# design 1

**config.mk**
```make
export PLATFORM = sky130hd
export DESIGN_NAME = nios_cpu_pio_ext
export DESIGN_NICKNAME = d
export VERILOG_FILES = /design/src/rtl/nios_cpu_pio_ext.sv
export SDC_FILE = /design/constraint.sdc
export NUM_CORES = 1
export LEC_CHECK = 0
export CAP_MARGIN = 20
export CORE_UTILIZATION = 50
export DETAILED_ROUTE_END_ITERATION = 8
export GPL_TIMING_DRIVEN = 0
export HOLD_SLACK_MARGIN = 0.02
export PLACE_DENSITY = 0.88
export SYNTH_ARGS = -nofsm -noshare
export SYNTH_HDL_FRONTEND = slang
export SYNTH_SLANG_ARGS = --single-unit
```
**constraint.sdc**
```tcl
create_clock -name clk -period 4.98 [get_ports clk]
set_input_delay 0.996 -clock clk [delete_from_list [all_inputs] [get_ports clk]]
set_output_delay 0.996 -clock clk [all_outputs]
set_load 0.03 [all_outputs]
```
**src/rtl/nios_cpu_pio_ext.sv**
```systemverilog
`default_nettype none
// ============================================================================
//  Module      : nios_cpu_pio_ext
//  Description : Memory-mapped parallel I/O port with per-bit direction,
//                atomic set/clear of the output data, a 2-flop input
//                synchronizer and optional edge capture with masked irq.
//                Define NIOS_CPU_PIO_EXT_EDGE_IRQ_EN to compile in edge
//                capture, irq mask, priming counter and irq.
//  Revision    : 1.0 - initial release
// ============================================================================
module nios_cpu_pio_ext #(
    parameter int          WIDTH       = 32,
    parameter logic [31:0] RESET_VALUE = 32'h0,
    parameter logic [31:0] DIR_RESET   = 32'h0,
    parameter int          EDGE_TYPE   = 0
) (
    input  logic             clk,
    input  logic             reset,
    input  logic [2:0]       address,
    input  logic             chipselect,
    input  logic             write_n,
    input  logic [31:0]      writedata,
    output logic [31:0]      readdata,
    input  logic [WIDTH-1:0] in_port,
    output logic [WIDTH-1:0] out_port,
    output logic [WIDTH-1:0] oe,
    output logic             irq
);

    localparam logic [2:0] c_addr_data   = 3'd0;
    localparam logic [2:0] c_addr_dir    = 3'd1;
    localparam logic [2:0] c_addr_mask   = 3'd2;
    localparam logic [2:0] c_addr_cap    = 3'd3;
    localparam logic [2:0] c_addr_outset = 3'd4;
    localparam logic [2:0] c_addr_outclr = 3'd5;

    localparam logic [WIDTH-1:0] c_data_rst = RESET_VALUE[WIDTH-1:0];
    localparam logic [WIDTH-1:0] c_dir_rst  = DIR_RESET[WIDTH-1:0];

    logic             w_wr;
    logic [WIDTH-1:0] w_wd;
    logic [WIDTH-1:0] r_data;
    logic [WIDTH-1:0] r_dir;
    logic [WIDTH-1:0] r_sync1;
    logic [WIDTH-1:0] r_sync2;
    logic [WIDTH-1:0] w_mask;
    logic [WIDTH-1:0] w_capture;
    logic [WIDTH-1:0] w_rd;

    assign w_wr     = chipselect & ~write_n;
    assign w_wd     = writedata[WIDTH-1:0];
    assign out_port = r_data;
    assign oe       = r_dir;

    // Output data and direction registers, including atomic set/clear aliases
    always_ff @(posedge clk) begin
        if (reset) begin
            r_data <= c_data_rst;
            r_dir  <= c_dir_rst;
        end else if (w_wr) begin
            case (address)
                c_addr_data:   r_data <= w_wd;
                c_addr_dir:    r_dir  <= w_wd;
                c_addr_outset: r_data <= r_data | w_wd;
                c_addr_outclr: r_data <= r_data & ~w_wd;
                default:       ;
            endcase
        end
    end

    // Two-flop synchronizer for the asynchronous input pins
    always_ff @(posedge clk) begin
        if (reset) begin
            r_sync1 <= '0;
            r_sync2 <= '0;
        end else begin
            r_sync1 <= in_port;
            r_sync2 <= r_sync1;
        end
    end

`ifdef NIOS_CPU_PIO_EXT_EDGE_IRQ_EN
    logic [WIDTH-1:0] r_prev;
    logic [WIDTH-1:0] r_mask;
    logic [WIDTH-1:0] r_capture;
    logic [1:0]       r_prime;
    logic [WIDTH-1:0] w_edge;
    logic [WIDTH-1:0] w_set;
    logic [WIDTH-1:0] w_clr;

    generate
        if (EDGE_TYPE == 0) begin : g_edge_rise
            assign w_edge = r_sync2 & ~r_prev;
        end else if (EDGE_TYPE == 1) begin : g_edge_fall
            assign w_edge = ~r_sync2 & r_prev;
        end else begin : g_edge_any
            assign w_edge = r_sync2 ^ r_prev;
        end
    endgenerate

    // Edges are ignored until the synchronizer and delay stage hold real data,
    // and only input-direction bits can capture.
    assign w_set = (r_prime == 2'd3) ? (w_edge & ~r_dir) : '0;
    assign w_clr = (w_wr && address == c_addr_cap) ? w_wd : '0;

    // Delay stage, priming counter, irq mask and sticky capture (set wins over clear)
    always_ff @(posedge clk) begin
        if (reset) begin
            r_prev    <= '0;
            r_prime   <= 2'd0;
            r_mask    <= '0;
            r_capture <= '0;
        end else begin
            r_prev <= r_sync2;
            if (r_prime != 2'd3) begin
                r_prime <= r_prime + 2'd1;
            end
            if (w_wr && address == c_addr_mask) begin
                r_mask <= w_wd;
            end
            r_capture <= (r_capture & ~w_clr) | w_set;
        end
    end

    assign w_mask    = r_mask;
    assign w_capture = r_capture;
    assign irq       = |(r_capture & r_mask);
`else
    assign w_mask    = '0;
    assign w_capture = '0;
    assign irq       = 1'b0;
`endif

    // Zero-wait register read mux
    always_comb begin
        w_rd = '0;
        case (address)
            c_addr_data: w_rd = (r_dir & r_data) | (~r_dir & r_sync2);
            c_addr_dir:  w_rd = r_dir;
            c_addr_mask: w_rd = w_mask;
            c_addr_cap:  w_rd = w_capture;
            default:     w_rd = '0;
        endcase
    end

    generate
        if (WIDTH < 32) begin : g_pad
            logic w_unused_wd_hi;
            assign w_unused_wd_hi = |writedata[31:WIDTH];
            assign readdata       = {{(32-WIDTH){1'b0}}, w_rd};
        end else begin : g_full
            assign readdata = w_rd;
        end
    endgenerate

endmodule
`default_nettype wire
```
### The metal 1 layer, design 1

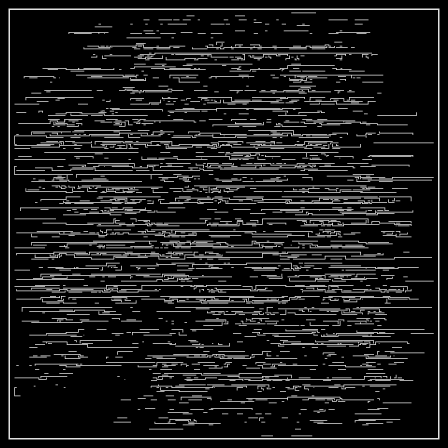
- main direction: horizontal
- longest straight run: 53.4 um
via count: 5173
grt met1 use: 36.1%
Post-Route WL: 16900 um

==> impl_metrics.py <==
# Flow results
metrics = {
    "setup_path": {
        "r2r_slack_ns": 4.03,
        "start_kind": "input pin",
        "startpoint": "address[1]",
        "required_ns": 3.98,
        "worstPathMaxFanout": 10,
    },
    "power_and_ir_drop": {
        "clk-power_mw": 1.21,
        "p_comb_mw": 0.271,
        "fin_total_pwr_mw": 2.56,
        "powerSeq_mw": 1.08,
        "p_per_area_nw_per_um2": 331,
        "sw_frac_of_total_pct": 24.6,
    },
    "final_layout": {
        "largest_class": "logic gates",
        "drive_gt1_share_pct": 7.15,
        "ff_count": 128,
        "comb_area_um2": 2580,
        "flop_area_um2": 2560,
        "area_growth_pct": 45.1,
    },
    "timing": {
        "setup_viol": 0,
        "whs_ns": 0.428,
        "fin_ws_ns": 0.139,
        "worstMarginPinSlew_ns": 0.768,
        "min_period_ns": 4.84,
    },
    "outcome": {
        "status": "finished clean",
    },
    "cts": {
        "cts_sinks": 128,
    },
    "yosys": {
        "ys_types": 23,
        "yosys_warnings": 0,
        "ys_dominant_reg_cell": "dfxtp_1",
        "muxShareOfSynthArea_pct": 6.01,
        "yosys_register_bits": 128,
    },
    "global_route": {
        "grt_overflow": 0,
        "grt_util_met3_pct": 6.37,
        "first_global_vias": 5377,
    },
    "detailed_routing": {
        "dr_wl_met3_um": 1280,
        "drt_first_pass_iters": 5,
    },
    "die": {
        "dieWidth_um": 105,
        "dieArea_um2": 11100,
    },
    "place": {
        "globalplace.congestion": 0.845,
    },
}
### Met2 routing, design 1

Bar = 20 um.
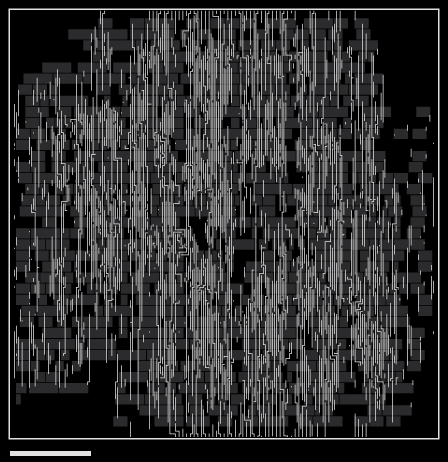
- main direction: vertical
- share of all routed wire: 49%
- longest straight run: 43.2 um
- nets with wire on the layer: 742
- wire length on this layer: 8230 um
grt met2 use: 52.0%

-- how the worst max path moves through the flow --
stage                   end  slack (ns)  cells past startpoint
2_1_floorplan  readdata[30]        1.43                      4
3_3_place_gp   readdata[26]       -0.03                      6
3_5_place_dp   readdata[25]        0.21                      7
4_1_cts        readdata[25]        0.22                      7
5_1_grt        readdata[24]        0.02                      7
6_report       readdata[11]        0.14                      6
-- registers in the layout (all words and copies together) (netlist names) --
signal / count
oe: 32
out_port: 32
r_sync1: 32
r_sync2: 32

# design 2

File: config.mk
export PLATFORM = sky130hd
export DESIGN_NAME = stopwatch_time_core
export DESIGN_NICKNAME = d
export VERILOG_FILES = /design/src/rtl/stopwatch_pkg.sv /design/src/rtl/stopwatch_time_core_bcd_digit_step.sv /design/src/rtl/stopwatch_time_core.sv
export SDC_FILE = /design/constraint.sdc
export NUM_CORES = 1
export LEC_CHECK = 0
export CORE_ASPECT_RATIO = 0.9
export CORE_MARGIN = 5
export CORE_UTILIZATION = 54
export CTS_CLUSTER_SIZE = 28
export DETAILED_ROUTE_END_ITERATION = 10
export HOLD_SLACK_MARGIN = 0.12
export PLACE_DENSITY = 0.79
export SLEW_MARGIN = 10
export SYNTH_ARGS = -nofsm -noshare
export SYNTH_HDL_FRONTEND = slang
export SYNTH_SLANG_ARGS = --single-unit
File: constraint.sdc
create_clock -name clk -period 7 [get_ports clk]
set_clock_uncertainty 0.1 [all_clocks]
set_input_delay 1.05 -clock clk [delete_from_list [all_inputs] [get_ports clk]]
set_output_delay 1.05 -clock clk [all_outputs]
set_load 0.02 [all_outputs]
File: src/rtl/stopwatch_pkg.sv
// Shared types and digit limits for the stopwatch time core.
package stopwatch_pkg;

  localparam int unsigned BCD_W = 4;

  typedef logic [BCD_W-1:0] bcd_t;

  typedef enum logic [1:0] {
    IDLE  = 2'd0,
    RUN   = 2'd1,
    PAUSE = 2'd2,
    DONE  = 2'd3
  } sw_state_t;

  // MM:SS as four BCD digits, most significant first
  typedef struct packed {
    bcd_t min_tens;
    bcd_t min_ones;
    bcd_t sec_tens;
    bcd_t sec_ones;
  } sw_time_t;

  localparam bcd_t SEC_ONES_MAX = BCD_W'(9);
  localparam bcd_t SEC_TENS_MAX = BCD_W'(5);
  localparam bcd_t MIN_ONES_MAX = BCD_W'(9);
  localparam bcd_t MIN_TENS_MAX = BCD_W'(5);

endpackage

File: src/rtl/stopwatch_time_core_bcd_digit_step.sv
// One BCD digit incrementer/decrementer with carry/borrow out; chained 4x.
module bcd_digit_step
  import stopwatch_pkg::*;
(
  input  bcd_t digit,
  input  bcd_t max,
  input  logic en,
  input  logic down,
  output bcd_t next_digit_c,
  output logic carry_c
);

  // Step the digit, wrapping at 0/max and flagging carry or borrow
  always_comb begin
    next_digit_c = digit;
    carry_c      = 1'b0;
    if (en) begin
      if (down) begin
        if (digit == '0) begin
          next_digit_c = max;
          carry_c      = 1'b1;
        end else begin
          next_digit_c = digit - BCD_W'(1);
        end
      end else begin
        if (digit >= max) begin
          next_digit_c = '0;
          carry_c      = 1'b1;
        end else begin
          next_digit_c = digit + BCD_W'(1);
        end
      end
    end
  end

endmodule

File: src/rtl/stopwatch_time_core.sv
// MM:SS stopwatch time register with run/pause/done control.
module stopwatch_time_core
  import stopwatch_pkg::*;
#(
  parameter bit DOWN_STOP_AT_ZERO = 1'b1
) (
  input  logic       clk,
  input  logic       rst_n,
  input  logic       tick,
  input  logic       start_stop,
  input  logic       clear,
  input  logic       dir,
  input  logic       inc,
  input  logic       dec,
  output logic [3:0] sec_ones,
  output logic [3:0] sec_tens,
  output logic [3:0] min_ones,
  output logic [3:0] min_tens,
  output logic       running,
  output logic       done
);

  sw_state_t  state_q, state_d;
  sw_time_t   time_q, time_d;
  sw_time_t   chain_c;
  logic [3:0] cy_c;
  logic       dir_q, dir_d;
  logic       done_q, done_d;
  logic       running_q;
  logic       step_en_c;
  logic       adj_en_c;
  logic       step_down_c;

  // The digit chain serves both the 1 Hz step in RUN and the minute adjust in IDLE
  assign step_en_c   = (state_q == RUN) && tick;
  assign adj_en_c    = (state_q == IDLE) && !start_stop && (inc ^ dec);
  assign step_down_c = (state_q == RUN) ? dir_q : dec;

  bcd_digit_step u_sec_ones (
    .digit(time_q.sec_ones), .max(SEC_ONES_MAX), .en(step_en_c),
    .down(step_down_c), .next_digit_c(chain_c.sec_ones), .carry_c(cy_c[0])
  );
  bcd_digit_step u_sec_tens (
    .digit(time_q.sec_tens), .max(SEC_TENS_MAX), .en(cy_c[0]),
    .down(step_down_c), .next_digit_c(chain_c.sec_tens), .carry_c(cy_c[1])
  );
  bcd_digit_step u_min_ones (
    .digit(time_q.min_ones), .max(MIN_ONES_MAX), .en(cy_c[1] | adj_en_c),
    .down(step_down_c), .next_digit_c(chain_c.min_ones), .carry_c(cy_c[2])
  );
  bcd_digit_step u_min_tens (
    .digit(time_q.min_tens), .max(MIN_TENS_MAX), .en(cy_c[2]),
    .down(step_down_c), .next_digit_c(chain_c.min_tens), .carry_c(cy_c[3])
  );

  // Next-state, time and done logic; clear > tick > start_stop > inc/dec
  always_comb begin
    state_d = state_q;
    time_d  = time_q;
    dir_d   = dir_q;
    done_d  = 1'b0;
    if (clear) begin
      state_d = IDLE;
      time_d  = '0;
    end else begin
      case (state_q)
        IDLE: begin
          if (start_stop) begin
            // a down-count from 00:00 has nothing to count
            if (!(dir && (time_q == '0))) begin
              dir_d   = dir;
              state_d = RUN;
            end
          end else if (adj_en_c) begin
            time_d = chain_c;
          end
        end
        RUN: begin
          if (tick) begin
            time_d = chain_c;
            if (!dir_q) begin
              done_d = cy_c[3];
            end else if (chain_c == '0) begin
              done_d = 1'b1;
              if (DOWN_STOP_AT_ZERO) state_d = DONE;
            end
          end
          if (start_stop && (state_d == RUN)) state_d = PAUSE;
        end
        PAUSE: begin
          if (start_stop) state_d = RUN;
        end
        DONE: begin
          if (start_stop) state_d = IDLE;
        end
        default: state_d = IDLE;
      endcase
    end
  end

  // State, direction latch, digit and flag registers
  always_ff @(posedge clk or negedge rst_n) begin
    if (!rst_n) begin
      state_q   <= IDLE;
      time_q    <= '0;
      dir_q     <= 1'b0;
      done_q    <= 1'b0;
      running_q <= 1'b0;
    end else begin
      state_q   <= state_d;
      time_q    <= time_d;
      dir_q     <= dir_d;
      done_q    <= done_d;
      running_q <= (state_d == RUN);
    end
  end

  assign sec_ones = time_q.sec_ones;
  assign sec_tens = time_q.sec_tens;
  assign min_ones = time_q.min_ones;
  assign min_tens = time_q.min_tens;
  assign running  = running_q;
  assign done     = done_q;

endmodule

### Close-up of the layout, design 2

Bar = 5 um. Region (8, 40) to (28, 60) um. Cells in grey, sequential cells in the stronger grey; small squares are vias.
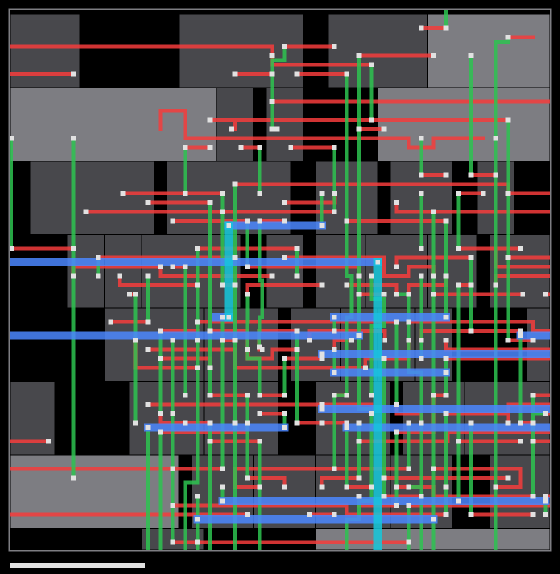
- cyan: metal 4
- green: metal 2
- blue: metal 3
- red: metal 1
- netlist names of flops here include: sec_ones (3)
- most frequent: inv_1 (4)
- sequential cells in the window: 3
- cells with their middle in the window: 37

==> impl_metrics.py <==
# Flow results
metrics = {
    "outcome": {
        "status": "finished clean",
    },
    "setup_path": {
        "start_kind": "input pin",
        "end_kind": "register",
    },
    "timing": {
        "fmax_mhz": 277,
    },
    "global_route": {
        "grt_busiest_layer": "met1",
        "use_met1_pct": 31.4,
    },
    "power_and_ir_drop": {
        "p_comb_mw": 0.250,
    },
    "yosys": {
        "netlist.area_leader.share_pct": 27.0,
        "muxShareOfSynthArea_pct": 6.49,
    },
    "die": {
        "dieArea_um2": 4910,
        "rows": 20,
    },
    "cts": {
        "clkTransAtPathRegs_ns": 0.08,
        "cts_sinks": 21,
        "post_cts_buffers": 0,
        "cts-root-buf": "clkbuf_8",
    },
    "final_layout": {
        "fillers": 290,
        "comb_area_um2": 1320,
    },
    "place": {
        "post-place-ws_ns": 3.12,
    },
    "detailed_routing": {
        "routed_wirelength_um": 4820,
    },
}
worst min-delay path: stages (launching register included):
cell and delay (ns):
dfrtp_1 0.45, nor2_1 0.13, a211oi_1 0.06
per-stage QoR:
step	hold WS [ns]	instances	util, %	area (um2)	total power, mW
finish	0.566	297	65.8	2260	0.495
global route	0.626	297	65.8	2260	0.531
CTS	0.568	297	65.8	2260	0.492
detailed placement	0.552	293	64.5	2210	0.409
global placement	0.537	293	64.5	2210	0.406
floorplan	0.477	233	-	1950	0.342
metal layers:
metal	wire [um]	up-vias
met5	0	-
met4	20	0
met3	387	4
met2	2100	84
met1	2310	867
li1	-	916

# design 3

### The metal 1 layer, design 3

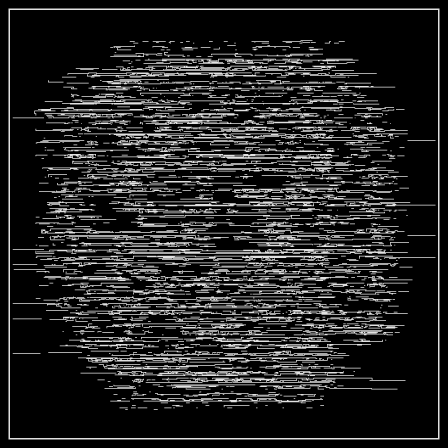
`src/rtl/cpu_pkg.sv`:
```
// Shared constants for the execute-side arithmetic units.
// Operation encodings and FSM state codes for muldiv_unit.
package cpu_pkg;

    localparam int WORD_WIDTH = 32;

    localparam logic [1:0] MD_MUL  = 2'b00;
    localparam logic [1:0] MD_MULH = 2'b01;
    localparam logic [1:0] MD_DIVU = 2'b10;
    localparam logic [1:0] MD_REMU = 2'b11;

    localparam logic [1:0] ST_IDLE = 2'd0;
    localparam logic [1:0] ST_RUN  = 2'd1;
    localparam logic [1:0] ST_DONE = 2'd2;

endpackage

```
`src/rtl/muldiv_unit_if.sv`:
```
// Start/busy/done bundle between control, register bank and muldiv_unit.
// master = requester side, slave = the arithmetic unit.
interface muldiv_unit_if;
    import cpu_pkg::*;

    logic                  start;
    logic [1:0]            op;
    logic [WORD_WIDTH-1:0] a;
    logic [WORD_WIDTH-1:0] b;
    logic                  busy;
    logic                  done;
    logic [WORD_WIDTH-1:0] result;
    logic                  div_by_zero;

    modport master (
        output start, op, a, b,
        input  busy, done, result, div_by_zero
    );

    modport slave (
        input  start, op, a, b,
        output busy, done, result, div_by_zero
    );

endinterface

```
`src/rtl/muldiv_unit.sv`:
```
// Iterative unsigned multiply (shift-add) / divide (restoring) unit.
// One iteration per cycle, WIDTH iterations, result latched in DONE.
module muldiv_unit
    import cpu_pkg::*;
#(
    parameter int WIDTH = WORD_WIDTH
) (
    input  logic          clk,
    input  logic          reset,
    muldiv_unit_if.slave  md
);

    localparam logic [5:0] LAST = 6'(WIDTH - 1);

    logic [1:0]       state_q, state_d;
    logic [5:0]       cnt_q, cnt_d;
    logic [1:0]       op_q, op_d;
    logic [WIDTH-1:0] a_q, a_d;
    logic [WIDTH-1:0] b_q, b_d;
    logic [WIDTH-1:0] hi_q, hi_d;
    logic [WIDTH-1:0] lo_q, lo_d;
    logic             done_q, done_d;
    logic [WIDTH-1:0] res_q, res_d;
    logic             dbz_q, dbz_d;

    logic [WIDTH:0]   mul_sum;
    logic [WIDTH:0]   r_sh;
    logic [WIDTH:0]   trial;
    logic             is_div;

    // hi holds the product high word or the remainder; lo the low word or quotient
    always_comb begin
        is_div  = op_q[1];
        mul_sum = {1'b0, hi_q} + (lo_q[0] ? {1'b0, a_q} : '0);
        r_sh    = {hi_q, lo_q[WIDTH-1]};
        trial   = r_sh - {1'b0, b_q};

        state_d = state_q;
        cnt_d   = cnt_q;
        op_d    = op_q;
        a_d     = a_q;
        b_d     = b_q;
        hi_d    = hi_q;
        lo_d    = lo_q;
        done_d  = 1'b0;
        res_d   = res_q;
        dbz_d   = dbz_q;

        unique case (state_q)
            ST_RUN: begin
                if (is_div) begin
                    hi_d = trial[WIDTH] ? r_sh[WIDTH-1:0] : trial[WIDTH-1:0];
                    lo_d = {lo_q[WIDTH-2:0], ~trial[WIDTH]};
                end else begin
                    hi_d = mul_sum[WIDTH:1];
                    lo_d = {mul_sum[0], lo_q[WIDTH-1:1]};
                end
                cnt_d = cnt_q + 6'd1;
                if (cnt_q == LAST) begin
                    state_d = ST_DONE;
                end
            end
            ST_DONE: begin
                done_d  = 1'b1;
                res_d   = op_q[0] ? hi_q : lo_q;
                dbz_d   = is_div && (b_q == '0);
                state_d = ST_IDLE;
            end
            default: begin
            end
        endcase

        // A start in DONE still retires the finished result above
        if (md.start && (state_q != ST_RUN)) begin
            state_d = ST_RUN;
            cnt_d   = '0;
            op_d    = md.op;
            a_d     = md.a;
            b_d     = md.b;
            hi_d    = '0;
            lo_d    = md.op[1] ? md.a : md.b;
        end
    end

    always_ff @(posedge clk) begin
        if (reset) begin
            state_q <= ST_IDLE;
            cnt_q   <= '0;
            op_q    <= MD_MUL;
            a_q     <= '0;
            b_q     <= '0;
            hi_q    <= '0;
            lo_q    <= '0;
            done_q  <= 1'b0;
            res_q   <= '0;
            dbz_q   <= 1'b0;
        end else begin
            state_q <= state_d;
            cnt_q   <= cnt_d;
            op_q    <= op_d;
            a_q     <= a_d;
            b_q     <= b_d;
            hi_q    <= hi_d;
            lo_q    <= lo_d;
            done_q  <= done_d;
            res_q   <= res_d;
            dbz_q   <= dbz_d;
        end
    end

    assign md.busy        = (state_q == ST_RUN);
    assign md.done        = done_q;
    assign md.result      = res_q;
    assign md.div_by_zero = dbz_q;

endmodule

```
`src/flat_wrapper.sv`:
```
// flat-port wrapper written by rule: the top's interface ports become plain ports
module muldiv_unit_flat import cpu_pkg::*;
#(
    parameter int WIDTH = WORD_WIDTH
)
  (clk, reset, md_start, md_op, md_a, md_b, md_busy, md_done, md_result, md_div_by_zero);
  muldiv_unit_if md_i ();
  input  logic clk;
  input  logic reset;
  input wire logic [$bits(md_i.start)-1:0] md_start;
  input wire logic [$bits(md_i.op)-1:0] md_op;
  input wire logic [$bits(md_i.a)-1:0] md_a;
  input wire logic [$bits(md_i.b)-1:0] md_b;
  output wire logic [$bits(md_i.busy)-1:0] md_busy;
  output wire logic [$bits(md_i.done)-1:0] md_done;
  output wire logic [$bits(md_i.result)-1:0] md_result;
  output wire logic [$bits(md_i.div_by_zero)-1:0] md_div_by_zero;
  assign md_i.start = md_start;
  assign md_i.op = md_op;
  assign md_i.a = md_a;
  assign md_i.b = md_b;
  assign md_busy = md_i.busy;
  assign md_done = md_i.done;
  assign md_result = md_i.result;
  assign md_div_by_zero = md_i.div_by_zero;
  muldiv_unit #(.WIDTH(WIDTH)) u_core (.clk(clk), .reset(reset), .md(md_i));
endmodule
```
`config.mk`:
```
export PLATFORM = sky130hd
export DESIGN_NAME = muldiv_unit_flat
export DESIGN_NICKNAME = d
export VERILOG_FILES = /design/src/rtl/cpu_pkg.sv /design/src/rtl/muldiv_unit_if.sv /design/src/rtl/muldiv_unit.sv /design/src/flat_wrapper.sv
export SDC_FILE = /design/constraint.sdc
export NUM_CORES = 1
export LEC_CHECK = 0
export CAP_MARGIN = 5
export CORE_MARGIN = 10
export CORE_UTILIZATION = 50
export DETAILED_ROUTE_END_ITERATION = 12
export PLACE_DENSITY = 0.74
export REMOVE_ABC_BUFFERS = 1
export SYNTH_ARGS = -nofsm -noshare
export SYNTH_HDL_FRONTEND = slang
export SYNTH_SLANG_ARGS = --single-unit
```
`constraint.sdc`:
```
create_clock -name clk -period 9.3 [get_ports clk]
set_input_delay 0.93 -clock clk [delete_from_list [all_inputs] [get_ports clk]]
set_output_delay 0.93 -clock clk [all_outputs]
set_load 0.1 [all_outputs]
```
==> impl_metrics.py <==
# Flow results
metrics = {
    "cts": {
        "postCtsHoldBufs": 0,
        "cts_resized": 0,
    },
    "setup_path": {
        "worstPathArrival_ns": 3.27,
        "r2r_slack_ns": 5.21,
        "required_ns": 8.37,
        "startpoint": "u_core.state_q[0]",
    },
    "yosys": {
        "async_flop_share_pct": 0,
        "synth_stat.cells": 1452,
        "synth_cells": 1452,
    },
    "global_route": {
        "use_met2_pct": 35.2,
        "grt_util_met3_pct": 4.49,
        "grt_busiest_layer": "met2",
    },
    "final_layout": {
        "largest_class": "logic gates",
        "n_antenna_cell": 0,
        "logic_gate_count": 1140,
        "drive_gt1_share_pct": 5.13,
        "area_growth_pct": 14.4,
        "instances_no_fill": 1785,
        "comb-cell-share_pct": 57.0,
    },
    "place": {
        "port_buffers": 103,
        "dpl.cell_count": 1754,
        "post-place-ws_ns": 5.31,
    },
    "timing": {
        "setup_viol": 0,
        "finClkSkew_ns": 0.0108,
        "whs_ns": 0.459,
        "fmax_mhz": 238,
    },
    "die": {
        "dieWidth_um": 172,
        "rows": 55,
    },
    "detailed_routing": {
        "vias_per_cell": 5.92,
    },
    "power_and_ir_drop": {
        "p_per_area_nw_per_um2": 161,
    },
    "outcome": {
        "status": "finished clean",
    },
}
About 'The metal 1 layer' of design 3:
- wire length on this layer: 15700 um
- longest straight run: 54.3 um
- main direction: horizontal
- share of all routed wire: 47%
Post-Route WL: 33300 um
grt met1 use: 29.9%
via count: 10600

==> cell families after synthesis <==
family                     Yosys count
and+or+nand+nor                    449
AOI/OAI and AO/OA                  441
DFF                                172
buffers and inverters              140
muxes                              125
adders and majority gates           67
xor gates and xnor gates            58
==> power breakdown <==
part	switching [mW]	internal, mW	total, mW
sequential	0.0512	0.777	0.828
clock	0.318	0.423	0.741
combinational	0.313	0.238	0.551
==> worst max-delay path: cells and delay by family (launching register included) <==
family	cells	cell delay, ns
buf+inv	2	2.01
simple gates	1	0.37
flops	1	0.43

# design 4

### Met2 routing, design 4

Bar = 20 um.
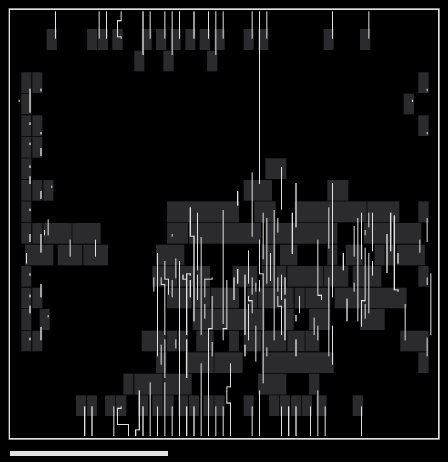
### The metal 1 layer, design 4

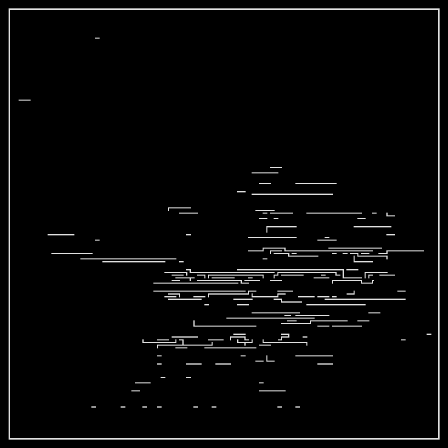
## src/rtl/branch_resolve_if.sv

```systemverilog
// Execute-stage <-> branch resolve bundle: instruction handshake, comparator
// mode/flags, redirect/flush outputs and the optional statistics counters.
interface branch_resolve_if #(
  parameter int CNT_W = 32
);
  logic             instr_vld_i;
  logic             ready_o;
  logic             is_br_i;
  logic             is_jal_i;
  logic             is_jalr_i;
  logic [2:0]       funct3_i;
  logic             br_less_i;
  logic             br_equal_i;
  logic             br_signed_o;
  logic             pc_sel_o;
  logic             flush_o;
  logic             illegal_o;
  logic [CNT_W-1:0] br_cnt_o;
  logic [CNT_W-1:0] taken_cnt_o;

  modport slave (
    input  instr_vld_i, is_br_i, is_jal_i, is_jalr_i, funct3_i, br_less_i, br_equal_i,
    output ready_o, br_signed_o, pc_sel_o, flush_o, illegal_o, br_cnt_o, taken_cnt_o
  );

  modport master (
    output instr_vld_i, is_br_i, is_jal_i, is_jalr_i, funct3_i, br_less_i, br_equal_i,
    input  ready_o, br_signed_o, pc_sel_o, flush_o, illegal_o, br_cnt_o, taken_cnt_o
  );
endinterface

```

## src/rtl/branch_resolve.sv

```systemverilog
// Branch/jump resolution: taken decision, registered PC redirect and a
// FLUSH_CYCLES-long front-end flush. Define BR_STATS_EN for branch counters.
module branch_resolve #(
  parameter int FLUSH_CYCLES = 2,
  parameter int CNT_W        = 32
) (
  input  logic             clk_i,
  input  logic             rst_i,
  branch_resolve_if.slave  bus
);

  generate
    if (FLUSH_CYCLES < 1 || FLUSH_CYCLES > 15) begin : g_bad_flush_cycles
      $error("branch_resolve: FLUSH_CYCLES must be in 1..15");
    end
  endgenerate

  localparam logic [3:0] FC = 4'(FLUSH_CYCLES);

  typedef enum logic {IDLE, FLUSH} state_e;

  state_e     state_q, state_d;
  logic [3:0] cnt_q, cnt_d;
  logic       pc_sel_q, illegal_q;
  logic       ready, flush;
  logic       accept, jump, is_cbr, legal, cond, taken;

  // Unsigned compare only for BLTU/BGEU (funct3 11x)
  assign bus.br_signed_o = ~(bus.funct3_i[2] & bus.funct3_i[1]);

  always_comb begin
    cond = 1'b0;
    unique case (bus.funct3_i)
      3'b000:  cond = bus.br_equal_i;
      3'b001:  cond = ~bus.br_equal_i;
      3'b100:  cond = bus.br_less_i;
      3'b101:  cond = ~bus.br_less_i;
      3'b110:  cond = bus.br_less_i;
      3'b111:  cond = ~bus.br_less_i;
      default: cond = 1'b0;
    endcase
  end

  // Jumps outrank branches, so a conditional branch only counts without a jump flag
  assign jump   = bus.is_jal_i | bus.is_jalr_i;
  assign is_cbr = bus.is_br_i & ~jump;
  assign legal  = (bus.funct3_i[2:1] != 2'b01);
  assign accept = bus.instr_vld_i & ready;
  assign taken  = jump | (is_cbr & legal & cond);

  always_ff @(posedge clk_i or posedge rst_i) begin
    if (rst_i) begin
      state_q <= IDLE;
      cnt_q   <= '0;
    end else begin
      state_q <= state_d;
      cnt_q   <= cnt_d;
    end
  end

  always_comb begin
    state_d = state_q;
    cnt_d   = cnt_q;
    unique case (state_q)
      IDLE: begin
        if (accept && taken) begin
          state_d = FLUSH;
          cnt_d   = FC;
        end
      end
      FLUSH: begin
        cnt_d = cnt_q - 4'd1;
        if (cnt_q == 4'd1) state_d = IDLE;
      end
      default: state_d = IDLE;
    endcase
  end

  always_comb begin
    ready = 1'b0;
    flush = 1'b0;
    unique case (state_q)
      IDLE:    ready = ~rst_i;
      FLUSH:   flush = 1'b1;
      default: ready = 1'b0;
    endcase
  end

  always_ff @(posedge clk_i or posedge rst_i) begin
    if (rst_i) begin
      pc_sel_q  <= 1'b0;
      illegal_q <= 1'b0;
    end else begin
      pc_sel_q  <= accept & taken;
      illegal_q <= accept & is_cbr & ~legal;
    end
  end

  assign bus.ready_o   = ready;
  assign bus.flush_o   = flush;
  assign bus.pc_sel_o  = pc_sel_q;
  assign bus.illegal_o = illegal_q;

`ifdef BR_STATS_EN
  logic [CNT_W-1:0] br_cnt_q, taken_cnt_q;

  always_ff @(posedge clk_i or posedge rst_i) begin
    if (rst_i) begin
      br_cnt_q    <= '0;
      taken_cnt_q <= '0;
    end else if (accept && is_cbr && legal) begin
      br_cnt_q <= br_cnt_q + 1'b1;
      if (cond) taken_cnt_q <= taken_cnt_q + 1'b1;
    end
  end

  assign bus.br_cnt_o    = br_cnt_q;
  assign bus.taken_cnt_o = taken_cnt_q;
`else
  assign bus.br_cnt_o    = '0;
  assign bus.taken_cnt_o = '0;
`endif

endmodule

```

## src/flat_wrapper.sv

```systemverilog
// flat-port wrapper written by rule: the top's interface ports become plain ports
module branch_resolve_flat 
#(
  parameter int FLUSH_CYCLES = 2,
  parameter int CNT_W        = 32
)
  (clk_i, rst_i, bus_instr_vld_i, bus_is_br_i, bus_is_jal_i, bus_is_jalr_i, bus_funct3_i, bus_br_less_i, bus_br_equal_i, bus_ready_o, bus_br_signed_o, bus_pc_sel_o, bus_flush_o, bus_illegal_o, bus_br_cnt_o, bus_taken_cnt_o);
  branch_resolve_if #(.CNT_W(CNT_W)) bus_i ();
  input  logic clk_i;
  input  logic rst_i;
  input wire logic [$bits(bus_i.instr_vld_i)-1:0] bus_instr_vld_i;
  input wire logic [$bits(bus_i.is_br_i)-1:0] bus_is_br_i;
  input wire logic [$bits(bus_i.is_jal_i)-1:0] bus_is_jal_i;
  input wire logic [$bits(bus_i.is_jalr_i)-1:0] bus_is_jalr_i;
  input wire logic [$bits(bus_i.funct3_i)-1:0] bus_funct3_i;
  input wire logic [$bits(bus_i.br_less_i)-1:0] bus_br_less_i;
  input wire logic [$bits(bus_i.br_equal_i)-1:0] bus_br_equal_i;
  output wire logic [$bits(bus_i.ready_o)-1:0] bus_ready_o;
  output wire logic [$bits(bus_i.br_signed_o)-1:0] bus_br_signed_o;
  output wire logic [$bits(bus_i.pc_sel_o)-1:0] bus_pc_sel_o;
  output wire logic [$bits(bus_i.flush_o)-1:0] bus_flush_o;
  output wire logic [$bits(bus_i.illegal_o)-1:0] bus_illegal_o;
  output wire logic [$bits(bus_i.br_cnt_o)-1:0] bus_br_cnt_o;
  output wire logic [$bits(bus_i.taken_cnt_o)-1:0] bus_taken_cnt_o;
  assign bus_i.instr_vld_i = bus_instr_vld_i;
  assign bus_i.is_br_i = bus_is_br_i;
  assign bus_i.is_jal_i = bus_is_jal_i;
  assign bus_i.is_jalr_i = bus_is_jalr_i;
  assign bus_i.funct3_i = bus_funct3_i;
  assign bus_i.br_less_i = bus_br_less_i;
  assign bus_i.br_equal_i = bus_br_equal_i;
  assign bus_ready_o = bus_i.ready_o;
  assign bus_br_signed_o = bus_i.br_signed_o;
  assign bus_pc_sel_o = bus_i.pc_sel_o;
  assign bus_flush_o = bus_i.flush_o;
  assign bus_illegal_o = bus_i.illegal_o;
  assign bus_br_cnt_o = bus_i.br_cnt_o;
  assign bus_taken_cnt_o = bus_i.taken_cnt_o;
  branch_resolve #(.FLUSH_CYCLES(FLUSH_CYCLES), .CNT_W(CNT_W)) u_core (.clk_i(clk_i), .rst_i(rst_i), .bus(bus_i));
endmodule
```

## config.mk

```make
export PLATFORM = sky130hd
export DESIGN_NAME = branch_resolve_flat
export DESIGN_NICKNAME = d
export VERILOG_FILES = /design/src/rtl/branch_resolve_if.sv /design/src/rtl/branch_resolve.sv /design/src/flat_wrapper.sv
export SDC_FILE = /design/constraint.sdc
export NUM_CORES = 1
export LEC_CHECK = 0
export CORE_UTILIZATION = 34
export CTS_CLUSTER_DIAMETER = 40
export CTS_CLUSTER_SIZE = 20
export DETAILED_ROUTE_END_ITERATION = 10
export GPL_ROUTABILITY_DRIVEN = 1
export PLACE_DENSITY = 0.87
export SKIP_LAST_GASP = 1
export SLEW_MARGIN = 0
export SYNTH_ARGS = -nofsm -noshare
export SYNTH_HDL_FRONTEND = slang
export SYNTH_SLANG_ARGS = --single-unit
export TNS_END_PERCENT = 1
```

## constraint.sdc

```tcl
create_clock -name clk_i -period 2.2 [get_ports clk_i]
set_input_delay 0.33 -clock clk_i [delete_from_list [all_inputs] [get_ports clk_i]]
set_output_delay 0.33 -clock clk_i [all_outputs]
set_load 0.03 [all_outputs]
```

==> impl_metrics.py <==
# Flow results
metrics = {
    "die": {
        "dieWidth_um": 54.0,
        "fp.coreArea_um2": 2520,
        "io-pin-count": 80,
        "die_y_um": 54.0,
    },
    "setup_path": {
        "required_ns": 1.87,
        "crit_buf_inv": 2,
        "crit_family": "buffers and inverters",
        "cpMaxStageDelayCell": "clkdlybuf4s50_1",
    },
    "outcome": {
        "status": "finished clean",
    },
    "final_layout": {
        "fin_nets": 141,
        "logic_gate_count": 98,
    },
    "detailed_routing": {
        "vias_per_cell": 3.58,
        "drcViolationCount": 0,
    },
    "global_route": {
        "first_global_vias": 405,
    },
    "yosys": {
        "synth_stat.cells": 110,
    },
    "power_and_ir_drop": {
        "p_comb_mw": 0.435,
        "powerSeq_mw": 0.239,
        "sw_frac_of_total_pct": 49.0,
    },
}
## Picture notes: 'Met2 routing' of design 4
- share of all routed wire: 55%
- longest straight run: 21.9 um
- nets with wire on the layer: 131
- main direction: vertical
via count: 562
grt met2 use: 14.8%
Post-Route WL: 1210 um

## Picture notes: 'The metal 1 layer' of design 4
- longest straight run: 13.3 um
- main direction: horizontal
- wire length on this layer: 423 um
- share of all routed wire: 35%
- nets with wire on the layer: 76
grt met1 use: 8.35%

[routing by layer]
| metal | track usage (%) | part of all wire (%) | up-vias |
|---|---|---|---|
| met4 | 2.56 | 0 | 0 |
| li1 | - | - | 266 |
| met5 | 0 | 0 | - |
| met1 | 8.35 | 35 | 259 |
| met2 | 14.8 | 55 | 37 |
| met3 | 4.24 | 10 | 0 |
[stage by stage]
stage	cells	instance area, um2	worst slack (ns)	hold WS [ns]
CTS	157	880	0.217	0.377
global placement	153	853	0.253	0.541
finish	157	880	0.220	0.374
global route	157	880	0.128	0.404
detailed placement	153	853	0.227	0.571
floorplan	173	1160	0.728	0.133

# design 5

<file path="config.mk">
export PLATFORM = sky130hd
export DESIGN_NAME = uart_frame_sequencer
export DESIGN_NICKNAME = d
export VERILOG_FILES = /design/src/rtl/uart_seq_pkg.sv /design/src/rtl/sequencer_gap_timer.sv /design/src/rtl/uart_frame_sequencer.sv
export SDC_FILE = /design/constraint.sdc
export NUM_CORES = 1
export LEC_CHECK = 0
export CORE_ASPECT_RATIO = 2
export CORE_MARGIN = 2
export CORE_UTILIZATION = 43
export CTS_BUF_LIST = sky130_fd_sc_hd__clkbuf_4
export CTS_CLUSTER_SIZE = 12
export DETAILED_ROUTE_END_ITERATION = 12
export GPL_ROUTABILITY_DRIVEN = 0
export PLACE_DENSITY = 0.74
export SLEW_MARGIN = 20
export SYNTH_ARGS = -nofsm -noshare
export SYNTH_HDL_FRONTEND = slang
export SYNTH_HIERARCHICAL = 1
export SYNTH_SLANG_ARGS = --single-unit
</file>
<file path="constraint.sdc">
create_clock -name clk -period 6.4 [get_ports clk]
set_input_delay 1.6 -clock clk [delete_from_list [all_inputs] [get_ports clk]]
set_output_delay 1.6 -clock clk [all_outputs]
set_load 0.02 [all_outputs]
</file>
<file path="src/rtl/uart_seq_pkg.sv">
// Shared state encoding and default constants for the UART frame sequencer.
package uart_seq_pkg;

   localparam int SEQ_DATA_W_DEF     = 8;
   localparam int SEQ_GAP_CYCLES_DEF = 52084;

   typedef enum logic [1:0] {
      IDLE = 2'd0,
      SEND = 2'd1,
      GAP  = 2'd2,
      DONE = 2'd3
   } seq_state_t;

   // Counter width able to hold max_val; never below one bit so a zero gap still elaborates.
   function automatic int cnt_width(input int max_val);
      return (max_val < 2) ? 1 : $clog2(max_val + 1);
   endfunction

endpackage

</file>
<file path="src/rtl/sequencer_gap_timer.sv">
// Loadable down-counter that times the idle gap between two bytes of a frame.
module sequencer_gap_timer
   import uart_seq_pkg::*;
#(
   parameter int CNT_W = cnt_width(SEQ_GAP_CYCLES_DEF)
) (
   input  logic             clk,
   input  logic             rst,
   input  logic             clr_i,
   input  logic             load_i,
   input  logic             en_i,
   input  logic [CNT_W-1:0] value_i,
   output logic             expire_o
);

   logic [CNT_W-1:0] count_q, count_d;

   always_comb begin
      count_d = count_q;
      if (clr_i) begin
         count_d = '0;
      end else if (load_i) begin
         count_d = value_i;
      end else if (en_i && (count_q != '0)) begin
         count_d = count_q - CNT_W'(1);
      end
   end

   always_ff @(posedge clk or posedge rst) begin
      if (rst) begin
         count_q <= '0;
      end else begin
         count_q <= count_d;
      end
   end

   // The last gap cycle is the one holding 1, so the next byte is offered right after it.
   assign expire_o = (count_q == CNT_W'(1));

endmodule

</file>
<file path="src/rtl/uart_frame_sequencer.sv">
// Latches a command frame and feeds it byte by byte to the UART TX with a programmable gap.
// Define SEQ_CHECKSUM_EN to append a modulo-2^DATA_W sum trailer byte to every frame.
module uart_frame_sequencer
   import uart_seq_pkg::*;
#(
   parameter int DATA_W     = SEQ_DATA_W_DEF,
   parameter int MAX_BYTES  = 16,
   parameter int GAP_CYCLES = SEQ_GAP_CYCLES_DEF,
   parameter int LEN_W      = $clog2(MAX_BYTES + 1)
) (
   input  logic                        clk,
   input  logic                        rst,
   input  logic                        start,
   input  logic [LEN_W-1:0]            len,
   input  logic [MAX_BYTES*DATA_W-1:0] frame,
   input  logic                        abort,
   output logic [DATA_W-1:0]           tx_data,
   output logic                        tx_valid,
   input  logic                        tx_ready,
   output logic                        busy,
   output logic                        done,
   output logic [1:0]                  dbg_state_o
);

   localparam int CNT_W   = cnt_width(GAP_CYCLES);
   localparam int FRAME_W = MAX_BYTES * DATA_W;

   seq_state_t          state_q, state_d;
   logic [FRAME_W-1:0]  frame_q, frame_d;
   logic [LEN_W-1:0]    len_q, len_d;
   logic [LEN_W-1:0]    idx_q, idx_d;
   logic [LEN_W-1:0]    len_clamped;
   logic [DATA_W-1:0]   tx_data_q, tx_data_d;
   logic [DATA_W-1:0]   byte_sel;
   logic                tx_valid_q, tx_valid_d;
   logic                busy_q, busy_d;
   logic                done_q, done_d;
   logic                last_byte;
   logic                handshake;
   logic                tmr_load, tmr_en, tmr_clr, tmr_expire;
`ifdef SEQ_CHECKSUM_EN
   logic [DATA_W-1:0]   csum_q, csum_d;
`endif

   // A byte transfers on an edge where tx_valid && tx_ready; tx_data is frozen until then.
   assign handshake   = tx_valid_q & tx_ready;
   assign len_clamped = (len > LEN_W'(MAX_BYTES)) ? LEN_W'(MAX_BYTES) : len;

`ifdef SEQ_CHECKSUM_EN
   assign last_byte = (idx_q == len_q);
`else
   assign last_byte = (idx_q == (len_q - LEN_W'(1)));
`endif

   sequencer_gap_timer #(
      .CNT_W (CNT_W)
   ) u_gap_timer (
      .clk      (clk),
      .rst      (rst),
      .clr_i    (tmr_clr),
      .load_i   (tmr_load),
      .en_i     (tmr_en),
      .value_i  (CNT_W'(GAP_CYCLES)),
      .expire_o (tmr_expire)
   );

   always_comb begin
      state_d  = state_q;
      frame_d  = frame_q;
      len_d    = len_q;
      idx_d    = idx_q;
      tmr_load = 1'b0;
      tmr_en   = 1'b0;
      tmr_clr  = 1'b0;
`ifdef SEQ_CHECKSUM_EN
      csum_d   = csum_q;
`endif
      case (state_q)
         IDLE: begin
            if (start) begin
               frame_d = frame;
               len_d   = len_clamped;
               idx_d   = '0;
`ifdef SEQ_CHECKSUM_EN
               csum_d  = '0;
               state_d = SEND;
`else
               state_d = (len_clamped == '0) ? DONE : SEND;
`endif
            end
         end
         SEND: begin
            if (handshake) begin
`ifdef SEQ_CHECKSUM_EN
               csum_d = csum_q + tx_data_q;
`endif
               if (last_byte) begin
                  state_d = DONE;
               end else if (GAP_CYCLES == 0) begin
                  idx_d = idx_q + LEN_W'(1);
               end else begin
                  state_d  = GAP;
                  tmr_load = 1'b1;
               end
            end
         end
         GAP: begin
            tmr_en = 1'b1;
            if (tmr_expire) begin
               state_d = SEND;
               idx_d   = idx_q + LEN_W'(1);
            end
         end
         DONE: begin
            state_d = IDLE;
         end
         default: begin
            state_d = IDLE;
         end
      endcase
      // Abort beats a same-cycle handshake: the offered byte counts as never sent.
      if (abort && (state_q != IDLE)) begin
         state_d  = IDLE;
         idx_d    = '0;
         tmr_clr  = 1'b1;
         tmr_load = 1'b0;
         tmr_en   = 1'b0;
      end
   end

   // Index mux over the latched frame; the trailer sits at index len when enabled.
   always_comb begin
      byte_sel = '0;
      for (int i = 0; i < MAX_BYTES; i++) begin
         if (idx_d == LEN_W'(i)) begin
            byte_sel = frame_d[i*DATA_W +: DATA_W];
         end
      end
`ifdef SEQ_CHECKSUM_EN
      if (idx_d == len_d) begin
         byte_sel = csum_d;
      end
`endif
   end

   always_comb begin
      tx_valid_d = (state_d == SEND);
      busy_d     = (state_d != IDLE);
      done_d     = (state_d == DONE);
      tx_data_d  = (state_d == SEND) ? byte_sel : tx_data_q;
   end

   always_ff @(posedge clk or posedge rst) begin
      if (rst) begin
         state_q    <= IDLE;
         frame_q    <= '0;
         len_q      <= '0;
         idx_q      <= '0;
         tx_data_q  <= '0;
         tx_valid_q <= 1'b0;
         busy_q     <= 1'b0;
         done_q     <= 1'b0;
`ifdef SEQ_CHECKSUM_EN
         csum_q     <= '0;
`endif
      end else begin
         state_q    <= state_d;
         frame_q    <= frame_d;
         len_q      <= len_d;
         idx_q      <= idx_d;
         tx_data_q  <= tx_data_d;
         tx_valid_q <= tx_valid_d;
         busy_q     <= busy_d;
         done_q     <= done_d;
`ifdef SEQ_CHECKSUM_EN
         csum_q     <= csum_d;
`endif
      end
   end

   assign tx_data     = tx_data_q;
   assign tx_valid    = tx_valid_q;
   assign busy        = busy_q;
   assign done        = done_q;
   assign dbg_state_o = state_q;

endmodule

</file>
### The metal 1 layer, design 5

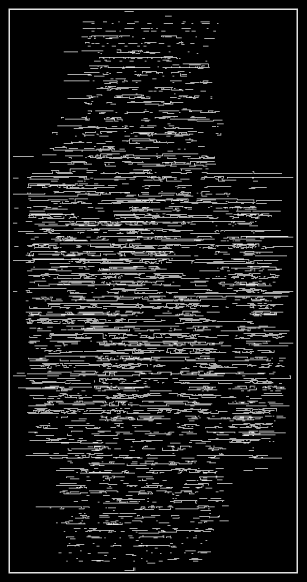
- nets with wire on the layer: 1165
- longest straight run: 34.5 um
- wire length on this layer: 9450 um
grt met1 use: 27.2%
Post-Route WL: 27200 um
via count: 7994

==> impl_metrics.py <==
# Flow results
metrics = {
    "yosys": {
        "ys_dominant_reg_cell": "dfrtp_1",
        "edf_count": 0,
        "netlist.area_leader.share_pct": 48.6,
        "async_flop_share_pct": 100,
        "yosys_register_bits": 167,
    },
    "flow_run": {
        "drv_cap": 0,
    },
    "hold_path": {
        "hold_class": "register to register",
    },
    "outcome": {
        "status": "finished clean",
    },
    "timing": {
        "drv_slew": 0,
        "max_slew_margin_pct": 40.0,
        "fmax_mhz": 214,
    },
    "final_layout": {
        "comb_area_um2": 4140,
        "fin_area_um2": 10700,
        "drive_gt1_share_pct": 6.35,
        "logic_gate_count": 778,
        "final-clk-cell-share_pct": 2.98,
        "fillers": 1867,
        "fin_nets": 1297,
        "comb-cell-share_pct": 38.7,
        "ff_count": 167,
    },
    "cts": {
        "cts_sinks": 167,
        "cts_resized": 0,
    },
    "power_and_ir_drop": {
        "maxPowerGroup": "combinational logic",
        "p_per_area_nw_per_um2": 413,
        "pwr-share-seq_pct": 39.9,
        "sw_frac_of_total_pct": 41.8,
        "p_int_mw": 2.57,
        "peakVddDrop_mv": 0.200,
        "powerSeq_mw": 1.76,
    },
    "global_route": {
        "antenna_found_initial": 1,
    },
    "setup_path": {
        "crit_family": "simple AND/OR/NAND/NOR gates",
        "max_stage_delay_ns": 0.59,
        "crit_type": "register to register",
        "end_kind": "register",
        "crit_buf_inv": 1,
        "crit_end": "tx_data[0]",
        "timing.rr.start": "u_gap_timer/count_q[8]",
    },
    "place": {
        "port_buffers": 150,
    },
}
### Met2 routing, design 5

Bar = 20 um.
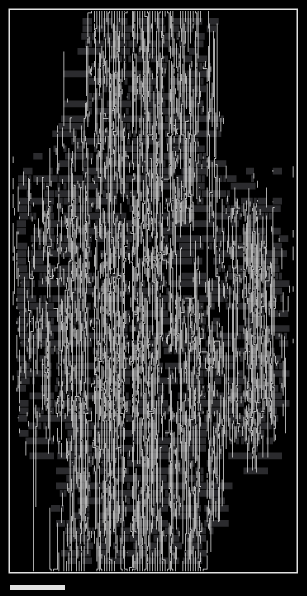
- share of all routed wire: 55%
- longest straight run: 85.7 um
- wire length on this layer: 14900 um
- main direction: vertical
grt met2 use: 48.3%

metal layers:
| metal | vias up | part of all wire, % | wire length (um) | GRT usage, % |
|---|---|---|---|---|
| li1 | 3779 | - | - | - |
| met4 | 0 | 6.3 | 1730 | 17.4 |
| met3 | 78 | 4.3 | 1170 | 3.67 |
| met1 | 3856 | 35 | 9450 | 27.2 |
| met2 | 281 | 55 | 14900 | 48.3 |
| met5 | - | 0 | 0 | 0 |
metrics by stage:
step	setup WS (ns)	hold slack [ns]
finish	1.72	0.479
global route	1.45	0.509
CTS	1.79	0.483
detailed placement	1.58	0.454
global placement	1.63	0.451
floorplan	0.735	0.433

# design 6

### The metal 1 layer, design 6

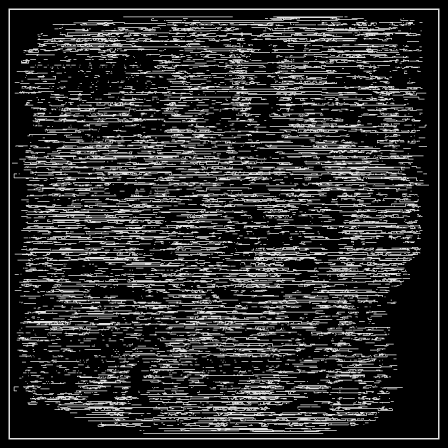
### Met2 routing, design 6

Bar = 50 um.
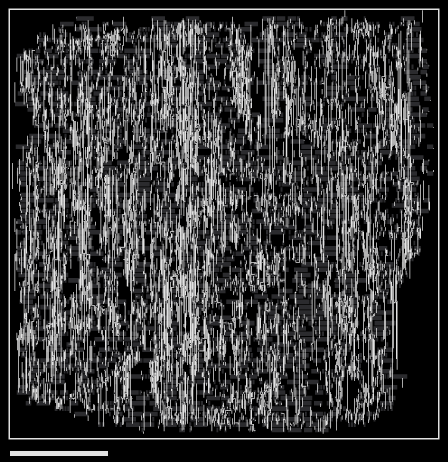
`src/rtl/fir_pkg.sv`:
```
// fir_pkg: shared helpers for the FIR datapath.
//   clog2      - ceiling log2 for sizing address fields and accumulator growth
//   acc_width  - accumulator width: sample + coefficient + tap-count growth bits
//   sample_t / coef_t - signed sample and coefficient types at the default widths,
//                       for DSP blocks that use those widths
package fir_pkg;

  function automatic int clog2(input int n);
    int r;
    r = 0;
    while ((1 << r) < n) r++;
    return r;
  endfunction

  function automatic int acc_width(input int data_w, input int coef_w, input int n_taps);
    return data_w + coef_w + clog2(n_taps);
  endfunction

  localparam int DEF_DATA_W = 8;
  localparam int DEF_COEF_W = 8;

  typedef logic signed [DEF_DATA_W-1:0] sample_t;
  typedef logic signed [DEF_COEF_W-1:0] coef_t;

endpackage

```
`src/rtl/fir_pipe_param_if.sv`:
```
// fir_pipe_param_if: sample stream, control and coefficient bus of the FIR.
//   in_valid/sample_in        : input sample stream (master -> slave)
//   flush                     : clear pipeline and tap state (master -> slave)
//   coef_we/coef_addr/coef_wdata : shadow coefficient write (master -> slave)
//   coef_commit               : copy shadow bank to active bank (master -> slave)
//   out_valid/fir_out         : filtered output stream (slave -> master)
// Handshake: valid-only streams, no ready. A sample is taken on every rising
// edge where in_valid=1; fir_out is meaningful on every cycle where
// out_valid=1 and the consumer must accept it then (no backpressure).
interface fir_pipe_param_if #(
  parameter int N_TAPS = 5,
  parameter int DATA_W = 8,
  parameter int COEF_W = 8,
  parameter int OUT_W  = 16
);
  import fir_pkg::*;

  localparam int ADDR_W = clog2(N_TAPS);

  logic                     in_valid;
  logic signed [DATA_W-1:0] sample_in;
  logic                     flush;
  logic                     coef_we;
  logic [ADDR_W-1:0]        coef_addr;
  logic signed [COEF_W-1:0] coef_wdata;
  logic                     coef_commit;
  logic                     out_valid;
  logic [OUT_W-1:0]         fir_out;

  modport master (
    output in_valid, sample_in, flush, coef_we, coef_addr, coef_wdata, coef_commit,
    input  out_valid, fir_out
  );

  modport slave (
    input  in_valid, sample_in, flush, coef_we, coef_addr, coef_wdata, coef_commit,
    output out_valid, fir_out
  );

endinterface

```
`src/rtl/fir_tap_slice.sv`:
```
// fir_tap_slice: one tap of the transposed FIR chain.
//   p = x * coef registered every cycle (x only changes on valid samples).
//   s = p + s_in registered only when en (a valid product is present), so
//   idle cycles do not shift the chain.
// Ports:
//   clock, reset  : rising-edge clock, synchronous active-high reset
//   flush         : clears p and s at the next edge
//   en            : advance the chain this cycle
//   x, coef       : signed sample and coefficient
//   s_in          : partial sum from the next-higher tap (0 for the last tap)
//   s_out         : this tap's partial sum
module fir_tap_slice
  import fir_pkg::*;
#(
  parameter int DATA_W = 8,
  parameter int COEF_W = 8,
  parameter int ACC_W  = 19
) (
  input  logic                     clock,
  input  logic                     reset,
  input  logic                     flush,
  input  logic                     en,
  input  logic signed [DATA_W-1:0] x,
  input  logic signed [COEF_W-1:0] coef,
  input  logic signed [ACC_W-1:0]  s_in,
  output logic signed [ACC_W-1:0]  s_out
);

  localparam int PROD_W = DATA_W + COEF_W;

  logic signed [PROD_W-1:0] p_q, p_d;
  logic signed [ACC_W-1:0]  s_q, s_d;

  always_comb begin
    p_d = PROD_W'(x) * PROD_W'(coef);
    s_d = s_q;
    if (en) s_d = {{(ACC_W-PROD_W){p_q[PROD_W-1]}}, p_q} + s_in;
    if (flush) begin
      p_d = '0;
      s_d = '0;
    end
  end

  always_ff @(posedge clock) begin
    if (reset) begin
      p_q <= '0;
      s_q <= '0;
    end else begin
      p_q <= p_d;
      s_q <= s_d;
    end
  end

  assign s_out = s_q;

endmodule

```
`src/rtl/fir_pipe_param.sv`:
```
// fir_pipe_param: parametrised signed transposed-form pipelined FIR.
// Stage 1 registers the valid sample, stage 2 forms all products, stage 3
// advances the transposed adder chain; output is 3 edges after the sample.
// Coefficients live in a shadow bank (written by coef_we) and an active bank
// (loaded from shadow on coef_commit); both reset to COEF_INIT.
// Ports:
//   clock : rising-edge clock
//   reset : synchronous, active-high
//   bus   : fir_pipe_param_if slave (sample in, flush, coefficient bus, output)
// Build option: define FIR_ROUND_SAT_EN to round half-up and saturate the
// scaled output; otherwise the output is a truncating, wrapping bit slice.
module fir_pipe_param
  import fir_pkg::*;
#(
  parameter int N_TAPS    = 5,
  parameter int DATA_W    = 8,
  parameter int COEF_W    = 8,
  parameter int OUT_W     = 16,
  parameter int OUT_SHIFT = 0,
  parameter logic [N_TAPS*COEF_W-1:0] COEF_INIT = 40'h03_07_14_07_03
) (
  input logic              clock,
  input logic              reset,
  fir_pipe_param_if.slave  bus
);

  localparam int ACC_W = acc_width(DATA_W, COEF_W, N_TAPS);
  localparam int EXT_W = ACC_W + OUT_SHIFT + OUT_W;

  logic signed [COEF_W-1:0] shadow_q [N_TAPS];
  logic signed [COEF_W-1:0] shadow_d [N_TAPS];
  logic signed [COEF_W-1:0] active_q [N_TAPS];
  logic signed [COEF_W-1:0] active_d [N_TAPS];

  logic signed [DATA_W-1:0] x_q, x_d;
  logic v1_q, v1_d, v2_q, v2_d, v3_q, v3_d;

  logic signed [ACC_W-1:0] s_chain [N_TAPS];

  // Commit reads shadow_q, so a same-cycle write only reaches the shadow.
  always_comb begin
    shadow_d = shadow_q;
    active_d = active_q;
    if (bus.coef_commit) active_d = shadow_q;
    if (bus.coef_we && (int'(bus.coef_addr) < N_TAPS))
      shadow_d[bus.coef_addr] = bus.coef_wdata;
  end

  // Flush wins over a same-cycle valid sample.
  always_comb begin
    x_d  = x_q;
    v1_d = bus.in_valid;
    if (bus.in_valid) x_d = bus.sample_in;
    v2_d = v1_q;
    v3_d = v2_q;
    if (bus.flush) begin
      x_d  = '0;
      v1_d = 1'b0;
      v2_d = 1'b0;
      v3_d = 1'b0;
    end
  end

  always_ff @(posedge clock) begin
    if (reset) begin
      for (int k = 0; k < N_TAPS; k++) begin
        shadow_q[k] <= COEF_INIT[k*COEF_W +: COEF_W];
        active_q[k] <= COEF_INIT[k*COEF_W +: COEF_W];
      end
      x_q  <= '0;
      v1_q <= 1'b0;
      v2_q <= 1'b0;
      v3_q <= 1'b0;
    end else begin
      shadow_q <= shadow_d;
      active_q <= active_d;
      x_q      <= x_d;
      v1_q     <= v1_d;
      v2_q     <= v2_d;
      v3_q     <= v3_d;
    end
  end

  // Tap 0's partial sum is the filter output y.
  for (genvar k = 0; k < N_TAPS; k++) begin : g_tap
    if (k == N_TAPS - 1) begin : g_last
      fir_tap_slice #(.DATA_W(DATA_W), .COEF_W(COEF_W), .ACC_W(ACC_W)) u_tap (
        .clock (clock), .reset (reset), .flush (bus.flush), .en (v2_q),
        .x (x_q), .coef (active_q[k]), .s_in ('0), .s_out (s_chain[k])
      );
    end else begin : g_mid
      fir_tap_slice #(.DATA_W(DATA_W), .COEF_W(COEF_W), .ACC_W(ACC_W)) u_tap (
        .clock (clock), .reset (reset), .flush (bus.flush), .en (v2_q),
        .x (x_q), .coef (active_q[k]), .s_in (s_chain[k+1]), .s_out (s_chain[k])
      );
    end
  end

  // y widened so the shifted slice never runs past its sign bit.
  logic signed [EXT_W-1:0] y_ext;
  assign y_ext = {{(OUT_SHIFT+OUT_W){s_chain[0][ACC_W-1]}}, s_chain[0]};

  assign bus.out_valid = v3_q;

`ifdef FIR_ROUND_SAT_EN
  localparam logic signed [EXT_W-1:0] OUT_MAX = {{(EXT_W-OUT_W+1){1'b0}}, {(OUT_W-1){1'b1}}};
  localparam logic signed [EXT_W-1:0] OUT_MIN = {{(EXT_W-OUT_W+1){1'b1}}, {(OUT_W-1){1'b0}}};

  logic signed [EXT_W-1:0] y_rnd, y_sh;
  logic [OUT_W-1:0]        out_sat;

  if (OUT_SHIFT > 0) begin : g_rnd
    assign y_rnd = y_ext + (EXT_W'(1) << (OUT_SHIFT - 1));
  end else begin : g_nornd
    assign y_rnd = y_ext;
  end

  assign y_sh = y_rnd >>> OUT_SHIFT;

  always_comb begin
    out_sat = y_sh[OUT_W-1:0];
    if (y_sh > OUT_MAX) out_sat = OUT_MAX[OUT_W-1:0];
    if (y_sh < OUT_MIN) out_sat = OUT_MIN[OUT_W-1:0];
  end

  assign bus.fir_out = out_sat;
`else
  assign bus.fir_out = OUT_W'(y_ext >>> OUT_SHIFT);
`endif

endmodule

```
`src/flat_wrapper.sv`:
```
// flat-port wrapper written by rule: the top's interface ports become plain ports
module fir_pipe_param_flat import fir_pkg::*;
#(
  parameter int N_TAPS    = 5,
  parameter int DATA_W    = 8,
  parameter int COEF_W    = 8,
  parameter int OUT_W     = 16,
  parameter int OUT_SHIFT = 0,
  parameter logic [N_TAPS*COEF_W-1:0] COEF_INIT = 40'h03_07_14_07_03
)
  (clock, reset, bus_in_valid, bus_sample_in, bus_flush, bus_coef_we, bus_coef_addr, bus_coef_wdata, bus_coef_commit, bus_out_valid, bus_fir_out);
  fir_pipe_param_if #(.N_TAPS(N_TAPS), .DATA_W(DATA_W), .COEF_W(COEF_W), .OUT_W(OUT_W)) bus_i ();
  input logic clock;
  input logic reset;
  input wire logic [$bits(bus_i.in_valid)-1:0] bus_in_valid;
  input wire logic [$bits(bus_i.sample_in)-1:0] bus_sample_in;
  input wire logic [$bits(bus_i.flush)-1:0] bus_flush;
  input wire logic [$bits(bus_i.coef_we)-1:0] bus_coef_we;
  input wire logic [$bits(bus_i.coef_addr)-1:0] bus_coef_addr;
  input wire logic [$bits(bus_i.coef_wdata)-1:0] bus_coef_wdata;
  input wire logic [$bits(bus_i.coef_commit)-1:0] bus_coef_commit;
  output wire logic [$bits(bus_i.out_valid)-1:0] bus_out_valid;
  output wire logic [$bits(bus_i.fir_out)-1:0] bus_fir_out;
  assign bus_i.in_valid = bus_in_valid;
  assign bus_i.sample_in = bus_sample_in;
  assign bus_i.flush = bus_flush;
  assign bus_i.coef_we = bus_coef_we;
  assign bus_i.coef_addr = bus_coef_addr;
  assign bus_i.coef_wdata = bus_coef_wdata;
  assign bus_i.coef_commit = bus_coef_commit;
  assign bus_out_valid = bus_i.out_valid;
  assign bus_fir_out = bus_i.fir_out;
  fir_pipe_param #(.N_TAPS(N_TAPS), .DATA_W(DATA_W), .COEF_W(COEF_W), .OUT_W(OUT_W), .OUT_SHIFT(OUT_SHIFT), .COEF_INIT(COEF_INIT)) u_core (.clock(clock), .reset(reset), .bus(bus_i));
endmodule
```
`config.mk`:
```
export PLATFORM = sky130hd
export DESIGN_NAME = fir_pipe_param_flat
export DESIGN_NICKNAME = d
export VERILOG_FILES = /design/src/rtl/fir_pkg.sv /design/src/rtl/fir_pipe_param_if.sv /design/src/rtl/fir_tap_slice.sv /design/src/rtl/fir_pipe_param.sv /design/src/flat_wrapper.sv
export SDC_FILE = /design/constraint.sdc
export NUM_CORES = 1
export LEC_CHECK = 0
export ABC_AREA = 1
export CAP_MARGIN = 10
export CORE_MARGIN = 2
export CORE_UTILIZATION = 55
export CTS_CLUSTER_DIAMETER = 50
export DETAILED_ROUTE_END_ITERATION = 8
export PLACE_DENSITY_LB_ADDON = 0.15
export SKIP_CTS_REPAIR_TIMING = 1
export SLEW_MARGIN = 20
export SYNTH_ARGS = -nofsm -noshare
export SYNTH_HDL_FRONTEND = slang
export SYNTH_SLANG_ARGS = --single-unit
```
`constraint.sdc`:
```
create_clock -name clock -period 4.8 [get_ports clock]
set_input_delay 0.96 -clock clock [delete_from_list [all_inputs] [get_ports clock]]
set_output_delay 0.96 -clock clock [all_outputs]
set_load 0.005 [all_outputs]
```
==> impl_metrics.py <==
# Flow results
metrics = {
    "outcome": {
        "status": "finished clean",
    },
    "hold_path": {
        "hp-start": "u_core.v1_q",
    },
    "setup_path": {
        "r2r_slack_ns": 0.31,
        "required_ns": 5.28,
        "max_stage_delay_ns": 0.52,
        "worstPathMaxFanout": 23,
    },
    "power_and_ir_drop": {
        "fin_total_pwr_mw": 6.01,
        "leakage_nw": 15.6,
        "sw_frac_of_total_pct": 29.7,
        "pwr-share-comb_pct": 17.8,
        "p_switching_mw": 1.78,
    },
    "detailed_routing": {
        "drt_iter0_drc": 1274,
    },
    "timing": {
        "worstMarginPinSlew_ns": 1.04,
        "drv_slew": 0,
        "max_slew_margin_pct": 30.8,
        "hold_viol_final": 0,
    },
    "global_route": {
        "antenna_found_initial": 0,
        "grt_busiest_layer": "met2",
        "grtUsageTotal_pct": 26.5,
    },
    "yosys": {
        "synth_seq_share_pct": 20.0,
        "muxShareOfSynthArea_pct": 0,
        "fp_nets": 4133,
    },
    "flow_run": {
        "tool_warnings": 26,
    },
    "final_layout": {
        "fillers": 4367,
    },
}
Notes on 'The metal 1 layer' of design 6 above:
- longest straight run: 91.5 um
- nets with wire on the layer: 3943

Notes on 'Met2 routing' of design 6 above:
- main direction: vertical
- share of all routed wire: 46%
- nets with wire on the layer: 3205
- wire length on this layer: 27.9 mm

[worst register-to-register path: cells and delay by family (launching register included)]
| family | cells | cell delay [ns] |
|---|---|---|
| flops | 1 | 0.33 |
| simple gates | 9 | 0.87 |
| fa+ha+maj | 5 | 2.31 |
| buf+inv | 5 | 0.92 |
[layout make-up]
type                       instances  area (um2)  share of cell area, %
clock inverter                    20         277                   1.01
timing repair buffer              69         671                   2.46
tap                              600         751                   2.75
inverter                         931        3500                   12.8
multi-input combinational       2321       16200                   59.2
clock buffer                      41         928                   3.40
sequential                       251        5030                   18.4

# design 7

### The metal 1 layer, design 7

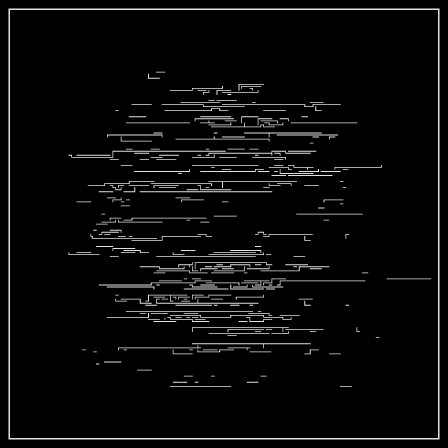
File: src/rtl/pwr_seq_ctrl.sv
// Power-domain sequencer for a retention/restore domain.
// Sleep: save -> isolate -> power off. Wake: power on -> settle -> release reset -> restore.
// Every output is a registered decode of the state, so it lags the state by one cycle.
// Optional build macro PWR_SEQ_TIMEOUT_EN adds a save/restore handshake watchdog and a
// sticky err_o flag; without it err_o is tied low.
module pwr_seq_ctrl #(
  parameter int unsigned IsoCycles     = 4,
  parameter int unsigned SettleCycles  = 16,
  parameter int unsigned TimeoutCycles = 1024
) (
  input  logic clk_i,
  input  logic rst_ni,
  input  logic sleep_req_i,
  input  logic wake_req_i,
  input  logic save_done_i,
  input  logic restore_done_i,
  output logic save_start_o,
  output logic restore_start_o,
  output logic iso_en_o,
  output logic pwr_off_o,
  output logic dom_rst_o,
  output logic busy_o,
  output logic asleep_o,
  output logic err_o
);

  localparam int unsigned MaxIsoSettle = (IsoCycles > SettleCycles) ? IsoCycles : SettleCycles;
  localparam int unsigned MaxCycles    =
      (MaxIsoSettle > TimeoutCycles) ? MaxIsoSettle : TimeoutCycles;
  localparam int unsigned CntW         = $clog2(MaxCycles + 1);

  localparam logic [CntW-1:0] IsoLoad    = CntW'(IsoCycles - 1);
  localparam logic [CntW-1:0] SettleLoad = CntW'(SettleCycles - 1);

  typedef enum logic [2:0] {
    StActive,
    StSaveStart,
    StSaveWait,
    StIsoOn,
    StOff,
    StPwrUp,
    StRestoreStart,
    StRestoreWait
  } state_e;

  state_e          state_q;
  logic [CntW-1:0] cnt_q;
  logic            pend_wake_q;
  logic            save_start_q;
  logic            restore_start_q;
  logic            iso_en_q;
  logic            pwr_off_q;
  logic            dom_rst_q;
  logic            busy_q;
  logic            asleep_q;

`ifdef PWR_SEQ_TIMEOUT_EN
  localparam logic [CntW-1:0] TimeoutLoad = CntW'(TimeoutCycles - 1);

  logic [CntW-1:0] wdog_q;
  logic            err_q;
`endif

  // Sequencer: state transitions, counters and the registered decode of the current state.
  always_ff @(posedge clk_i) begin
    if (!rst_ni) begin
      state_q         <= StActive;
      cnt_q           <= '0;
      pend_wake_q     <= 1'b0;
      save_start_q    <= 1'b0;
      restore_start_q <= 1'b0;
      iso_en_q        <= 1'b0;
      pwr_off_q       <= 1'b0;
      dom_rst_q       <= 1'b0;
      busy_q          <= 1'b0;
      asleep_q        <= 1'b0;
`ifdef PWR_SEQ_TIMEOUT_EN
      wdog_q          <= '0;
      err_q           <= 1'b0;
`endif
    end else begin
      save_start_q    <= 1'b0;
      restore_start_q <= 1'b0;
      iso_en_q        <= 1'b0;
      pwr_off_q       <= 1'b0;
      dom_rst_q       <= 1'b0;
      busy_q          <= 1'b0;
      asleep_q        <= 1'b0;

      case (state_q)
        StActive: begin
          // Wake is meaningless while powered; only sleep is acted on.
          if (sleep_req_i) begin
            state_q <= StSaveStart;
`ifdef PWR_SEQ_TIMEOUT_EN
            err_q   <= 1'b0;
`endif
          end
        end

        StSaveStart: begin
          save_start_q <= 1'b1;
          busy_q       <= 1'b1;
          if (wake_req_i) pend_wake_q <= 1'b1;
          state_q      <= StSaveWait;
`ifdef PWR_SEQ_TIMEOUT_EN
          wdog_q       <= TimeoutLoad;
`endif
        end

        StSaveWait: begin
          busy_q <= 1'b1;
          if (wake_req_i) pend_wake_q <= 1'b1;
          if (save_done_i) begin
            state_q <= StIsoOn;
            cnt_q   <= IsoLoad;
          end
`ifdef PWR_SEQ_TIMEOUT_EN
          else if (wdog_q == '0) begin
            // Abandon the save: domain stays powered and any pending wake is moot.
            state_q     <= StActive;
            err_q       <= 1'b1;
            pend_wake_q <= 1'b0;
          end else begin
            wdog_q <= wdog_q - 1'b1;
          end
`endif
        end

        StIsoOn: begin
          iso_en_q <= 1'b1;
          busy_q   <= 1'b1;
          if (wake_req_i) pend_wake_q <= 1'b1;
          if (cnt_q == '0) begin
            state_q <= StOff;
          end else begin
            cnt_q <= cnt_q - 1'b1;
          end
        end

        StOff: begin
          iso_en_q  <= 1'b1;
          pwr_off_q <= 1'b1;
          dom_rst_q <= 1'b1;
          asleep_q  <= 1'b1;
          if (wake_req_i || pend_wake_q) begin
            state_q     <= StPwrUp;
            cnt_q       <= SettleLoad;
            pend_wake_q <= 1'b0;
          end
        end

        StPwrUp: begin
          iso_en_q  <= 1'b1;
          dom_rst_q <= 1'b1;
          busy_q    <= 1'b1;
          if (cnt_q == '0) begin
            state_q <= StRestoreStart;
          end else begin
            cnt_q <= cnt_q - 1'b1;
          end
        end

        StRestoreStart: begin
          iso_en_q        <= 1'b1;
          restore_start_q <= 1'b1;
          busy_q          <= 1'b1;
          state_q         <= StRestoreWait;
`ifdef PWR_SEQ_TIMEOUT_EN
          wdog_q          <= TimeoutLoad;
`endif
        end

        StRestoreWait: begin
          iso_en_q <= 1'b1;
          busy_q   <= 1'b1;
          if (restore_done_i) begin
            state_q <= StActive;
          end
`ifdef PWR_SEQ_TIMEOUT_EN
          else if (wdog_q == '0) begin
            state_q <= StActive;
            err_q   <= 1'b1;
          end else begin
            wdog_q <= wdog_q - 1'b1;
          end
`endif
        end

        default: state_q <= StActive;
      endcase
    end
  end

  assign save_start_o    = save_start_q;
  assign restore_start_o = restore_start_q;
  assign iso_en_o        = iso_en_q;
  assign pwr_off_o       = pwr_off_q;
  assign dom_rst_o       = dom_rst_q;
  assign busy_o          = busy_q;
  assign asleep_o        = asleep_q;

`ifdef PWR_SEQ_TIMEOUT_EN
  assign err_o = err_q;
`else
  assign err_o = 1'b0;
`endif

endmodule

File: config.mk
export PLATFORM = sky130hd
export DESIGN_NAME = pwr_seq_ctrl
export DESIGN_NICKNAME = d
export VERILOG_FILES = /design/src/rtl/pwr_seq_ctrl.sv
export SDC_FILE = /design/constraint.sdc
export NUM_CORES = 1
export LEC_CHECK = 0
export CORE_MARGIN = 8
export CORE_UTILIZATION = 35
export DETAILED_ROUTE_END_ITERATION = 16
export GPL_TIMING_DRIVEN = 0
export PLACE_DENSITY_LB_ADDON = 0.05
export SYNTH_ARGS = -nofsm -noshare
export SYNTH_HDL_FRONTEND = slang
export SYNTH_SLANG_ARGS = --single-unit
File: constraint.sdc
create_clock -name clk_i -period 1.5 [get_ports clk_i]
set_input_delay 0.225 -clock clk_i [delete_from_list [all_inputs] [get_ports clk_i]]
set_output_delay 0.225 -clock clk_i [all_outputs]
set_load 0.01 [all_outputs]
==> impl_metrics.py <==
# Flow results
metrics = {
    "detailed_routing": {
        "vias_per_cell": 5.15,
        "drcViolationCount": 0,
        "met1Wirelength_um": 1190,
    },
    "cts": {
        "clockBufferDepth": 2,
    },
    "timing": {
        "setup_viol": 13,
        "finClkSkew_ns": 0.00440,
        "fin_ws_ns": -0.0882,
    },
    "power_and_ir_drop": {
        "p_comb_mw": 1.83,
    },
    "final_layout": {
        "drive_gt1_share_pct": 25.9,
        "n_antenna_cell": 0,
        "fin_area_um2": 1370,
    },
    "outcome": {
        "status": "finished with violations",
        "violations": "setup timing",
    },
    "place": {
        "hpwl_um": 1770,
    },
    "yosys": {
        "synth.cell_area_um2": 1090,
    },
    "setup_path": {
        "end_kind": "register",
    },
}
About 'The metal 1 layer' of design 7:
- nets with wire on the layer: 139
- longest straight run: 22.1 um
- share of all routed wire: 49%
- main direction: horizontal
- wire length on this layer: 1190 um

==> cell families after synthesis <==
| kind of cell | Yosys count |
|---|---|
| xor+xnor | 6 |
| mux | 1 |
| buf+inv | 9 |
| flops | 21 |
| other cells | 1 |
| fa+ha+maj | 2 |
| simple gates | 55 |
| compound gates | 24 |
==> final cells by class <==
| cell class | instances | share of cell area (%) |
|---|---|---|
| multi-input combinational | 89 | 48.9 |
| tap | 33 | 3.02 |
| timing repair buffer | 16 | 10.9 |
| buffer | 5 | 3.11 |
| clock buffer | 4 | 1.92 |
| inverter | 4 | 1.10 |
| sequential | 21 | 31.1 |

# design 8

### The metal 1 layer, design 8

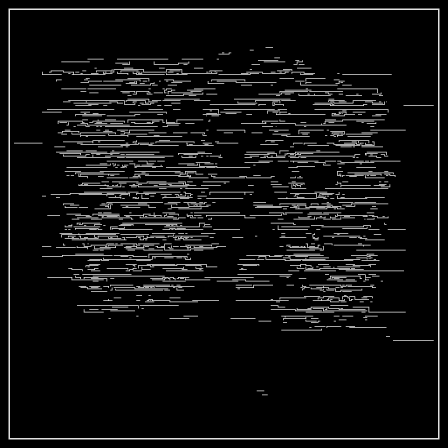
### Met2 routing, design 8

Bar = 20 um.
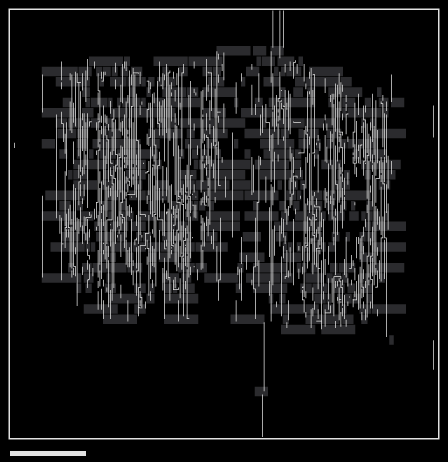
$ cat src/rtl/led_mode_controller_if.sv
`default_nettype none
// ============================================================================
// Module      : led_mode_controller_if
// Description : Button-in / LED-and-status-out bundle of the LED mode controller.
// Revision    : 1.0 - initial release
// ============================================================================
interface led_mode_controller_if;
   logic       i_BUT1;
   logic       LED1;
   logic [1:0] o_MODE;
   logic       o_SHORT;
   logic       o_LONG;

   modport master (output i_BUT1, input LED1, o_MODE, o_SHORT, o_LONG);
   modport slave  (input i_BUT1, output LED1, o_MODE, o_SHORT, o_LONG);
endinterface
`default_nettype wire

$ cat src/rtl/led_mode_controller.sv
`default_nettype none
// ============================================================================
// Module      : led_mode_controller
// Description : Short/long press classifier driving an OFF/ON/SLOW/FAST LED mode FSM.
// Revision    : 1.0 - initial release
// ============================================================================
module led_mode_controller #(
   parameter int LONG_PRESS_CYCLES = 100_000_000,
   parameter int SLOW_HALF_CYCLES  = 25_000_000,
   parameter int FAST_HALF_CYCLES  = 5_000_000
) (
   input  logic                  CLK,
   input  logic                  RST_N,
   led_mode_controller_if.slave  bus
);

   localparam int c_HOLD_W    = $clog2(LONG_PRESS_CYCLES + 1);
   localparam int c_BLINK_MAX = (SLOW_HALF_CYCLES > FAST_HALF_CYCLES) ? SLOW_HALF_CYCLES : FAST_HALF_CYCLES;
   localparam int c_BLINK_W   = $clog2(c_BLINK_MAX + 1);

   localparam logic [c_HOLD_W-1:0]  c_HOLD_MAX  = c_HOLD_W'(LONG_PRESS_CYCLES);
   localparam logic [c_HOLD_W-1:0]  c_HOLD_ONE  = c_HOLD_W'(1);
   localparam logic [c_BLINK_W-1:0] c_BLINK_ONE = c_BLINK_W'(1);
   localparam logic [c_BLINK_W-1:0] c_SLOW_LAST = c_BLINK_W'(SLOW_HALF_CYCLES - 1);
   localparam logic [c_BLINK_W-1:0] c_FAST_LAST = c_BLINK_W'(FAST_HALF_CYCLES - 1);

   localparam logic [1:0] c_MODE_OFF  = 2'd0;
   localparam logic [1:0] c_MODE_ON   = 2'd1;
   localparam logic [1:0] c_MODE_SLOW = 2'd2;
   localparam logic [1:0] c_MODE_FAST = 2'd3;

   logic                 r_but_prev;
   logic [c_HOLD_W-1:0]  r_hold;
   logic [c_HOLD_W-1:0]  w_hold_next;
   logic                 r_long_done;
   logic [1:0]           r_mode;
   logic [1:0]           w_mode_next;
   logic                 r_short;
   logic                 r_long;
   logic [c_BLINK_W-1:0] r_blink_cnt;
   logic [c_BLINK_W-1:0] w_half_last;
   logic                 r_phase;
   logic                 r_led;
   logic                 w_led_next;
   logic                 w_press;
   logic                 w_release;
   logic                 w_long_evt;
   logic                 w_short_evt;

   assign w_press     = !bus.i_BUT1 &&  r_but_prev;
   assign w_release   =  bus.i_BUT1 && !r_but_prev;
   // Fires only on the transition into saturation, so a long hold yields one pulse.
   assign w_long_evt  = !bus.i_BUT1 && (w_hold_next == c_HOLD_MAX) && (r_hold != c_HOLD_MAX);
   assign w_short_evt = w_release && !r_long_done;
   assign w_half_last = (r_mode == c_MODE_SLOW) ? c_SLOW_LAST : c_FAST_LAST;

   always_comb begin
      w_hold_next = r_hold;
      if (w_press) begin
         w_hold_next = c_HOLD_ONE;
      end else if (w_release) begin
         w_hold_next = '0;
      end else if (!bus.i_BUT1 && (r_hold != c_HOLD_MAX)) begin
         w_hold_next = r_hold + c_HOLD_ONE;
      end
   end

   always_ff @(posedge CLK or negedge RST_N) begin
      if (!RST_N) begin
         r_but_prev  <= 1'b1;
         r_hold      <= '0;
         r_long_done <= 1'b0;
         r_short     <= 1'b0;
         r_long      <= 1'b0;
      end else begin
         r_but_prev <= bus.i_BUT1;
         r_hold     <= w_hold_next;
         r_short    <= w_short_evt;
         r_long     <= w_long_evt;
         if (w_release) begin
            r_long_done <= 1'b0;
         end else if (w_long_evt) begin
            r_long_done <= 1'b1;
         end
      end
   end

   // Mode FSM: state register
   always_ff @(posedge CLK or negedge RST_N) begin
      if (!RST_N) begin
         r_mode <= c_MODE_OFF;
      end else begin
         r_mode <= w_mode_next;
      end
   end

   // Mode FSM: next state; FAST wraps to OFF through 2-bit overflow
   always_comb begin
      w_mode_next = r_mode;
      if (w_long_evt) begin
         w_mode_next = c_MODE_OFF;
      end else if (w_short_evt) begin
         w_mode_next = r_mode + 2'd1;
      end
   end

   // Mode FSM: output decode
   always_comb begin
      w_led_next = 1'b0;
      case (r_mode)
         c_MODE_OFF: w_led_next = 1'b0;
         c_MODE_ON:  w_led_next = 1'b1;
         default:    w_led_next = r_phase;
      endcase
   end

   always_ff @(posedge CLK or negedge RST_N) begin
      if (!RST_N) begin
         r_blink_cnt <= '0;
         r_phase     <= 1'b1;
         r_led       <= 1'b0;
      end else begin
         r_led <= w_led_next;
         if (w_mode_next != r_mode) begin
            r_blink_cnt <= '0;
            r_phase     <= 1'b1;
         end else if ((r_mode == c_MODE_SLOW) || (r_mode == c_MODE_FAST)) begin
            if (r_blink_cnt == w_half_last) begin
               r_blink_cnt <= '0;
               r_phase     <= ~r_phase;
            end else begin
               r_blink_cnt <= r_blink_cnt + c_BLINK_ONE;
            end
         end
      end
   end

   assign bus.LED1    = r_led;
   assign bus.o_MODE  = r_mode;
   assign bus.o_SHORT = r_short;
   assign bus.o_LONG  = r_long;

endmodule
`default_nettype wire

$ cat src/flat_wrapper.sv
// flat-port wrapper written by rule: the top's interface ports become plain ports
module led_mode_controller_flat 
#(
   parameter int LONG_PRESS_CYCLES = 100_000_000,
   parameter int SLOW_HALF_CYCLES  = 25_000_000,
   parameter int FAST_HALF_CYCLES  = 5_000_000
)
  (CLK, RST_N, bus_i_BUT1, bus_LED1, bus_o_MODE, bus_o_SHORT, bus_o_LONG);
  led_mode_controller_if bus_i ();
  input  logic CLK;
  input  logic RST_N;
  input wire logic [$bits(bus_i.i_BUT1)-1:0] bus_i_BUT1;
  output wire logic [$bits(bus_i.LED1)-1:0] bus_LED1;
  output wire logic [$bits(bus_i.o_MODE)-1:0] bus_o_MODE;
  output wire logic [$bits(bus_i.o_SHORT)-1:0] bus_o_SHORT;
  output wire logic [$bits(bus_i.o_LONG)-1:0] bus_o_LONG;
  assign bus_i.i_BUT1 = bus_i_BUT1;
  assign bus_LED1 = bus_i.LED1;
  assign bus_o_MODE = bus_i.o_MODE;
  assign bus_o_SHORT = bus_i.o_SHORT;
  assign bus_o_LONG = bus_i.o_LONG;
  led_mode_controller #(.LONG_PRESS_CYCLES(LONG_PRESS_CYCLES), .SLOW_HALF_CYCLES(SLOW_HALF_CYCLES), .FAST_HALF_CYCLES(FAST_HALF_CYCLES)) u_core (.CLK(CLK), .RST_N(RST_N), .bus(bus_i));
endmodule
$ cat config.mk
export PLATFORM = sky130hd
export DESIGN_NAME = led_mode_controller_flat
export DESIGN_NICKNAME = d
export VERILOG_FILES = /design/src/rtl/led_mode_controller_if.sv /design/src/rtl/led_mode_controller.sv /design/src/flat_wrapper.sv
export SDC_FILE = /design/constraint.sdc
export NUM_CORES = 1
export LEC_CHECK = 0
export CORE_MARGIN = 8
export CORE_UTILIZATION = 40
export DETAILED_ROUTE_END_ITERATION = 8
export PLACE_DENSITY = 0.63
export RECOVER_POWER = 100
export REMOVE_ABC_BUFFERS = 1
export SYNTH_ARGS = -nofsm -noshare
export SYNTH_HDL_FRONTEND = slang
export SYNTH_SLANG_ARGS = --single-unit
$ cat constraint.sdc
create_clock -name CLK -period 3.8 [get_ports CLK]
set_input_delay 0.76 -clock CLK [delete_from_list [all_inputs] [get_ports CLK]]
set_output_delay 0.76 -clock CLK [all_outputs]
set_load 0.02 [all_outputs]
==> impl_metrics.py <==
# Flow results
metrics = {
    "outcome": {
        "status": "finished clean",
    },
    "yosys": {
        "ys_area_um2": 3740,
        "simple_gate_share_pct": 34.4,
    },
    "final_layout": {
        "layout_top_cell": "dfrtp_1",
        "nNonClkInverters": 13,
        "instances_no_fill": 539,
        "area_growth_pct": 7.78,
        "clkbuf_count": 12,
        "n_all_buffers": 24,
        "fillers": 898,
    },
    "detailed_routing": {
        "avgRoutedWirePerCell_um": 17.3,
        "vias_per_cell": 6.01,
    },
    "cts": {
        "postCtsHoldBufs": 0,
        "cts_tree": "yes",
        "clkLatencyLatePin_ns": 0.34,
        "clkTransAtPathRegs_ns": 0.06,
    },
    "setup_path": {
        "startpoint": "bus_i_BUT1",
        "max_stage_delay_ns": 0.51,
        "crit_type": "input pin to register",
        "reg2reg_depth": 10,
        "worstPathArrival_ns": 3.68,
    },
    "hold_path": {
        "min_to": "u_core.r_long_done",
    },
    "flow_run": {
        "tool_warnings": 27,
    },
    "die": {
        "taps": 111,
        "fp_util_pct": 40.9,
        "rows": 35,
        "fp.coreArea_um2": 9150,
        "io-pin-count": 8,
    },
    "global_route": {
        "grtUsageTotal_pct": 15.5,
    },
    "timing": {
        "hold_viol_final": 0,
        "setup_tns_ns": 0,
    },
    "power_and_ir_drop": {
        "peakVddDrop_mv": 0.186,
        "powerSeq_mw": 0.714,
        "leakage_nw": 1.59,
        "p_per_area_nw_per_um2": 402,
    },
    "place": {
        "port_buffers": 7,
    },
}
## Picture notes: 'The metal 1 layer' of design 8
- main direction: horizontal
- nets with wire on the layer: 408
Post-Route WL: 9340 um
grt met1 use: 19.2%
via count: 3239

## Picture notes: 'Met2 routing' of design 8
- longest straight run: 36.0 um
- nets with wire on the layer: 360
- main direction: vertical
- wire length on this layer: 4560 um
grt met2 use: 25.3%

## how the worst max path moves through the flow
stage	to	slack, ns	cells after the start
5_1_grt	u_core.r_blink_cnt[6]	0.18	12
3_5_place_dp	u_core.r_blink_cnt[8]	0.0007	10
2_1_floorplan	u_core.r_blink_cnt[17]	0.15	8
6_report	u_core.r_blink_cnt[8]	0.30	12
3_3_place_gp	u_core.r_blink_cnt[17]	0.05	10
4_1_cts	u_core.r_blink_cnt[8]	0.37	10
## worst max-delay path: cells and delay by family
kind | cells | cell delay [ns]
AOI/OAI and AO/OA | 5 | 0.96
buffers and inverters | 4 | 1.23
and+or+nand+nor | 3 | 0.71

# design 9

--- src/rtl/shift_sequencer.sv ---
// shift_sequencer: drives an 8-bit rotator through up to two passes to realise sll/srl/sra/ror.
// Define SHIFT_ZERO_FLAG_EN to register a RESULT==0 flag on ZERO; otherwise ZERO is tied low.
module shift_sequencer (
  input  logic       CLK,
  input  logic       RESET_N,
  input  logic       START,
  input  logic [1:0] OPCODE,
  input  logic [7:0] OPERAND,
  input  logic [7:0] AMOUNT,
  input  logic [7:0] ROT_RESULT,
  output logic [7:0] ROT_DATA,
  output logic [2:0] ROT_S,
  output logic       ROT_A,
  output logic       ROT_C,
  output logic       BUSY,
  output logic       DONE,
  output logic [7:0] RESULT,
  output logic       ZERO
);
  typedef enum logic [1:0] {IDLE, PASS1, PASS2, FIN} state_t;
  state_t state_q, state_d;
  logic [7:0] work_q, work_d, result_q, result_d;
  logic [2:0] s_q, s_d;
  logic a_q, a_d, c_q, c_d, two_q, two_d, sll_q, sll_d, done_q, done_d;
  logic accept, op_sll, op_ror;
  logic [3:0] eff;
  logic [7:0] rev_operand, rev_work;
  assign op_sll = OPCODE == 2'b00;
  assign op_ror = OPCODE == 2'b11;
  // Shifts saturate at 8 (everything shifted out); rotates wrap modulo 8.
  assign eff = op_ror ? {1'b0, AMOUNT[2:0]} : (AMOUNT > 8'd8 ? 4'd8 : AMOUNT[3:0]);
  assign accept = START && (state_q == IDLE || state_q == FIN);
  assign rev_operand = {<<{OPERAND}};
  assign rev_work = {<<{work_q}};
  always_comb begin
    state_d = state_q;
    work_d = work_q;
    s_d = s_q;
    a_d = a_q;
    c_d = c_q;
    two_d = two_q;
    sll_d = sll_q;
    result_d = result_q;
    done_d = 1'b0;
    if (state_q == PASS1 || state_q == PASS2) work_d = ROT_RESULT;
    if (state_q == PASS1) begin
      state_d = two_q ? PASS2 : FIN;
      s_d = two_q ? 3'd1 : s_q;
    end
    if (state_q == PASS2) state_d = FIN;
    if (state_q == FIN) begin
      result_d = sll_q ? rev_work : work_q;
      done_d = 1'b1;
      state_d = IDLE;
    end
    // Left shifts run as right shifts on the bit-reversed value; an amount of 8 needs 7 then 1.
    if (accept) begin
      work_d = op_sll ? rev_operand : OPERAND;
      s_d = eff[3] ? 3'd7 : eff[2:0];
      a_d = OPCODE == 2'b10;
      c_d = op_ror;
      two_d = eff[3];
      sll_d = op_sll;
      state_d = eff == 4'd0 ? FIN : PASS1;
    end
  end
  always_ff @(posedge CLK or negedge RESET_N) begin
    if (!RESET_N) begin
      state_q <= IDLE;
      work_q <= 8'h00;
      result_q <= 8'h00;
      s_q <= 3'd0;
      a_q <= 1'b0;
      c_q <= 1'b0;
      two_q <= 1'b0;
      sll_q <= 1'b0;
      done_q <= 1'b0;
    end else begin
      state_q <= state_d;
      work_q <= work_d;
      result_q <= result_d;
      s_q <= s_d;
      a_q <= a_d;
      c_q <= c_d;
      two_q <= two_d;
      sll_q <= sll_d;
      done_q <= done_d;
    end
  end
  assign ROT_DATA = work_q;
  assign ROT_S = s_q;
  assign ROT_A = a_q;
  assign ROT_C = c_q;
  assign BUSY = state_q == PASS1 || state_q == PASS2;
  assign DONE = done_q;
  assign RESULT = result_q;
`ifdef SHIFT_ZERO_FLAG_EN
  logic zero_q, zero_d;
  always_comb zero_d = state_q == FIN ? result_d == 8'h00 : zero_q;
  always_ff @(posedge CLK or negedge RESET_N) begin
    if (!RESET_N) zero_q <= 1'b0;
    else zero_q <= zero_d;
  end
  assign ZERO = zero_q;
`else
  assign ZERO = 1'b0;
`endif
endmodule

--- config.mk ---
export PLATFORM = sky130hd
export DESIGN_NAME = shift_sequencer
export DESIGN_NICKNAME = d
export VERILOG_FILES = /design/src/rtl/shift_sequencer.sv
export SDC_FILE = /design/constraint.sdc
export NUM_CORES = 1
export LEC_CHECK = 0
export CAP_MARGIN = 20
export CORE_ASPECT_RATIO = 1.2
export CORE_MARGIN = 1.5
export CORE_UTILIZATION = 42
export DETAILED_ROUTE_END_ITERATION = 16
export PLACE_DENSITY = 0.81
export REMOVE_ABC_BUFFERS = 1
export SYNTH_ARGS = -nofsm -noshare
export SYNTH_HDL_FRONTEND = slang
export SYNTH_SLANG_ARGS = --single-unit
--- constraint.sdc ---
create_clock -name CLK -period 1.9 [get_ports CLK]
set_input_delay 0.38 -clock CLK [delete_from_list [all_inputs] [get_ports CLK]]
set_output_delay 0.38 -clock CLK [all_outputs]
set_load 0.03 [all_outputs]
==> impl_metrics.py <==
# Flow results
metrics = {
    "final_layout": {
        "area_growth_pct": 45.6,
        "nNonClkInverters": 11,
        "n_all_buffers": 58,
        "layout_top_cell": "clkdlybuf4s50_1",
        "sh_seq_area_pct": 34.5,
        "comb-cell-share_pct": 30.3,
        "final-clk-cell-share_pct": 1.19,
        "final_cell_mix": "50 x clkdlybuf4s50_1, 26 x dfrtp_1, 17 x mux2i_1",
        "comb_area_um2": 572,
    },
    "timing": {
        "finClkSkew_ns": 0.00146,
        "min_period_ns": 1.85,
        "hold_viol_final": 0,
        "setup_tns_ns": 0,
    },
    "setup_path": {
        "worstPathMaxFanout": 4,
        "startpoint": "ROT_DATA[6]",
        "start_kind": "register",
        "timing.rr.start": "state_q[0]",
        "cpMaxStageDelayCell": "clkdlybuf4s50_1",
    },
    "yosys": {
        "synthXorXnorAreaFrac_pct": 0,
        "simple_gate_share_pct": 14.0,
        "adder_share_pct": 1.93,
        "most_common_cell": "dfrtp_1",
        "area_leaders": "dfrtp_1 50%, mux2i_1 13%, o221ai_1 5.4%, nand3_1 4.6%, a21oi_1 3.9%",
        "yosys_warnings": 0,
        "netlist.area_leader.share_pct": 50.2,
        "synth.cell_area_um2": 1300,
        "avgSynthCellArea_um2": 10.3,
    },
    "global_route": {
        "grt_pass1_wl_um": 5240,
        "use_met1_pct": 26.9,
        "use_met2_pct": 34.0,
        "first_global_vias": 1116,
    },
    "detailed_routing": {
        "avgRoutedWirePerCell_um": 14.7,
        "top_layer": "met4",
    },
    "outcome": {
        "status": "finished clean",
    },
    "flow_run": {
        "drv_cap": 0,
    },
    "place": {
        "hpwl_um": 2440,
    },
    "die": {
        "taps": 34,
    },
    "power_and_ir_drop": {
        "clk-power_mw": 0.228,
        "maxPowerGroup": "combinational logic",
    },
}
## stage by stage
step	worst slack [ns]	hold slack (ns)	utilization, %	area [um2]	total power, mW
after global placement	0.0419	0.467	65.3	1870	3.17
after floorplan	0.0172	0.0844	-	1260	2.31
final	0.0517	0.416	65.9	1890	3.43
after global routing	0.00547	0.430	65.9	1890	3.65
after detailed placement	0.0193	0.478	65.3	1870	3.23
after CTS	0.00382	0.419	66.1	1890	3.45
## what timing repair did
action                                  CTS  global route
resized                                   2             1
pin swaps                                 0             0
endpoints found under the setup margin    1             1
### The metal 1 layer, design 9

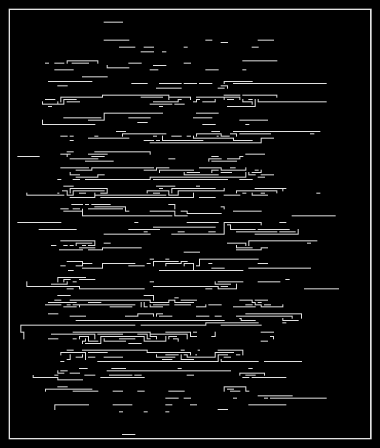
- wire length on this layer: 1320 um
- share of all routed wire: 42%


# design 10

**src/rtl/phase_incr_estimator_pkg.sv**
```systemverilog
// phase_incr_estimator_pkg: shared widths, state encoding and sample type for the
// phase-increment estimator. Revision 1.0
`default_nettype none

package phase_incr_estimator_pkg;

  localparam int SAMPLE_W = 32;
  localparam int PHASE_W  = 32;

  typedef enum logic [0:0] {
    SEEK    = 1'b0,
    MEASURE = 1'b1
  } est_state_t;

  typedef logic signed [SAMPLE_W-1:0] sample_t;

endpackage

`default_nettype wire

```
**src/rtl/phase_incr_estimator_if.sv**
```systemverilog
// phase_incr_estimator_if: sample stream in, phase-increment estimate out.
// Revision 1.0
`default_nettype none

interface phase_incr_estimator_if #(
  parameter int SAMPLE_W = 32,
  parameter int PERIOD_W = 24
);
  import phase_incr_estimator_pkg::*;

  logic                       step_in;
  logic signed [SAMPLE_W-1:0] sample_in;
  logic [PHASE_W-1:0]         phase_incr_out;
  logic [PERIOD_W-1:0]        period_out;
  logic                       valid_out;
  logic                       locked_out;

  modport master (
    output step_in, sample_in,
    input  phase_incr_out, period_out, valid_out, locked_out
  );

  modport slave (
    input  step_in, sample_in,
    output phase_incr_out, period_out, valid_out, locked_out
  );

endinterface

`default_nettype wire

```
**src/rtl/phase_incr_estimator_recip_divider.sv**
```systemverilog
// recip_divider: restoring serial divider computing floor(2^PHASE_W / divisor),
// one quotient bit per clock. Revision 1.0
`default_nettype none

module recip_divider
  import phase_incr_estimator_pkg::*;
#(
  parameter int PERIOD_W = 24
) (
  input  logic                clk,
  input  logic                rst_n,
  input  logic                start,
  input  logic                abort,
  input  logic [PERIOD_W-1:0] divisor,
  output logic                busy,
  output logic                done,
  output logic [PHASE_W-1:0]  quotient
);

  localparam logic [5:0] NUM_BITS = 6'(PHASE_W + 1);

  logic [PERIOD_W-1:0] dvsr;
  logic [PERIOD_W-1:0] rem;
  logic [PHASE_W:0]    dividend;
  logic [PHASE_W-1:0]  quo;
  logic [5:0]          bits_left;
  logic                busy_q;
  logic                done_q;

  logic [PERIOD_W:0]   shifted;
  logic                fits;
  logic [PERIOD_W-1:0] rem_next;

  // The remainder is always below the divisor, so one extra bit covers the shift.
  always_comb begin
    shifted  = {rem, dividend[PHASE_W]};
    fits     = shifted >= {1'b0, dvsr};
    rem_next = fits ? PERIOD_W'(shifted - {1'b0, dvsr}) : shifted[PERIOD_W-1:0];
  end

  always_ff @(posedge clk) begin
    if (!rst_n || abort) begin
      dvsr      <= '0;
      rem       <= '0;
      dividend  <= '0;
      quo       <= '0;
      bits_left <= '0;
      busy_q    <= 1'b0;
      done_q    <= 1'b0;
    end else if (start) begin
      dvsr      <= divisor;
      rem       <= '0;
      dividend  <= {1'b1, {PHASE_W{1'b0}}};
      quo       <= '0;
      bits_left <= NUM_BITS;
      busy_q    <= 1'b1;
      done_q    <= 1'b0;
    end else begin
      done_q <= 1'b0;
      if (busy_q) begin
        rem       <= rem_next;
        dividend  <= {dividend[PHASE_W-1:0], 1'b0};
        quo       <= {quo[PHASE_W-2:0], fits};
        bits_left <= bits_left - 6'd1;
        if (bits_left == 6'd1) begin
          busy_q <= 1'b0;
          done_q <= 1'b1;
        end
      end
    end
  end

  assign busy     = busy_q;
  assign done     = done_q;
  assign quotient = quo;

endmodule

`default_nettype wire

```
**src/rtl/phase_incr_estimator.sv**
```systemverilog
// phase_incr_estimator: measures the period between rising zero crossings (with
// hysteresis) and reports floor(2^32 / period) as a DDS phase increment. Revision 1.0
`default_nettype none

module phase_incr_estimator #(
  parameter int SAMPLE_W   = 32,
  parameter int PERIOD_W   = 24,
  parameter int HYST       = 2**20,
  parameter int MIN_PERIOD = 2
) (
  input  logic                    clk_in,
  input  logic                    rst_n_in,
  phase_incr_estimator_if.slave   est
);
  import phase_incr_estimator_pkg::*;

  localparam logic [0:0]                 ST_SEEK    = 1'b0;
  localparam logic [0:0]                 ST_MEASURE = 1'b1;
  localparam logic [PERIOD_W-1:0]        COUNT_MAX  = '1;
  localparam logic [PERIOD_W-1:0]        MIN_P      = PERIOD_W'(MIN_PERIOD);
  localparam logic signed [SAMPLE_W-1:0] NEG_HYST   = -SAMPLE_W'(HYST);

  logic [0:0]          state;
  logic                armed;
  logic [PERIOD_W-1:0] count;
  logic [PERIOD_W-1:0] pend_period;
  logic [PHASE_W-1:0]  phase_incr;
  logic [PERIOD_W-1:0] period;
  logic                valid;
  logic                locked;

  logic                below_hyst;
  logic                crossing;
  logic                timeout;
  logic                launch;
  logic [PERIOD_W-1:0] period_p;
  logic                div_busy;
  logic                div_done;
  logic [PHASE_W-1:0]  div_quotient;

  // Timeout fires only on the step that brings count to its ceiling, so a
  // saturated counter in SEEK does not keep disarming the detector.
  always_comb begin
    below_hyst = est.sample_in < NEG_HYST;
    crossing   = est.step_in && armed && !est.sample_in[SAMPLE_W-1];
    period_p   = count + PERIOD_W'(1);
    timeout    = est.step_in && !crossing && (count == COUNT_MAX - PERIOD_W'(1));
    launch     = crossing && (state == ST_MEASURE) && (period_p >= MIN_P) && !div_busy;
  end

  recip_divider #(
    .PERIOD_W (PERIOD_W)
  ) u_div (
    .clk      (clk_in),
    .rst_n    (rst_n_in),
    .start    (launch),
    .abort    (timeout),
    .divisor  (period_p),
    .busy     (div_busy),
    .done     (div_done),
    .quotient (div_quotient)
  );

  always_ff @(posedge clk_in) begin
    if (!rst_n_in) begin
      state       <= ST_SEEK;
      armed       <= 1'b0;
      count       <= '0;
      pend_period <= '0;
      phase_incr  <= '0;
      period      <= '0;
      valid       <= 1'b0;
      locked      <= 1'b0;
    end else begin
      valid <= 1'b0;
      if (div_done) begin
        phase_incr <= div_quotient;
        period     <= pend_period;
        valid      <= 1'b1;
        locked     <= 1'b1;
      end
      if (est.step_in) begin
        if (crossing) begin
          armed <= 1'b0;
          count <= '0;
          if (state == ST_SEEK) begin
            state <= ST_MEASURE;
          end else if (launch) begin
            pend_period <= period_p;
          end
        end else begin
          if (below_hyst) begin
            armed <= 1'b1;
          end
          if (count != COUNT_MAX) begin
            count <= count + PERIOD_W'(1);
          end
          if (timeout) begin
            locked <= 1'b0;
            state  <= ST_SEEK;
            armed  <= 1'b0;
          end
        end
      end
    end
  end

  assign est.phase_incr_out = phase_incr;
  assign est.period_out     = period;
  assign est.valid_out      = valid;
  assign est.locked_out     = locked;

endmodule

`default_nettype wire

```
**src/flat_wrapper.sv**
```systemverilog
// flat-port wrapper written by rule: the top's interface ports become plain ports
module phase_incr_estimator_flat import phase_incr_estimator_pkg::*;
#(
  parameter int SAMPLE_W   = 32,
  parameter int PERIOD_W   = 24,
  parameter int HYST       = 2**20,
  parameter int MIN_PERIOD = 2
)
  (clk_in, rst_n_in, est_step_in, est_sample_in, est_phase_incr_out, est_period_out, est_valid_out, est_locked_out);
  phase_incr_estimator_if #(.SAMPLE_W(SAMPLE_W), .PERIOD_W(PERIOD_W)) est_i ();
  input  logic clk_in;
  input  logic rst_n_in;
  input wire logic [$bits(est_i.step_in)-1:0] est_step_in;
  input wire logic [$bits(est_i.sample_in)-1:0] est_sample_in;
  output wire logic [$bits(est_i.phase_incr_out)-1:0] est_phase_incr_out;
  output wire logic [$bits(est_i.period_out)-1:0] est_period_out;
  output wire logic [$bits(est_i.valid_out)-1:0] est_valid_out;
  output wire logic [$bits(est_i.locked_out)-1:0] est_locked_out;
  assign est_i.step_in = est_step_in;
  assign est_i.sample_in = est_sample_in;
  assign est_phase_incr_out = est_i.phase_incr_out;
  assign est_period_out = est_i.period_out;
  assign est_valid_out = est_i.valid_out;
  assign est_locked_out = est_i.locked_out;
  phase_incr_estimator #(.SAMPLE_W(SAMPLE_W), .PERIOD_W(PERIOD_W), .HYST(HYST), .MIN_PERIOD(MIN_PERIOD)) u_core (.clk_in(clk_in), .rst_n_in(rst_n_in), .est(est_i));
endmodule
```
**config.mk**
```make
export PLATFORM = sky130hd
export DESIGN_NAME = phase_incr_estimator_flat
export DESIGN_NICKNAME = d
export VERILOG_FILES = /design/src/rtl/phase_incr_estimator_pkg.sv /design/src/rtl/phase_incr_estimator_if.sv /design/src/rtl/phase_incr_estimator_recip_divider.sv /design/src/rtl/phase_incr_estimator.sv /design/src/flat_wrapper.sv
export SDC_FILE = /design/constraint.sdc
export NUM_CORES = 1
export LEC_CHECK = 0
export CAP_MARGIN = 40
export CORE_MARGIN = 5
export CORE_UTILIZATION = 50
export DETAILED_ROUTE_END_ITERATION = 12
export PLACE_DENSITY = 0.71
export SYNTH_ARGS = -nofsm -noshare
export SYNTH_HDL_FRONTEND = slang
export SYNTH_SLANG_ARGS = --single-unit
```
**constraint.sdc**
```tcl
create_clock -name clk_in -period 7.2 [get_ports clk_in]
set_input_delay 1.08 -clock clk_in [delete_from_list [all_inputs] [get_ports clk_in]]
set_output_delay 1.08 -clock clk_in [all_outputs]
set_load 0.01 [all_outputs]
```
### The metal 1 layer, design 10

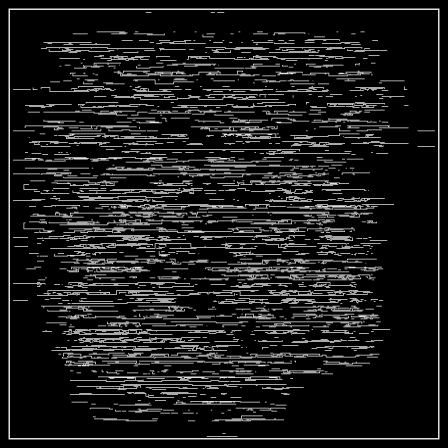
- share of all routed wire: 51%
- main direction: horizontal
- nets with wire on the layer: 1094
grt met1 use: 26.2%
Post-Route WL: 19800 um
via count: 7325

### Met2 routing, design 10

Bar = 50 um.
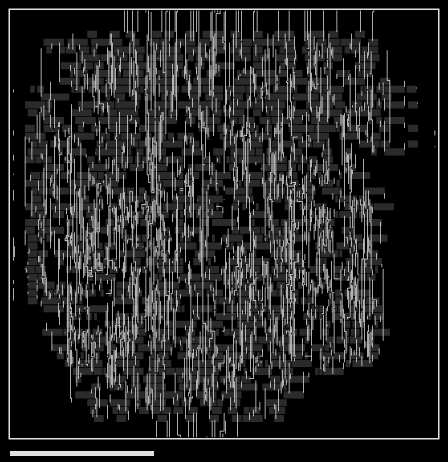
- share of all routed wire: 45%
- longest straight run: 62.0 um
- main direction: vertical
- nets with wire on the layer: 931
- wire length on this layer: 8860 um

==> impl_metrics.py <==
# Flow results
metrics = {
    "detailed_routing": {
        "antenna_left": 0,
        "vias_per_cell": 5.41,
        "drt_iter0_drc": 364,
    },
    "yosys": {
        "synth_cells": 1081,
        "synth_seq_share_pct": 41.1,
        "synthXorXnorAreaFrac_pct": 3.38,
        "simple_gate_share_pct": 21.1,
        "top_logic_kind": "simple AND/OR/NAND/NOR gates",
        "synth_stat.cells": 1081,
    },
    "power_and_ir_drop": {
        "fin_total_pwr_mw": 2.14,
        "peakVddDrop_mv": 0.171,
        "pwr-share-seq_pct": 51.0,
    },
    "final_layout": {
        "clkbuf_count": 17,
        "instances_no_fill": 1355,
        "logic_gate_count": 773,
        "comb-cell-share_pct": 47.2,
    },
    "outcome": {
        "status": "finished clean",
    },
    "setup_path": {
        "crit_type": "register to register",
        "max_stage_delay_ns": 0.62,
        "timing.rr.start": "u_core.count[0]",
    },
    "place": {
        "dpl.cell_count": 1323,
        "port_buffers": 72,
    },
    "timing": {
        "fin_crit_sh_pct": 58.0,
        "fin_ws_ns": 3.02,
        "rsz0062_at_grt": "no",
    },
    "flow_run": {
        "tool_warnings": 49,
        "drv_cap": 0,
    },
    "die": {
        "io-pin-count": 93,
        "fp_util_pct": 51.1,
    },
    "global_route": {
        "grtUsageTotal_pct": 18.2,
        "grt_overflow": 0,
    },
    "hold_path": {
        "hp-start": "u_core.u_div.rem[23]",
    },
    "cts": {
        "clkLatencyLatePin_ns": 0.44,
    },
}
### Met3 routing, design 10

Bar = 50 um.
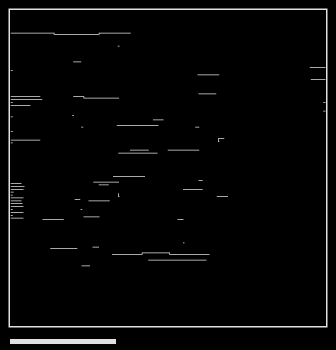
- main direction: horizontal
- longest straight run: 27.1 um
- nets with wire on the layer: 42
met3 usage: 3.17%

-- worst max-delay path by stage --
stage / slack [ns] / depth (start not counted) / to
6_report: 3.02 / 11 / u_core.u_div.dvsr[6]
5_1_grt: 2.69 / 11 / u_core.u_div.dvsr[7]
4_1_cts: 3.04 / 11 / u_core.u_div.dvsr[7]
3_5_place_dp: 3.04 / 11 / u_core.u_div.dvsr[7]
3_3_place_gp: 3.13 / 11 / u_core.u_div.dvsr[7]
2_1_floorplan: 4.06 / 13 / u_core.u_div.quotient[0]

# design 11

### The metal 1 layer, design 11

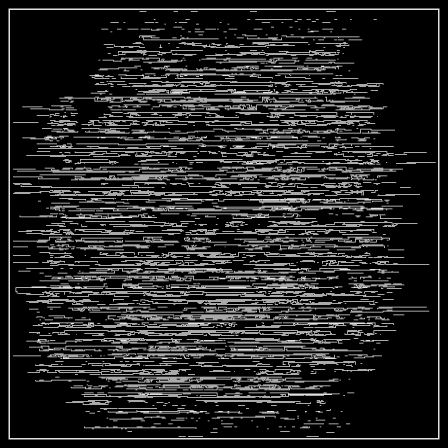
### Met2 routing, design 11

Bar = 50 um.
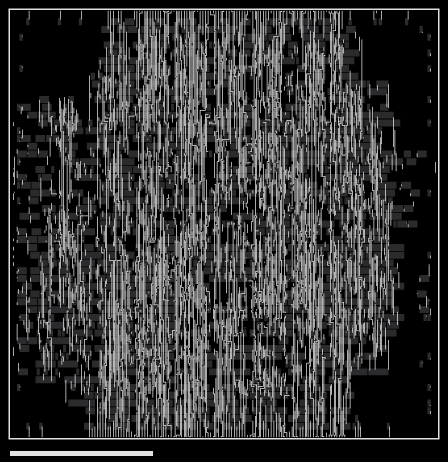
**src/rtl/cp0_reg.sv**
```systemverilog
// Coprocessor-0 register file: Status/Cause/EPC/EBase/BadVAddr/Count/Compare,
// mtc0/mfc0 access, exception entry/return bookkeeping and interrupt request.
package cp0_pkg;
   typedef enum logic [3:0] {
      EXC_NO,
      EXC_INTERRUPT,
      EXC_INST_TLB_REFILL,
      EXC_INST_TLB_INVALID,
      EXC_DATA_TLB_REFILL_LOAD,
      EXC_DATA_TLB_INVALID_LOAD,
      EXC_DATA_TLB_REFILL_STORE,
      EXC_DATA_TLB_INVALID_STORE,
      EXC_SYSCALL,
      EXC_BREAKPOINT,
      EXC_INVALID_INST,
      EXC_OV,
      EXC_ERET
   } Excp_t;
endpackage

module cp0_reg
   import cp0_pkg::*;
#(
   parameter logic [31:0] EBASE_RESET     = 32'h8000_0000,
   parameter logic [31:0] STATUS_RESET    = 32'h0040_0000,
   parameter logic [31:0] STATUS_WMASK    = 32'h0040_FF03,
   parameter int          COUNT_HALF_RATE = 1
) (
   input  logic        clk,
   input  logic        rst,
   input  logic        we_i,
   input  logic [4:0]  waddr_i,
   input  logic [2:0]  wsel_i,
   input  logic [31:0] wdata_i,
   input  logic [4:0]  raddr_i,
   input  logic [2:0]  rsel_i,
   output logic [31:0] rdata_o,
   input  logic [5:0]  int_i,
   input  Excp_t       exception_type_i,
   input  logic [31:0] exc_pc_i,
   input  logic        exc_in_delay_slot_i,
   input  logic [31:0] exc_badvaddr_i,
   output logic [31:0] status_o,
   output logic [31:0] cause_o,
   output logic [31:0] epc_o,
   output logic [31:0] ebase_o,
   output logic        timer_int_o,
   output logic        int_pending_o
);

   localparam logic [7:0] A_BADV   = {5'd8,  3'd0};
   localparam logic [7:0] A_COUNT  = {5'd9,  3'd0};
   localparam logic [7:0] A_CMP    = {5'd11, 3'd0};
   localparam logic [7:0] A_STATUS = {5'd12, 3'd0};
   localparam logic [7:0] A_CAUSE  = {5'd13, 3'd0};
   localparam logic [7:0] A_EPC    = {5'd14, 3'd0};
   localparam logic [7:0] A_EBASE  = {5'd15, 3'd1};

   logic [31:0] status, cause, epc, ebase, badvaddr, count, compare;
   logic        phase, timer_int;
   logic [7:0]  waddr, raddr;
   logic        exc_take, exc_eret, cnt_inc;

   function automatic logic [4:0] exc_code(input Excp_t e);
      case (e)
         EXC_INST_TLB_REFILL, EXC_INST_TLB_INVALID,
         EXC_DATA_TLB_REFILL_LOAD, EXC_DATA_TLB_INVALID_LOAD: exc_code = 5'd2;
         EXC_DATA_TLB_REFILL_STORE, EXC_DATA_TLB_INVALID_STORE: exc_code = 5'd3;
         EXC_SYSCALL:      exc_code = 5'd8;
         EXC_BREAKPOINT:   exc_code = 5'd9;
         EXC_INVALID_INST: exc_code = 5'd10;
         EXC_OV:           exc_code = 5'd12;
         default:          exc_code = 5'd0;
      endcase
   endfunction

   function automatic logic is_tlb(input Excp_t e);
      is_tlb = (e == EXC_INST_TLB_REFILL)       || (e == EXC_INST_TLB_INVALID) ||
               (e == EXC_DATA_TLB_REFILL_LOAD)  || (e == EXC_DATA_TLB_INVALID_LOAD) ||
               (e == EXC_DATA_TLB_REFILL_STORE) || (e == EXC_DATA_TLB_INVALID_STORE);
   endfunction

   assign waddr    = {waddr_i, wsel_i};
   assign raddr    = {raddr_i, rsel_i};
   assign exc_eret = (exception_type_i == EXC_ERET);
   assign exc_take = (exception_type_i != EXC_NO) && !exc_eret;
   assign cnt_inc  = (COUNT_HALF_RATE != 0) ? phase : 1'b1;

   always_ff @(posedge clk) begin
      if (!rst) begin
         status    <= STATUS_RESET;
         cause     <= '0;
         epc       <= '0;
         ebase     <= EBASE_RESET;
         badvaddr  <= '0;
         count     <= '0;
         compare   <= '0;
         phase     <= 1'b0;
         timer_int <= 1'b0;
      end else begin
         if (we_i && waddr == A_COUNT) begin
            count <= wdata_i;
            phase <= 1'b0;
         end else begin
            phase <= ~phase;
            if (cnt_inc) count <= count + 32'd1;
         end

         if (we_i && waddr == A_CMP) compare <= wdata_i;

         // Clearing through a Compare write has priority over a same-cycle match.
         if (we_i && waddr == A_CMP)
            timer_int <= 1'b0;
         else if (count == compare && compare != 32'd0)
            timer_int <= 1'b1;

         cause[15:10] <= {int_i[5] | timer_int, int_i[4:0]};
         if (we_i && waddr == A_CAUSE) cause[9:8] <= wdata_i[9:8];

         if (we_i && waddr == A_STATUS)
            status <= (status & ~STATUS_WMASK) | (wdata_i & STATUS_WMASK);
         if (we_i && waddr == A_EPC) epc <= wdata_i;
         if (we_i && waddr == A_EBASE) ebase <= {2'b10, wdata_i[29:12], 12'h000};

         // Placed after the mtc0 updates so hardware wins on shared fields.
         if (exc_take) begin
            if (!status[1]) begin
               epc       <= exc_in_delay_slot_i ? exc_pc_i - 32'd4 : exc_pc_i;
               cause[31] <= exc_in_delay_slot_i;
            end
            status[1]  <= 1'b1;
            cause[6:2] <= exc_code(exception_type_i);
            if (is_tlb(exception_type_i)) badvaddr <= exc_badvaddr_i;
         end else if (exc_eret) begin
            status[1] <= 1'b0;
         end
      end
   end

   always_comb begin
      rdata_o = '0;
      case (raddr)
         A_BADV:   rdata_o = badvaddr;
         A_COUNT:  rdata_o = count;
         A_CMP:    rdata_o = compare;
         A_STATUS: rdata_o = status;
         A_CAUSE:  rdata_o = cause;
         A_EPC:    rdata_o = epc;
         A_EBASE:  rdata_o = ebase;
         default:  rdata_o = '0;
      endcase
   end

   assign status_o      = status;
   assign cause_o       = cause;
   assign epc_o         = epc;
   assign ebase_o       = ebase;
   assign timer_int_o   = timer_int;
   assign int_pending_o = status[0] & ~status[1] & ~status[2] &
                          (|(cause[15:8] & status[15:8]));

endmodule

```
**config.mk**
```make
export PLATFORM = sky130hd
export DESIGN_NAME = cp0_reg
export DESIGN_NICKNAME = d
export VERILOG_FILES = /design/src/rtl/cp0_reg.sv
export SDC_FILE = /design/constraint.sdc
export NUM_CORES = 1
export LEC_CHECK = 0
export CORE_MARGIN = 2
export CORE_UTILIZATION = 45
export DETAILED_ROUTE_END_ITERATION = 10
export PLACE_DENSITY = 0.77
export SLEW_MARGIN = 40
export SYNTH_ARGS = -nofsm -noshare
export SYNTH_HDL_FRONTEND = slang
export SYNTH_SLANG_ARGS = --single-unit
```
**constraint.sdc**
```tcl
create_clock -name clk -period 6.5 [get_ports clk]
set_input_delay 1.95 -clock clk [delete_from_list [all_inputs] [get_ports clk]]
set_output_delay 1.95 -clock clk [all_outputs]
set_load 0.02 [all_outputs]
```
==> impl_metrics.py <==
# Flow results
metrics = {
    "die": {
        "dieWidth_um": 150,
    },
    "timing": {
        "setup_viol": 0,
        "rsz0062_at_grt": "no",
        "drv_slew": 0,
    },
    "cts": {
        "cts_resized": 0,
        "cts_sinks": 172,
        "cts_buffers": 17,
        "ctsHtreeMaxLevel": 4,
    },
    "detailed_routing": {
        "top_layer": "met4",
        "drt_iter0_drc": 1254,
        "antenna_left": 0,
    },
    "power_and_ir_drop": {
        "p_per_area_nw_per_um2": 204,
    },
    "yosys": {
        "top_logic_kind": "simple AND/OR/NAND/NOR gates",
        "synth_seq_share_pct": 36.1,
        "common_cells": "219 x nand2_1, 172 x dfxtp_1, 117 x a21oi_1",
        "synth_cells": 1164,
        "ys_sh_aoi_pct": 18.4,
    },
    "global_route": {
        "grt_busiest_layer": "met2",
    },
    "final_layout": {
        "sh_seq_area_pct": 27.6,
        "final_cell_mix": "233 x clkdlybuf4s50_1, 219 x nand2_1, 172 x dfxtp_1",
        "drive_gt1_share_pct": 9.15,
    },
    "flow_run": {
        "tool_warnings": 26,
    },
    "hold_path": {
        "hold_depth": 2,
    },
    "outcome": {
        "status": "finished clean",
    },
    "setup_path": {
        "end_kind": "primary output",
    },
    "place": {
        "dpl.cell_count": 1620,
    },
}
Notes on 'The metal 1 layer' of design 11 above:
- main direction: horizontal
- share of all routed wire: 40%
- nets with wire on the layer: 1326
- wire length on this layer: 14200 um
- longest straight run: 54.3 um
grt met1 use: 42.6%
Post-Route WL: 35700 um
via count: 9684

Notes on 'Met2 routing' of design 11 above:
- nets with wire on the layer: 1240
- main direction: vertical

[worst register-to-register path, stage by stage, from the launching register on]
cell and delay (ns):
dfxtp_1 0.53, nand4_2 0.31, nor4_4 0.68, nand3_1 0.19
xor2_1 0.19, a211oi_2 0.21
[where the power goes]
group / leakage, nW / internal [mW] / switching (mW)
combinational: 2.77 / 0.165 / 0.210
clock: 0.278 / 0.574 / 0.467
sequential: 1.40 / 1.09 / 0.0434
total: 4.45 / 1.83 / 0.720

# design 12

### Routing congestion map, design 12

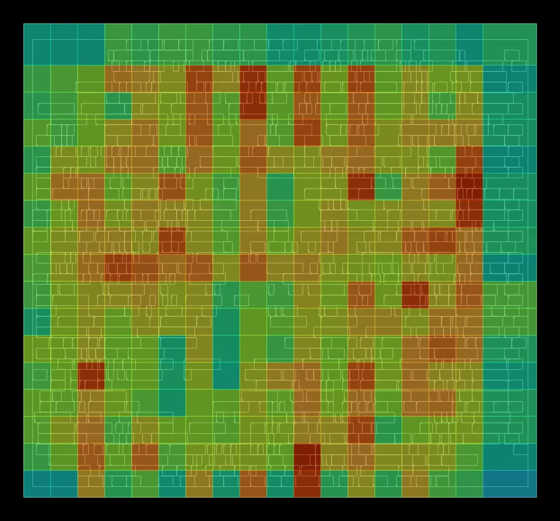
### The metal 1 layer, design 12

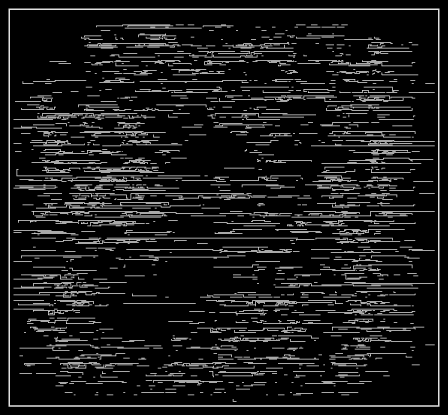
`config.mk`:
```
export PLATFORM = sky130hd
export DESIGN_NAME = demo_cmd_dec
export DESIGN_NICKNAME = d
export VERILOG_FILES = /design/src/rtl/demo_cmd_dec.sv
export SDC_FILE = /design/constraint.sdc
export NUM_CORES = 1
export LEC_CHECK = 0
export CORE_AREA = 2 2 129 119
export DETAILED_ROUTE_END_ITERATION = 7
export DIE_AREA = 0 0 131 121
export MAX_ROUTING_LAYER = met4
export PLACE_DENSITY = 0.81
export SLEW_MARGIN = 20
export SYNTH_ARGS = -nofsm -noshare
export SYNTH_HDL_FRONTEND = slang
export SYNTH_SLANG_ARGS = --single-unit
```
`constraint.sdc`:
```
create_clock -name clk -period 6.5 [get_ports clk]
set_input_delay 0.65 -clock clk [delete_from_list [all_inputs] [get_ports clk]]
set_output_delay 0.65 -clock clk [all_outputs]
set_load 0.005 [all_outputs]
```
`src/rtl/demo_cmd_dec.sv`:
```
// Multi-channel command-stream decoder: parses header+payload packets, forwards
// payload beats through one output register stage, drops malformed packets.
module demo_cmd_dec #(
  parameter int unsigned DATA_W  = 32,
  parameter int unsigned CH_NUM  = 4,
  parameter int unsigned MAX_LEN = 16,
  parameter int unsigned CNT_W   = 16
) (
  input  logic                    clk,
  input  logic                    rst,
  input  logic                    in_valid,
  output logic                    in_ready,
  input  logic [DATA_W-1:0]       in_data,
  output logic                    out_valid,
  input  logic                    out_ready,
  output logic [DATA_W-1:0]       out_data,
  output logic [7:0]              out_ch,
  output logic [7:0]              out_op,
  output logic                    out_last,
  output logic                    out_empty,
  output logic                    err_pulse,
  output logic [CNT_W-1:0]        err_cnt,
  output logic [CH_NUM*CNT_W-1:0] pkt_cnt
);

  typedef enum logic [1:0] {S_HDR, S_PAY, S_DROP} state_e;

  state_e state_q, state_d;
  logic [7:0] remain_q, remain_d;
  logic [7:0] ch_q, ch_d;
  logic [7:0] op_q, op_d;

  logic              out_valid_q, out_valid_d;
  logic [DATA_W-1:0] out_data_q, out_data_d;
  logic [7:0]        out_ch_q, out_ch_d;
  logic [7:0]        out_op_q, out_op_d;
  logic              out_last_q, out_last_d;
  logic              out_empty_q, out_empty_d;
  logic              err_pulse_q, err_pulse_d;
  logic [CNT_W-1:0]  err_cnt_q, err_cnt_d;
  logic [CNT_W-1:0]  pkt_q [CH_NUM];

  logic [7:0] hdr_op, hdr_len, hdr_ch;
  logic       hdr_bad;
  logic       in_fire, out_fire;

  assign hdr_op  = in_data[7:0];
  assign hdr_len = in_data[15:8];
  assign hdr_ch  = in_data[23:16];
  assign hdr_bad = (32'(hdr_ch) >= CH_NUM) || (32'(hdr_len) > MAX_LEN);

  // Drop state never produces output, so it need not wait on the output register.
  assign in_ready = (state_q == S_DROP) || !out_valid_q || out_ready;
  assign in_fire  = in_valid && in_ready;
  assign out_fire = out_valid_q && out_ready;

  always_ff @(posedge clk or posedge rst) begin
    if (rst) begin
      state_q  <= S_HDR;
      remain_q <= 8'd0;
      ch_q     <= 8'd0;
      op_q     <= 8'd0;
    end else begin
      state_q  <= state_d;
      remain_q <= remain_d;
      ch_q     <= ch_d;
      op_q     <= op_d;
    end
  end

  always_comb begin
    state_d  = state_q;
    remain_d = remain_q;
    ch_d     = ch_q;
    op_d     = op_q;
    if (in_fire) begin
      case (state_q)
        S_HDR: begin
          if (hdr_bad) begin
            remain_d = hdr_len;
            state_d  = (hdr_len == 8'd0) ? S_HDR : S_DROP;
          end else if (hdr_len != 8'd0) begin
            remain_d = hdr_len;
            ch_d     = hdr_ch;
            op_d     = hdr_op;
            state_d  = S_PAY;
          end
        end
        S_PAY, S_DROP: begin
          remain_d = remain_q - 8'd1;
          if (remain_q == 8'd1) state_d = S_HDR;
        end
        default: state_d = S_HDR;
      endcase
    end
  end

  always_comb begin
    out_valid_d = out_valid_q && !out_ready;
    out_data_d  = out_data_q;
    out_ch_d    = out_ch_q;
    out_op_d    = out_op_q;
    out_last_d  = out_last_q;
    out_empty_d = out_empty_q;
    err_pulse_d = 1'b0;
    err_cnt_d   = err_cnt_q;
    if (in_fire) begin
      case (state_q)
        S_HDR: begin
          if (hdr_bad) begin
            err_pulse_d = 1'b1;
            if (err_cnt_q != {CNT_W{1'b1}}) err_cnt_d = err_cnt_q + CNT_W'(1);
          end else if (hdr_len == 8'd0) begin
            out_valid_d = 1'b1;
            out_data_d  = '0;
            out_ch_d    = hdr_ch;
            out_op_d    = hdr_op;
            out_last_d  = 1'b1;
            out_empty_d = 1'b1;
          end
        end
        S_PAY: begin
          out_valid_d = 1'b1;
          out_data_d  = in_data;
          out_ch_d    = ch_q;
          out_op_d    = op_q;
          out_last_d  = (remain_q == 8'd1);
          out_empty_d = 1'b0;
        end
        default: ;
      endcase
    end
  end

  always_ff @(posedge clk or posedge rst) begin
    if (rst) begin
      out_valid_q <= 1'b0;
      out_data_q  <= '0;
      out_ch_q    <= 8'd0;
      out_op_q    <= 8'd0;
      out_last_q  <= 1'b0;
      out_empty_q <= 1'b0;
      err_pulse_q <= 1'b0;
      err_cnt_q   <= '0;
    end else begin
      out_valid_q <= out_valid_d;
      out_data_q  <= out_data_d;
      out_ch_q    <= out_ch_d;
      out_op_q    <= out_op_d;
      out_last_q  <= out_last_d;
      out_empty_q <= out_empty_d;
      err_pulse_q <= err_pulse_d;
      err_cnt_q   <= err_cnt_d;
    end
  end

  // Per-channel delivered-packet counters, bumped when a last beat is taken.
  for (genvar c = 0; c < CH_NUM; c++) begin : g_pkt
    always_ff @(posedge clk or posedge rst) begin
      if (rst) begin
        pkt_q[c] <= '0;
      end else if (out_fire && out_last_q && (out_ch_q == 8'(c))) begin
        pkt_q[c] <= pkt_q[c] + CNT_W'(1);
      end
    end
    assign pkt_cnt[c*CNT_W +: CNT_W] = pkt_q[c];
  end

  assign out_valid = out_valid_q;
  assign out_data  = out_data_q;
  assign out_ch    = out_ch_q;
  assign out_op    = out_op_q;
  assign out_last  = out_last_q;
  assign out_empty = out_empty_q;
  assign err_pulse = err_pulse_q;
  assign err_cnt   = err_cnt_q;

endmodule

```
==> impl_metrics.py <==
# Flow results
metrics = {
    "final_layout": {
        "comb-cell-share_pct": 31.5,
        "final_cell_mix": "168 x clkdlybuf4s50_1, 158 x dfrtp_1, 125 x nand2_1",
        "sh_seq_area_pct": 41.2,
    },
    "global_route": {
        "antenna_found_initial": 0,
        "grt_overflow": 0,
        "use_met2_pct": 33.1,
        "grt_start_max_net_pins": 91,
    },
    "cts": {
        "clkTransAtPathRegs_ns": 0.06,
        "cts_sinks": 158,
        "clockBufferDepth": 2,
        "cts_resized": 0,
    },
    "die": {
        "taps": 198,
        "dieArea_um2": 15900,
    },
    "outcome": {
        "status": "finished clean",
    },
    "timing": {
        "fin_crit_sh_pct": 44.0,
        "max_slew_margin_pct": 43.7,
        "setup_tns_ns": 0,
    },
    "power_and_ir_drop": {
        "p_comb_mw": 0.812,
        "clk-power_mw": 1.04,
    },
    "detailed_routing": {
        "drcViolationCount": 0,
        "antenna_left": 0,
        "dr_wl_met2_um": 7600,
    },
    "hold_path": {
        "hp-start": "pkt_cnt[63]",
        "hold_class": "register to register",
    },
    "place": {
        "post-place-ws_ns": 3.27,
        "port_buffers": 168,
    },
    "setup_path": {
        "required_ns": 6.80,
        "worstPathArrival_ns": 3.16,
    },
    "yosys": {
        "yosys_register_bits": 158,
        "top_logic_kind": "simple AND/OR/NAND/NOR gates",
        "simple_gate_share_pct": 20.2,
    },
}
About 'Routing congestion map' of design 12:
utilization after layout: 66.4%
total track usage: 21.5%

About 'The metal 1 layer' of design 12:
- longest straight run: 58.4 um
- nets with wire on the layer: 792
- share of all routed wire: 46%

path summary, 6_finish.rpt:
check / end / slack, ns
min reg2reg: pkt_cnt[63] / 0.47
max in group asynchronous: out_data[17] / 4.40
min in group asynchronous: pkt_cnt[27] / 0.76
max reg2reg: out_last / 3.73
max: out_last / 3.64
min: pkt_cnt[63] / 0.47
critical path, stage by stage:
cell and delay [ns]:
clkdlybuf4s50_1 0.47, nor4_2 0.71, and4_1 0.40, o21ai_4 0.16, buf_4 0.36, mux2_2 0.36

# design 13

## config.mk

```make
export PLATFORM = sky130hd
export DESIGN_NAME = core_hazard_ctrl_flat
export DESIGN_NICKNAME = d
export VERILOG_FILES = /design/src/rtl/core_hazard_ctrl_pkg.sv /design/src/rtl/core_hazard_ctrl_if.sv /design/src/rtl/core_hazard_ctrl_wait_timer.sv /design/src/rtl/core_hazard_ctrl.sv /design/src/flat_wrapper.sv
export SDC_FILE = /design/constraint.sdc
export NUM_CORES = 1
export LEC_CHECK = 0
export ABC_AREA = 1
export CORE_ASPECT_RATIO = 0.9
export CORE_MARGIN = 5
export CORE_UTILIZATION = 39
export CTS_CLUSTER_DIAMETER = 100
export DETAILED_ROUTE_END_ITERATION = 16
export PLACE_DENSITY = 0.76
export SLEW_MARGIN = 20
export SYNTH_ARGS = -nofsm -noshare
export SYNTH_HDL_FRONTEND = slang
export SYNTH_HIERARCHICAL = 1
export SYNTH_SLANG_ARGS = --single-unit
```

## constraint.sdc

```tcl
create_clock -name clock -period 2.5 [get_ports clock]
set_input_delay 0.5 -clock clock [delete_from_list [all_inputs] [get_ports clock]]
set_output_delay 0.5 -clock clock [all_outputs]
set_load 0.005 [all_outputs]
```

## src/rtl/core_hazard_ctrl_pkg.sv

```systemverilog
// core_hazard_ctrl_pkg: shared types and helpers for the pipeline hazard sequencer
package core_hazard_ctrl_pkg;
  typedef enum logic [0:0] {RUN = 1'b0, WAIT = 1'b1} hazard_state_t;
  typedef enum logic [1:0] {PC_PC4 = 2'd0, PC_BRANCH = 2'd1, PC_EXC = 2'd2, PC_EPC = 2'd3} pc_src_t;
  // Both source fields are compared whatever the opcode; a spurious stall only costs one bubble.
  function automatic logic load_use(input logic ld, input logic [4:0] w, input logic [4:0] rs, input logic [4:0] rt);
    return ld && w != 5'd0 && (w == rs || w == rt);
  endfunction
endpackage

```

## src/rtl/core_hazard_ctrl_if.sv

```systemverilog
// core_hazard_ctrl_if: stage-register fields in, pipeline controls out; HAZARD_STATS_EN adds statistics
interface core_hazard_ctrl_if
`ifdef HAZARD_STATS_EN
  #(parameter int STAT_W = 32)
`endif
  ;
  import core_hazard_ctrl_pkg::*;
  logic [4:0] id_rs;
  logic [4:0] id_rt;
  logic       ex_load;
  logic [4:0] ex_W_regnum;
  logic       branch_taken;
  logic       eret;
  logic       exception;
  logic       dmem_req;
  logic       dmem_ready;
  logic       freeze;
  logic       stall_pc;
  logic       id_stall;
  logic       flush_if;
  logic       flush_id;
  logic       flush_ex;
  logic       flush_mem;
  pc_src_t    pc_src;
  logic       bus_error;
  logic       mem_wait;
`ifdef HAZARD_STATS_EN
  logic [STAT_W-1:0] stall_cycles;
  logic [STAT_W-1:0] flush_events;
  logic [STAT_W-1:0] bus_errors;
`endif
  modport master (
    output id_rs, id_rt, ex_load, ex_W_regnum, branch_taken, eret, exception, dmem_req, dmem_ready,
    input  freeze, stall_pc, id_stall, flush_if, flush_id, flush_ex, flush_mem, pc_src, bus_error, mem_wait
`ifdef HAZARD_STATS_EN
    , input stall_cycles, flush_events, bus_errors
`endif
  );
  modport slave (
    input  id_rs, id_rt, ex_load, ex_W_regnum, branch_taken, eret, exception, dmem_req, dmem_ready,
    output freeze, stall_pc, id_stall, flush_if, flush_id, flush_ex, flush_mem, pc_src, bus_error, mem_wait
`ifdef HAZARD_STATS_EN
    , output stall_cycles, flush_events, bus_errors
`endif
  );
endinterface

```

## src/rtl/core_hazard_ctrl_wait_timer.sv

```systemverilog
// core_hazard_ctrl_wait_timer: data-memory wait counter with saturation and watchdog expiry compare
module core_hazard_ctrl_wait_timer #(
  parameter int MEM_TIMEOUT = 16,
  parameter int CNT_W = 5
) (
  input  logic clock,
  input  logic reset,
  input  logic inc,
  output logic expire
);
  localparam logic [CNT_W-1:0] LAST = MEM_TIMEOUT == 0 ? '0 : CNT_W'(MEM_TIMEOUT - 1);
  logic [CNT_W-1:0] wait_cnt;
  // count frozen WAIT cycles, holding at all-ones; any other cycle restarts from zero
  always_ff @(posedge clock or posedge reset)
    if (reset) wait_cnt <= '0;
    else wait_cnt <= !inc ? '0 : &wait_cnt ? wait_cnt : wait_cnt + CNT_W'(1);
  assign expire = MEM_TIMEOUT != 0 && wait_cnt == LAST;
endmodule

```

## src/rtl/core_hazard_ctrl.sv

```systemverilog
// core_hazard_ctrl: stall/flush/freeze/PC-select sequencer for the 5-stage core; HAZARD_STATS_EN adds counters
module core_hazard_ctrl
  import core_hazard_ctrl_pkg::*;
#(
  parameter int MEM_TIMEOUT = 16,
  parameter int CNT_W = 5
`ifdef HAZARD_STATS_EN
  , parameter int STAT_W = 32
`endif
) (
  input logic clock,
  input logic reset,
  core_hazard_ctrl_if.slave hz
);
  localparam logic [0:0] ST_RUN  = 1'b0;
  localparam logic [0:0] ST_WAIT = 1'b1;
  logic [0:0] state;
  logic expire, timeout, kill, er, mw, br, lu;
  // Priority chain: each lower rule is masked by every rule above it.
  assign timeout = state == ST_WAIT && !hz.dmem_ready && expire;
  assign kill    = hz.exception || timeout;
  assign er      = !kill && hz.eret;
  assign mw      = !kill && !hz.eret && hz.dmem_req && !hz.dmem_ready;
  assign br      = !kill && !hz.eret && !mw && hz.branch_taken;
  assign lu      = !kill && !hz.eret && !mw && !hz.branch_taken &&
                   load_use(hz.ex_load, hz.ex_W_regnum, hz.id_rs, hz.id_rt);
  // Everything is forced quiet while reset is held, even though it is asynchronous.
  assign hz.freeze    = !reset && mw;
  assign hz.stall_pc  = !reset && lu;
  assign hz.id_stall  = !reset && lu;
  assign hz.flush_if  = !reset && (kill || er || br);
  assign hz.flush_id  = !reset && (kill || er || br);
  assign hz.flush_ex  = !reset && (kill || er);
  assign hz.flush_mem = !reset && kill;
  assign hz.bus_error = !reset && timeout;
  assign hz.mem_wait  = !reset && state == ST_WAIT;
  assign hz.pc_src    = reset ? PC_PC4 : kill ? PC_EXC : er ? PC_EPC : br ? PC_BRANCH : PC_PC4;
  // stay in WAIT only while an unmasked memory access is still outstanding
  always_ff @(posedge clock or posedge reset)
    if (reset) state <= ST_RUN;
    else state <= mw ? ST_WAIT : ST_RUN;
  core_hazard_ctrl_wait_timer #(.MEM_TIMEOUT(MEM_TIMEOUT), .CNT_W(CNT_W)) u_timer (
    .clock(clock),
    .reset(reset),
    .inc(mw && state == ST_WAIT),
    .expire(expire)
  );
`ifdef HAZARD_STATS_EN
  logic [STAT_W-1:0] stall_cycles, flush_events, bus_errors;
  // free-running event counters that wrap naturally
  always_ff @(posedge clock or posedge reset)
    if (reset) begin
      stall_cycles <= '0;
      flush_events <= '0;
      bus_errors   <= '0;
    end else begin
      stall_cycles <= stall_cycles + STAT_W'(hz.freeze || hz.stall_pc);
      flush_events <= flush_events + STAT_W'(hz.flush_if || hz.flush_id || hz.flush_ex || hz.flush_mem);
      bus_errors   <= bus_errors + STAT_W'(hz.bus_error);
    end
  assign hz.stall_cycles = stall_cycles;
  assign hz.flush_events = flush_events;
  assign hz.bus_errors   = bus_errors;
`endif
endmodule

```

## src/flat_wrapper.sv

```systemverilog
// flat-port wrapper written by rule: the top's interface ports become plain ports
module core_hazard_ctrl_flat import core_hazard_ctrl_pkg::*;
#(
  parameter int MEM_TIMEOUT = 16,
  parameter int CNT_W = 5

)
  (clock, reset, hz_id_rs, hz_id_rt, hz_ex_load, hz_ex_W_regnum, hz_branch_taken, hz_eret, hz_exception, hz_dmem_req, hz_dmem_ready, hz_freeze, hz_stall_pc, hz_id_stall, hz_flush_if, hz_flush_id, hz_flush_ex, hz_flush_mem, hz_pc_src, hz_bus_error, hz_mem_wait);
  core_hazard_ctrl_if hz_i ();
  input logic clock;
  input logic reset;
  input wire logic [$bits(hz_i.id_rs)-1:0] hz_id_rs;
  input wire logic [$bits(hz_i.id_rt)-1:0] hz_id_rt;
  input wire logic [$bits(hz_i.ex_load)-1:0] hz_ex_load;
  input wire logic [$bits(hz_i.ex_W_regnum)-1:0] hz_ex_W_regnum;
  input wire logic [$bits(hz_i.branch_taken)-1:0] hz_branch_taken;
  input wire logic [$bits(hz_i.eret)-1:0] hz_eret;
  input wire logic [$bits(hz_i.exception)-1:0] hz_exception;
  input wire logic [$bits(hz_i.dmem_req)-1:0] hz_dmem_req;
  input wire logic [$bits(hz_i.dmem_ready)-1:0] hz_dmem_ready;
  output wire logic [$bits(hz_i.freeze)-1:0] hz_freeze;
  output wire logic [$bits(hz_i.stall_pc)-1:0] hz_stall_pc;
  output wire logic [$bits(hz_i.id_stall)-1:0] hz_id_stall;
  output wire logic [$bits(hz_i.flush_if)-1:0] hz_flush_if;
  output wire logic [$bits(hz_i.flush_id)-1:0] hz_flush_id;
  output wire logic [$bits(hz_i.flush_ex)-1:0] hz_flush_ex;
  output wire logic [$bits(hz_i.flush_mem)-1:0] hz_flush_mem;
  output wire logic [$bits(hz_i.pc_src)-1:0] hz_pc_src;
  output wire logic [$bits(hz_i.bus_error)-1:0] hz_bus_error;
  output wire logic [$bits(hz_i.mem_wait)-1:0] hz_mem_wait;
  assign hz_i.id_rs = hz_id_rs;
  assign hz_i.id_rt = hz_id_rt;
  assign hz_i.ex_load = hz_ex_load;
  assign hz_i.ex_W_regnum = hz_ex_W_regnum;
  assign hz_i.branch_taken = hz_branch_taken;
  assign hz_i.eret = hz_eret;
  assign hz_i.exception = hz_exception;
  assign hz_i.dmem_req = hz_dmem_req;
  assign hz_i.dmem_ready = hz_dmem_ready;
  assign hz_freeze = hz_i.freeze;
  assign hz_stall_pc = hz_i.stall_pc;
  assign hz_id_stall = hz_i.id_stall;
  assign hz_flush_if = hz_i.flush_if;
  assign hz_flush_id = hz_i.flush_id;
  assign hz_flush_ex = hz_i.flush_ex;
  assign hz_flush_mem = hz_i.flush_mem;
  assign hz_pc_src = hz_i.pc_src;
  assign hz_bus_error = hz_i.bus_error;
  assign hz_mem_wait = hz_i.mem_wait;
  core_hazard_ctrl #(.MEM_TIMEOUT(MEM_TIMEOUT), .CNT_W(CNT_W)) u_core (.clock(clock), .reset(reset), .hz(hz_i));
endmodule
```

==> impl_metrics.py <==
# Flow results
metrics = {
    "outcome": {
        "status": "finished clean",
    },
    "hold_path": {
        "min_to": "u_core/u_timer/wait_cnt[1]",
        "hold_depth": 2,
    },
    "global_route": {
        "grt_start_max_net_pins": 8,
        "antenna_found_initial": 0,
        "first_global_vias": 735,
    },
    "detailed_routing": {
        "antenna_left": 0,
        "drt_first_pass_iters": 4,
        "top_layer": "met4",
        "dr_wl_met3_um": 93,
    },
    "final_layout": {
        "final-clk-cell-share_pct": 2.06,
        "layout_top_cell": "nand2_1",
        "n_antenna_cell": 0,
        "final_core_util_pct": 66.3,
        "largest_class": "logic gates",
        "buf_share_pct": 33.6,
        "sh_seq_area_pct": 13.8,
    },
    "place": {
        "dpl.cell_count": 170,
        "port_buffers": 33,
    },
    "timing": {
        "min_period_ns": 2.43,
        "hold_viol_final": 0,
        "max_slew_margin_pct": 83.7,
        "setup_viol": 0,
        "drv_slew": 0,
    },
    "power_and_ir_drop": {
        "clk-power_mw": 0.0932,
        "sw_frac_of_total_pct": 27.7,
        "pwr-share-comb_pct": 33.7,
        "clkPwrFrac_pct": 32.3,
        "fin_total_pwr_mw": 0.289,
        "maxPowerGroup": "sequential cells",
    },
    "yosys": {
        "top_logic_kind": "simple AND/OR/NAND/NOR gates",
        "fp_nets": 138,
        "synth.cell_area_um2": 659,
        "avgSynthCellArea_um2": 5.89,
        "yosys_warnings": 6,
        "netlist.area_leader.share_pct": 22.8,
        "area_leaders": "dfrtp_1 23%, nand2_1 17%, inv_1 15%, nor2_1 11%, ha_1 5.7%",
        "simple_gate_share_pct": 42.3,
        "ys_dominant_reg_cell": "dfrtp_1",
    },
    "setup_path": {
        "worstPathMaxFanout": 3,
        "worstPathArrival_ns": 1.93,
    },
    "cts": {
        "ctsHtreeMaxLevel": 1,
        "cts_buffers": 3,
        "clkTransAtPathRegs_ns": 0.04,
    },
    "flow_run": {
        "drv_cap": 0,
    },
}
[tightest hold or removal path, cell delays in order (launching register included)]
cell and delay, ns:
dfrtp_1 0.36, nand3_1 0.08, nand2_1 0.06
[state kept, by name, summed over array words and instances, names as in the netlist]
register	count
u_core/u_timer/wait_cnt	5
u_core/state	1
[routing by layer]
metal / vias to the layer above / global-route usage (%)
met4: 0 / 6.38
met1: 337 / 19.0
met5: - / 0
li1: 409 / -
met2: 24 / 25.1
met3: 4 / 2.75
### The metal 1 layer, design 13

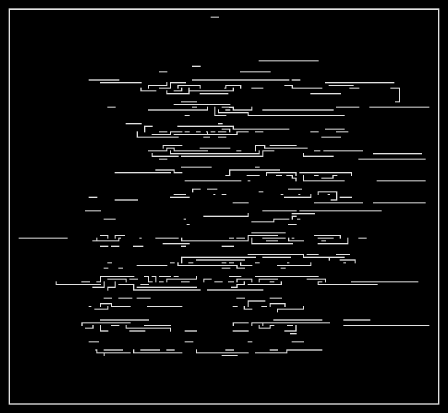
- main direction: horizontal
- nets with wire on the layer: 160
Post-Route WL: 1830 um
grt met1 use: 19.0%
via count: 774

### Met2 routing, design 13

Bar = 20 um.
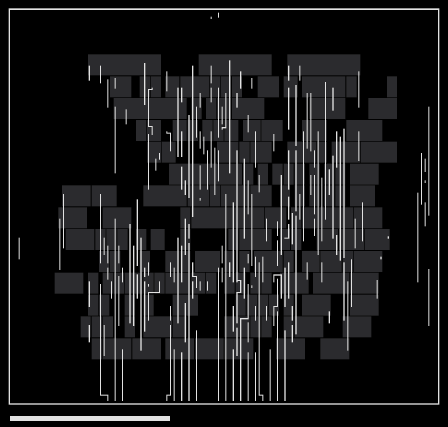
- share of all routed wire: 51%
- wire length on this layer: 934 um
- nets with wire on the layer: 147

### Met3 routing, design 13

Bar = 20 um.
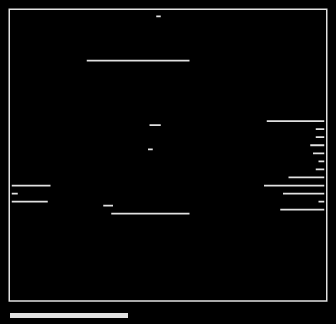
- main direction: horizontal
- share of all routed wire: 5.1%
- nets with wire on the layer: 19
- longest straight run: 17.0 um
- wire length on this layer: 93.4 um
met3 usage: 2.75%


# design 14

### The metal 1 layer, design 14

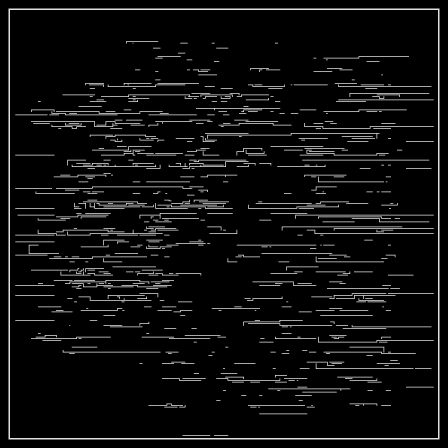
===== config.mk =====
export PLATFORM = sky130hd
export DESIGN_NAME = rom_burst_fetch
export DESIGN_NICKNAME = d
export VERILOG_FILES = /design/src/rtl/rom_fetch_pkg.sv /design/src/rtl/rom_burst_fetch_lat_counter.sv /design/src/rtl/rom_burst_fetch.sv
export SDC_FILE = /design/constraint.sdc
export NUM_CORES = 1
export LEC_CHECK = 0
export CORE_MARGIN = 4
export CORE_UTILIZATION = 40
export CTS_CLUSTER_SIZE = 25
export DETAILED_ROUTE_END_ITERATION = 8
export GPL_TIMING_DRIVEN = 0
export HOLD_SLACK_MARGIN = 0.02
export PLACE_DENSITY = 0.79
export REMOVE_ABC_BUFFERS = 1
export SYNTH_ARGS = -nofsm -noshare
export SYNTH_HDL_FRONTEND = slang
export SYNTH_SLANG_ARGS = --single-unit

===== constraint.sdc =====
create_clock -name clk -period 5.01 [get_ports clk]
set_input_delay 0.7515 -clock clk [delete_from_list [all_inputs] [get_ports clk]]
set_output_delay 0.7515 -clock clk [all_outputs]
set_load 0.03 [all_outputs]

===== src/rtl/rom_fetch_pkg.sv =====
// Shared types and default constants for the ROM burst fetcher.
package rom_fetch_pkg;

   typedef enum logic [2:0] {
      S_IDLE,
      S_ISSUE,
      S_WAIT,
      S_COLLECT,
      S_FINISH
   } fetch_state_t;

   localparam int DEF_DATA_W    = 32;
   localparam int DEF_ADDR_W    = 16;
   localparam int DEF_RD_LAT    = 2;
   localparam int DEF_BURST_LEN = 1;
   localparam int LAT_W         = 4;

endpackage


===== src/rtl/rom_burst_fetch_lat_counter.sv =====
// Read-latency down-counter: load a start value, decrement to zero, flag zero.
module lat_counter
   import rom_fetch_pkg::*;
#(
   parameter int CNT_W = LAT_W
) (
   input  logic             clk,
   input  logic             rst_n,
   input  logic             load,
   input  logic             dec,
   input  logic [CNT_W-1:0] load_val,
   output logic             zero
);

   logic [CNT_W-1:0] cnt_q;

   always_ff @(posedge clk) begin
      if (!rst_n) begin
         cnt_q <= '0;
      end else if (load) begin
         cnt_q <= load_val;
      end else if (dec && (cnt_q != '0)) begin
         cnt_q <= cnt_q - 1'b1;
      end
   end

   assign zero = (cnt_q == '0);

endmodule


===== src/rtl/rom_burst_fetch.sv =====
// Burst fetcher for a fixed-latency ROM with valid/ready output.
// Define ROM_FETCH_WRAP_EN to wrap the address at the end of the ROM instead of stopping.
module rom_burst_fetch
   import rom_fetch_pkg::*;
#(
   parameter int DATA_W    = DEF_DATA_W,
   parameter int ADDR_W    = DEF_ADDR_W,
   parameter int ROM_DEPTH = 2**ADDR_W,
   parameter int RD_LAT    = DEF_RD_LAT,
   parameter int BURST_LEN = DEF_BURST_LEN
) (
   input  logic              clk,
   input  logic              rst_n,
   input  logic              start,
   input  logic [DATA_W-1:0] rom_data,
   output logic [ADDR_W-1:0] rom_addr,
   output logic              rom_rd,
   output logic [DATA_W-1:0] out_data,
   output logic              out_valid,
   input  logic              out_ready,
   output logic              busy,
   output logic              finish,
   output logic              end_of_rom
);

   localparam int BEAT_W = $clog2(BURST_LEN + 1);
   localparam logic [ADDR_W-1:0] LAST_ADDR = ADDR_W'(ROM_DEPTH - 1);
   localparam logic [BEAT_W-1:0] LAST_BEAT = BEAT_W'(BURST_LEN - 1);
   // ISSUE loads RD_LAT-2 so WAIT (which exits on zero) lasts RD_LAT-1 cycles.
   localparam logic [LAT_W-1:0]  LAT_LOAD  = (RD_LAT > 1) ? LAT_W'(RD_LAT - 2) : '0;

   fetch_state_t      state_q, state_d;
   logic [ADDR_W-1:0] addr_q;
   logic [BEAT_W-1:0] beat_q;
   logic [DATA_W-1:0] data_p1;
   logic              eor_q;
   logic              locked;
   logic              at_last;
   logic              hs;
   logic              end_stop;
   logic              enter_collect;
   logic              lat_load, lat_dec, lat_zero;

   assign at_last = (addr_q == LAST_ADDR);

`ifdef ROM_FETCH_WRAP_EN
   assign locked   = 1'b0;
   assign end_stop = 1'b0;
`else
   assign locked   = eor_q;
   assign end_stop = at_last;
`endif

   lat_counter #(.CNT_W(LAT_W)) u_lat (
      .clk      (clk),
      .rst_n    (rst_n),
      .load     (lat_load),
      .dec      (lat_dec),
      .load_val (LAT_LOAD),
      .zero     (lat_zero)
   );

   always_comb begin
      state_d       = state_q;
      lat_load      = 1'b0;
      lat_dec       = 1'b0;
      hs            = 1'b0;
      enter_collect = 1'b0;
      case (state_q)
         S_IDLE: begin
            if (start && !locked) state_d = S_ISSUE;
         end
         S_ISSUE: begin
            lat_load = 1'b1;
            if (RD_LAT == 1) begin
               state_d       = S_COLLECT;
               enter_collect = 1'b1;
            end else begin
               state_d = S_WAIT;
            end
         end
         S_WAIT: begin
            lat_dec = 1'b1;
            if (lat_zero) begin
               state_d       = S_COLLECT;
               enter_collect = 1'b1;
            end
         end
         S_COLLECT: begin
            if (out_ready) begin
               hs      = 1'b1;
               state_d = ((beat_q == LAST_BEAT) || end_stop) ? S_FINISH : S_ISSUE;
            end
         end
         S_FINISH: state_d = S_IDLE;
         default:  state_d = S_IDLE;
      endcase
   end

   always_ff @(posedge clk) begin
      if (!rst_n) state_q <= S_IDLE;
      else        state_q <= state_d;
   end

   always_ff @(posedge clk) begin
      if (!rst_n) begin
         addr_q <= '0;
         beat_q <= '0;
         eor_q  <= 1'b0;
      end else begin
`ifdef ROM_FETCH_WRAP_EN
         eor_q <= hs && at_last;
         if (hs) addr_q <= at_last ? '0 : addr_q + 1'b1;
`else
         if (hs && at_last) eor_q <= 1'b1;
         if (hs) addr_q <= addr_q + 1'b1;
`endif
         if (hs) beat_q <= beat_q + 1'b1;
         if (state_q == S_FINISH) beat_q <= '0;
      end
   end

   // Data capture on COLLECT entry; held until the handshake.
   always_ff @(posedge clk) begin
      if (enter_collect) data_p1 <= rom_data;
   end

   assign rom_rd     = (state_q == S_ISSUE);
   assign rom_addr   = rom_rd ? addr_q : '0;
   assign out_valid  = (state_q == S_COLLECT);
   assign out_data   = out_valid ? data_p1 : '0;
   assign busy       = (state_q != S_IDLE);
   assign finish     = (state_q == S_FINISH);
   assign end_of_rom = eor_q;

endmodule


==> impl_metrics.py <==
# Flow results
metrics = {
    "outcome": {
        "status": "finished clean",
    },
    "timing": {
        "setup_tns_ns": 0,
        "drv_slew": 0,
        "hold_viol_final": 0,
        "worstMarginPinSlew_ns": 0.957,
    },
    "place": {
        "post_dp_cell_area_um2": 3480,
        "hpwl_um": 4140,
    },
    "cts": {
        "cts_resized": 0,
        "postCtsHoldBufs": 0,
        "cts_tree": "yes",
    },
    "setup_path": {
        "crit_family": "simple AND/OR/NAND/NOR gates",
        "crit_buf_inv": 2,
        "worstPathMaxFanout": 34,
        "startpoint": "state_q[0]",
    },
    "final_layout": {
        "instances_no_fill": 395,
        "clkbuf_count": 12,
        "logic_gate_count": 151,
        "drive_gt1_share_pct": 9.06,
    },
    "global_route": {
        "grt_pass1_wl_um": 9000,
        "grt_util_met3_pct": 3.60,
    },
    "detailed_routing": {
        "routed_wirelength_um": 5590,
        "avgRoutedWirePerCell_um": 14.2,
        "dr_wl_met2_um": 2460,
        "dr_wl_met3_um": 427,
    },
    "power_and_ir_drop": {
        "powerSeq_mw": 0.536,
    },
    "yosys": {
        "synth_stat.cells": 222,
        "async_flop_share_pct": 0,
    },
    "die": {
        "taps": 75,
        "rows": 28,
    },
}
About 'The metal 1 layer' of design 14:
- longest straight run: 28.1 um
- nets with wire on the layer: 309

## registers in the layout (all words and copies together) (netlist names)
register and flops:
addr_q 16, state_q 3, beat_q 1, u_lat.cnt_q 4, data_p1 32, end_of_rom 1
## cells by family after synthesis
kind of cell	Yosys count	synth area share, %
muxes	3	1.20
adders and majority gates	2	0.998
xor gates and xnor gates	14	4.89
and+or+nand+nor	121	29.3
DFF	57	58.3
AOI/OAI and AO/OA	11	3.04
buffers and inverters	14	2.30

# design 15

### The metal 1 layer, design 15

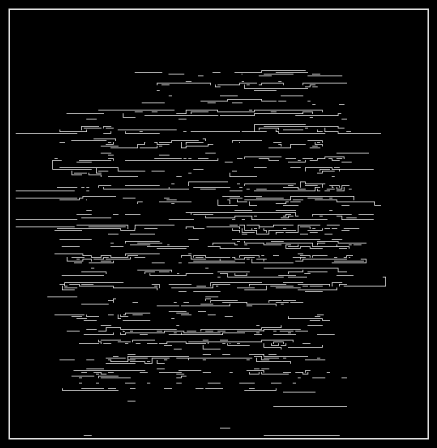
### Met2 routing, design 15

Bar = 20 um.
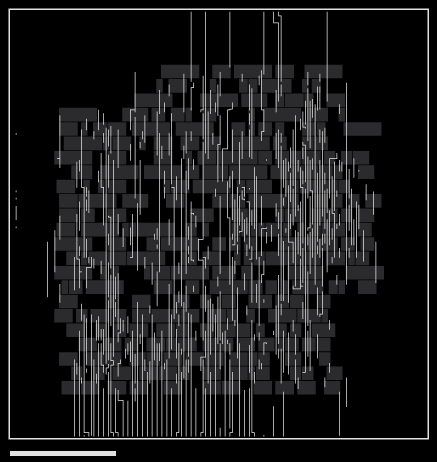
### Met3 routing, design 15

Bar = 20 um.
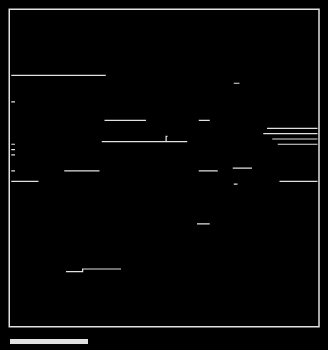
## src/rtl/hs_rr_arbiter_pkg.sv

```systemverilog
// Shared types and width helpers for the handshake round-robin arbiter.
package hs_pkg;

  typedef enum logic {
    IDLE   = 1'b0,
    LOCKED = 1'b1
  } hs_state_e;

  // Ceiling log2, usable in constant (parameter) context.
  function automatic int clog2(input int n);
    int r;
    r = 0;
    while ((1 << r) < n) r++;
    return r;
  endfunction

  // Source-index width; a single requester still needs a 1-bit field.
  function automatic int src_w(input int n);
    return (n > 1) ? clog2(n) : 1;
  endfunction

endpackage

```

## src/rtl/hs_rr_arbiter_skid_buf.sv

```systemverilog
// Output register plus one skid slot. The register is the exposed entry;
// the skid slot absorbs the one beat that can arrive in the cycle a stall
// is first seen, because in_ready is registered (derived from skid_full).
module hs_skid_buf #(
  parameter int W = 8
) (
  input  logic         clk,
  input  logic         rst,
  input  logic         in_valid,
  output logic         in_ready,
  input  logic [W-1:0] in_data,
  output logic         out_valid,
  input  logic         out_ready,
  output logic [W-1:0] out_data
);

  logic         r_out_valid;
  logic [W-1:0] r_out_data;
  logic         r_skid_full;
  logic [W-1:0] r_skid_data;
  logic         w_in_fire;
  logic         w_load;

  assign in_ready  = !r_skid_full;
  assign w_in_fire = in_valid & !r_skid_full;
  assign w_load    = !r_out_valid | out_ready;
  assign out_valid = r_out_valid;
  assign out_data  = r_out_data;

  // Refill the output register from the skid slot first, then from the input.
  always_ff @(posedge clk) begin
    if (rst) begin
      r_out_valid <= 1'b0;
      r_out_data  <= '0;
      r_skid_full <= 1'b0;
      r_skid_data <= '0;
    end else if (w_load) begin
      if (r_skid_full) begin
        r_out_valid <= 1'b1;
        r_out_data  <= r_skid_data;
        r_skid_full <= w_in_fire;
        if (w_in_fire) r_skid_data <= in_data;
      end else begin
        r_out_valid <= w_in_fire;
        if (w_in_fire) r_out_data <= in_data;
      end
    end else if (w_in_fire) begin
      r_skid_full <= 1'b1;
      r_skid_data <= in_data;
    end
  end

endmodule

```

## src/rtl/hs_rr_arbiter.sv

```systemverilog
// Packet-aware round-robin arbiter: N valid/ready requesters share one
// registered valid/ready output. A winner sending a non-last beat keeps the
// grant until its last beat is accepted.
module hs_rr_arbiter
  import hs_pkg::*;
#(
  parameter  int N      = 4,
  parameter  int DATA_W = 8,
  localparam int SRC_W  = src_w(N)
) (
  input  logic                  clk,
  input  logic                  rst,
  input  logic [N-1:0]          valid_pre_i,
  input  logic [N*DATA_W-1:0]   data_pre_i,
  input  logic [N-1:0]          last_pre_i,
  output logic [N-1:0]          ready_pre_o,
  output logic                  valid_post_o,
  output logic [DATA_W-1:0]     data_post_o,
  output logic                  last_post_o,
  output logic [SRC_W-1:0]      src_post_o,
  input  logic                  ready_post_i
);

  localparam int BW = DATA_W + 1 + SRC_W;

  hs_state_e          r_state, w_state_nxt;
  logic [SRC_W-1:0]   r_ptr, w_ptr_nxt;
  logic [SRC_W-1:0]   r_owner, w_owner_nxt;
  logic [SRC_W-1:0]   w_pick;
  logic [SRC_W-1:0]   w_pick_inc;
  logic               w_found;
  logic               r_en;
  logic               w_in_ready;
  logic               w_acc;
  logic               w_last;
  logic [DATA_W-1:0]  w_data;
  logic [BW-1:0]      w_beat;
  logic [BW-1:0]      w_out;

  // Pick: locked owner only, else first valid requester at or after ptr.
  always_comb begin
    int               idx;
    logic [SRC_W-1:0] idx_s;
    idx     = 0;
    idx_s   = '0;
    w_pick  = r_ptr;
    w_found = 1'b0;
    if (r_state == LOCKED) begin
      w_pick  = r_owner;
      w_found = valid_pre_i[r_owner];
    end else begin
      // Descending scan so the lowest rotated offset is the last writer.
      for (int i = N - 1; i >= 0; i--) begin
        idx   = (int'(r_ptr) + i) % N;
        idx_s = SRC_W'(idx);
        if (valid_pre_i[idx_s]) begin
          w_pick  = idx_s;
          w_found = 1'b1;
        end
      end
    end
  end

  // Payload/last mux for the picked requester.
  always_comb begin
    w_data = '0;
    w_last = 1'b0;
    for (int k = 0; k < N; k++) begin
      if (SRC_W'(k) == w_pick) begin
        w_data = data_pre_i[k*DATA_W +: DATA_W];
        w_last = last_pre_i[k];
      end
    end
  end

  // One-hot ready; r_en keeps every ready low in the first cycle after reset.
  always_comb begin
    ready_pre_o = '0;
    for (int k = 0; k < N; k++)
      ready_pre_o[k] = (SRC_W'(k) == w_pick) & w_found & w_in_ready & r_en;
  end

  assign w_acc      = w_found & w_in_ready & r_en;
  assign w_pick_inc = (w_pick == SRC_W'(N - 1)) ? '0 : w_pick + 1'b1;

  // Next state: lock on a non-last beat, release and rotate on a last beat.
  always_comb begin
    w_state_nxt = r_state;
    w_ptr_nxt   = r_ptr;
    w_owner_nxt = r_owner;
    if (w_acc) begin
      if (w_last) begin
        w_state_nxt = IDLE;
        w_ptr_nxt   = w_pick_inc;
      end else begin
        w_state_nxt = LOCKED;
        w_owner_nxt = w_pick;
      end
    end
  end

  // Arbitration state register.
  always_ff @(posedge clk) begin
    if (rst) begin
      r_state <= IDLE;
      r_ptr   <= '0;
      r_owner <= '0;
      r_en    <= 1'b0;
    end else begin
      r_state <= w_state_nxt;
      r_ptr   <= w_ptr_nxt;
      r_owner <= w_owner_nxt;
      r_en    <= 1'b1;
    end
  end

  assign w_beat = {w_pick, w_last, w_data};

  hs_skid_buf #(.W(BW)) u_out (
    .clk       (clk),
    .rst       (rst),
    .in_valid  (w_acc),
    .in_ready  (w_in_ready),
    .in_data   (w_beat),
    .out_valid (valid_post_o),
    .out_ready (ready_post_i),
    .out_data  (w_out)
  );

  assign {src_post_o, last_post_o, data_post_o} = w_out;

endmodule

```

## config.mk

```make
export PLATFORM = sky130hd
export DESIGN_NAME = hs_rr_arbiter
export DESIGN_NICKNAME = d
export VERILOG_FILES = /design/src/rtl/hs_rr_arbiter_pkg.sv /design/src/rtl/hs_rr_arbiter_skid_buf.sv /design/src/rtl/hs_rr_arbiter.sv
export SDC_FILE = /design/constraint.sdc
export NUM_CORES = 1
export LEC_CHECK = 0
export CORE_AREA = 8 8 71 73
export CTS_CLUSTER_SIZE = 30
export DETAILED_ROUTE_END_ITERATION = 8
export DIE_AREA = 0 0 79 81
export HOLD_SLACK_MARGIN = 0.06
export PLACE_DENSITY_LB_ADDON = 0.15
export SETUP_SLACK_MARGIN = 0.02
export SYNTH_ARGS = -nofsm -noshare
export SYNTH_HDL_FRONTEND = slang
export SYNTH_SLANG_ARGS = --single-unit
```

## constraint.sdc

```tcl
create_clock -name clk -period 3.2 [get_ports clk]
set_clock_uncertainty 0.05 [all_clocks]
set_input_delay 0.64 -clock clk [delete_from_list [all_inputs] [get_ports clk]]
set_output_delay 0.64 -clock clk [all_outputs]
set_load 0.01 [all_outputs]
```

==> impl_metrics.py <==
# Flow results
metrics = {
    "yosys": {
        "edf_count": 0,
        "common_cells": "30 x dfxtp_1, 25 x nor2_1, 19 x mux2i_1",
        "synthXorXnorAreaFrac_pct": 0,
        "yosys_register_bits": 30,
        "most_common_cell": "dfxtp_1",
        "netlist.area_leader.share_pct": 35.7,
    },
    "detailed_routing": {
        "drcViolationCount": 0,
        "avgRoutedWirePerCell_um": 15.4,
        "vias_per_cell": 5.24,
    },
    "setup_path": {
        "worstPathMaxFanout": 5,
        "startpoint": "valid_pre_i[0]",
        "worstPathCellList": "dlygate4sd2_1 > buf_4 > nand2b_1 > a21oi_1 > o41ai_2 > buf_4 > inv_1 > ha_1 > and2_1 > dlygate4sd2_1",
        "crit_family": "buffers and inverters",
        "max_stage_delay_ns": 0.36,
    },
    "timing": {
        "fmax_mhz": 323,
        "rsz0062_at_grt": "yes",
        "whs_ns": 0.412,
        "fin_ws_ns": 0.100,
    },
    "power_and_ir_drop": {
        "clk-power_mw": 0.279,
        "powerSeq_mw": 0.480,
        "maxPowerGroup": "combinational logic",
        "peakVddDrop_mv": 0.331,
        "sw_frac_of_total_pct": 36.9,
        "p_per_area_nw_per_um2": 627,
    },
    "final_layout": {
        "clkbuf_count": 5,
        "instances_no_fill": 329,
        "flop_area_um2": 601,
    },
    "global_route": {
        "grtUsageTotal_pct": 15.8,
        "grt_overflow": 0,
        "first_global_vias": 1737,
    },
    "die": {
        "io-pin-count": 59,
        "dieArea_um2": 6400,
        "fp.coreArea_um2": 3910,
    },
    "cts": {
        "clkTransAtPathRegs_ns": 0.06,
        "ctsHtreeMaxLevel": 2,
    },
    "outcome": {
        "status": "finished clean",
    },
    "hold_path": {
        "hold_depth": 2,
    },
    "place": {
        "post-place-ws_ns": -0.488,
        "port_buffers": 58,
        "hpwl_um": 3990,
    },
    "flow_run": {
        "tool_warnings": 30,
    },
}
Notes on 'The metal 1 layer' of design 15 above:
- nets with wire on the layer: 296
- wire length on this layer: 2150 um
Post-Route WL: 5080 um
via count: 1725
grt met1 use: 17.2%

Notes on 'Met2 routing' of design 15 above:
- nets with wire on the layer: 276
- wire length on this layer: 2700 um
- longest straight run: 44.5 um
- share of all routed wire: 53%

Notes on 'Met3 routing' of design 15 above:
- nets with wire on the layer: 19
- main direction: horizontal
- share of all routed wire: 3.2%
- longest straight run: 23.9 um
met3 usage: 4.30%

## layout by cell type, fill, tap and decap left out, types with 4 or more instances in the layout
cell type,n
buf_4,31
a21oi_1,13
a22oi_1,7
nand2b_1,6
o22ai_1,9
clkbuf_8,5
mux2i_1,19
dlygate4sd2_1,6
nor2b_1,5
a21oi_2,4
a211oi_1,9
dfxtp_1,30
and2_1,5
inv_1,4
clkdlybuf4s50_1,50
nor2_1,24
nand2_1,7
nor3_1,4

# design 16

$ cat src/rtl/spi_master_if.sv
// Bundles the controller handshake and the SPI pins of spi_master.
// The master modport is the DUT view; the slave modport is the environment view.
interface spi_master_if #(
  parameter int DATA_WIDTH = 8
);
  logic                  start;
  logic [DATA_WIDTH-1:0] data_in;
  logic                  busy;
  logic                  done;
  logic [DATA_WIDTH-1:0] data_out;
  logic                  sclk;
  logic                  ss;
  logic                  mosi;
  logic                  miso;

  modport master (
    input  start, data_in, miso,
    output busy, done, data_out, sclk, ss, mosi
  );

  modport slave (
    output start, data_in, miso,
    input  busy, done, data_out, sclk, ss, mosi
  );
endinterface

$ cat src/rtl/spi_master.sv
// Single-clock SPI initiator: one full-duplex MSB-first word per start, mode-0 style
// timing (sclk idles low, mosi changes and miso is sampled on sclk falling edges).
module spi_master #(
  parameter int DATA_WIDTH = 8,
  parameter int CLK_DIV    = 2
) (
  input  logic          clk,
  input  logic          rst_n,
  spi_master_if.master  bus
);
  localparam int DIV_W = $clog2(CLK_DIV) + 1;
  localparam int CNT_W = $clog2(DATA_WIDTH) + 1;

  typedef enum logic [2:0] {
    IDLE  = 3'd0,
    SETUP = 3'd1,
    HIGH  = 3'd2,
    LOW   = 3'd3,
    HOLD  = 3'd4
  } state_e;

  state_e                state_q,    state_d;
  logic [DIV_W-1:0]      div_q,      div_d;
  logic [CNT_W-1:0]      bit_cnt_q,  bit_cnt_d;
  logic [DATA_WIDTH-1:0] tx_q,       tx_d;
  logic [DATA_WIDTH-1:0] rx_q,       rx_d;
  logic [DATA_WIDTH-1:0] data_out_q, data_out_d;
  logic                  busy_q,     busy_d;
  logic                  done_q,     done_d;
  logic                  sclk_q,     sclk_d;
  logic                  ss_q,       ss_d;
  logic                  mosi_q,     mosi_d;
  logic                  div_end_s;

  assign div_end_s = (div_q == DIV_W'(CLK_DIV - 1));

  // Next-state and next-output logic for the transfer sequencer.
  always_comb begin
    state_d    = state_q;
    div_d      = div_q;
    bit_cnt_d  = bit_cnt_q;
    tx_d       = tx_q;
    rx_d       = rx_q;
    data_out_d = data_out_q;
    busy_d     = busy_q;
    done_d     = 1'b0;
    sclk_d     = sclk_q;
    ss_d       = ss_q;
    mosi_d     = mosi_q;

    case (state_q)
      IDLE: begin
        if (bus.start) begin
          tx_d      = bus.data_in;
          rx_d      = {DATA_WIDTH{1'b0}};
          bit_cnt_d = {CNT_W{1'b0}};
          div_d     = {DIV_W{1'b0}};
          ss_d      = 1'b1;
          busy_d    = 1'b1;
          mosi_d    = bus.data_in[DATA_WIDTH-1];
          state_d   = SETUP;
        end else begin
          ss_d    = 1'b0;
          sclk_d  = 1'b0;
          busy_d  = 1'b0;
          state_d = IDLE;
        end
      end

      SETUP, LOW: begin
        if (div_end_s) begin
          div_d   = {DIV_W{1'b0}};
          sclk_d  = 1'b1;
          state_d = HIGH;
        end else begin
          div_d = div_q + DIV_W'(1);
        end
      end

      HIGH: begin
        if (div_end_s) begin
          div_d     = {DIV_W{1'b0}};
          sclk_d    = 1'b0;
          rx_d      = {rx_q[DATA_WIDTH-2:0], bus.miso};
          bit_cnt_d = bit_cnt_q + CNT_W'(1);
          if (bit_cnt_q == CNT_W'(DATA_WIDTH - 1)) begin
            state_d = HOLD;
          end else begin
            // Rotate so tx_q[DATA_WIDTH-2] is always the next bit to present.
            mosi_d  = tx_q[DATA_WIDTH-2];
            tx_d    = {tx_q[DATA_WIDTH-2:0], tx_q[DATA_WIDTH-1]};
            state_d = LOW;
          end
        end else begin
          div_d = div_q + DIV_W'(1);
        end
      end

      HOLD: begin
        if (div_end_s) begin
          div_d      = {DIV_W{1'b0}};
          ss_d       = 1'b0;
          busy_d     = 1'b0;
          done_d     = 1'b1;
          mosi_d     = 1'b0;
          data_out_d = rx_q;
          state_d    = IDLE;
        end else begin
          div_d = div_q + DIV_W'(1);
        end
      end

      default: begin
        div_d   = {DIV_W{1'b0}};
        sclk_d  = 1'b0;
        ss_d    = 1'b0;
        busy_d  = 1'b0;
        mosi_d  = 1'b0;
        state_d = IDLE;
      end
    endcase
  end

  // State and output registers; reset forces every pin to its idle value at once.
  always_ff @(posedge clk or negedge rst_n) begin
    if (!rst_n) begin
      state_q    <= IDLE;
      div_q      <= {DIV_W{1'b0}};
      bit_cnt_q  <= {CNT_W{1'b0}};
      tx_q       <= {DATA_WIDTH{1'b0}};
      rx_q       <= {DATA_WIDTH{1'b0}};
      data_out_q <= {DATA_WIDTH{1'b0}};
      busy_q     <= 1'b0;
      done_q     <= 1'b0;
      sclk_q     <= 1'b0;
      ss_q       <= 1'b0;
      mosi_q     <= 1'b0;
    end else begin
      state_q    <= state_d;
      div_q      <= div_d;
      bit_cnt_q  <= bit_cnt_d;
      tx_q       <= tx_d;
      rx_q       <= rx_d;
      data_out_q <= data_out_d;
      busy_q     <= busy_d;
      done_q     <= done_d;
      sclk_q     <= sclk_d;
      ss_q       <= ss_d;
      mosi_q     <= mosi_d;
    end
  end

  assign bus.busy     = busy_q;
  assign bus.done     = done_q;
  assign bus.data_out = data_out_q;
  assign bus.sclk     = sclk_q;
  assign bus.ss       = ss_q;
  assign bus.mosi     = mosi_q;
endmodule

$ cat src/flat_wrapper.sv
// flat-port wrapper written by rule: the top's interface ports become plain ports
module spi_master_flat 
#(
  parameter int DATA_WIDTH = 8,
  parameter int CLK_DIV    = 2
)
  (clk, rst_n, bus_start, bus_data_in, bus_miso, bus_busy, bus_done, bus_data_out, bus_sclk, bus_ss, bus_mosi);
  spi_master_if #(.DATA_WIDTH(DATA_WIDTH)) bus_i ();
  input  logic clk;
  input  logic rst_n;
  input wire logic [$bits(bus_i.start)-1:0] bus_start;
  input wire logic [$bits(bus_i.data_in)-1:0] bus_data_in;
  input wire logic [$bits(bus_i.miso)-1:0] bus_miso;
  output wire logic [$bits(bus_i.busy)-1:0] bus_busy;
  output wire logic [$bits(bus_i.done)-1:0] bus_done;
  output wire logic [$bits(bus_i.data_out)-1:0] bus_data_out;
  output wire logic [$bits(bus_i.sclk)-1:0] bus_sclk;
  output wire logic [$bits(bus_i.ss)-1:0] bus_ss;
  output wire logic [$bits(bus_i.mosi)-1:0] bus_mosi;
  assign bus_i.start = bus_start;
  assign bus_i.data_in = bus_data_in;
  assign bus_i.miso = bus_miso;
  assign bus_busy = bus_i.busy;
  assign bus_done = bus_i.done;
  assign bus_data_out = bus_i.data_out;
  assign bus_sclk = bus_i.sclk;
  assign bus_ss = bus_i.ss;
  assign bus_mosi = bus_i.mosi;
  spi_master #(.DATA_WIDTH(DATA_WIDTH), .CLK_DIV(CLK_DIV)) u_core (.clk(clk), .rst_n(rst_n), .bus(bus_i));
endmodule
$ cat config.mk
export PLATFORM = sky130hd
export DESIGN_NAME = spi_master_flat
export DESIGN_NICKNAME = d
export VERILOG_FILES = /design/src/rtl/spi_master_if.sv /design/src/rtl/spi_master.sv /design/src/flat_wrapper.sv
export SDC_FILE = /design/constraint.sdc
export NUM_CORES = 1
export LEC_CHECK = 0
export ABC_CLOCK_PERIOD_IN_PS = 1800
export CAP_MARGIN = 20
export CORE_ASPECT_RATIO = 1.2
export CORE_MARGIN = 10
export CORE_UTILIZATION = 40
export DETAILED_ROUTE_END_ITERATION = 8
export PLACE_DENSITY = 0.63
export SLEW_MARGIN = 20
export SYNTH_ARGS = -nofsm -noshare
export SYNTH_HDL_FRONTEND = slang
export SYNTH_SLANG_ARGS = --single-unit
$ cat constraint.sdc
create_clock -name clk -period 1.8 [get_ports clk]
set_clock_uncertainty 0.05 [all_clocks]
set_input_delay 0.18 -clock clk [delete_from_list [all_inputs] [get_ports clk]]
set_output_delay 0.18 -clock clk [all_outputs]
set_load 0.01 [all_outputs]
==> impl_metrics.py <==
# Flow results
metrics = {
    "final_layout": {
        "nNonClkInverters": 2,
        "buf_share_pct": 14.6,
        "n_all_buffers": 33,
    },
    "setup_path": {
        "worst-path-stages": 5,
        "reg2reg_depth": 5,
        "crit_family": "flip-flops",
        "cpMaxStageDelayCell": "dfrtp_1",
        "crit_buf_inv": 0,
        "worstPathCellList": "ha_1 > nand3b_1 > a31o_1 > and2_4 > mux2_4",
        "timing.rr.start": "u_core.bit_cnt_q[0]",
    },
    "place": {
        "post_dp_cell_area_um2": 1990,
        "port_buffers": 24,
        "hpwl_um": 2490,
        "globalplace.congestion": 0.803,
        "post-place-ws_ns": 0.0672,
    },
    "yosys": {
        "fp_nets": 154,
        "edf_count": 0,
        "ys_dominant_reg_cell": "dfrtp_1",
        "async_flop_share_pct": 100,
        "synth_seq_share_pct": 55.4,
        "synth_top_cell_by_area": "dfrtp_1",
        "common_cells": "37 x dfrtp_1, 17 x a21oi_1, 10 x mux2_2, 10 x mux2i_1, 9 x a22o_1",
        "netlist.area_leader.share_pct": 55.4,
    },
    "outcome": {
        "status": "finished clean",
    },
    "die": {
        "rows": 25,
    },
    "timing": {
        "drv_slew": 0,
        "hold_viol_final": 0,
        "whs_ns": 0.251,
    },
    "cts": {
        "clockBufferDepth": 2,
    },
    "detailed_routing": {
        "dr_wl_met2_um": 1760,
        "dr_wl_met3_um": 201,
        "drcViolationCount": 0,
        "vias_per_cell": 5.30,
    },
    "flow_run": {
        "drv_cap": 0,
    },
    "global_route": {
        "grt_overflow": 0,
    },
}
==> what timing repair did <==
action                                  CTS  global route
endpoints found under the setup margin    0             1
hold buffers                              0             0
resized                                   0             1
==> cells by family after synthesis <==
family | count (synthesis) | synth area share (%)
and+or+nand+nor | 29 | 9.81
AOI/OAI and AO/OA | 42 | 16.3
adders and majority gates | 1 | 0.748
muxes | 21 | 13.6
buffers and inverters | 11 | 4.12
DFF | 37 | 55.4
==> power breakdown <==
group	total [mW]	internal (mW)	switching, mW
Combinational	1.17	0.591	0.582
Clock	0.729	0.414	0.314
Sequential	1.28	1.08	0.204
### The metal 1 layer, design 16

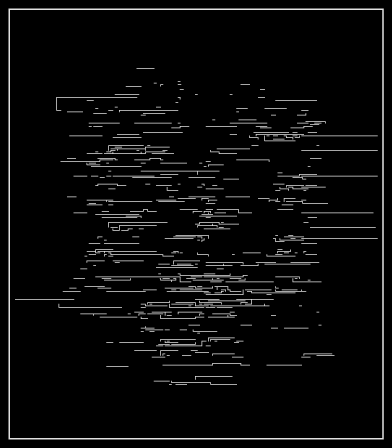
- share of all routed wire: 42%
- longest straight run: 17.9 um
- wire length on this layer: 1480 um
via count: 1203
Post-Route WL: 3510 um
grt met1 use: 11.2%


# design 17

### The metal 1 layer, design 17

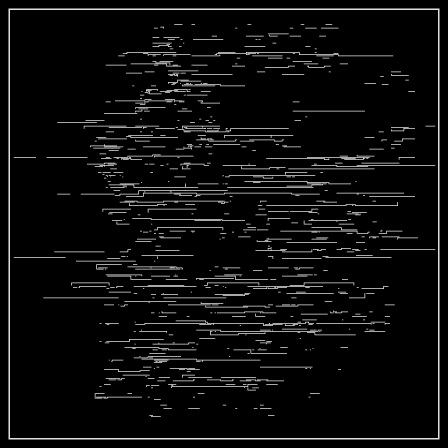
### Met2 routing, design 17

Bar = 50 um.
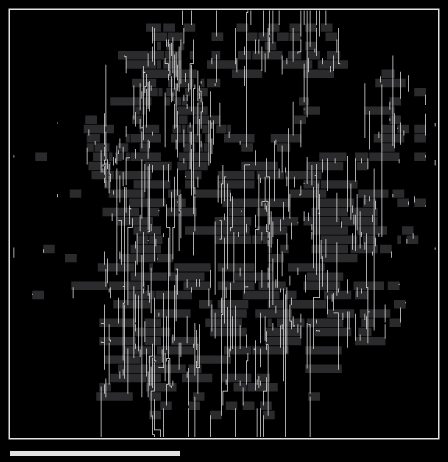
**config.mk**
```make
export PLATFORM = sky130hd
export DESIGN_NAME = add_serial_feeder
export DESIGN_NICKNAME = d
export VERILOG_FILES = /design/src/rtl/add_serial_pkg.sv /design/src/rtl/add_serial_feeder_fifo.sv /design/src/rtl/add_serial_feeder.sv
export SDC_FILE = /design/constraint.sdc
export NUM_CORES = 1
export LEC_CHECK = 0
export CAP_MARGIN = 0
export CORE_MARGIN = 3
export CORE_UTILIZATION = 28
export CTS_BUF_LIST = sky130_fd_sc_hd__clkbuf_8
export CTS_CLUSTER_DIAMETER = 60
export CTS_CLUSTER_SIZE = 28
export DETAILED_ROUTE_END_ITERATION = 16
export HOLD_SLACK_MARGIN = 0.02
export SYNTH_ARGS = -nofsm -noshare
export SYNTH_HDL_FRONTEND = slang
export SYNTH_SLANG_ARGS = --single-unit
export TNS_END_PERCENT = 30
```
**constraint.sdc**
```tcl
create_clock -name clk -period 3.6 [get_ports clk]
set_input_delay 0.36 -clock clk [delete_from_list [all_inputs] [get_ports clk]]
set_output_delay 0.36 -clock clk [all_outputs]
set_load 0.05 [all_outputs]
```
**src/rtl/add_serial_pkg.sv**
```systemverilog
// Shared definitions for the serial-adder feeder: FSM state encoding and default sizing.
package add_serial_pkg;

    typedef enum logic [1:0] {
        S_IDLE  = 2'd0,
        S_ISSUE = 2'd1,
        S_WAIT  = 2'd2,
        S_HOLD  = 2'd3
    } feeder_state_t;

    localparam int DEF_WIDTH = 8;
    localparam int DEF_LAT   = 9;

endpackage

```
**src/rtl/add_serial_feeder_fifo.sv**
```systemverilog
// Operand-pair FIFO for the serial-adder feeder; registered read head, no fall-through.
module add_serial_feeder_fifo #(
    parameter int WIDTH = 16,
    parameter int DEPTH = 4
) (
    input  logic                     clk,
    input  logic                     rst,
    input  logic                     push,
    input  logic                     pop,
    input  logic [WIDTH-1:0]         wdata,
    output logic [WIDTH-1:0]         rdata,
    output logic                     full,
    output logic                     empty,
    output logic [$clog2(DEPTH):0]   count
);

    localparam int AW = $clog2(DEPTH);

    logic [WIDTH-1:0] mem [DEPTH];
    logic [AW-1:0]    wr_ptr;
    logic [AW-1:0]    rd_ptr;
    logic             do_push;
    logic             do_pop;

    assign full    = (count == (AW+1)'(DEPTH));
    assign empty   = (count == '0);
    assign do_push = push && !full;
    assign do_pop  = pop && !empty;
    assign rdata   = mem[rd_ptr];

    // DEPTH is a power of two, so pointers wrap by natural overflow.
    always_ff @(posedge clk or posedge rst) begin
        if (rst) begin
            wr_ptr <= '0;
            rd_ptr <= '0;
            count  <= '0;
        end else begin
            if (do_push) wr_ptr <= wr_ptr + 1'b1;
            if (do_pop)  rd_ptr <= rd_ptr + 1'b1;
            case ({do_push, do_pop})
                2'b10:   count <= count + 1'b1;
                2'b01:   count <= count - 1'b1;
                default: count <= count;
            endcase
        end
    end

    always_ff @(posedge clk) begin
        if (do_push) mem[wr_ptr] <= wdata;
    end

endmodule

```
**src/rtl/add_serial_feeder.sv**
```systemverilog
// Feeds buffered operand pairs to the 8-bit serial adder one at a time and returns results.
// Optional result checker enabled by defining ADD_SERIAL_FEEDER_CHECK_EN (adds port res_err).
module add_serial_feeder
    import add_serial_pkg::*;
#(
    parameter int WIDTH = DEF_WIDTH,
    parameter int DEPTH = 4,
    parameter int LAT   = DEF_LAT
) (
    input  logic             clk,
    input  logic             rst,
    input  logic             in_valid,
    output logic             in_ready,
    input  logic [WIDTH-1:0] in_a,
    input  logic [WIDTH-1:0] in_b,
    output logic             add_en,
    output logic [WIDTH-1:0] add_a,
    output logic [WIDTH-1:0] add_b,
    input  logic [WIDTH-1:0] add_out,
    output logic             res_valid,
    input  logic             res_ready,
    output logic [WIDTH-1:0] res_data,
    output logic             busy
`ifdef ADD_SERIAL_FEEDER_CHECK_EN
    ,
    output logic             res_err
`endif
);

    localparam int CW = $clog2(DEPTH) + 1;
    localparam int TW = (LAT > 1) ? $clog2(LAT) : 1;

    feeder_state_t      state_q;
    feeder_state_t      state_d;
    logic [TW-1:0]      timer;
    logic [2*WIDTH-1:0] fifo_rdata;
    logic               fifo_full;
    logic               fifo_empty;
    logic [CW-1:0]      fifo_count;
    logic               push;
    logic               latch;
    logic               capture;

    assign in_ready = (fifo_count != CW'(DEPTH));
    assign push     = in_valid && !fifo_full;
    assign latch    = !fifo_empty &&
                      ((state_q == S_IDLE) || ((state_q == S_HOLD) && res_ready));
    assign capture  = (state_q == S_WAIT) && (timer == '0);
    assign add_en   = (state_q == S_ISSUE);
    assign busy     = (state_q != S_IDLE);

    add_serial_feeder_fifo #(
        .WIDTH (2*WIDTH),
        .DEPTH (DEPTH)
    ) u_fifo (
        .clk   (clk),
        .rst   (rst),
        .push  (push),
        .pop   (latch),
        .wdata ({in_a, in_b}),
        .rdata (fifo_rdata),
        .full  (fifo_full),
        .empty (fifo_empty),
        .count (fifo_count)
    );

    always_comb begin
        state_d = state_q;
        case (state_q)
            S_IDLE:  if (latch) state_d = S_ISSUE;
            S_ISSUE: state_d = S_WAIT;
            S_WAIT:  if (capture) state_d = S_HOLD;
            S_HOLD: begin
                if (res_ready) state_d = latch ? S_ISSUE : S_IDLE;
            end
            default: state_d = S_IDLE;
        endcase
    end

    // Timer is loaded on entry to S_ISSUE and counts the en cycle itself,
    // so out is sampled at the end of the LAT-th cycle counting the en cycle.
    always_ff @(posedge clk or posedge rst) begin
        if (rst) begin
            state_q <= S_IDLE;
            timer   <= '0;
            add_a   <= '0;
            add_b   <= '0;
        end else begin
            state_q <= state_d;
            if (latch) begin
                add_a <= fifo_rdata[2*WIDTH-1:WIDTH];
                add_b <= fifo_rdata[WIDTH-1:0];
                timer <= TW'(LAT - 1);
            end else if (((state_q == S_ISSUE) || (state_q == S_WAIT)) && (timer != '0)) begin
                timer <= timer - 1'b1;
            end
        end
    end

`ifdef ADD_SERIAL_FEEDER_CHECK_EN
    logic [WIDTH-1:0] expected;
    assign expected = add_a + add_b;
`endif

    always_ff @(posedge clk or posedge rst) begin
        if (rst) begin
            res_valid <= 1'b0;
            res_data  <= '0;
`ifdef ADD_SERIAL_FEEDER_CHECK_EN
            res_err   <= 1'b0;
`endif
        end else if (capture) begin
            res_valid <= 1'b1;
            res_data  <= add_out;
`ifdef ADD_SERIAL_FEEDER_CHECK_EN
            res_err   <= (add_out != expected);
`endif
        end else if ((state_q == S_HOLD) && res_ready) begin
            res_valid <= 1'b0;
        end
    end

endmodule

```
==> impl_metrics.py <==
# Flow results
metrics = {
    "outcome": {
        "status": "finished clean",
    },
    "final_layout": {
        "nNonClkInverters": 14,
        "drive_gt1_share_pct": 21.8,
        "sh_seq_area_pct": 57.7,
        "final-clk-cell-share_pct": 3.52,
    },
    "power_and_ir_drop": {
        "fin_total_pwr_mw": 4.62,
    },
    "setup_path": {
        "worstPathCellList": "inv_1 > ha_1 > inv_1 > clkdlybuf4s50_1",
        "reg2reg_depth": 10,
        "timing.rr.start": "u_fifo.count[1]",
    },
    "detailed_routing": {
        "dr_wl_met3_um": 433,
    },
    "global_route": {
        "first_global_vias": 2170,
        "grt_busiest_layer": "met2",
    },
    "timing": {
        "worstMarginPinSlew_ns": 0.940,
        "whs_ns": 0.487,
    },
    "place": {
        "post-place-ws_ns": 1.36,
    },
}
Notes on 'The metal 1 layer' of design 17 above:
- wire length on this layer: 3200 um
- longest straight run: 28.7 um
- share of all routed wire: 44%
via count: 2038
Post-Route WL: 7280 um

Notes on 'Met2 routing' of design 17 above:
- longest straight run: 47.6 um
- nets with wire on the layer: 287
- share of all routed wire: 48%
- wire length on this layer: 3500 um
- main direction: vertical

## power breakdown
part / internal, mW / switching, mW / leakage [nW]
Clock: 0.270 / 0.391 / 0.0957
Combinational: 0.913 / 1.19 / 0.699
Sequential: 1.64 / 0.220 / 1.03
## how the worst min path moves through the flow
stage | to | cells after the start | slack, ns
2_1_floorplan | u_fifo.mem[0][0] | 0 | 0.46
3_3_place_gp | res_valid | 1 | 0.46
3_5_place_dp | res_valid | 1 | 0.48
4_1_cts | res_valid | 1 | 0.50
5_1_grt | res_valid | 1 | 0.53
6_report | add_a[3] | 2 | 0.49

# design 18

`src/rtl/tff_ctrl.sv`:
```
// tff_ctrl: write/read sequencer for one time-domain storage cell (WE pulse width in, out pulse width back).
// Optional read timeout is built when TFF_CTRL_TIMEOUT_EN is defined.
`timescale 1ns/1ps

module tff_ctrl #(
  parameter int DW       = 4,
  parameter int CLR_CYC  = 2,
  parameter int SYNC_STG = 2,
  parameter int TO_CYC   = 2**DW + 8
) (
  input  logic          clk,
  input  logic          rstb,
  input  logic          wr_valid,
  input  logic [DW-1:0] wr_data,
  output logic          wr_ready,
  output logic          wr_done,
  input  logic          rd_req,
  output logic          rd_valid,
  output logic [DW-1:0] rd_data,
  output logic          rd_err,
  output logic          tff_we,
  output logic          tff_re,
  output logic          tff_rstb,
  input  logic          tff_out
);

  localparam int CLRW = $clog2(CLR_CYC + 1);

  localparam logic [2:0] ST_IDLE  = 3'd0;
  localparam logic [2:0] ST_CLEAR = 3'd1;
  localparam logic [2:0] ST_WRITE = 3'd2;
  localparam logic [2:0] ST_READ  = 3'd3;
  localparam logic [2:0] ST_DONE  = 3'd4;

  logic [2:0]          state;
  logic [CLRW-1:0]     clr_cnt;
  logic [DW-1:0]       cnt;
  logic [SYNC_STG-1:0] sync;
  logic                s_out;
  logic                s_prev;
  logic                s_fall;

`ifdef TFF_CTRL_TIMEOUT_EN
  localparam int TOW = $clog2(TO_CYC + 1);
  logic [TOW-1:0] to_cnt;
`endif

  // tff_out is asynchronous to clk; only the last synchronizer stage is used.
  always_ff @(posedge clk or negedge rstb) begin
    if (!rstb) sync <= '0;
    else       sync <= {sync[SYNC_STG-2:0], tff_out};
  end

  assign s_out  = sync[SYNC_STG-1];
  assign s_fall = s_prev && !s_out;

  // NOTE: every register below uses non-blocking assignment so all state
  // updates see the pre-edge values, independent of statement order.
  always_ff @(posedge clk or negedge rstb) begin
    if (!rstb) begin
      state    <= ST_IDLE;
      wr_ready <= 1'b0;
      wr_done  <= 1'b0;
      rd_valid <= 1'b0;
      rd_data  <= '0;
      rd_err   <= 1'b0;
      tff_we   <= 1'b0;
      tff_re   <= 1'b0;
      tff_rstb <= 1'b0;
      clr_cnt  <= '0;
      cnt      <= '0;
      s_prev   <= 1'b0;
`ifdef TFF_CTRL_TIMEOUT_EN
      to_cnt   <= '0;
`endif
    end else begin
      wr_done  <= 1'b0;
      rd_valid <= 1'b0;
      case (state)
        ST_IDLE: begin
          wr_ready <= 1'b1;
          tff_rstb <= 1'b1;
          tff_we   <= 1'b0;
          tff_re   <= 1'b0;
          // Write has priority; a simultaneous read request is dropped.
          if (wr_valid && wr_ready) begin
            state    <= ST_CLEAR;
            wr_ready <= 1'b0;
            tff_rstb <= 1'b0;
            clr_cnt  <= CLRW'(CLR_CYC - 1);
            cnt      <= wr_data;
          end else if (rd_req && wr_ready) begin
            state    <= ST_READ;
            wr_ready <= 1'b0;
            tff_re   <= 1'b1;
            cnt      <= '0;
            s_prev   <= 1'b0;
`ifdef TFF_CTRL_TIMEOUT_EN
            to_cnt   <= '0;
`endif
          end
        end

        ST_CLEAR: begin
          if (clr_cnt == '0) begin
            tff_rstb <= 1'b1;
            if (cnt == '0) begin
              state <= ST_DONE;
            end else begin
              state  <= ST_WRITE;
              tff_we <= 1'b1;
            end
          end else begin
            clr_cnt <= clr_cnt - CLRW'(1);
          end
        end

        ST_WRITE: begin
          if (cnt == DW'(1)) begin
            tff_we <= 1'b0;
            state  <= ST_DONE;
          end else begin
            cnt <= cnt - DW'(1);
          end
        end

        ST_DONE: begin
          wr_done  <= 1'b1;
          wr_ready <= 1'b1;
          state    <= ST_IDLE;
        end

        ST_READ: begin
          s_prev <= s_out;
          if (s_out && (cnt != '1)) cnt <= cnt + DW'(1);
`ifdef TFF_CTRL_TIMEOUT_EN
          to_cnt <= to_cnt + TOW'(1);
`endif
          if (s_fall) begin
            tff_re   <= 1'b0;
            rd_valid <= 1'b1;
            rd_data  <= cnt;
            rd_err   <= 1'b0;
            wr_ready <= 1'b1;
            state    <= ST_IDLE;
          end
`ifdef TFF_CTRL_TIMEOUT_EN
          else if (to_cnt == TOW'(TO_CYC - 1)) begin
            tff_re   <= 1'b0;
            rd_valid <= 1'b1;
            rd_data  <= cnt;
            rd_err   <= 1'b1;
            wr_ready <= 1'b1;
            state    <= ST_IDLE;
          end
`endif
        end

        default: begin
          state    <= ST_IDLE;
          tff_we   <= 1'b0;
          tff_re   <= 1'b0;
          tff_rstb <= 1'b1;
        end
      endcase
    end
  end

endmodule

```
`config.mk`:
```
export PLATFORM = sky130hd
export DESIGN_NAME = tff_ctrl
export DESIGN_NICKNAME = d
export VERILOG_FILES = /design/src/rtl/tff_ctrl.sv
export SDC_FILE = /design/constraint.sdc
export NUM_CORES = 1
export LEC_CHECK = 0
export ABC_CLOCK_PERIOD_IN_PS = 2120
export CAP_MARGIN = 5
export CORE_UTILIZATION = 53
export DETAILED_ROUTE_END_ITERATION = 12
export PLACE_DENSITY = 0.76
export SYNTH_ARGS = -nofsm -noshare
export SYNTH_HDL_FRONTEND = slang
export SYNTH_SLANG_ARGS = --single-unit
```
`constraint.sdc`:
```
create_clock -name clk -period 2.12 [get_ports clk]
set_clock_uncertainty 0.15 [all_clocks]
set_input_delay 0.424 -clock clk [delete_from_list [all_inputs] [get_ports clk]]
set_output_delay 0.424 -clock clk [all_outputs]
set_load 0.01 [all_outputs]
```
### Met3 routing, design 18

Bar = 20 um.
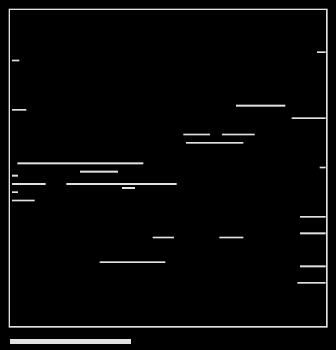
- longest straight run: 20.5 um
- wire length on this layer: 126 um
- share of all routed wire: 4.6%
- main direction: horizontal
via count: 1092
Post-Route WL: 2720 um
met3 usage: 3.48%

==> impl_metrics.py <==
# Flow results
metrics = {
    "yosys": {
        "ys_area_um2": 1340,
        "netlist.area_leader.share_pct": 41.2,
        "synth_cells": 133,
        "synth_seq_share_pct": 41.2,
    },
    "setup_path": {
        "required_ns": 1.55,
        "cpMaxStageDelayCell": "clkdlybuf4s50_1",
        "max_stage_delay_ns": 0.58,
    },
    "outcome": {
        "status": "finished clean",
    },
    "flow_run": {
        "drv_cap": 0,
    },
    "detailed_routing": {
        "dr_wl_met3_um": 126,
        "dr_wl_met2_um": 1240,
    },
    "cts": {
        "cts_resized": 0,
        "cts-root-buf": "clkbuf_4",
        "clkTransAtPathRegs_ns": 0.13,
        "cts_tree": "yes",
        "cts_buffers": 3,
    },
    "final_layout": {
        "fin_area_um2": 1570,
        "largest_class": "logic gates",
    },
    "die": {
        "fp_util_pct": 58.1,
    },
    "timing": {
        "max_slew_margin_pct": 61.7,
        "min_period_ns": 1.94,
        "whs_ns": 0.218,
    },
    "hold_path": {
        "hold_class": "register to register",
        "hp-start": "sync[0]",
    },
    "global_route": {
        "grt_pass1_wl_um": 4600,
    },
}
### Close-up of the layout, design 18

Bar = 5 um. Region (3, 29) to (23, 49) um. Cells in grey, sequential cells in the stronger grey; small squares are vias.
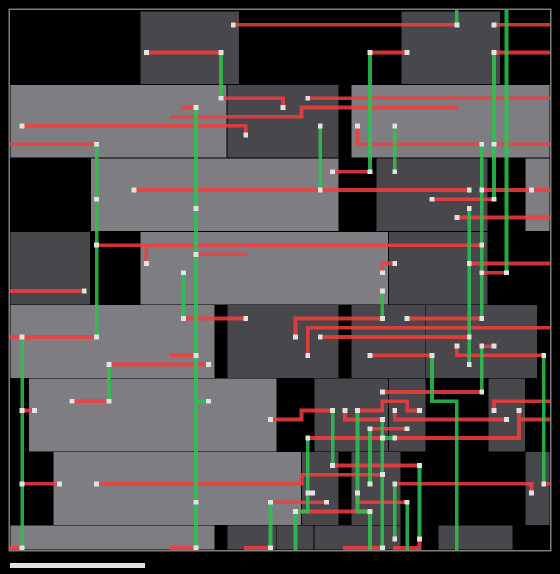
- red: metal 1
- green: metal 2
- cells with their middle in the window: 21
- sequential cells in the window: 7
- most frequent: dfrtp_1 (7), clkdlybuf4s50_1 (4), mux2_2 (3)
- netlist names of flops here include: rd_data (3), sync (2)

[power by group]
| group | internal [mW] | switching, mW | total (mW) | leakage (nW) |
|---|---|---|---|---|
| sequential | 0.563 | 0.187 | 0.750 | 0.278 |
| clock | 0.105 | 0.128 | 0.233 | 0.0210 |
| combinational | 0.617 | 0.609 | 1.23 | 0.400 |
[registers in the layout, summed over array words and instances, names as in the netlist]
name	count
tff_re	1
wr_ready	1
cnt	4
s_prev	1
rd_data	4
sync	2
clr_cnt	2
state	3
tff_we	1
wr_done	1
rd_valid	1
tff_rstb	1

# design 19

File: src/rtl/fms_pkg.sv
// rtl/fms_pkg.sv - shared types, constants and lane priority helper for the field merge scheduler
package fms_pkg;

    typedef enum logic [1:0] {
        IDLE = 2'd0,
        SEEK = 2'd1,
        XFER = 2'd2,
        DONE = 2'd3
    } state_t;

    // Upper bound on lanes the priority helper can scan; instances use the low NUM_LANES bits.
    localparam int MAX_LANES       = 32;
    localparam int LANE_IDX_W      = $clog2(MAX_LANES);
    localparam int DEF_STALL_LIMIT = 1023;
    localparam int STALL_W         = $clog2(DEF_STALL_LIMIT + 1);

    typedef struct packed {
        logic                  found;
        logic [LANE_IDX_W-1:0] idx;
    } lane_hit_t;

    function automatic lane_hit_t lowest_match(input logic [MAX_LANES-1:0] match);
        lane_hit_t hit;
        hit.found = |match;
        hit.idx   = '0;
        for (int i = MAX_LANES - 1; i >= 0; i--) begin
            if (match[i]) begin
                hit.idx = LANE_IDX_W'(i);
            end
        end
        return hit;
    endfunction

endpackage

File: src/rtl/fms_lane_select.sv
// rtl/fms_lane_select.sv - index match, lowest-lane priority and granted-lane head mux
module fms_lane_select
    import fms_pkg::*;
#(
    parameter int NUM_LANES = 2,
    parameter int INDEX_W   = 10,
    parameter int DATA_W    = 8,
    parameter int LANE_W    = 1
) (
    input  logic [NUM_LANES-1:0]         lane_valid,
    input  logic [NUM_LANES*INDEX_W-1:0] lane_index,
    input  logic [NUM_LANES*DATA_W-1:0]  lane_data,
    input  logic [NUM_LANES-1:0]         lane_last,
    input  logic [INDEX_W-1:0]           expected,
    input  logic [LANE_W-1:0]            grant,
    output logic                         match_found,
    output logic [LANE_W-1:0]            match_lane,
    output logic                         sel_valid,
    output logic [DATA_W-1:0]            sel_data,
    output logic                         sel_last
);

    logic [MAX_LANES-1:0] match;
    lane_hit_t            hit;

    always_comb begin
        match = '0;
        for (int n = 0; n < NUM_LANES; n++) begin
            match[n] = lane_valid[n] && (lane_index[n*INDEX_W +: INDEX_W] == expected);
        end
    end

    assign hit         = lowest_match(match);
    assign match_found = hit.found;
    assign match_lane  = LANE_W'(hit.idx);

    always_comb begin
        sel_valid = 1'b0;
        sel_data  = '0;
        sel_last  = 1'b0;
        for (int n = 0; n < NUM_LANES; n++) begin
            if (grant == LANE_W'(n)) begin
                sel_valid = lane_valid[n];
                sel_data  = lane_data[n*DATA_W +: DATA_W];
                sel_last  = lane_last[n];
            end
        end
    end

endmodule

File: src/rtl/field_merge_scheduler.sv
// rtl/field_merge_scheduler.sv - merges encoder lanes into one output FIFO in ascending field index order
module field_merge_scheduler
    import fms_pkg::*;
#(
    parameter int NUM_LANES   = 2,
    parameter int INDEX_W     = 10,
    parameter int DATA_W      = 8,
    parameter int STALL_LIMIT = 1023
) (
    input  logic                         clock_clk,
    input  logic                         reset_reset,
    input  logic                         msg_start,
    input  logic [INDEX_W-1:0]           msg_field_count,
    input  logic                         msg_abort,
    input  logic [NUM_LANES-1:0]         lane_valid,
    input  logic [NUM_LANES*INDEX_W-1:0] lane_index,
    input  logic [NUM_LANES*DATA_W-1:0]  lane_data,
    input  logic [NUM_LANES-1:0]         lane_last,
    output logic [NUM_LANES-1:0]         lane_pop,
    input  logic                         out_fifo_full,
    output logic                         out_fifo_push,
    output logic [DATA_W-1:0]            out_fifo_data,
    output logic                         busy,
    output logic                         msg_done,
    output logic                         error_stall
);

    localparam int                LANE_W    = (NUM_LANES > 1) ? $clog2(NUM_LANES) : 1;
    localparam int                CNT_W     = $clog2(STALL_LIMIT + 1);
    localparam logic [CNT_W-1:0]  STALL_MAX = CNT_W'(STALL_LIMIT);

    state_t               state, state_nx;
    logic [INDEX_W-1:0]   fcount;
    logic [INDEX_W-1:0]   expected;
    logic [LANE_W-1:0]    grant;
    logic [CNT_W-1:0]     stall_cnt;
    logic                 error_q;
    logic                 done_q;
    logic [DATA_W-1:0]    data_q;

    logic                 match_found;
    logic [LANE_W-1:0]    match_lane;
    logic                 sel_valid;
    logic [DATA_W-1:0]    sel_data;
    logic                 sel_last;
    logic                 fire;
    logic                 last_field;

    fms_lane_select #(
        .NUM_LANES (NUM_LANES),
        .INDEX_W   (INDEX_W),
        .DATA_W    (DATA_W),
        .LANE_W    (LANE_W)
    ) u_lane_select (
        .lane_valid  (lane_valid),
        .lane_index  (lane_index),
        .lane_data   (lane_data),
        .lane_last   (lane_last),
        .expected    (expected),
        .grant       (grant),
        .match_found (match_found),
        .match_lane  (match_lane),
        .sel_valid   (sel_valid),
        .sel_data    (sel_data),
        .sel_last    (sel_last)
    );

    // Abort and reset both kill the transfer in the cycle they are seen.
    assign fire       = (state == XFER) && sel_valid && !out_fifo_full && !msg_abort && !reset_reset;
    // fcount is nonzero whenever this is consulted (only from XFER).
    assign last_field = (expected == (fcount - INDEX_W'(1)));

    always_comb begin
        state_nx = state;
        case (state)
            IDLE: begin
                if (msg_start) begin
                    state_nx = (msg_field_count == '0) ? DONE : SEEK;
                end
            end
            SEEK: begin
                if (match_found) begin
                    state_nx = XFER;
                end
            end
            XFER: begin
                if (fire && sel_last) begin
                    state_nx = last_field ? DONE : SEEK;
                end
            end
            DONE:    state_nx = IDLE;
            default: state_nx = IDLE;
        endcase
        if (msg_abort) begin
            state_nx = IDLE;
        end
    end

    always_ff @(posedge clock_clk) begin
        if (reset_reset) begin
            state     <= IDLE;
            fcount    <= '0;
            expected  <= '0;
            grant     <= '0;
            stall_cnt <= '0;
            error_q   <= 1'b0;
            done_q    <= 1'b0;
            data_q    <= '0;
        end else begin
            state  <= state_nx;
            done_q <= (state == DONE) && !msg_abort;
            if (fire) begin
                data_q <= sel_data;
            end
            if (msg_abort) begin
                expected  <= '0;
                stall_cnt <= '0;
                error_q   <= 1'b0;
            end else begin
                case (state)
                    IDLE: begin
                        if (msg_start) begin
                            fcount    <= msg_field_count;
                            expected  <= '0;
                            stall_cnt <= '0;
                            error_q   <= 1'b0;
                        end
                    end
                    SEEK: begin
                        if (match_found) begin
                            grant     <= match_lane;
                            stall_cnt <= '0;
                        end else if (stall_cnt != STALL_MAX) begin
                            stall_cnt <= stall_cnt + CNT_W'(1);
                            if (stall_cnt == STALL_MAX - CNT_W'(1)) begin
                                error_q <= 1'b1;
                            end
                        end
                    end
                    XFER: begin
                        if (fire && sel_last && !last_field) begin
                            expected <= expected + INDEX_W'(1);
                        end
                    end
                    default: ;
                endcase
            end
        end
    end

    always_comb begin
        lane_pop = '0;
        for (int n = 0; n < NUM_LANES; n++) begin
            if (fire && (grant == LANE_W'(n))) begin
                lane_pop[n] = 1'b1;
            end
        end
    end

    assign out_fifo_push = fire;
    assign out_fifo_data = fire ? sel_data : data_q;
    assign busy          = (state != IDLE);
    assign msg_done      = done_q;
    assign error_stall   = error_q;

endmodule

File: config.mk
export PLATFORM = sky130hd
export DESIGN_NAME = field_merge_scheduler
export DESIGN_NICKNAME = d
export VERILOG_FILES = /design/src/rtl/fms_pkg.sv /design/src/rtl/fms_lane_select.sv /design/src/rtl/field_merge_scheduler.sv
export SDC_FILE = /design/constraint.sdc
export NUM_CORES = 1
export LEC_CHECK = 0
export CAP_MARGIN = 20
export CORE_MARGIN = 5
export CORE_UTILIZATION = 50
export DETAILED_ROUTE_END_ITERATION = 10
export PLACE_DENSITY = 0.93
export SYNTH_ARGS = -nofsm -noshare
export SYNTH_HDL_FRONTEND = slang
export SYNTH_HIERARCHICAL = 1
export SYNTH_SLANG_ARGS = --single-unit
File: constraint.sdc
create_clock -name clock_clk -period 2.8 [get_ports clock_clk]
set_clock_uncertainty 0.05 [all_clocks]
set_input_delay 0.28 -clock clock_clk [delete_from_list [all_inputs] [get_ports clock_clk]]
set_output_delay 0.28 -clock clock_clk [all_outputs]
set_load 0.05 [all_outputs]
### The metal 1 layer, design 19

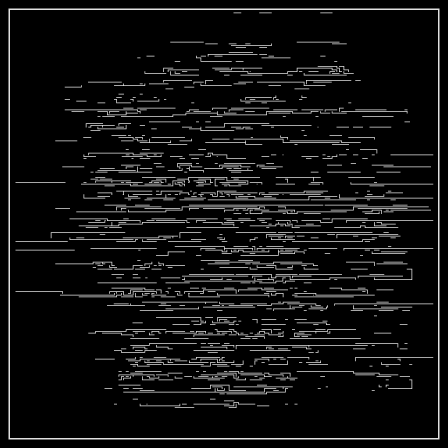
- longest straight run: 27.6 um
- nets with wire on the layer: 428
- share of all routed wire: 43%
- wire length on this layer: 3150 um

==> impl_metrics.py <==
# Flow results
metrics = {
    "outcome": {
        "status": "finished clean",
    },
    "power_and_ir_drop": {
        "p_per_area_nw_per_um2": 339,
    },
    "global_route": {
        "grt_start_max_net_pins": 21,
    },
    "yosys": {
        "most_common_cell": "nand2_1",
        "ys_sh_aoi_pct": 12.6,
        "avgSynthCellArea_um2": 7.92,
        "edf_count": 0,
        "netlist.area_leader.share_pct": 31.4,
    },
    "place": {
        "post_dp_cell_area_um2": 3630,
    },
    "detailed_routing": {
        "dr_wl_met3_um": 421,
        "avgRoutedWirePerCell_um": 15.1,
    },
    "final_layout": {
        "fillers": 412,
        "flop_area_um2": 861,
        "fin_area_um2": 3740,
    },
    "die": {
        "dieArea_um2": 7060,
        "die_y_um": 84.0,
    },
    "timing": {
        "hold_viol_final": 0,
    },
}
[critical path, cell delays in order (launching register included)]
cell and delay, ns:
dfxtp_1 0.40, nor4_4 0.44, nand2_2 0.12, and4_4 0.21
a2111oi_4 0.37, and4bb_2 0.33, nor4_2 0.35, mux2i_1 0.22
[power breakdown]
part           total [mW]  internal, mW  switching, mW
combinational       0.245         0.140          0.105
sequential          0.634         0.619         0.0151
clock               0.389         0.175          0.215
[repair_timing]
action	in CTS	in global routing
setup buffers	0	2
setup endpoints to repair	0	5
resized	0	2

# design 20

### The metal 1 layer, design 20

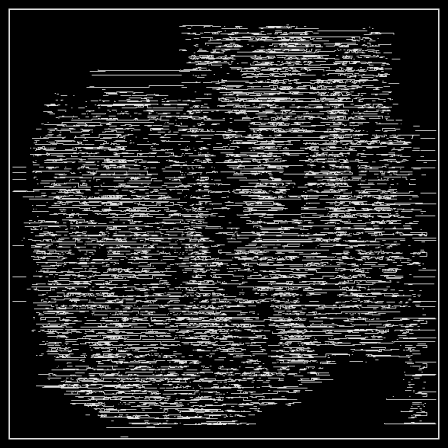
File: config.mk
export PLATFORM = sky130hd
export DESIGN_NAME = neuron_mac_accumulate
export DESIGN_NICKNAME = d
export VERILOG_FILES = /design/src/rtl/neuron_mac_accumulate.sv
export SDC_FILE = /design/constraint.sdc
export NUM_CORES = 1
export LEC_CHECK = 0
export CORE_MARGIN = 5
export CORE_UTILIZATION = 61
export CTS_CLUSTER_DIAMETER = 30
export DETAILED_ROUTE_END_ITERATION = 8
export PLACE_DENSITY = 0.93
export SYNTH_ARGS = -nofsm -noshare
export SYNTH_HDL_FRONTEND = slang
export SYNTH_SLANG_ARGS = --single-unit
File: constraint.sdc
create_clock -name clk -period 9.5 [get_ports clk]
set_input_delay 1.9 -clock clk [delete_from_list [all_inputs] [get_ports clk]]
set_output_delay 1.9 -clock clk [all_outputs]
set_load 0.1 [all_outputs]
File: src/rtl/neuron_mac_accumulate.sv
// neuron_mac_accumulate: multiplies each neuron input by its weight and accumulates the products in signed fixed point.
// Each finished vector gets the bias added, is saturated, optionally passed through ReLU, and is flagged with an output_valid pulse.
`default_nettype none

module neuron_mac_accumulate #(
  parameter int DATA_BITS   = 16,
  parameter int FRAC_BITS   = 8,
  parameter int NUM_WEIGHTS = 784,
  parameter int LAYER_NO    = 0,
  parameter int NEURON_NO   = 0,
  parameter int BIAS_INIT   = 0,
  parameter bit ACT_RELU    = 1'b1
) (
  input  logic                 clk,
  input  logic                 reset,
  input  logic [DATA_BITS-1:0] neuron_in,
  input  logic                 neuron_in_valid,
  input  logic [DATA_BITS-1:0] weight_out,
  input  logic                 bias_valid,
  input  logic [31:0]          bias_value,
  input  logic [31:0]          config_layer_no,
  input  logic [31:0]          config_neuron_no,
  output logic [DATA_BITS-1:0] neuron_out,
  output logic                 output_valid
);

  localparam int MUL_W = 2 * DATA_BITS;
  localparam int CNT_W = (NUM_WEIGHTS > 1) ? $clog2(NUM_WEIGHTS) : 1;
  localparam int ACC_W = MUL_W + $clog2(NUM_WEIGHTS) + 1;
  localparam int SUM_W = ACC_W + 1;
  localparam logic [CNT_W-1:0] LAST_CNT = CNT_W'(NUM_WEIGHTS - 1);
  localparam logic signed [SUM_W-1:0] SAT_MAX =
    {{(SUM_W-DATA_BITS+1){1'b0}}, {(DATA_BITS-1){1'b1}}};
  localparam logic signed [SUM_W-1:0] SAT_MIN =
    {{(SUM_W-DATA_BITS+1){1'b1}}, {(DATA_BITS-1){1'b0}}};

  logic [DATA_BITS-1:0]     in_d;
  logic                     vld_d;
  logic signed [MUL_W-1:0]  mul_r;
  logic                     mul_vld;
  logic signed [ACC_W-1:0]  acc;
  logic [CNT_W-1:0]         count;
  logic [DATA_BITS-1:0]     bias_r;
  logic signed [SUM_W-1:0]  sum_r;
  logic                     fin_vld;

  logic signed [ACC_W-1:0]  acc_next;
  logic signed [SUM_W-1:0]  bias_shifted;
  logic signed [SUM_W-1:0]  sum_next;
  logic signed [SUM_W-1:0]  shifted;
  logic [DATA_BITS-1:0]     result;
  logic                     bias_hit;
  logic                     unused_bias_hi;

  assign unused_bias_hi = ^bias_value[31:DATA_BITS];
  assign bias_hit = bias_valid && (config_layer_no == 32'(LAYER_NO))
                    && (config_neuron_no == 32'(NEURON_NO));

  assign acc_next     = acc + {{(ACC_W-MUL_W){mul_r[MUL_W-1]}}, mul_r};
  // Bias is aligned to the product's Q format (2*FRAC_BITS) before shifting back.
  assign bias_shifted = {{(SUM_W-DATA_BITS-FRAC_BITS){bias_r[DATA_BITS-1]}},
                         bias_r, {FRAC_BITS{1'b0}}};
  assign sum_next     = {acc_next[ACC_W-1], acc_next} + bias_shifted;
  assign shifted      = sum_r >>> FRAC_BITS;

  always_comb begin
    result = shifted[DATA_BITS-1:0];
    if (shifted > SAT_MAX) begin
      result = {1'b0, {(DATA_BITS-1){1'b1}}};
    end else if (shifted < SAT_MIN) begin
      result = {1'b1, {(DATA_BITS-1){1'b0}}};
    end
    if (ACT_RELU && result[DATA_BITS-1]) begin
      result = '0;
    end
  end

  always_ff @(posedge clk) begin
    if (reset) begin
      in_d         <= '0;
      vld_d        <= 1'b0;
      mul_r        <= '0;
      mul_vld      <= 1'b0;
      acc          <= '0;
      count        <= '0;
      bias_r       <= DATA_BITS'(BIAS_INIT);
      sum_r        <= '0;
      fin_vld      <= 1'b0;
      neuron_out   <= '0;
      output_valid <= 1'b0;
    end else begin
      in_d    <= neuron_in;
      vld_d   <= neuron_in_valid;
      mul_r   <= $signed(in_d) * $signed(weight_out);
      mul_vld <= vld_d;
      fin_vld <= 1'b0;

      if (mul_vld) begin
        if (count == LAST_CNT) begin
          sum_r   <= sum_next;
          fin_vld <= 1'b1;
          acc     <= '0;
          count   <= '0;
        end else begin
          acc   <= acc_next;
          count <= count + 1'b1;
        end
      end

      // A write on the completion edge lands after sum_r has used the old bias.
      if (bias_hit) begin
        bias_r <= bias_value[DATA_BITS-1:0];
      end

      output_valid <= fin_vld;
      if (fin_vld) begin
        neuron_out <= result;
      end
    end
  end

endmodule

`default_nettype wire

==> impl_metrics.py <==
# Flow results
metrics = {
    "power_and_ir_drop": {
        "leakage_nw": 10.7,
        "p_switching_mw": 2.62,
        "p_int_mw": 2.81,
    },
    "outcome": {
        "status": "finished clean",
    },
    "timing": {
        "setup_tns_ns": 0,
        "fin_ws_ns": 1.03,
    },
    "cts": {
        "cts_sinks": 172,
        "clockBufferDepth": 2,
        "ctsHtreeMaxLevel": 4,
        "clkTransAtPathRegs_ns": 0.06,
    },
    "final_layout": {
        "final_cell_mix": "338 x inv_1, 264 x fa_1, 237 x nand2_1",
        "buf_share_pct": 6.18,
        "ff_count": 172,
        "area_growth_pct": 10.8,
        "flop_area_um2": 3440,
        "logic_gate_count": 1751,
        "largest_register": "acc",
    },
    "yosys": {
        "yosys_warnings": 0,
        "simple_gate_share_pct": 19.5,
        "synth_top_cell_by_area": "fa_1",
        "synth.cell_area_um2": 20000,
        "synth_stat.cells": 2352,
        "adder_share_pct": 36.4,
        "common_cells": "338 x inv_1, 264 x fa_1, 237 x nand2_1",
    },
    "setup_path": {
        "end_kind": "register",
        "timing.rr.start": "in_d[15]",
        "required_ns": 9.79,
        "startpoint": "weight_out[15]",
        "r2r_slack_ns": 2.60,
    },
    "hold_path": {
        "min_to": "sum_r[33]",
    },
    "global_route": {
        "grtUsageTotal_pct": 29.1,
        "grt_overflow": 0,
        "grt_start_max_net_pins": 87,
        "use_met2_pct": 51.7,
    },
    "detailed_routing": {
        "dr_wl_met2_um": 25600,
        "vias": 16900,
    },
    "place": {
        "globalplace.congestion": 0.921,
    },
}
About 'The metal 1 layer' of design 20:
- nets with wire on the layer: 2771
- wire length on this layer: 19900 um
- longest straight run: 40.0 um
- share of all routed wire: 38%

[worst reg2reg max path, stage by stage, from the launching register on]
cell and delay, ns:
dfxtp_1 0.69, nand2_1 0.24, inv_1 0.18, fa_1 0.47, inv_1 0.24, fa_1 0.45, inv_1 0.12, fa_1 0.46
fa_1 0.49, fa_1 0.55, inv_1 0.05, fa_1 0.52, inv_1 0.04, ha_1 0.37, a21o_1 0.18, a21o_1 0.17
a21oi_1 0.23, nand2_1 0.11, o311ai_1 0.25, nand3_1 0.17, o41ai_2 0.32, o21ai_1 0.15, mux2_1 0.32

# design 21

### Routing congestion map, design 21

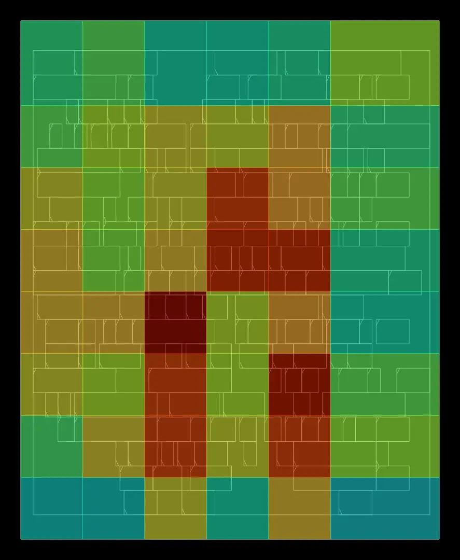
[src/rtl/bcd_stopwatch_ctrl.sv]
// Stopwatch run control: prescaled tick, start/stop/clear FSM, BCD decade cascade with overflow.
// Optional display hold (lap) is built only when LAP_HOLD_EN is defined.
module bcd_stopwatch_ctrl #(
  parameter int DIGITS   = 4,
  parameter int PRESCALE = 10
) (
  input  logic                  clk,
  input  logic                  rst,
  input  logic                  start,
  input  logic                  stop,
  input  logic                  clear,
  input  logic                  lap,
  output logic [4*DIGITS-1:0]   digits_o,
  output logic                  tick_o,
  output logic                  ovf_o,
  output logic [1:0]            state_o
);

  localparam int PW = (PRESCALE > 1) ? $clog2(PRESCALE) : 1;
  localparam logic [PW-1:0] PRE_LAST = PW'(PRESCALE - 1);

  typedef enum logic [1:0] {
    S_IDLE  = 2'b00,
    S_RUN   = 2'b01,
    S_PAUSE = 2'b10,
    S_DONE  = 2'b11
  } state_t;

  state_t                state_q;
  logic [PW-1:0]         pre_q;
  logic [4*DIGITS-1:0]   live_q;
  logic [4*DIGITS-1:0]   live_d;
  logic                  tick_q;
  logic                  ovf_q;
  logic [DIGITS:0]       carry;
  logic                  all_nines;
  logic                  wrap;

  // carry[k] is set when every digit below k holds 9
  always_comb begin
    carry[0] = 1'b1;
    for (int k = 0; k < DIGITS; k++) begin
      carry[k+1] = carry[k] & (live_q[4*k +: 4] == 4'd9);
    end
  end

  generate
    for (genvar gi = 0; gi < DIGITS; gi++) begin : g_digit
      assign live_d[4*gi +: 4] = !carry[gi]                     ? live_q[4*gi +: 4] :
                                 (live_q[4*gi +: 4] == 4'd9)    ? 4'd0 :
                                                                  live_q[4*gi +: 4] + 4'd1;
    end
  endgenerate

  assign all_nines = carry[DIGITS];
  assign wrap      = (pre_q == PRE_LAST);

  always_ff @(posedge clk or posedge rst) begin
    if (rst) begin
      state_q <= S_IDLE;
      pre_q   <= '0;
      live_q  <= '0;
      tick_q  <= 1'b0;
      ovf_q   <= 1'b0;
    end else begin
      tick_q <= 1'b0;
      if (clear) begin
        state_q <= S_IDLE;
        pre_q   <= '0;
        live_q  <= '0;
        ovf_q   <= 1'b0;
      end else begin
        case (state_q)
          S_IDLE:  if (start) state_q <= S_RUN;
          S_RUN: begin
            if (stop) begin
              state_q <= S_PAUSE;
            end else if (wrap) begin
              pre_q  <= '0;
              tick_q <= 1'b1;
              // full scale: hold all nines rather than wrapping
              if (all_nines) begin
                ovf_q   <= 1'b1;
                state_q <= S_DONE;
              end else begin
                live_q <= live_d;
              end
            end else begin
              pre_q <= pre_q + 1'b1;
            end
          end
          S_PAUSE: if (start) state_q <= S_RUN;
          default: ;
        endcase
      end
    end
  end

  assign tick_o  = tick_q;
  assign ovf_o   = ovf_q;
  assign state_o = state_q;

`ifdef LAP_HOLD_EN
  logic                hold_q;
  logic [4*DIGITS-1:0] shadow_q;
  logic                enter_done;

  assign enter_done = (state_q == S_RUN) && !stop && wrap && all_nines;

  always_ff @(posedge clk or posedge rst) begin
    if (rst) begin
      hold_q   <= 1'b0;
      shadow_q <= '0;
    end else if (clear || enter_done) begin
      hold_q <= 1'b0;
    end else if (lap && (state_q == S_RUN || state_q == S_PAUSE)) begin
      hold_q <= !hold_q;
      if (!hold_q) shadow_q <= live_q;
    end
  end

  assign digits_o = hold_q ? shadow_q : live_q;
`else
  logic unused_lap;
  assign unused_lap = lap;
  assign digits_o   = live_q;
`endif

endmodule

[config.mk]
export PLATFORM = sky130hd
export DESIGN_NAME = bcd_stopwatch_ctrl
export DESIGN_NICKNAME = d
export VERILOG_FILES = /design/src/rtl/bcd_stopwatch_ctrl.sv
export SDC_FILE = /design/constraint.sdc
export NUM_CORES = 1
export LEC_CHECK = 0
export CORE_ASPECT_RATIO = 1.25
export CORE_MARGIN = 1
export CORE_UTILIZATION = 55
export CTS_CLUSTER_DIAMETER = 60
export DETAILED_ROUTE_END_ITERATION = 8
export MAX_ROUTING_LAYER = met4
export PLACE_DENSITY_LB_ADDON = 0.2
export SLEW_MARGIN = 20
export SYNTH_ARGS = -nofsm -noshare
export SYNTH_HDL_FRONTEND = slang
export SYNTH_SLANG_ARGS = --single-unit
[constraint.sdc]
create_clock -name clk -period 4.2 [get_ports clk]
set_input_delay 1.26 -clock clk [delete_from_list [all_inputs] [get_ports clk]]
set_output_delay 1.26 -clock clk [all_outputs]
set_load 0.02 [all_outputs]
==> impl_metrics.py <==
# Flow results
metrics = {
    "yosys": {
        "avgSynthCellArea_um2": 9.55,
        "ys_sh_aoi_pct": 13.8,
        "ys_types": 40,
        "synth_cells": 143,
        "top_logic_kind": "simple AND/OR/NAND/NOR gates",
        "ys_area_um2": 1370,
        "synth.cell_area_um2": 1370,
    },
    "detailed_routing": {
        "top_layer": "met4",
        "vias_per_cell": 5.75,
        "drcViolationCount": 0,
        "vias": 1132,
    },
    "timing": {
        "worstMarginPinSlew_ns": 0.884,
        "drv_slew": 0,
        "fin_crit_sh_pct": 64.9,
        "whs_ns": 0.529,
    },
    "cts": {
        "clockBufferDepth": 2,
        "cts_sinks": 24,
        "post_cts_buffers": 0,
        "cts-root-buf": "clkbuf_4",
    },
    "setup_path": {
        "crit_buf_inv": 1,
        "required_ns": 2.94,
        "r2r_end": "digits_o[13]",
        "worstPathCellList": "clkdlybuf4s50_1",
        "worstPathMaxFanout": 6,
    },
    "power_and_ir_drop": {
        "pwr-share-seq_pct": 64.6,
        "peakVddDrop_mv": 0.217,
        "leakage_nw": 0.682,
        "p_per_area_nw_per_um2": 228,
    },
    "flow_run": {
        "drv_cap": 0,
    },
    "place": {
        "hpwl_um": 2130,
        "port_buffers": 24,
        "post-place-ws_ns": 1.14,
    },
    "final_layout": {
        "fin_nets": 180,
    },
    "die": {
        "dieWidth_um": 46.6,
    },
    "global_route": {
        "use_met2_pct": 40.7,
    },
    "outcome": {
        "status": "finished clean",
    },
}
Notes on 'Routing congestion map' of design 21 above:
peak-usage layer in the global routing report: met2
drt wl/cell: 14.2 um

-- area by class of cell --
| class | count | area, um2 |
|---|---|---|
| clock buffers | 3 | 22.5 |
| multi-input cells | 106 | 688 |
| fillers | 184 | 654 |
| inverters | 8 | 30.0 |
| well taps | 31 | 38.8 |
| repair buffers | 25 | 248 |
| flip-flops and latches | 24 | 601 |
-- registers in the layout, indices dropped and copies added (netlist names) --
register,count
digits_o,16
ovf_o,1
tick_o,1
state_o,2
pre_q,4

# design 22

===== config.mk =====
export PLATFORM = sky130hd
export DESIGN_NAME = led_pattern_engine
export DESIGN_NICKNAME = d
export VERILOG_FILES = /design/src/rtl/led_pattern_engine.sv
export SDC_FILE = /design/constraint.sdc
export NUM_CORES = 1
export LEC_CHECK = 0
export CORE_MARGIN = 5
export CORE_UTILIZATION = 40
export CTS_CLUSTER_DIAMETER = 200
export DETAILED_ROUTE_END_ITERATION = 10
export DONT_BUFFER_PORTS = 1
export PLACE_DENSITY = 0.56
export SETUP_SLACK_MARGIN = 0.5
export SLEW_MARGIN = 20
export SYNTH_ARGS = -nofsm -noshare
export SYNTH_HDL_FRONTEND = slang
export SYNTH_SLANG_ARGS = --single-unit

===== constraint.sdc =====
create_clock -name clk -period 3.7 [get_ports clk]
set_input_delay 0.555 -clock clk [delete_from_list [all_inputs] [get_ports clk]]
set_output_delay 0.555 -clock clk [all_outputs]
set_load 0.05 [all_outputs]

===== src/rtl/led_pattern_engine.sv =====
// led_pattern_engine: WIDTH-bit LED pattern generator with rotate, bounce,
// fill/drain and inverted-rotate modes, a two-rate prescaler and a step strobe.
module led_pattern_engine #(
  parameter int unsigned WIDTH    = 5,
  parameter int unsigned SLOW_DIV = 4,
  parameter int unsigned FAST_DIV = 2
) (
  input  logic             clk,
  input  logic             reset,
  input  logic             pause,
  input  logic             fast,
  input  logic             rt,
  input  logic [1:0]       mode,
  output logic [WIDTH-1:0] dout,
  output logic             step
);

  localparam int unsigned CW = (SLOW_DIV > 1) ? $clog2(SLOW_DIV) : 1;

  localparam logic [CW-1:0]    SLOW_LAST = CW'(SLOW_DIV - 1);
  localparam logic [CW-1:0]    FAST_LAST = CW'(FAST_DIV - 1);
  localparam logic [WIDTH-1:0] SEED_ONE  = WIDTH'(1);
  localparam logic [WIDTH-1:0] SEED_INV  = ~SEED_ONE;
  localparam logic [WIDTH-1:0] ALL_ONES  = '1;
  localparam logic [WIDTH-1:0] ALL_ZERO  = '0;

  localparam logic [1:0] MODE_ROT  = 2'b00;
  localparam logic [1:0] MODE_BNC  = 2'b01;
  localparam logic [1:0] MODE_FILL = 2'b10;

  typedef enum logic {DIR_LEFT  = 1'b0, DIR_RIGHT = 1'b1} bdir_t;
  typedef enum logic {PH_FILL   = 1'b0, PH_DRAIN  = 1'b1} phase_t;

  logic [CW-1:0]    cnt_q,   cnt_d;
  logic [1:0]       mode_q,  mode_d;
  logic [WIDTH-1:0] dout_q,  dout_d;
  logic             step_q,  step_d;
  bdir_t            bdir_q,  bdir_d;
  phase_t           phase_q, phase_d;

  logic [CW-1:0]    div_last;
  logic             tick;
  logic             fill_bit;
  logic [WIDTH-1:0] fill_next;

  // Next-state: mode reload beats tick; pause freezes prescaler and pattern.
  always_comb begin
    cnt_d     = cnt_q;
    mode_d    = mode_q;
    dout_d    = dout_q;
    step_d    = 1'b0;
    bdir_d    = bdir_q;
    phase_d   = phase_q;
    div_last  = fast ? FAST_LAST : SLOW_LAST;
    tick      = !pause && (cnt_q >= div_last);
    fill_bit  = (phase_q == PH_FILL);
    fill_next = rt ? {fill_bit, dout_q[WIDTH-1:1]} : {dout_q[WIDTH-2:0], fill_bit};

    if (mode != mode_q) begin
      mode_d  = mode;
      cnt_d   = '0;
      bdir_d  = DIR_LEFT;
      phase_d = PH_FILL;
      case (mode)
        MODE_ROT, MODE_BNC: dout_d = SEED_ONE;
        MODE_FILL:          dout_d = ALL_ZERO;
        default:            dout_d = SEED_INV;
      endcase
    end else if (tick) begin
      cnt_d  = '0;
      step_d = 1'b1;
      case (mode_q)
        MODE_BNC: begin
          if (bdir_q == DIR_LEFT && dout_q[WIDTH-1]) begin
            bdir_d = DIR_RIGHT;
            dout_d = dout_q >> 1;
          end else if (bdir_q == DIR_RIGHT && dout_q[0]) begin
            bdir_d = DIR_LEFT;
            dout_d = dout_q << 1;
          end else if (bdir_q == DIR_LEFT) begin
            dout_d = dout_q << 1;
          end else begin
            dout_d = dout_q >> 1;
          end
        end
        MODE_FILL: begin
          dout_d = fill_next;
          if (fill_next == ALL_ONES)      phase_d = PH_DRAIN;
          else if (fill_next == ALL_ZERO) phase_d = PH_FILL;
        end
        default: begin
          dout_d = rt ? {dout_q[0], dout_q[WIDTH-1:1]}
                      : {dout_q[WIDTH-2:0], dout_q[WIDTH-1]};
        end
      endcase
    end else if (!pause) begin
      cnt_d = cnt_q + CW'(1);
    end
  end

  // State registers with asynchronous active-high reset.
  always_ff @(posedge clk or posedge reset) begin
    if (reset) begin
      cnt_q   <= '0;
      mode_q  <= MODE_ROT;
      dout_q  <= SEED_ONE;
      step_q  <= 1'b0;
      bdir_q  <= DIR_LEFT;
      phase_q <= PH_FILL;
    end else begin
      cnt_q   <= cnt_d;
      mode_q  <= mode_d;
      dout_q  <= dout_d;
      step_q  <= step_d;
      bdir_q  <= bdir_d;
      phase_q <= phase_d;
    end
  end

  assign dout = dout_q;
  assign step = step_q;

endmodule


### The metal 1 layer, design 22

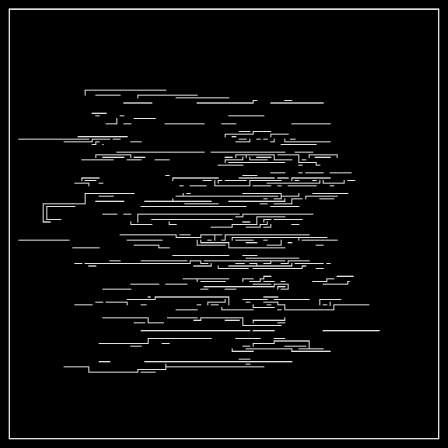
- wire length on this layer: 918 um
- nets with wire on the layer: 99
- share of all routed wire: 48%
- main direction: horizontal
- longest straight run: 19.3 um

### Met2 routing, design 22

Bar = 20 um.
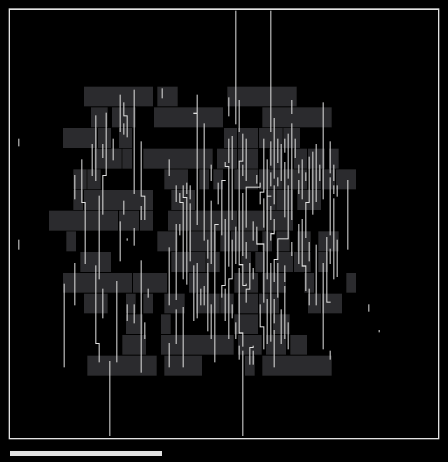
- longest straight run: 18.0 um
- wire length on this layer: 858 um
- main direction: vertical
- nets with wire on the layer: 83

### Met3 routing, design 22

Bar = 20 um.
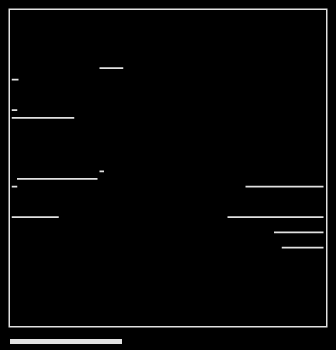
- main direction: horizontal
- longest straight run: 16.8 um
- share of all routed wire: 4.5%
- wire length on this layer: 85.3 um

==> cell usage in the layout (no fill, tap or decap), drive strengths merged <==
cell    count
dfrtp      11
nand2       8
nor2        7
inv         6
a21oi       5
o21ai       5
nor3        4
clkbuf      4
a311oi      3
nand3b      3
o221ai      3
ha          3
or2         3
nor2b       2
xor2        2
nand2b      2
a21boi      2
mux2i       2
o21a        2
o21bai      2
nor4b       2
a31oi       2
xnor2       1
o211ai      1
nand3       1
o211a       1
and3        1
and4        1
a21o        1
a22o        1
a31o        1
a311o       1
dfstp       1
==> impl_metrics.py <==
# Flow results
metrics = {
    "final_layout": {
        "final-clk-cell-share_pct": 4.11,
        "buf_share_pct": 0,
        "logic_gate_count": 72,
        "ff_count": 12,
        "comb_area_um2": 488,
        "largest_class": "logic gates",
        "final_core_util_pct": 44.1,
    },
    "global_route": {
        "grt_util_met3_pct": 3.44,
        "first_global_vias": 704,
    },
    "power_and_ir_drop": {
        "pwr-share-seq_pct": 52.7,
        "p_comb_mw": 0.0557,
        "peakVddDrop_mv": 0.174,
    },
    "setup_path": {
        "r2r_end": "dout[3]",
        "end_kind": "register",
        "start_kind": "register",
        "timing.rr.start": "cnt_q[1]",
    },
    "timing": {
        "fmax_mhz": 502,
        "hold_viol_final": 0,
    },
    "detailed_routing": {
        "vias": 703,
        "drt_iter0_drc": 7,
    },
    "yosys": {
        "netlist.area_leader.share_pct": 32.2,
        "ys_dominant_reg_cell": "dfrtp_1",
        "synth.cell_area_um2": 856,
        "async_flop_share_pct": 100,
        "muxShareOfSynthArea_pct": 2.34,
        "common_cells": "11 x dfrtp_1, 8 x nand2_1, 7 x nor2_1",
        "edf_count": 0,
        "ys_types": 39,
    },
    "outcome": {
        "status": "finished clean",
    },
    "cts": {
        "ctsHtreeMaxLevel": 1,
        "cts_sinks": 12,
    },
    "die": {
        "rows": 16,
    },
    "place": {
        "post_dp_cell_area_um2": 846,
    },
}

# design 23

### src/rtl/keypad_if.sv
// keypad_if: keypad pins and game-side outputs of the keypad encoder.
interface keypad_if;
  logic [3:0] row;
  logic [3:0] col;
  logic [3:0] keypad_value;
  logic       check_answer;
  logic       key_held;
  modport master (input row, output col, keypad_value, check_answer, key_held);
  modport slave  (output row, input col, keypad_value, check_answer, key_held);
endinterface

### src/rtl/keypad_encoder.sv
// keypad_encoder: 4x4 keypad scanner, debouncer and digit/submit encoder.
// Optional KEYPAD_CLEAR_ON_SUBMIT_EN clears the digit the cycle after a submit strobe.
module keypad_encoder #(
  parameter int COL_CYCLES     = 12000,
  parameter int DEBOUNCE_SCANS = 4
) (
  input logic      clk_12MHz,
  input logic      reset,
  keypad_if.master kp
);
  localparam int DW = $clog2(COL_CYCLES);
  localparam int CW = $clog2(DEBOUNCE_SCANS + 1);
  localparam logic [1:0] IDLE = 2'd0, PRESS_DB = 2'd1, HELD = 2'd2, REL_DB = 2'd3;
  logic [3:0]    row_s1_q, row_s2_q, pr;
  logic [DW-1:0] dwell_q, dwell_d;
  logic [1:0]    ci_q, ci_d, hits_q, hits_d, state_q, state_d, frow;
  logic [3:0]    code_q, code_d, cand_q, cand_d, kv_q, kv_d, code;
  logic [CW-1:0] cnt_q, cnt_d, cnt_inc;
  logic [2:0]    tot;
  logic          ca_q, ca_d, last, round_end, valid, fire;
  always_comb begin
    pr        = ~row_s2_q;
    last      = dwell_q == DW'(COL_CYCLES - 1);
    round_end = last && ci_q == 2'd3;
    tot       = {1'b0, hits_q} + 3'(pr[0]) + 3'(pr[1]) + 3'(pr[2]) + 3'(pr[3]);
    frow      = pr[0] ? 2'd0 : pr[1] ? 2'd1 : pr[2] ? 2'd2 : 2'd3;
    code      = hits_q != 2'd0 ? code_q : {frow, ci_q};
    valid     = tot == 3'd1;
    dwell_d   = last ? '0 : dwell_q + DW'(1);
    ci_d      = last ? ci_q + 2'd1 : ci_q;
    hits_d    = !last ? hits_q : round_end ? 2'd0 : tot > 3'd2 ? 2'd2 : tot[1:0];
    code_d    = !last ? code_q : round_end ? 4'd0 : code;
    cnt_inc   = cnt_q + CW'(1);
    state_d   = state_q;
    cand_d    = cand_q;
    cnt_d     = cnt_q;
    fire      = 1'b0;
    if (round_end)
      case (state_q)
        IDLE: if (valid) begin
          cand_d  = code;
          cnt_d   = CW'(1);
          state_d = DEBOUNCE_SCANS == 1 ? HELD : PRESS_DB;
          fire    = DEBOUNCE_SCANS == 1;
        end
        PRESS_DB: if (valid && code == cand_q) begin
          cnt_d   = cnt_inc;
          state_d = cnt_inc == CW'(DEBOUNCE_SCANS) ? HELD : PRESS_DB;
          fire    = cnt_inc == CW'(DEBOUNCE_SCANS);
        end else state_d = IDLE;
        HELD: if (!valid) begin
          cnt_d   = CW'(1);
          state_d = DEBOUNCE_SCANS == 1 ? IDLE : REL_DB;
        end
        default: if (!valid) begin
          cnt_d   = cnt_inc;
          state_d = cnt_inc == CW'(DEBOUNCE_SCANS) ? IDLE : REL_DB;
        end else state_d = HELD;
      endcase
    ca_d = !(fire && code == 4'd14);
    kv_d = kv_q;
    // digits 1-9 sit in rows 0-2, cols 0-2: value = 3*row + col + 1
    if (fire && code[3:2] != 2'd3 && code[1:0] != 2'd3)
      kv_d = {code[3:2], 2'b00} - {2'b00, code[3:2]} + {2'b00, code[1:0]} + 4'd1;
    else if (fire && (code == 4'd12 || code == 4'd13))
      kv_d = 4'd0;
`ifdef KEYPAD_CLEAR_ON_SUBMIT_EN
    if (!ca_q) kv_d = 4'd0;
`else
`endif
  end
  always_ff @(posedge clk_12MHz) begin
    if (!reset) begin
      row_s1_q <= 4'hF;
      row_s2_q <= 4'hF;
      dwell_q  <= '0;
      ci_q     <= 2'd0;
      hits_q   <= 2'd0;
      code_q   <= 4'd0;
      state_q  <= IDLE;
      cand_q   <= 4'd0;
      cnt_q    <= '0;
      kv_q     <= 4'd0;
      ca_q     <= 1'b1;
    end else begin
      row_s1_q <= kp.row;
      row_s2_q <= row_s1_q;
      dwell_q  <= dwell_d;
      ci_q     <= ci_d;
      hits_q   <= hits_d;
      code_q   <= code_d;
      state_q  <= state_d;
      cand_q   <= cand_d;
      cnt_q    <= cnt_d;
      kv_q     <= kv_d;
      ca_q     <= ca_d;
    end
  end
  assign kp.col          = ~(4'b0001 << ci_q);
  assign kp.keypad_value = kv_q;
  assign kp.check_answer = ca_q;
  assign kp.key_held     = state_q == HELD || state_q == REL_DB;
endmodule

### src/flat_wrapper.sv
// flat-port wrapper written by rule: the top's interface ports become plain ports
module keypad_encoder_flat 
#(
  parameter int COL_CYCLES     = 12000,
  parameter int DEBOUNCE_SCANS = 4
)
  (clk_12MHz, reset, kp_row, kp_col, kp_keypad_value, kp_check_answer, kp_key_held);
  keypad_if kp_i ();
  input logic clk_12MHz;
  input logic reset;
  input wire logic [$bits(kp_i.row)-1:0] kp_row;
  output wire logic [$bits(kp_i.col)-1:0] kp_col;
  output wire logic [$bits(kp_i.keypad_value)-1:0] kp_keypad_value;
  output wire logic [$bits(kp_i.check_answer)-1:0] kp_check_answer;
  output wire logic [$bits(kp_i.key_held)-1:0] kp_key_held;
  assign kp_i.row = kp_row;
  assign kp_col = kp_i.col;
  assign kp_keypad_value = kp_i.keypad_value;
  assign kp_check_answer = kp_i.check_answer;
  assign kp_key_held = kp_i.key_held;
  keypad_encoder #(.COL_CYCLES(COL_CYCLES), .DEBOUNCE_SCANS(DEBOUNCE_SCANS)) u_core (.clk_12MHz(clk_12MHz), .reset(reset), .kp(kp_i));
endmodule
### config.mk
export PLATFORM = sky130hd
export DESIGN_NAME = keypad_encoder_flat
export DESIGN_NICKNAME = d
export VERILOG_FILES = /design/src/rtl/keypad_if.sv /design/src/rtl/keypad_encoder.sv /design/src/flat_wrapper.sv
export SDC_FILE = /design/constraint.sdc
export NUM_CORES = 1
export LEC_CHECK = 0
export ABC_AREA = 1
export CORE_MARGIN = 2
export CORE_UTILIZATION = 50
export CTS_BUF_LIST = sky130_fd_sc_hd__clkbuf_4
export DETAILED_ROUTE_END_ITERATION = 10
export PLACE_DENSITY = 0.69
export REMOVE_ABC_BUFFERS = 1
export SETUP_SLACK_MARGIN = 0.5
export SLEW_MARGIN = 15
export SYNTH_ARGS = -nofsm -noshare
export SYNTH_HDL_FRONTEND = slang
export SYNTH_SLANG_ARGS = --single-unit
### constraint.sdc
create_clock -name clk_12MHz -period 3.74 [get_ports clk_12MHz]
set_clock_uncertainty 0.1 [all_clocks]
set_input_delay 0.748 -clock clk_12MHz [delete_from_list [all_inputs] [get_ports clk_12MHz]]
set_output_delay 0.748 -clock clk_12MHz [all_outputs]
set_load 0.01 [all_outputs]
### Met3 routing, design 23

Bar = 20 um.
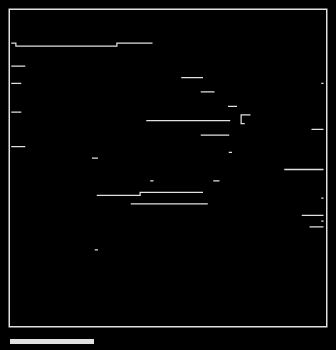
- nets with wire on the layer: 19
- main direction: horizontal

### The metal 1 layer, design 23

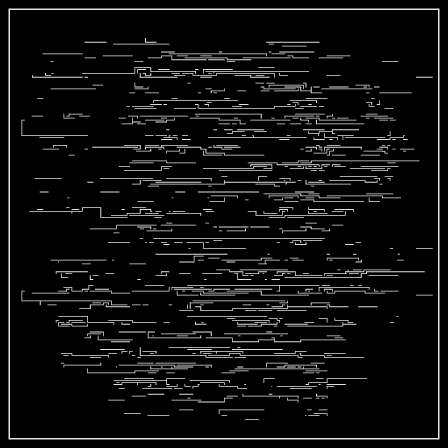
- longest straight run: 29.9 um
- share of all routed wire: 49%
- wire length on this layer: 2280 um
via count: 1935
grt met1 use: 24.7%
Post-Route WL: 4650 um

==> impl_metrics.py <==
# Flow results
metrics = {
    "outcome": {
        "status": "finished clean",
    },
    "yosys": {
        "edf_count": 0,
        "common_cells": "44 x dfxtp_1, 43 x inv_1, 39 x nand2_1",
        "area_leaders": "dfxtp_1 35%, inv_1 6.4%, nand2_1 5.8%, ha_1 5.5%, nand2_4 4.9%",
    },
    "power_and_ir_drop": {
        "leakage_nw": 1.16,
    },
    "timing": {
        "setup_tns_ns": 0,
        "setup_viol": 0,
    },
    "global_route": {
        "antenna_found_initial": 0,
        "use_met2_pct": 29.9,
        "grt_start_max_net_pins": 17,
    },
    "final_layout": {
        "largest_register": "u_core.dwell_q",
        "fillers": 466,
        "clkbuf_count": 6,
    },
    "cts": {
        "cts-root-buf": "clkbuf_4",
    },
    "place": {
        "post_dp_cell_area_um2": 2720,
        "globalplace.congestion": 0.842,
    },
}
## critical path: stages (launching register included)
cell and delay [ns]:
dfxtp_1 0.40, inv_2 0.10, fa_1 0.51, inv_1 0.05, fa_1 0.38, inv_1 0.08, fa_1 0.41, nand2_1 0.14
nor2_4 0.07, inv_1 0.16, nor2_1 0.09, nor2_4 0.20, nand2_2 0.08, o21ai_1 0.11, nor2_1 0.06
## power breakdown
part | leakage [nW] | internal, mW | switching, mW | total [mW]
clock network | 0.0315 | 0.0767 | 0.145 | 0.222
logic | 0.770 | 0.0260 | 0.0416 | 0.0677
registers | 0.357 | 0.475 | 0.00358 | 0.479

# design 24

### Met3 routing, design 24

Bar = 50 um.
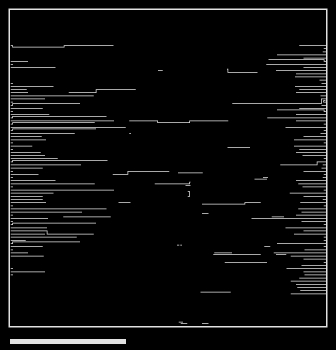
### Routing congestion map, design 24

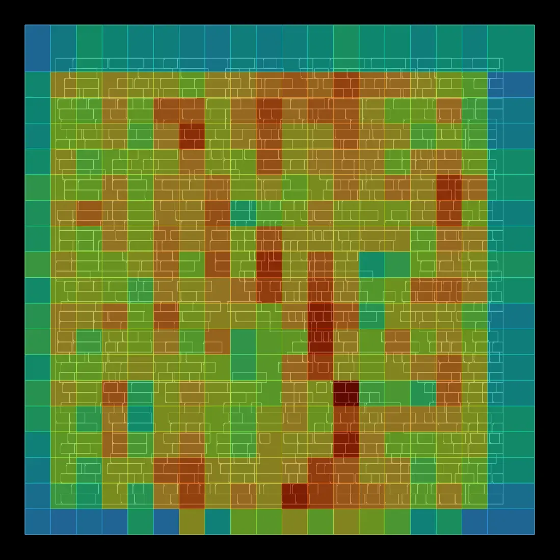
### The metal 1 layer, design 24

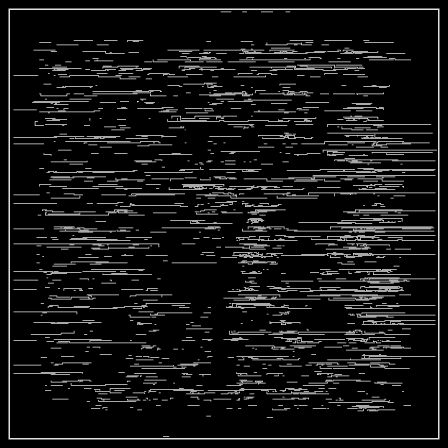
`src/rtl/rv32i_pkg.sv`:
```
// Shared types for the memory port arbiter: FSM states, transaction owner
// and the default fetch starvation limit.
package rv32i_pkg;

    localparam int unsigned STARVE_LIMIT_DEF = 4;
    localparam int unsigned STREAK_W         = 4;

    typedef enum logic [1:0] {
        IDLE = 2'd0,
        REQ  = 2'd1,
        RESP = 2'd2,
        DONE = 2'd3
    } arb_state_t;

    typedef enum logic {
        OWN_IF = 1'b0,
        OWN_DM = 1'b1
    } arb_owner_t;

endpackage

```
`src/rtl/mem_port_arbiter_if.sv`:
```
// Fetch, data and memory-side handshake bundle around the shared memory port.
// master is the arbiter's view; slave is the pipeline/memory view.
interface mem_port_arbiter_if #(
    parameter int unsigned ADDR_W = 32,
    parameter int unsigned DATA_W = 32
);
    logic              if_req;
    logic [ADDR_W-1:0] if_addr;
    logic [DATA_W-1:0] if_rdata;
    logic              if_valid;

    logic              dm_req;
    logic              dm_we;
    logic [ADDR_W-1:0] dm_addr;
    logic [DATA_W-1:0] dm_wdata;
    logic [DATA_W-1:0] dm_rdata;
    logic              dm_valid;

    logic              stall_if;
    logic              stall_mem;

    logic              mem_req;
    logic              mem_we;
    logic [ADDR_W-1:0] mem_addr;
    logic [DATA_W-1:0] mem_wdata;
    logic              mem_gnt;
    logic              mem_rvalid;
    logic [DATA_W-1:0] mem_rdata;

    modport master (
        input  if_req, if_addr, dm_req, dm_we, dm_addr, dm_wdata,
        input  mem_gnt, mem_rvalid, mem_rdata,
        output if_rdata, if_valid, dm_rdata, dm_valid, stall_if, stall_mem,
        output mem_req, mem_we, mem_addr, mem_wdata
    );

    modport slave (
        output if_req, if_addr, dm_req, dm_we, dm_addr, dm_wdata,
        output mem_gnt, mem_rvalid, mem_rdata,
        input  if_rdata, if_valid, dm_rdata, dm_valid, stall_if, stall_mem,
        input  mem_req, mem_we, mem_addr, mem_wdata
    );
endinterface

```
`src/rtl/mem_arb_pick.sv`:
```
// Owner selection: data port wins contention unless fetch has waited
// through STARVE_LIMIT consecutive data grants.
module mem_arb_pick
    import rv32i_pkg::*;
#(
    parameter int unsigned STARVE_LIMIT = STARVE_LIMIT_DEF
) (
    input  logic                if_req,
    input  logic                dm_req,
    input  logic [STREAK_W-1:0] streak,
    output logic                any_req_c,
    output arb_owner_t          owner_c
);
    localparam logic [STREAK_W-1:0] LIMIT = STREAK_W'(STARVE_LIMIT);

    always_comb begin
        any_req_c = if_req | dm_req;
        owner_c   = OWN_DM;
        if (if_req && (!dm_req || streak == LIMIT)) begin
            owner_c = OWN_IF;
        end
    end
endmodule

```
`src/rtl/mem_port_arbiter.sv`:
```
// Serialises instruction-fetch and load/store accesses onto one single-ported
// memory, one outstanding transaction at a time.
module mem_port_arbiter
    import rv32i_pkg::*;
#(
    parameter int unsigned ADDR_W       = 32,
    parameter int unsigned DATA_W       = 32,
    parameter int unsigned STARVE_LIMIT = STARVE_LIMIT_DEF
) (
    input  logic                 Clk,
    input  logic                 Rst,
    mem_port_arbiter_if.master   bus
);
    localparam logic [STREAK_W-1:0] LIMIT = STREAK_W'(STARVE_LIMIT);

    arb_state_t          state;
    arb_owner_t          owner;
    logic [STREAK_W-1:0] streak;

    logic                mem_req_q;
    logic                mem_we_q;
    logic [ADDR_W-1:0]   mem_addr_q;
    logic [DATA_W-1:0]   mem_wdata_q;
    logic [DATA_W-1:0]   if_rdata_q;
    logic [DATA_W-1:0]   dm_rdata_q;
    logic                if_valid_q;
    logic                dm_valid_q;

    logic                any_req_c;
    arb_owner_t          pick_c;

    mem_arb_pick #(
        .STARVE_LIMIT (STARVE_LIMIT)
    ) u_pick (
        .if_req    (bus.if_req),
        .dm_req    (bus.dm_req),
        .streak    (streak),
        .any_req_c (any_req_c),
        .owner_c   (pick_c)
    );

    // Transaction FSM; valid pulses are raised on entry to DONE and cleared by default.
    always_ff @(posedge Clk or negedge Rst) begin
        if (!Rst) begin
            state       <= IDLE;
            owner       <= OWN_IF;
            streak      <= '0;
            mem_req_q   <= 1'b0;
            mem_we_q    <= 1'b0;
            mem_addr_q  <= '0;
            mem_wdata_q <= '0;
            if_rdata_q  <= '0;
            dm_rdata_q  <= '0;
            if_valid_q  <= 1'b0;
            dm_valid_q  <= 1'b0;
        end else begin
            if_valid_q <= 1'b0;
            dm_valid_q <= 1'b0;
            case (state)
                IDLE: begin
                    if (any_req_c) begin
                        owner       <= pick_c;
                        mem_req_q   <= 1'b1;
                        mem_addr_q  <= (pick_c == OWN_DM) ? bus.dm_addr : bus.if_addr;
                        mem_wdata_q <= (pick_c == OWN_DM) ? bus.dm_wdata : '0;
                        mem_we_q    <= (pick_c == OWN_DM) && bus.dm_we;
                        if (pick_c == OWN_IF) begin
                            streak <= '0;
                        end else if (bus.if_req && streak != LIMIT) begin
                            streak <= streak + 1'b1;
                        end
                        state <= REQ;
                    end
                end
                REQ: begin
                    if (bus.mem_gnt) begin
                        mem_req_q <= 1'b0;
                        if (mem_we_q) begin
                            dm_valid_q <= 1'b1;
                            state      <= DONE;
                        end else begin
                            state <= RESP;
                        end
                    end
                end
                RESP: begin
                    if (bus.mem_rvalid) begin
                        if (owner == OWN_IF) begin
                            if_rdata_q <= bus.mem_rdata;
                            if_valid_q <= 1'b1;
                        end else begin
                            dm_rdata_q <= bus.mem_rdata;
                            dm_valid_q <= 1'b1;
                        end
                        state <= DONE;
                    end
                end
                DONE: begin
                    state <= IDLE;
                end
                default: begin
                    state <= IDLE;
                end
            endcase
        end
    end

    assign bus.mem_req   = mem_req_q;
    assign bus.mem_we    = mem_we_q;
    assign bus.mem_addr  = mem_addr_q;
    assign bus.mem_wdata = mem_wdata_q;
    assign bus.if_rdata  = if_rdata_q;
    assign bus.dm_rdata  = dm_rdata_q;
    assign bus.if_valid  = if_valid_q;
    assign bus.dm_valid  = dm_valid_q;

    // Stalls follow the requester's own req so a dropped request never stalls.
    assign bus.stall_if  = bus.if_req & ~if_valid_q;
    assign bus.stall_mem = bus.dm_req & ~dm_valid_q;
endmodule
```
`src/flat_wrapper.sv`:
```
// flat-port wrapper written by rule: the top's interface ports become plain ports
module mem_port_arbiter_flat import rv32i_pkg::*;
#(
    parameter int unsigned ADDR_W       = 32,
    parameter int unsigned DATA_W       = 32,
    parameter int unsigned STARVE_LIMIT = STARVE_LIMIT_DEF
)
  (Clk, Rst, bus_if_req, bus_if_addr, bus_dm_req, bus_dm_we, bus_dm_addr, bus_dm_wdata, bus_mem_gnt, bus_mem_rvalid, bus_mem_rdata, bus_if_rdata, bus_if_valid, bus_dm_rdata, bus_dm_valid, bus_stall_if, bus_stall_mem, bus_mem_req, bus_mem_we, bus_mem_addr, bus_mem_wdata);
  mem_port_arbiter_if #(.ADDR_W(ADDR_W), .DATA_W(DATA_W)) bus_i ();
  input  logic Clk;
  input  logic Rst;
  input wire logic [$bits(bus_i.if_req)-1:0] bus_if_req;
  input wire logic [$bits(bus_i.if_addr)-1:0] bus_if_addr;
  input wire logic [$bits(bus_i.dm_req)-1:0] bus_dm_req;
  input wire logic [$bits(bus_i.dm_we)-1:0] bus_dm_we;
  input wire logic [$bits(bus_i.dm_addr)-1:0] bus_dm_addr;
  input wire logic [$bits(bus_i.dm_wdata)-1:0] bus_dm_wdata;
  input wire logic [$bits(bus_i.mem_gnt)-1:0] bus_mem_gnt;
  input wire logic [$bits(bus_i.mem_rvalid)-1:0] bus_mem_rvalid;
  input wire logic [$bits(bus_i.mem_rdata)-1:0] bus_mem_rdata;
  output wire logic [$bits(bus_i.if_rdata)-1:0] bus_if_rdata;
  output wire logic [$bits(bus_i.if_valid)-1:0] bus_if_valid;
  output wire logic [$bits(bus_i.dm_rdata)-1:0] bus_dm_rdata;
  output wire logic [$bits(bus_i.dm_valid)-1:0] bus_dm_valid;
  output wire logic [$bits(bus_i.stall_if)-1:0] bus_stall_if;
  output wire logic [$bits(bus_i.stall_mem)-1:0] bus_stall_mem;
  output wire logic [$bits(bus_i.mem_req)-1:0] bus_mem_req;
  output wire logic [$bits(bus_i.mem_we)-1:0] bus_mem_we;
  output wire logic [$bits(bus_i.mem_addr)-1:0] bus_mem_addr;
  output wire logic [$bits(bus_i.mem_wdata)-1:0] bus_mem_wdata;
  assign bus_i.if_req = bus_if_req;
  assign bus_i.if_addr = bus_if_addr;
  assign bus_i.dm_req = bus_dm_req;
  assign bus_i.dm_we = bus_dm_we;
  assign bus_i.dm_addr = bus_dm_addr;
  assign bus_i.dm_wdata = bus_dm_wdata;
  assign bus_i.mem_gnt = bus_mem_gnt;
  assign bus_i.mem_rvalid = bus_mem_rvalid;
  assign bus_i.mem_rdata = bus_mem_rdata;
  assign bus_if_rdata = bus_i.if_rdata;
  assign bus_if_valid = bus_i.if_valid;
  assign bus_dm_rdata = bus_i.dm_rdata;
  assign bus_dm_valid = bus_i.dm_valid;
  assign bus_stall_if = bus_i.stall_if;
  assign bus_stall_mem = bus_i.stall_mem;
  assign bus_mem_req = bus_i.mem_req;
  assign bus_mem_we = bus_i.mem_we;
  assign bus_mem_addr = bus_i.mem_addr;
  assign bus_mem_wdata = bus_i.mem_wdata;
  mem_port_arbiter #(.ADDR_W(ADDR_W), .DATA_W(DATA_W), .STARVE_LIMIT(STARVE_LIMIT)) u_core (.Clk(Clk), .Rst(Rst), .bus(bus_i));
endmodule
```
`config.mk`:
```
export PLATFORM = sky130hd
export DESIGN_NAME = mem_port_arbiter_flat
export DESIGN_NICKNAME = d
export VERILOG_FILES = /design/src/rtl/rv32i_pkg.sv /design/src/rtl/mem_port_arbiter_if.sv /design/src/rtl/mem_arb_pick.sv /design/src/rtl/mem_port_arbiter.sv /design/src/flat_wrapper.sv
export SDC_FILE = /design/constraint.sdc
export NUM_CORES = 1
export LEC_CHECK = 0
export CAP_MARGIN = 20
export CORE_MARGIN = 8
export CORE_UTILIZATION = 38
export CTS_BUF_LIST = sky130_fd_sc_hd__clkbuf_4 sky130_fd_sc_hd__clkbuf_8
export DETAILED_ROUTE_END_ITERATION = 12
export GPL_ROUTABILITY_DRIVEN = 0
export PLACE_DENSITY_LB_ADDON = 0.05
export SLEW_MARGIN = 20
export SYNTH_ARGS = -nofsm -noshare
export SYNTH_HDL_FRONTEND = slang
export SYNTH_SLANG_ARGS = --single-unit
```
`constraint.sdc`:
```
create_clock -name Clk -period 1.7 [get_ports Clk]
set_clock_uncertainty 0.2 [all_clocks]
set_input_delay 0.255 -clock Clk [delete_from_list [all_inputs] [get_ports Clk]]
set_output_delay 0.255 -clock Clk [all_outputs]
set_load 0.05 [all_outputs]
```
==> impl_metrics.py <==
# Flow results
metrics = {
    "final_layout": {
        "comb-cell-share_pct": 20.0,
        "ff_count": 139,
        "sh_seq_area_pct": 34.2,
        "final_cell_mix": "138 x dfrtp_1, 131 x clkdlybuf4s50_1, 101 x buf_12",
    },
    "setup_path": {
        "reg2reg_depth": 5,
        "start_kind": "register",
    },
    "yosys": {
        "netlist.area_leader.share_pct": 62.8,
        "synth_cells": 380,
        "ys_dominant_reg_cell": "dfrtp_1",
        "most_common_cell": "dfrtp_1",
        "avgSynthCellArea_um2": 14.6,
    },
    "timing": {
        "fin_ws_ns": -0.0646,
        "drv_slew": 0,
        "worstMarginPinSlew_ns": 0.320,
        "max_slew_margin_pct": 78.7,
        "setup_viol": 62,
    },
    "outcome": {
        "status": "finished with violations",
        "violations": "setup timing",
    },
    "global_route": {
        "first_global_vias": 4806,
    },
    "die": {
        "io-pin-count": 269,
        "fp.coreArea_um2": 14400,
    },
    "power_and_ir_drop": {
        "fin_total_pwr_mw": 24.4,
        "p_switching_mw": 10.9,
        "leakage_nw": 4.48,
        "p_comb_mw": 15.5,
    },
    "place": {
        "post_dp_cell_area_um2": 9460,
        "port_buffers": 268,
    },
    "cts": {
        "clkLatencyLatePin_ns": 0.44,
        "cts-root-buf": "clkbuf_8",
        "clockBufferDepth": 2,
    },
    "detailed_routing": {
        "antenna_left": 0,
    },
}
## Picture notes: 'Met3 routing' of design 24
- wire length on this layer: 2250 um
- longest straight run: 49.4 um
- nets with wire on the layer: 155
- share of all routed wire: 12%
via count: 4444
Post-Route WL: 18400 um
met3 usage: 10.5%

## Picture notes: 'Routing congestion map' of design 24
utilization after layout: 70.9%
drt wl/cell: 20.9 um
grt met2 use: 31.0%
peak-usage layer in the global routing report: met2

## Picture notes: 'The metal 1 layer' of design 24
- main direction: horizontal
- longest straight run: 46.5 um

[per-layer routing]
metal	wire, um	global-route usage [%]	vias to the layer above
met3	2250	10.5	18
li1	-	-	2015
met4	282	6.46	0
met2	9110	31.0	191
met5	0	0	-
met1	6780	21.1	2220
[logic make-up (layout without fill, tap and decap cells)]
family          count (synthesis)  in the layout  share of synthesized area [%]
buf+inv                        32            350                           3.09
mux                            65             65                           13.2
flops                         139            139                           62.8
simple gates                   57             57                           6.09
fa+ha+maj                       6              6                           1.35
compound gates                 81             81                           13.5

# design 25

### The metal 1 layer, design 25

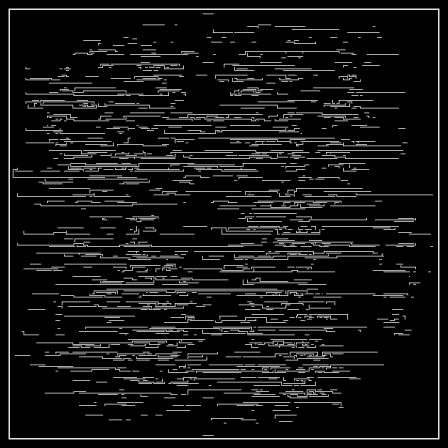
### Met2 routing, design 25

Bar = 20 um.
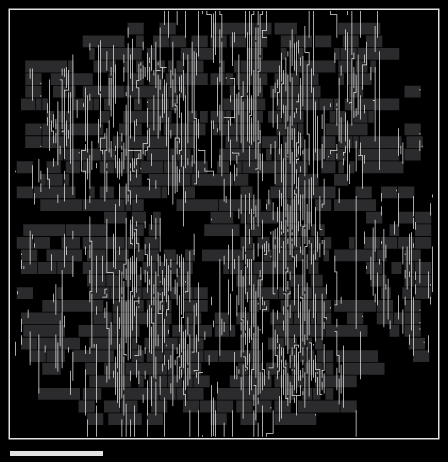
### Met3 routing, design 25

Bar = 20 um.
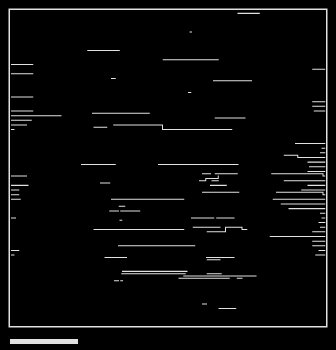
--- src/rtl/prog_run_ctrl_pkg.sv ---
// Shared types and default widths for the program load/run sequencer.
// Used by prog_run_ctrl and its cycle counter.
package run_ctrl_pkg;

  localparam int DEF_IW = 9;
  localparam int DEF_AW = 12;
  localparam int DEF_CW = 32;

  typedef enum logic [2:0] {
    IDLE,
    LOAD,
    HOLD,
    RUN,
    DONE,
    TOUT
  } run_state_t;

  function automatic logic state_is_busy(input run_state_t s);
    return (s == LOAD) || (s == HOLD) || (s == RUN);
  endfunction

endpackage

--- src/rtl/prog_run_ctrl_cycle_counter.sv ---
// RUN-cycle counter with synchronous clear, count enable and a terminal-count flag
// that is high when the next increment would reach TIMEOUT.
module run_cycle_counter
  import run_ctrl_pkg::*;
#(
  parameter int          CW      = DEF_CW,
  parameter int unsigned TIMEOUT = 32'd1 << 20
) (
  input  logic          clk,
  input  logic          reset,
  input  logic          clear_i,
  input  logic          enable_i,
  output logic [CW-1:0] count_o,
  output logic          at_limit_o
);

  localparam logic [CW-1:0] LAST = CW'(TIMEOUT - 1);

  logic [CW-1:0] count_q;
  logic [CW-1:0] count_d;

  // Clear takes priority so a restart always begins from zero.
  assign count_d = clear_i  ? '0 :
                   enable_i ? count_q + CW'(1) :
                              count_q;

  // NOTE: sequential state uses non-blocking assignments so every register samples
  // pre-edge values; blocking here would create order-dependent simulation results.
  always_ff @(posedge clk or negedge reset) begin
    if (!reset) begin
      count_q <= '0;
    end else begin
      count_q <= count_d;
    end
  end

  assign count_o    = count_q;
  assign at_limit_o = (count_q == LAST);

endmodule

--- src/rtl/prog_run_ctrl.sv ---
// Boot/run sequencer: streams a program into the instruction ROM, holds the CPU in
// reset, releases it and counts RUN cycles until done or timeout.
module prog_run_ctrl
  import run_ctrl_pkg::*;
#(
  parameter int          IW         = DEF_IW,
  parameter int          AW         = DEF_AW,
  parameter int          CW         = DEF_CW,
  parameter int          RST_CYCLES = 2,
  parameter int unsigned TIMEOUT    = 32'd1 << 20
) (
  input  logic          clk,
  input  logic          reset,
  input  logic          start,
  input  logic [AW:0]   prog_len,
  input  logic          load_valid,
  input  logic [IW-1:0] load_data,
  output logic          load_ready,
  output logic          imem_we,
  output logic [AW-1:0] imem_addr,
  output logic [IW-1:0] imem_data,
  output logic          cpu_reset,
  input  logic          cpu_done,
  output logic          busy,
  output logic          finished,
  output logic          timed_out,
  output logic          len_err,
  output logic [CW-1:0] cycles
);

  localparam int            HW        = (RST_CYCLES > 1) ? $clog2(RST_CYCLES) : 1;
  localparam logic [HW-1:0] HOLD_INIT = HW'(RST_CYCLES - 1);
  localparam logic [AW:0]   MAX_LEN   = {1'b1, {AW{1'b0}}};
  localparam logic [AW:0]   LEN_ONE   = (AW+1)'(1);

  run_state_t    state_q;
  logic [AW-1:0] addr_q;
  logic [AW:0]   len_q;
  logic [HW-1:0] hold_q;
  logic          finished_q;
  logic          timed_out_q;
  logic          len_err_q;

  logic          len_legal;
  logic          can_start;
  logic          accept;
  logic          last_word;
  logic          run_tick;
  logic          cnt_clear;
  logic          cnt_at_limit;
  logic [CW-1:0] cnt_value;

  assign len_legal = (prog_len != '0) && (prog_len <= MAX_LEN);
  assign can_start = start && !state_is_busy(state_q);
  assign accept    = load_valid && (state_q == LOAD);
  assign last_word = ({1'b0, addr_q} == (len_q - LEN_ONE));

  // cpu_done only feeds state; it never reaches an output combinationally.
  assign run_tick  = (state_q == RUN) && !cpu_done;
  assign cnt_clear = can_start && len_legal;

  run_cycle_counter #(
    .CW      (CW),
    .TIMEOUT (TIMEOUT)
  ) u_cycle_counter (
    .clk        (clk),
    .reset      (reset),
    .clear_i    (cnt_clear),
    .enable_i   (run_tick),
    .count_o    (cnt_value),
    .at_limit_o (cnt_at_limit)
  );

  always_ff @(posedge clk or negedge reset) begin
    if (!reset) begin
      state_q     <= IDLE;
      addr_q      <= '0;
      len_q       <= '0;
      hold_q      <= '0;
      finished_q  <= 1'b0;
      timed_out_q <= 1'b0;
      len_err_q   <= 1'b0;
    end else begin
      case (state_q)
        IDLE, DONE, TOUT: begin
          if (can_start) begin
            if (len_legal) begin
              len_q       <= prog_len;
              addr_q      <= '0;
              finished_q  <= 1'b0;
              timed_out_q <= 1'b0;
              len_err_q   <= 1'b0;
              state_q     <= LOAD;
            end else begin
              len_err_q <= 1'b1;
            end
          end
        end
        LOAD: begin
          if (accept) begin
            addr_q <= addr_q + AW'(1);
            if (last_word) begin
              hold_q  <= HOLD_INIT;
              state_q <= HOLD;
            end
          end
        end
        HOLD: begin
          if (hold_q == '0) begin
            state_q <= RUN;
          end else begin
            hold_q <= hold_q - HW'(1);
          end
        end
        RUN: begin
          // Done outranks a timeout landing on the same cycle.
          if (cpu_done) begin
            finished_q <= 1'b1;
            state_q    <= DONE;
          end else if (cnt_at_limit) begin
            timed_out_q <= 1'b1;
            state_q     <= TOUT;
          end
        end
        default: state_q <= IDLE;
      endcase
    end
  end

  assign load_ready = (state_q == LOAD);
  assign imem_we    = load_valid && load_ready;
  assign imem_addr  = addr_q;
  assign imem_data  = load_ready ? load_data : '0;
  assign cpu_reset  = (state_q != RUN);
  assign busy       = state_is_busy(state_q);
  assign finished   = finished_q;
  assign timed_out  = timed_out_q;
  assign len_err    = len_err_q;
  assign cycles     = cnt_value;

endmodule
--- config.mk ---
export PLATFORM = sky130hd
export DESIGN_NAME = prog_run_ctrl
export DESIGN_NICKNAME = d
export VERILOG_FILES = /design/src/rtl/prog_run_ctrl_pkg.sv /design/src/rtl/prog_run_ctrl_cycle_counter.sv /design/src/rtl/prog_run_ctrl.sv
export SDC_FILE = /design/constraint.sdc
export NUM_CORES = 1
export LEC_CHECK = 0
export CAP_MARGIN = 40
export CORE_UTILIZATION = 45
export CTS_BUF_LIST = sky130_fd_sc_hd__clkbuf_2 sky130_fd_sc_hd__clkbuf_4 sky130_fd_sc_hd__clkbuf_8
export CTS_CLUSTER_DIAMETER = 30
export DETAILED_ROUTE_END_ITERATION = 10
export PLACE_DENSITY = 0.73
export SLEW_MARGIN = 25
export SYNTH_ARGS = -nofsm -noshare
export SYNTH_HDL_FRONTEND = slang
export SYNTH_SLANG_ARGS = --single-unit
export TNS_END_PERCENT = 5
--- constraint.sdc ---
create_clock -name clk -period 3.3 [get_ports clk]
set_clock_uncertainty 0.2 [all_clocks]
set_input_delay 0.33 -clock clk [delete_from_list [all_inputs] [get_ports clk]]
set_output_delay 0.33 -clock clk [all_outputs]
set_load 0.03 [all_outputs]
==> impl_metrics.py <==
# Flow results
metrics = {
    "yosys": {
        "synth_stat.cells": 395,
        "common_cells": "64 x dfrtp_1, 55 x nor2_1, 28 x nand2_1",
        "ys_area_um2": 3680,
        "synth_top_cell_by_area": "dfrtp_1",
        "netlist.area_leader.share_pct": 43.5,
        "yosys_warnings": 0,
    },
    "setup_path": {
        "start_kind": "register",
        "cpMaxStageDelayCell": "clkdlybuf4s50_1",
        "r2r_end": "state_q[0]",
        "crit_buf_inv": 4,
        "startpoint": "state_q[1]",
    },
    "power_and_ir_drop": {
        "peakVddDrop_mv": 0.430,
        "p_per_area_nw_per_um2": 660,
        "pwr-share-seq_pct": 37.3,
    },
    "cts": {
        "clockBufferDepth": 2,
        "clkTransAtPathRegs_ns": 0.08,
        "cts_buffers": 9,
    },
    "detailed_routing": {
        "drcViolationCount": 0,
        "vias_per_cell": 5.76,
        "drt_iter0_drc": 177,
        "drt_first_pass_iters": 5,
    },
    "die": {
        "fp.coreArea_um2": 7810,
        "fp_util_pct": 47.1,
    },
    "place": {
        "globalplace.congestion": 0.904,
    },
    "final_layout": {
        "fin_area_um2": 4910,
        "clkbuf_count": 10,
        "drive_gt1_share_pct": 10.0,
        "layout_top_cell": "clkdlybuf4s50_1",
        "instances_no_fill": 591,
    },
    "timing": {
        "setup_tns_ns": 0,
    },
    "outcome": {
        "status": "finished clean",
    },
}
About 'The metal 1 layer' of design 25:
- share of all routed wire: 45%
- main direction: horizontal
- nets with wire on the layer: 441
- wire length on this layer: 4290 um
- longest straight run: 36.8 um
grt met1 use: 32.7%
via count: 3406
Post-Route WL: 9450 um

About 'Met2 routing' of design 25:
- share of all routed wire: 46%
- nets with wire on the layer: 446
grt met2 use: 35.0%

About 'Met3 routing' of design 25:
- nets with wire on the layer: 73
- share of all routed wire: 6.8%
- longest straight run: 26.2 um

## worst min-delay path by stage
stage | end | from | cells past startpoint | slack [ns]
2_1_floorplan | finished | reset | 0 | -0.17
3_3_place_gp | finished | finished | 1 | 0.30
3_5_place_dp | len_q[2] | reset | 1 | 0.20
4_1_cts | finished | finished | 1 | 0.31
5_1_grt | finished | finished | 1 | 0.33
6_report | finished | finished | 1 | 0.31
## layer usage
metal / track usage, % / wire [um] / vias up
met5: 0 / 0 / -
met4: 10.7 / 192 / 0
met3: 4.43 / 641 / 21
met2: 35.0 / 4320 / 127
met1: 32.7 / 4290 / 1648
li1: - / - / 1610


==> gallery <==
Met3 routing.
(a)
Bar = 50 um.
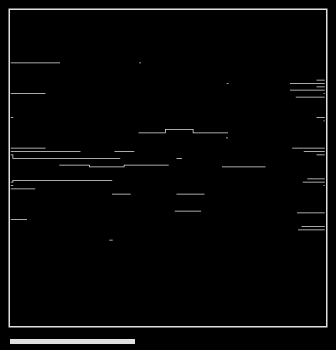
(b)
Bar = 50 um.
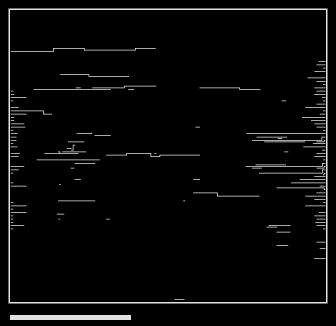
(c)
Bar = 20 um.
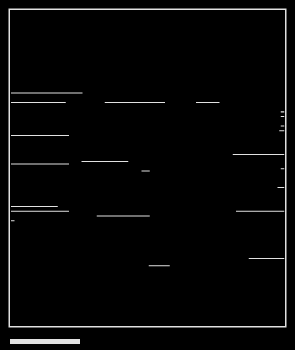
(d)
Bar = 20 um.
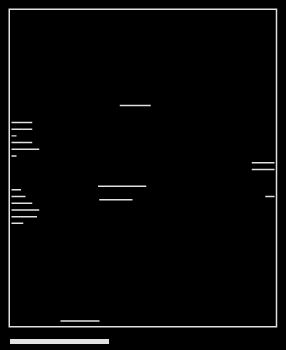
(e)
Bar = 20 um.
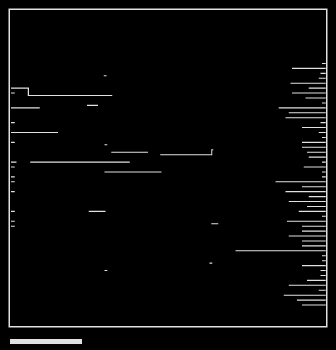
(f)
Bar = 50 um.
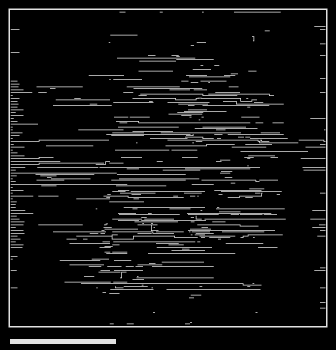
For design 16, see (c).
For design 11, see (f).
For design 12, see (b).
For design 14, see (e).
For design 9, see (d).
For design 17, see (a).

Key to (f):
- nets with wire on the layer: 266
- longest straight run: 76.6 um
- share of all routed wire: 12%
- wire length on this layer: 4110 um
- main direction: horizontal


## Gallery

Close-up of the layout.
Plate I
Bar = 5 um. Region (3, 27) to (23, 47) um. Cells in grey, sequential cells in the stronger grey; small squares are vias.
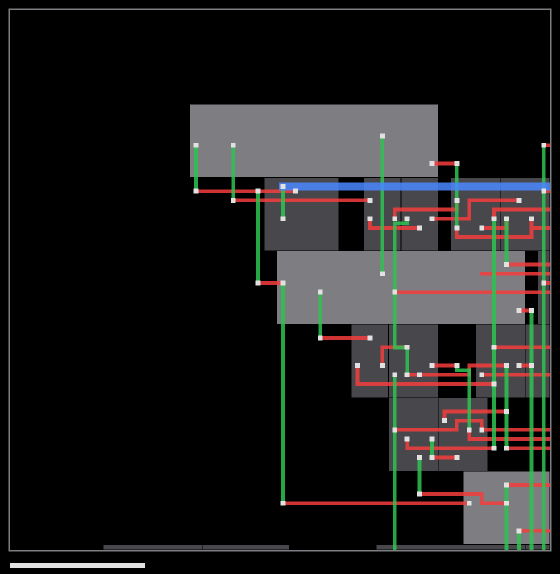
Plate II
Bar = 5 um. Region (12, 55) to (32, 75) um. Cells in grey, sequential cells in the stronger grey; small squares are vias.
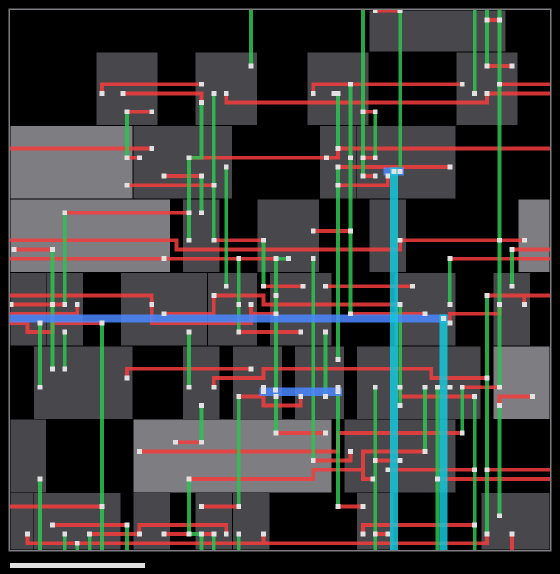
Plate III
Bar = 5 um. Region (18, 75) to (38, 95) um. Cells in grey, sequential cells in the stronger grey; small squares are vias.
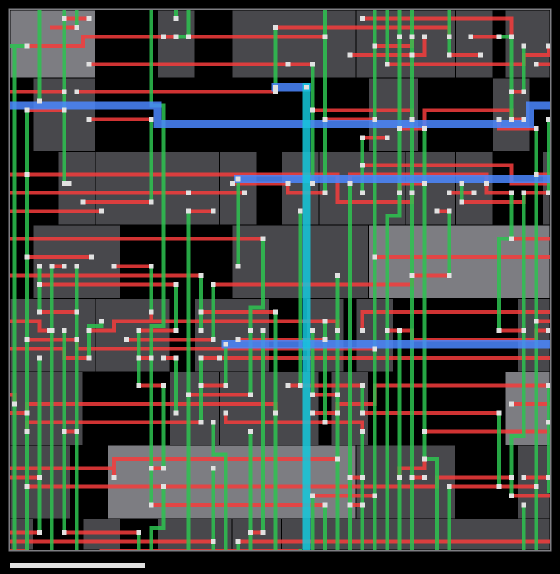
Plate IV
Bar = 5 um. Region (4, 32) to (24, 52) um. Cells in grey, sequential cells in the stronger grey; small squares are vias.
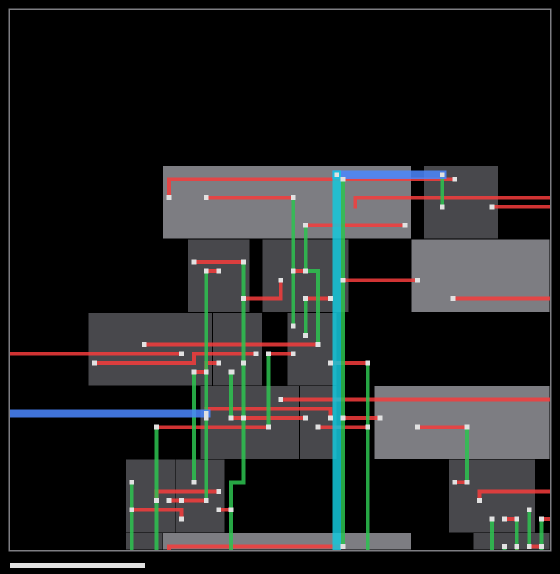
Plate V
Bar = 5 um. Region (3, 38) to (23, 58) um. Cells in grey, sequential cells in the stronger grey; small squares are vias.
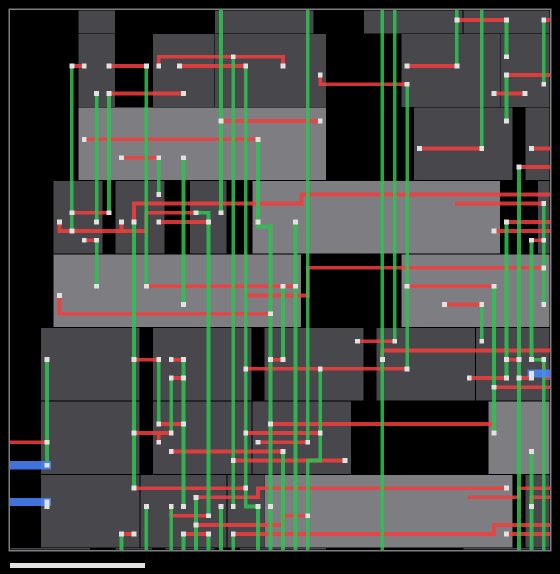
Design 22 is Plate IV.
Design 9 is Plate V.
Design 14 is Plate II.
Design 8 is Plate III.
Design 13 is Plate I.
Of these, largest die: Plate III
Of these, smallest die: Plate I

Power figures rest on the tool's default switching activity, not on a simulated workload.
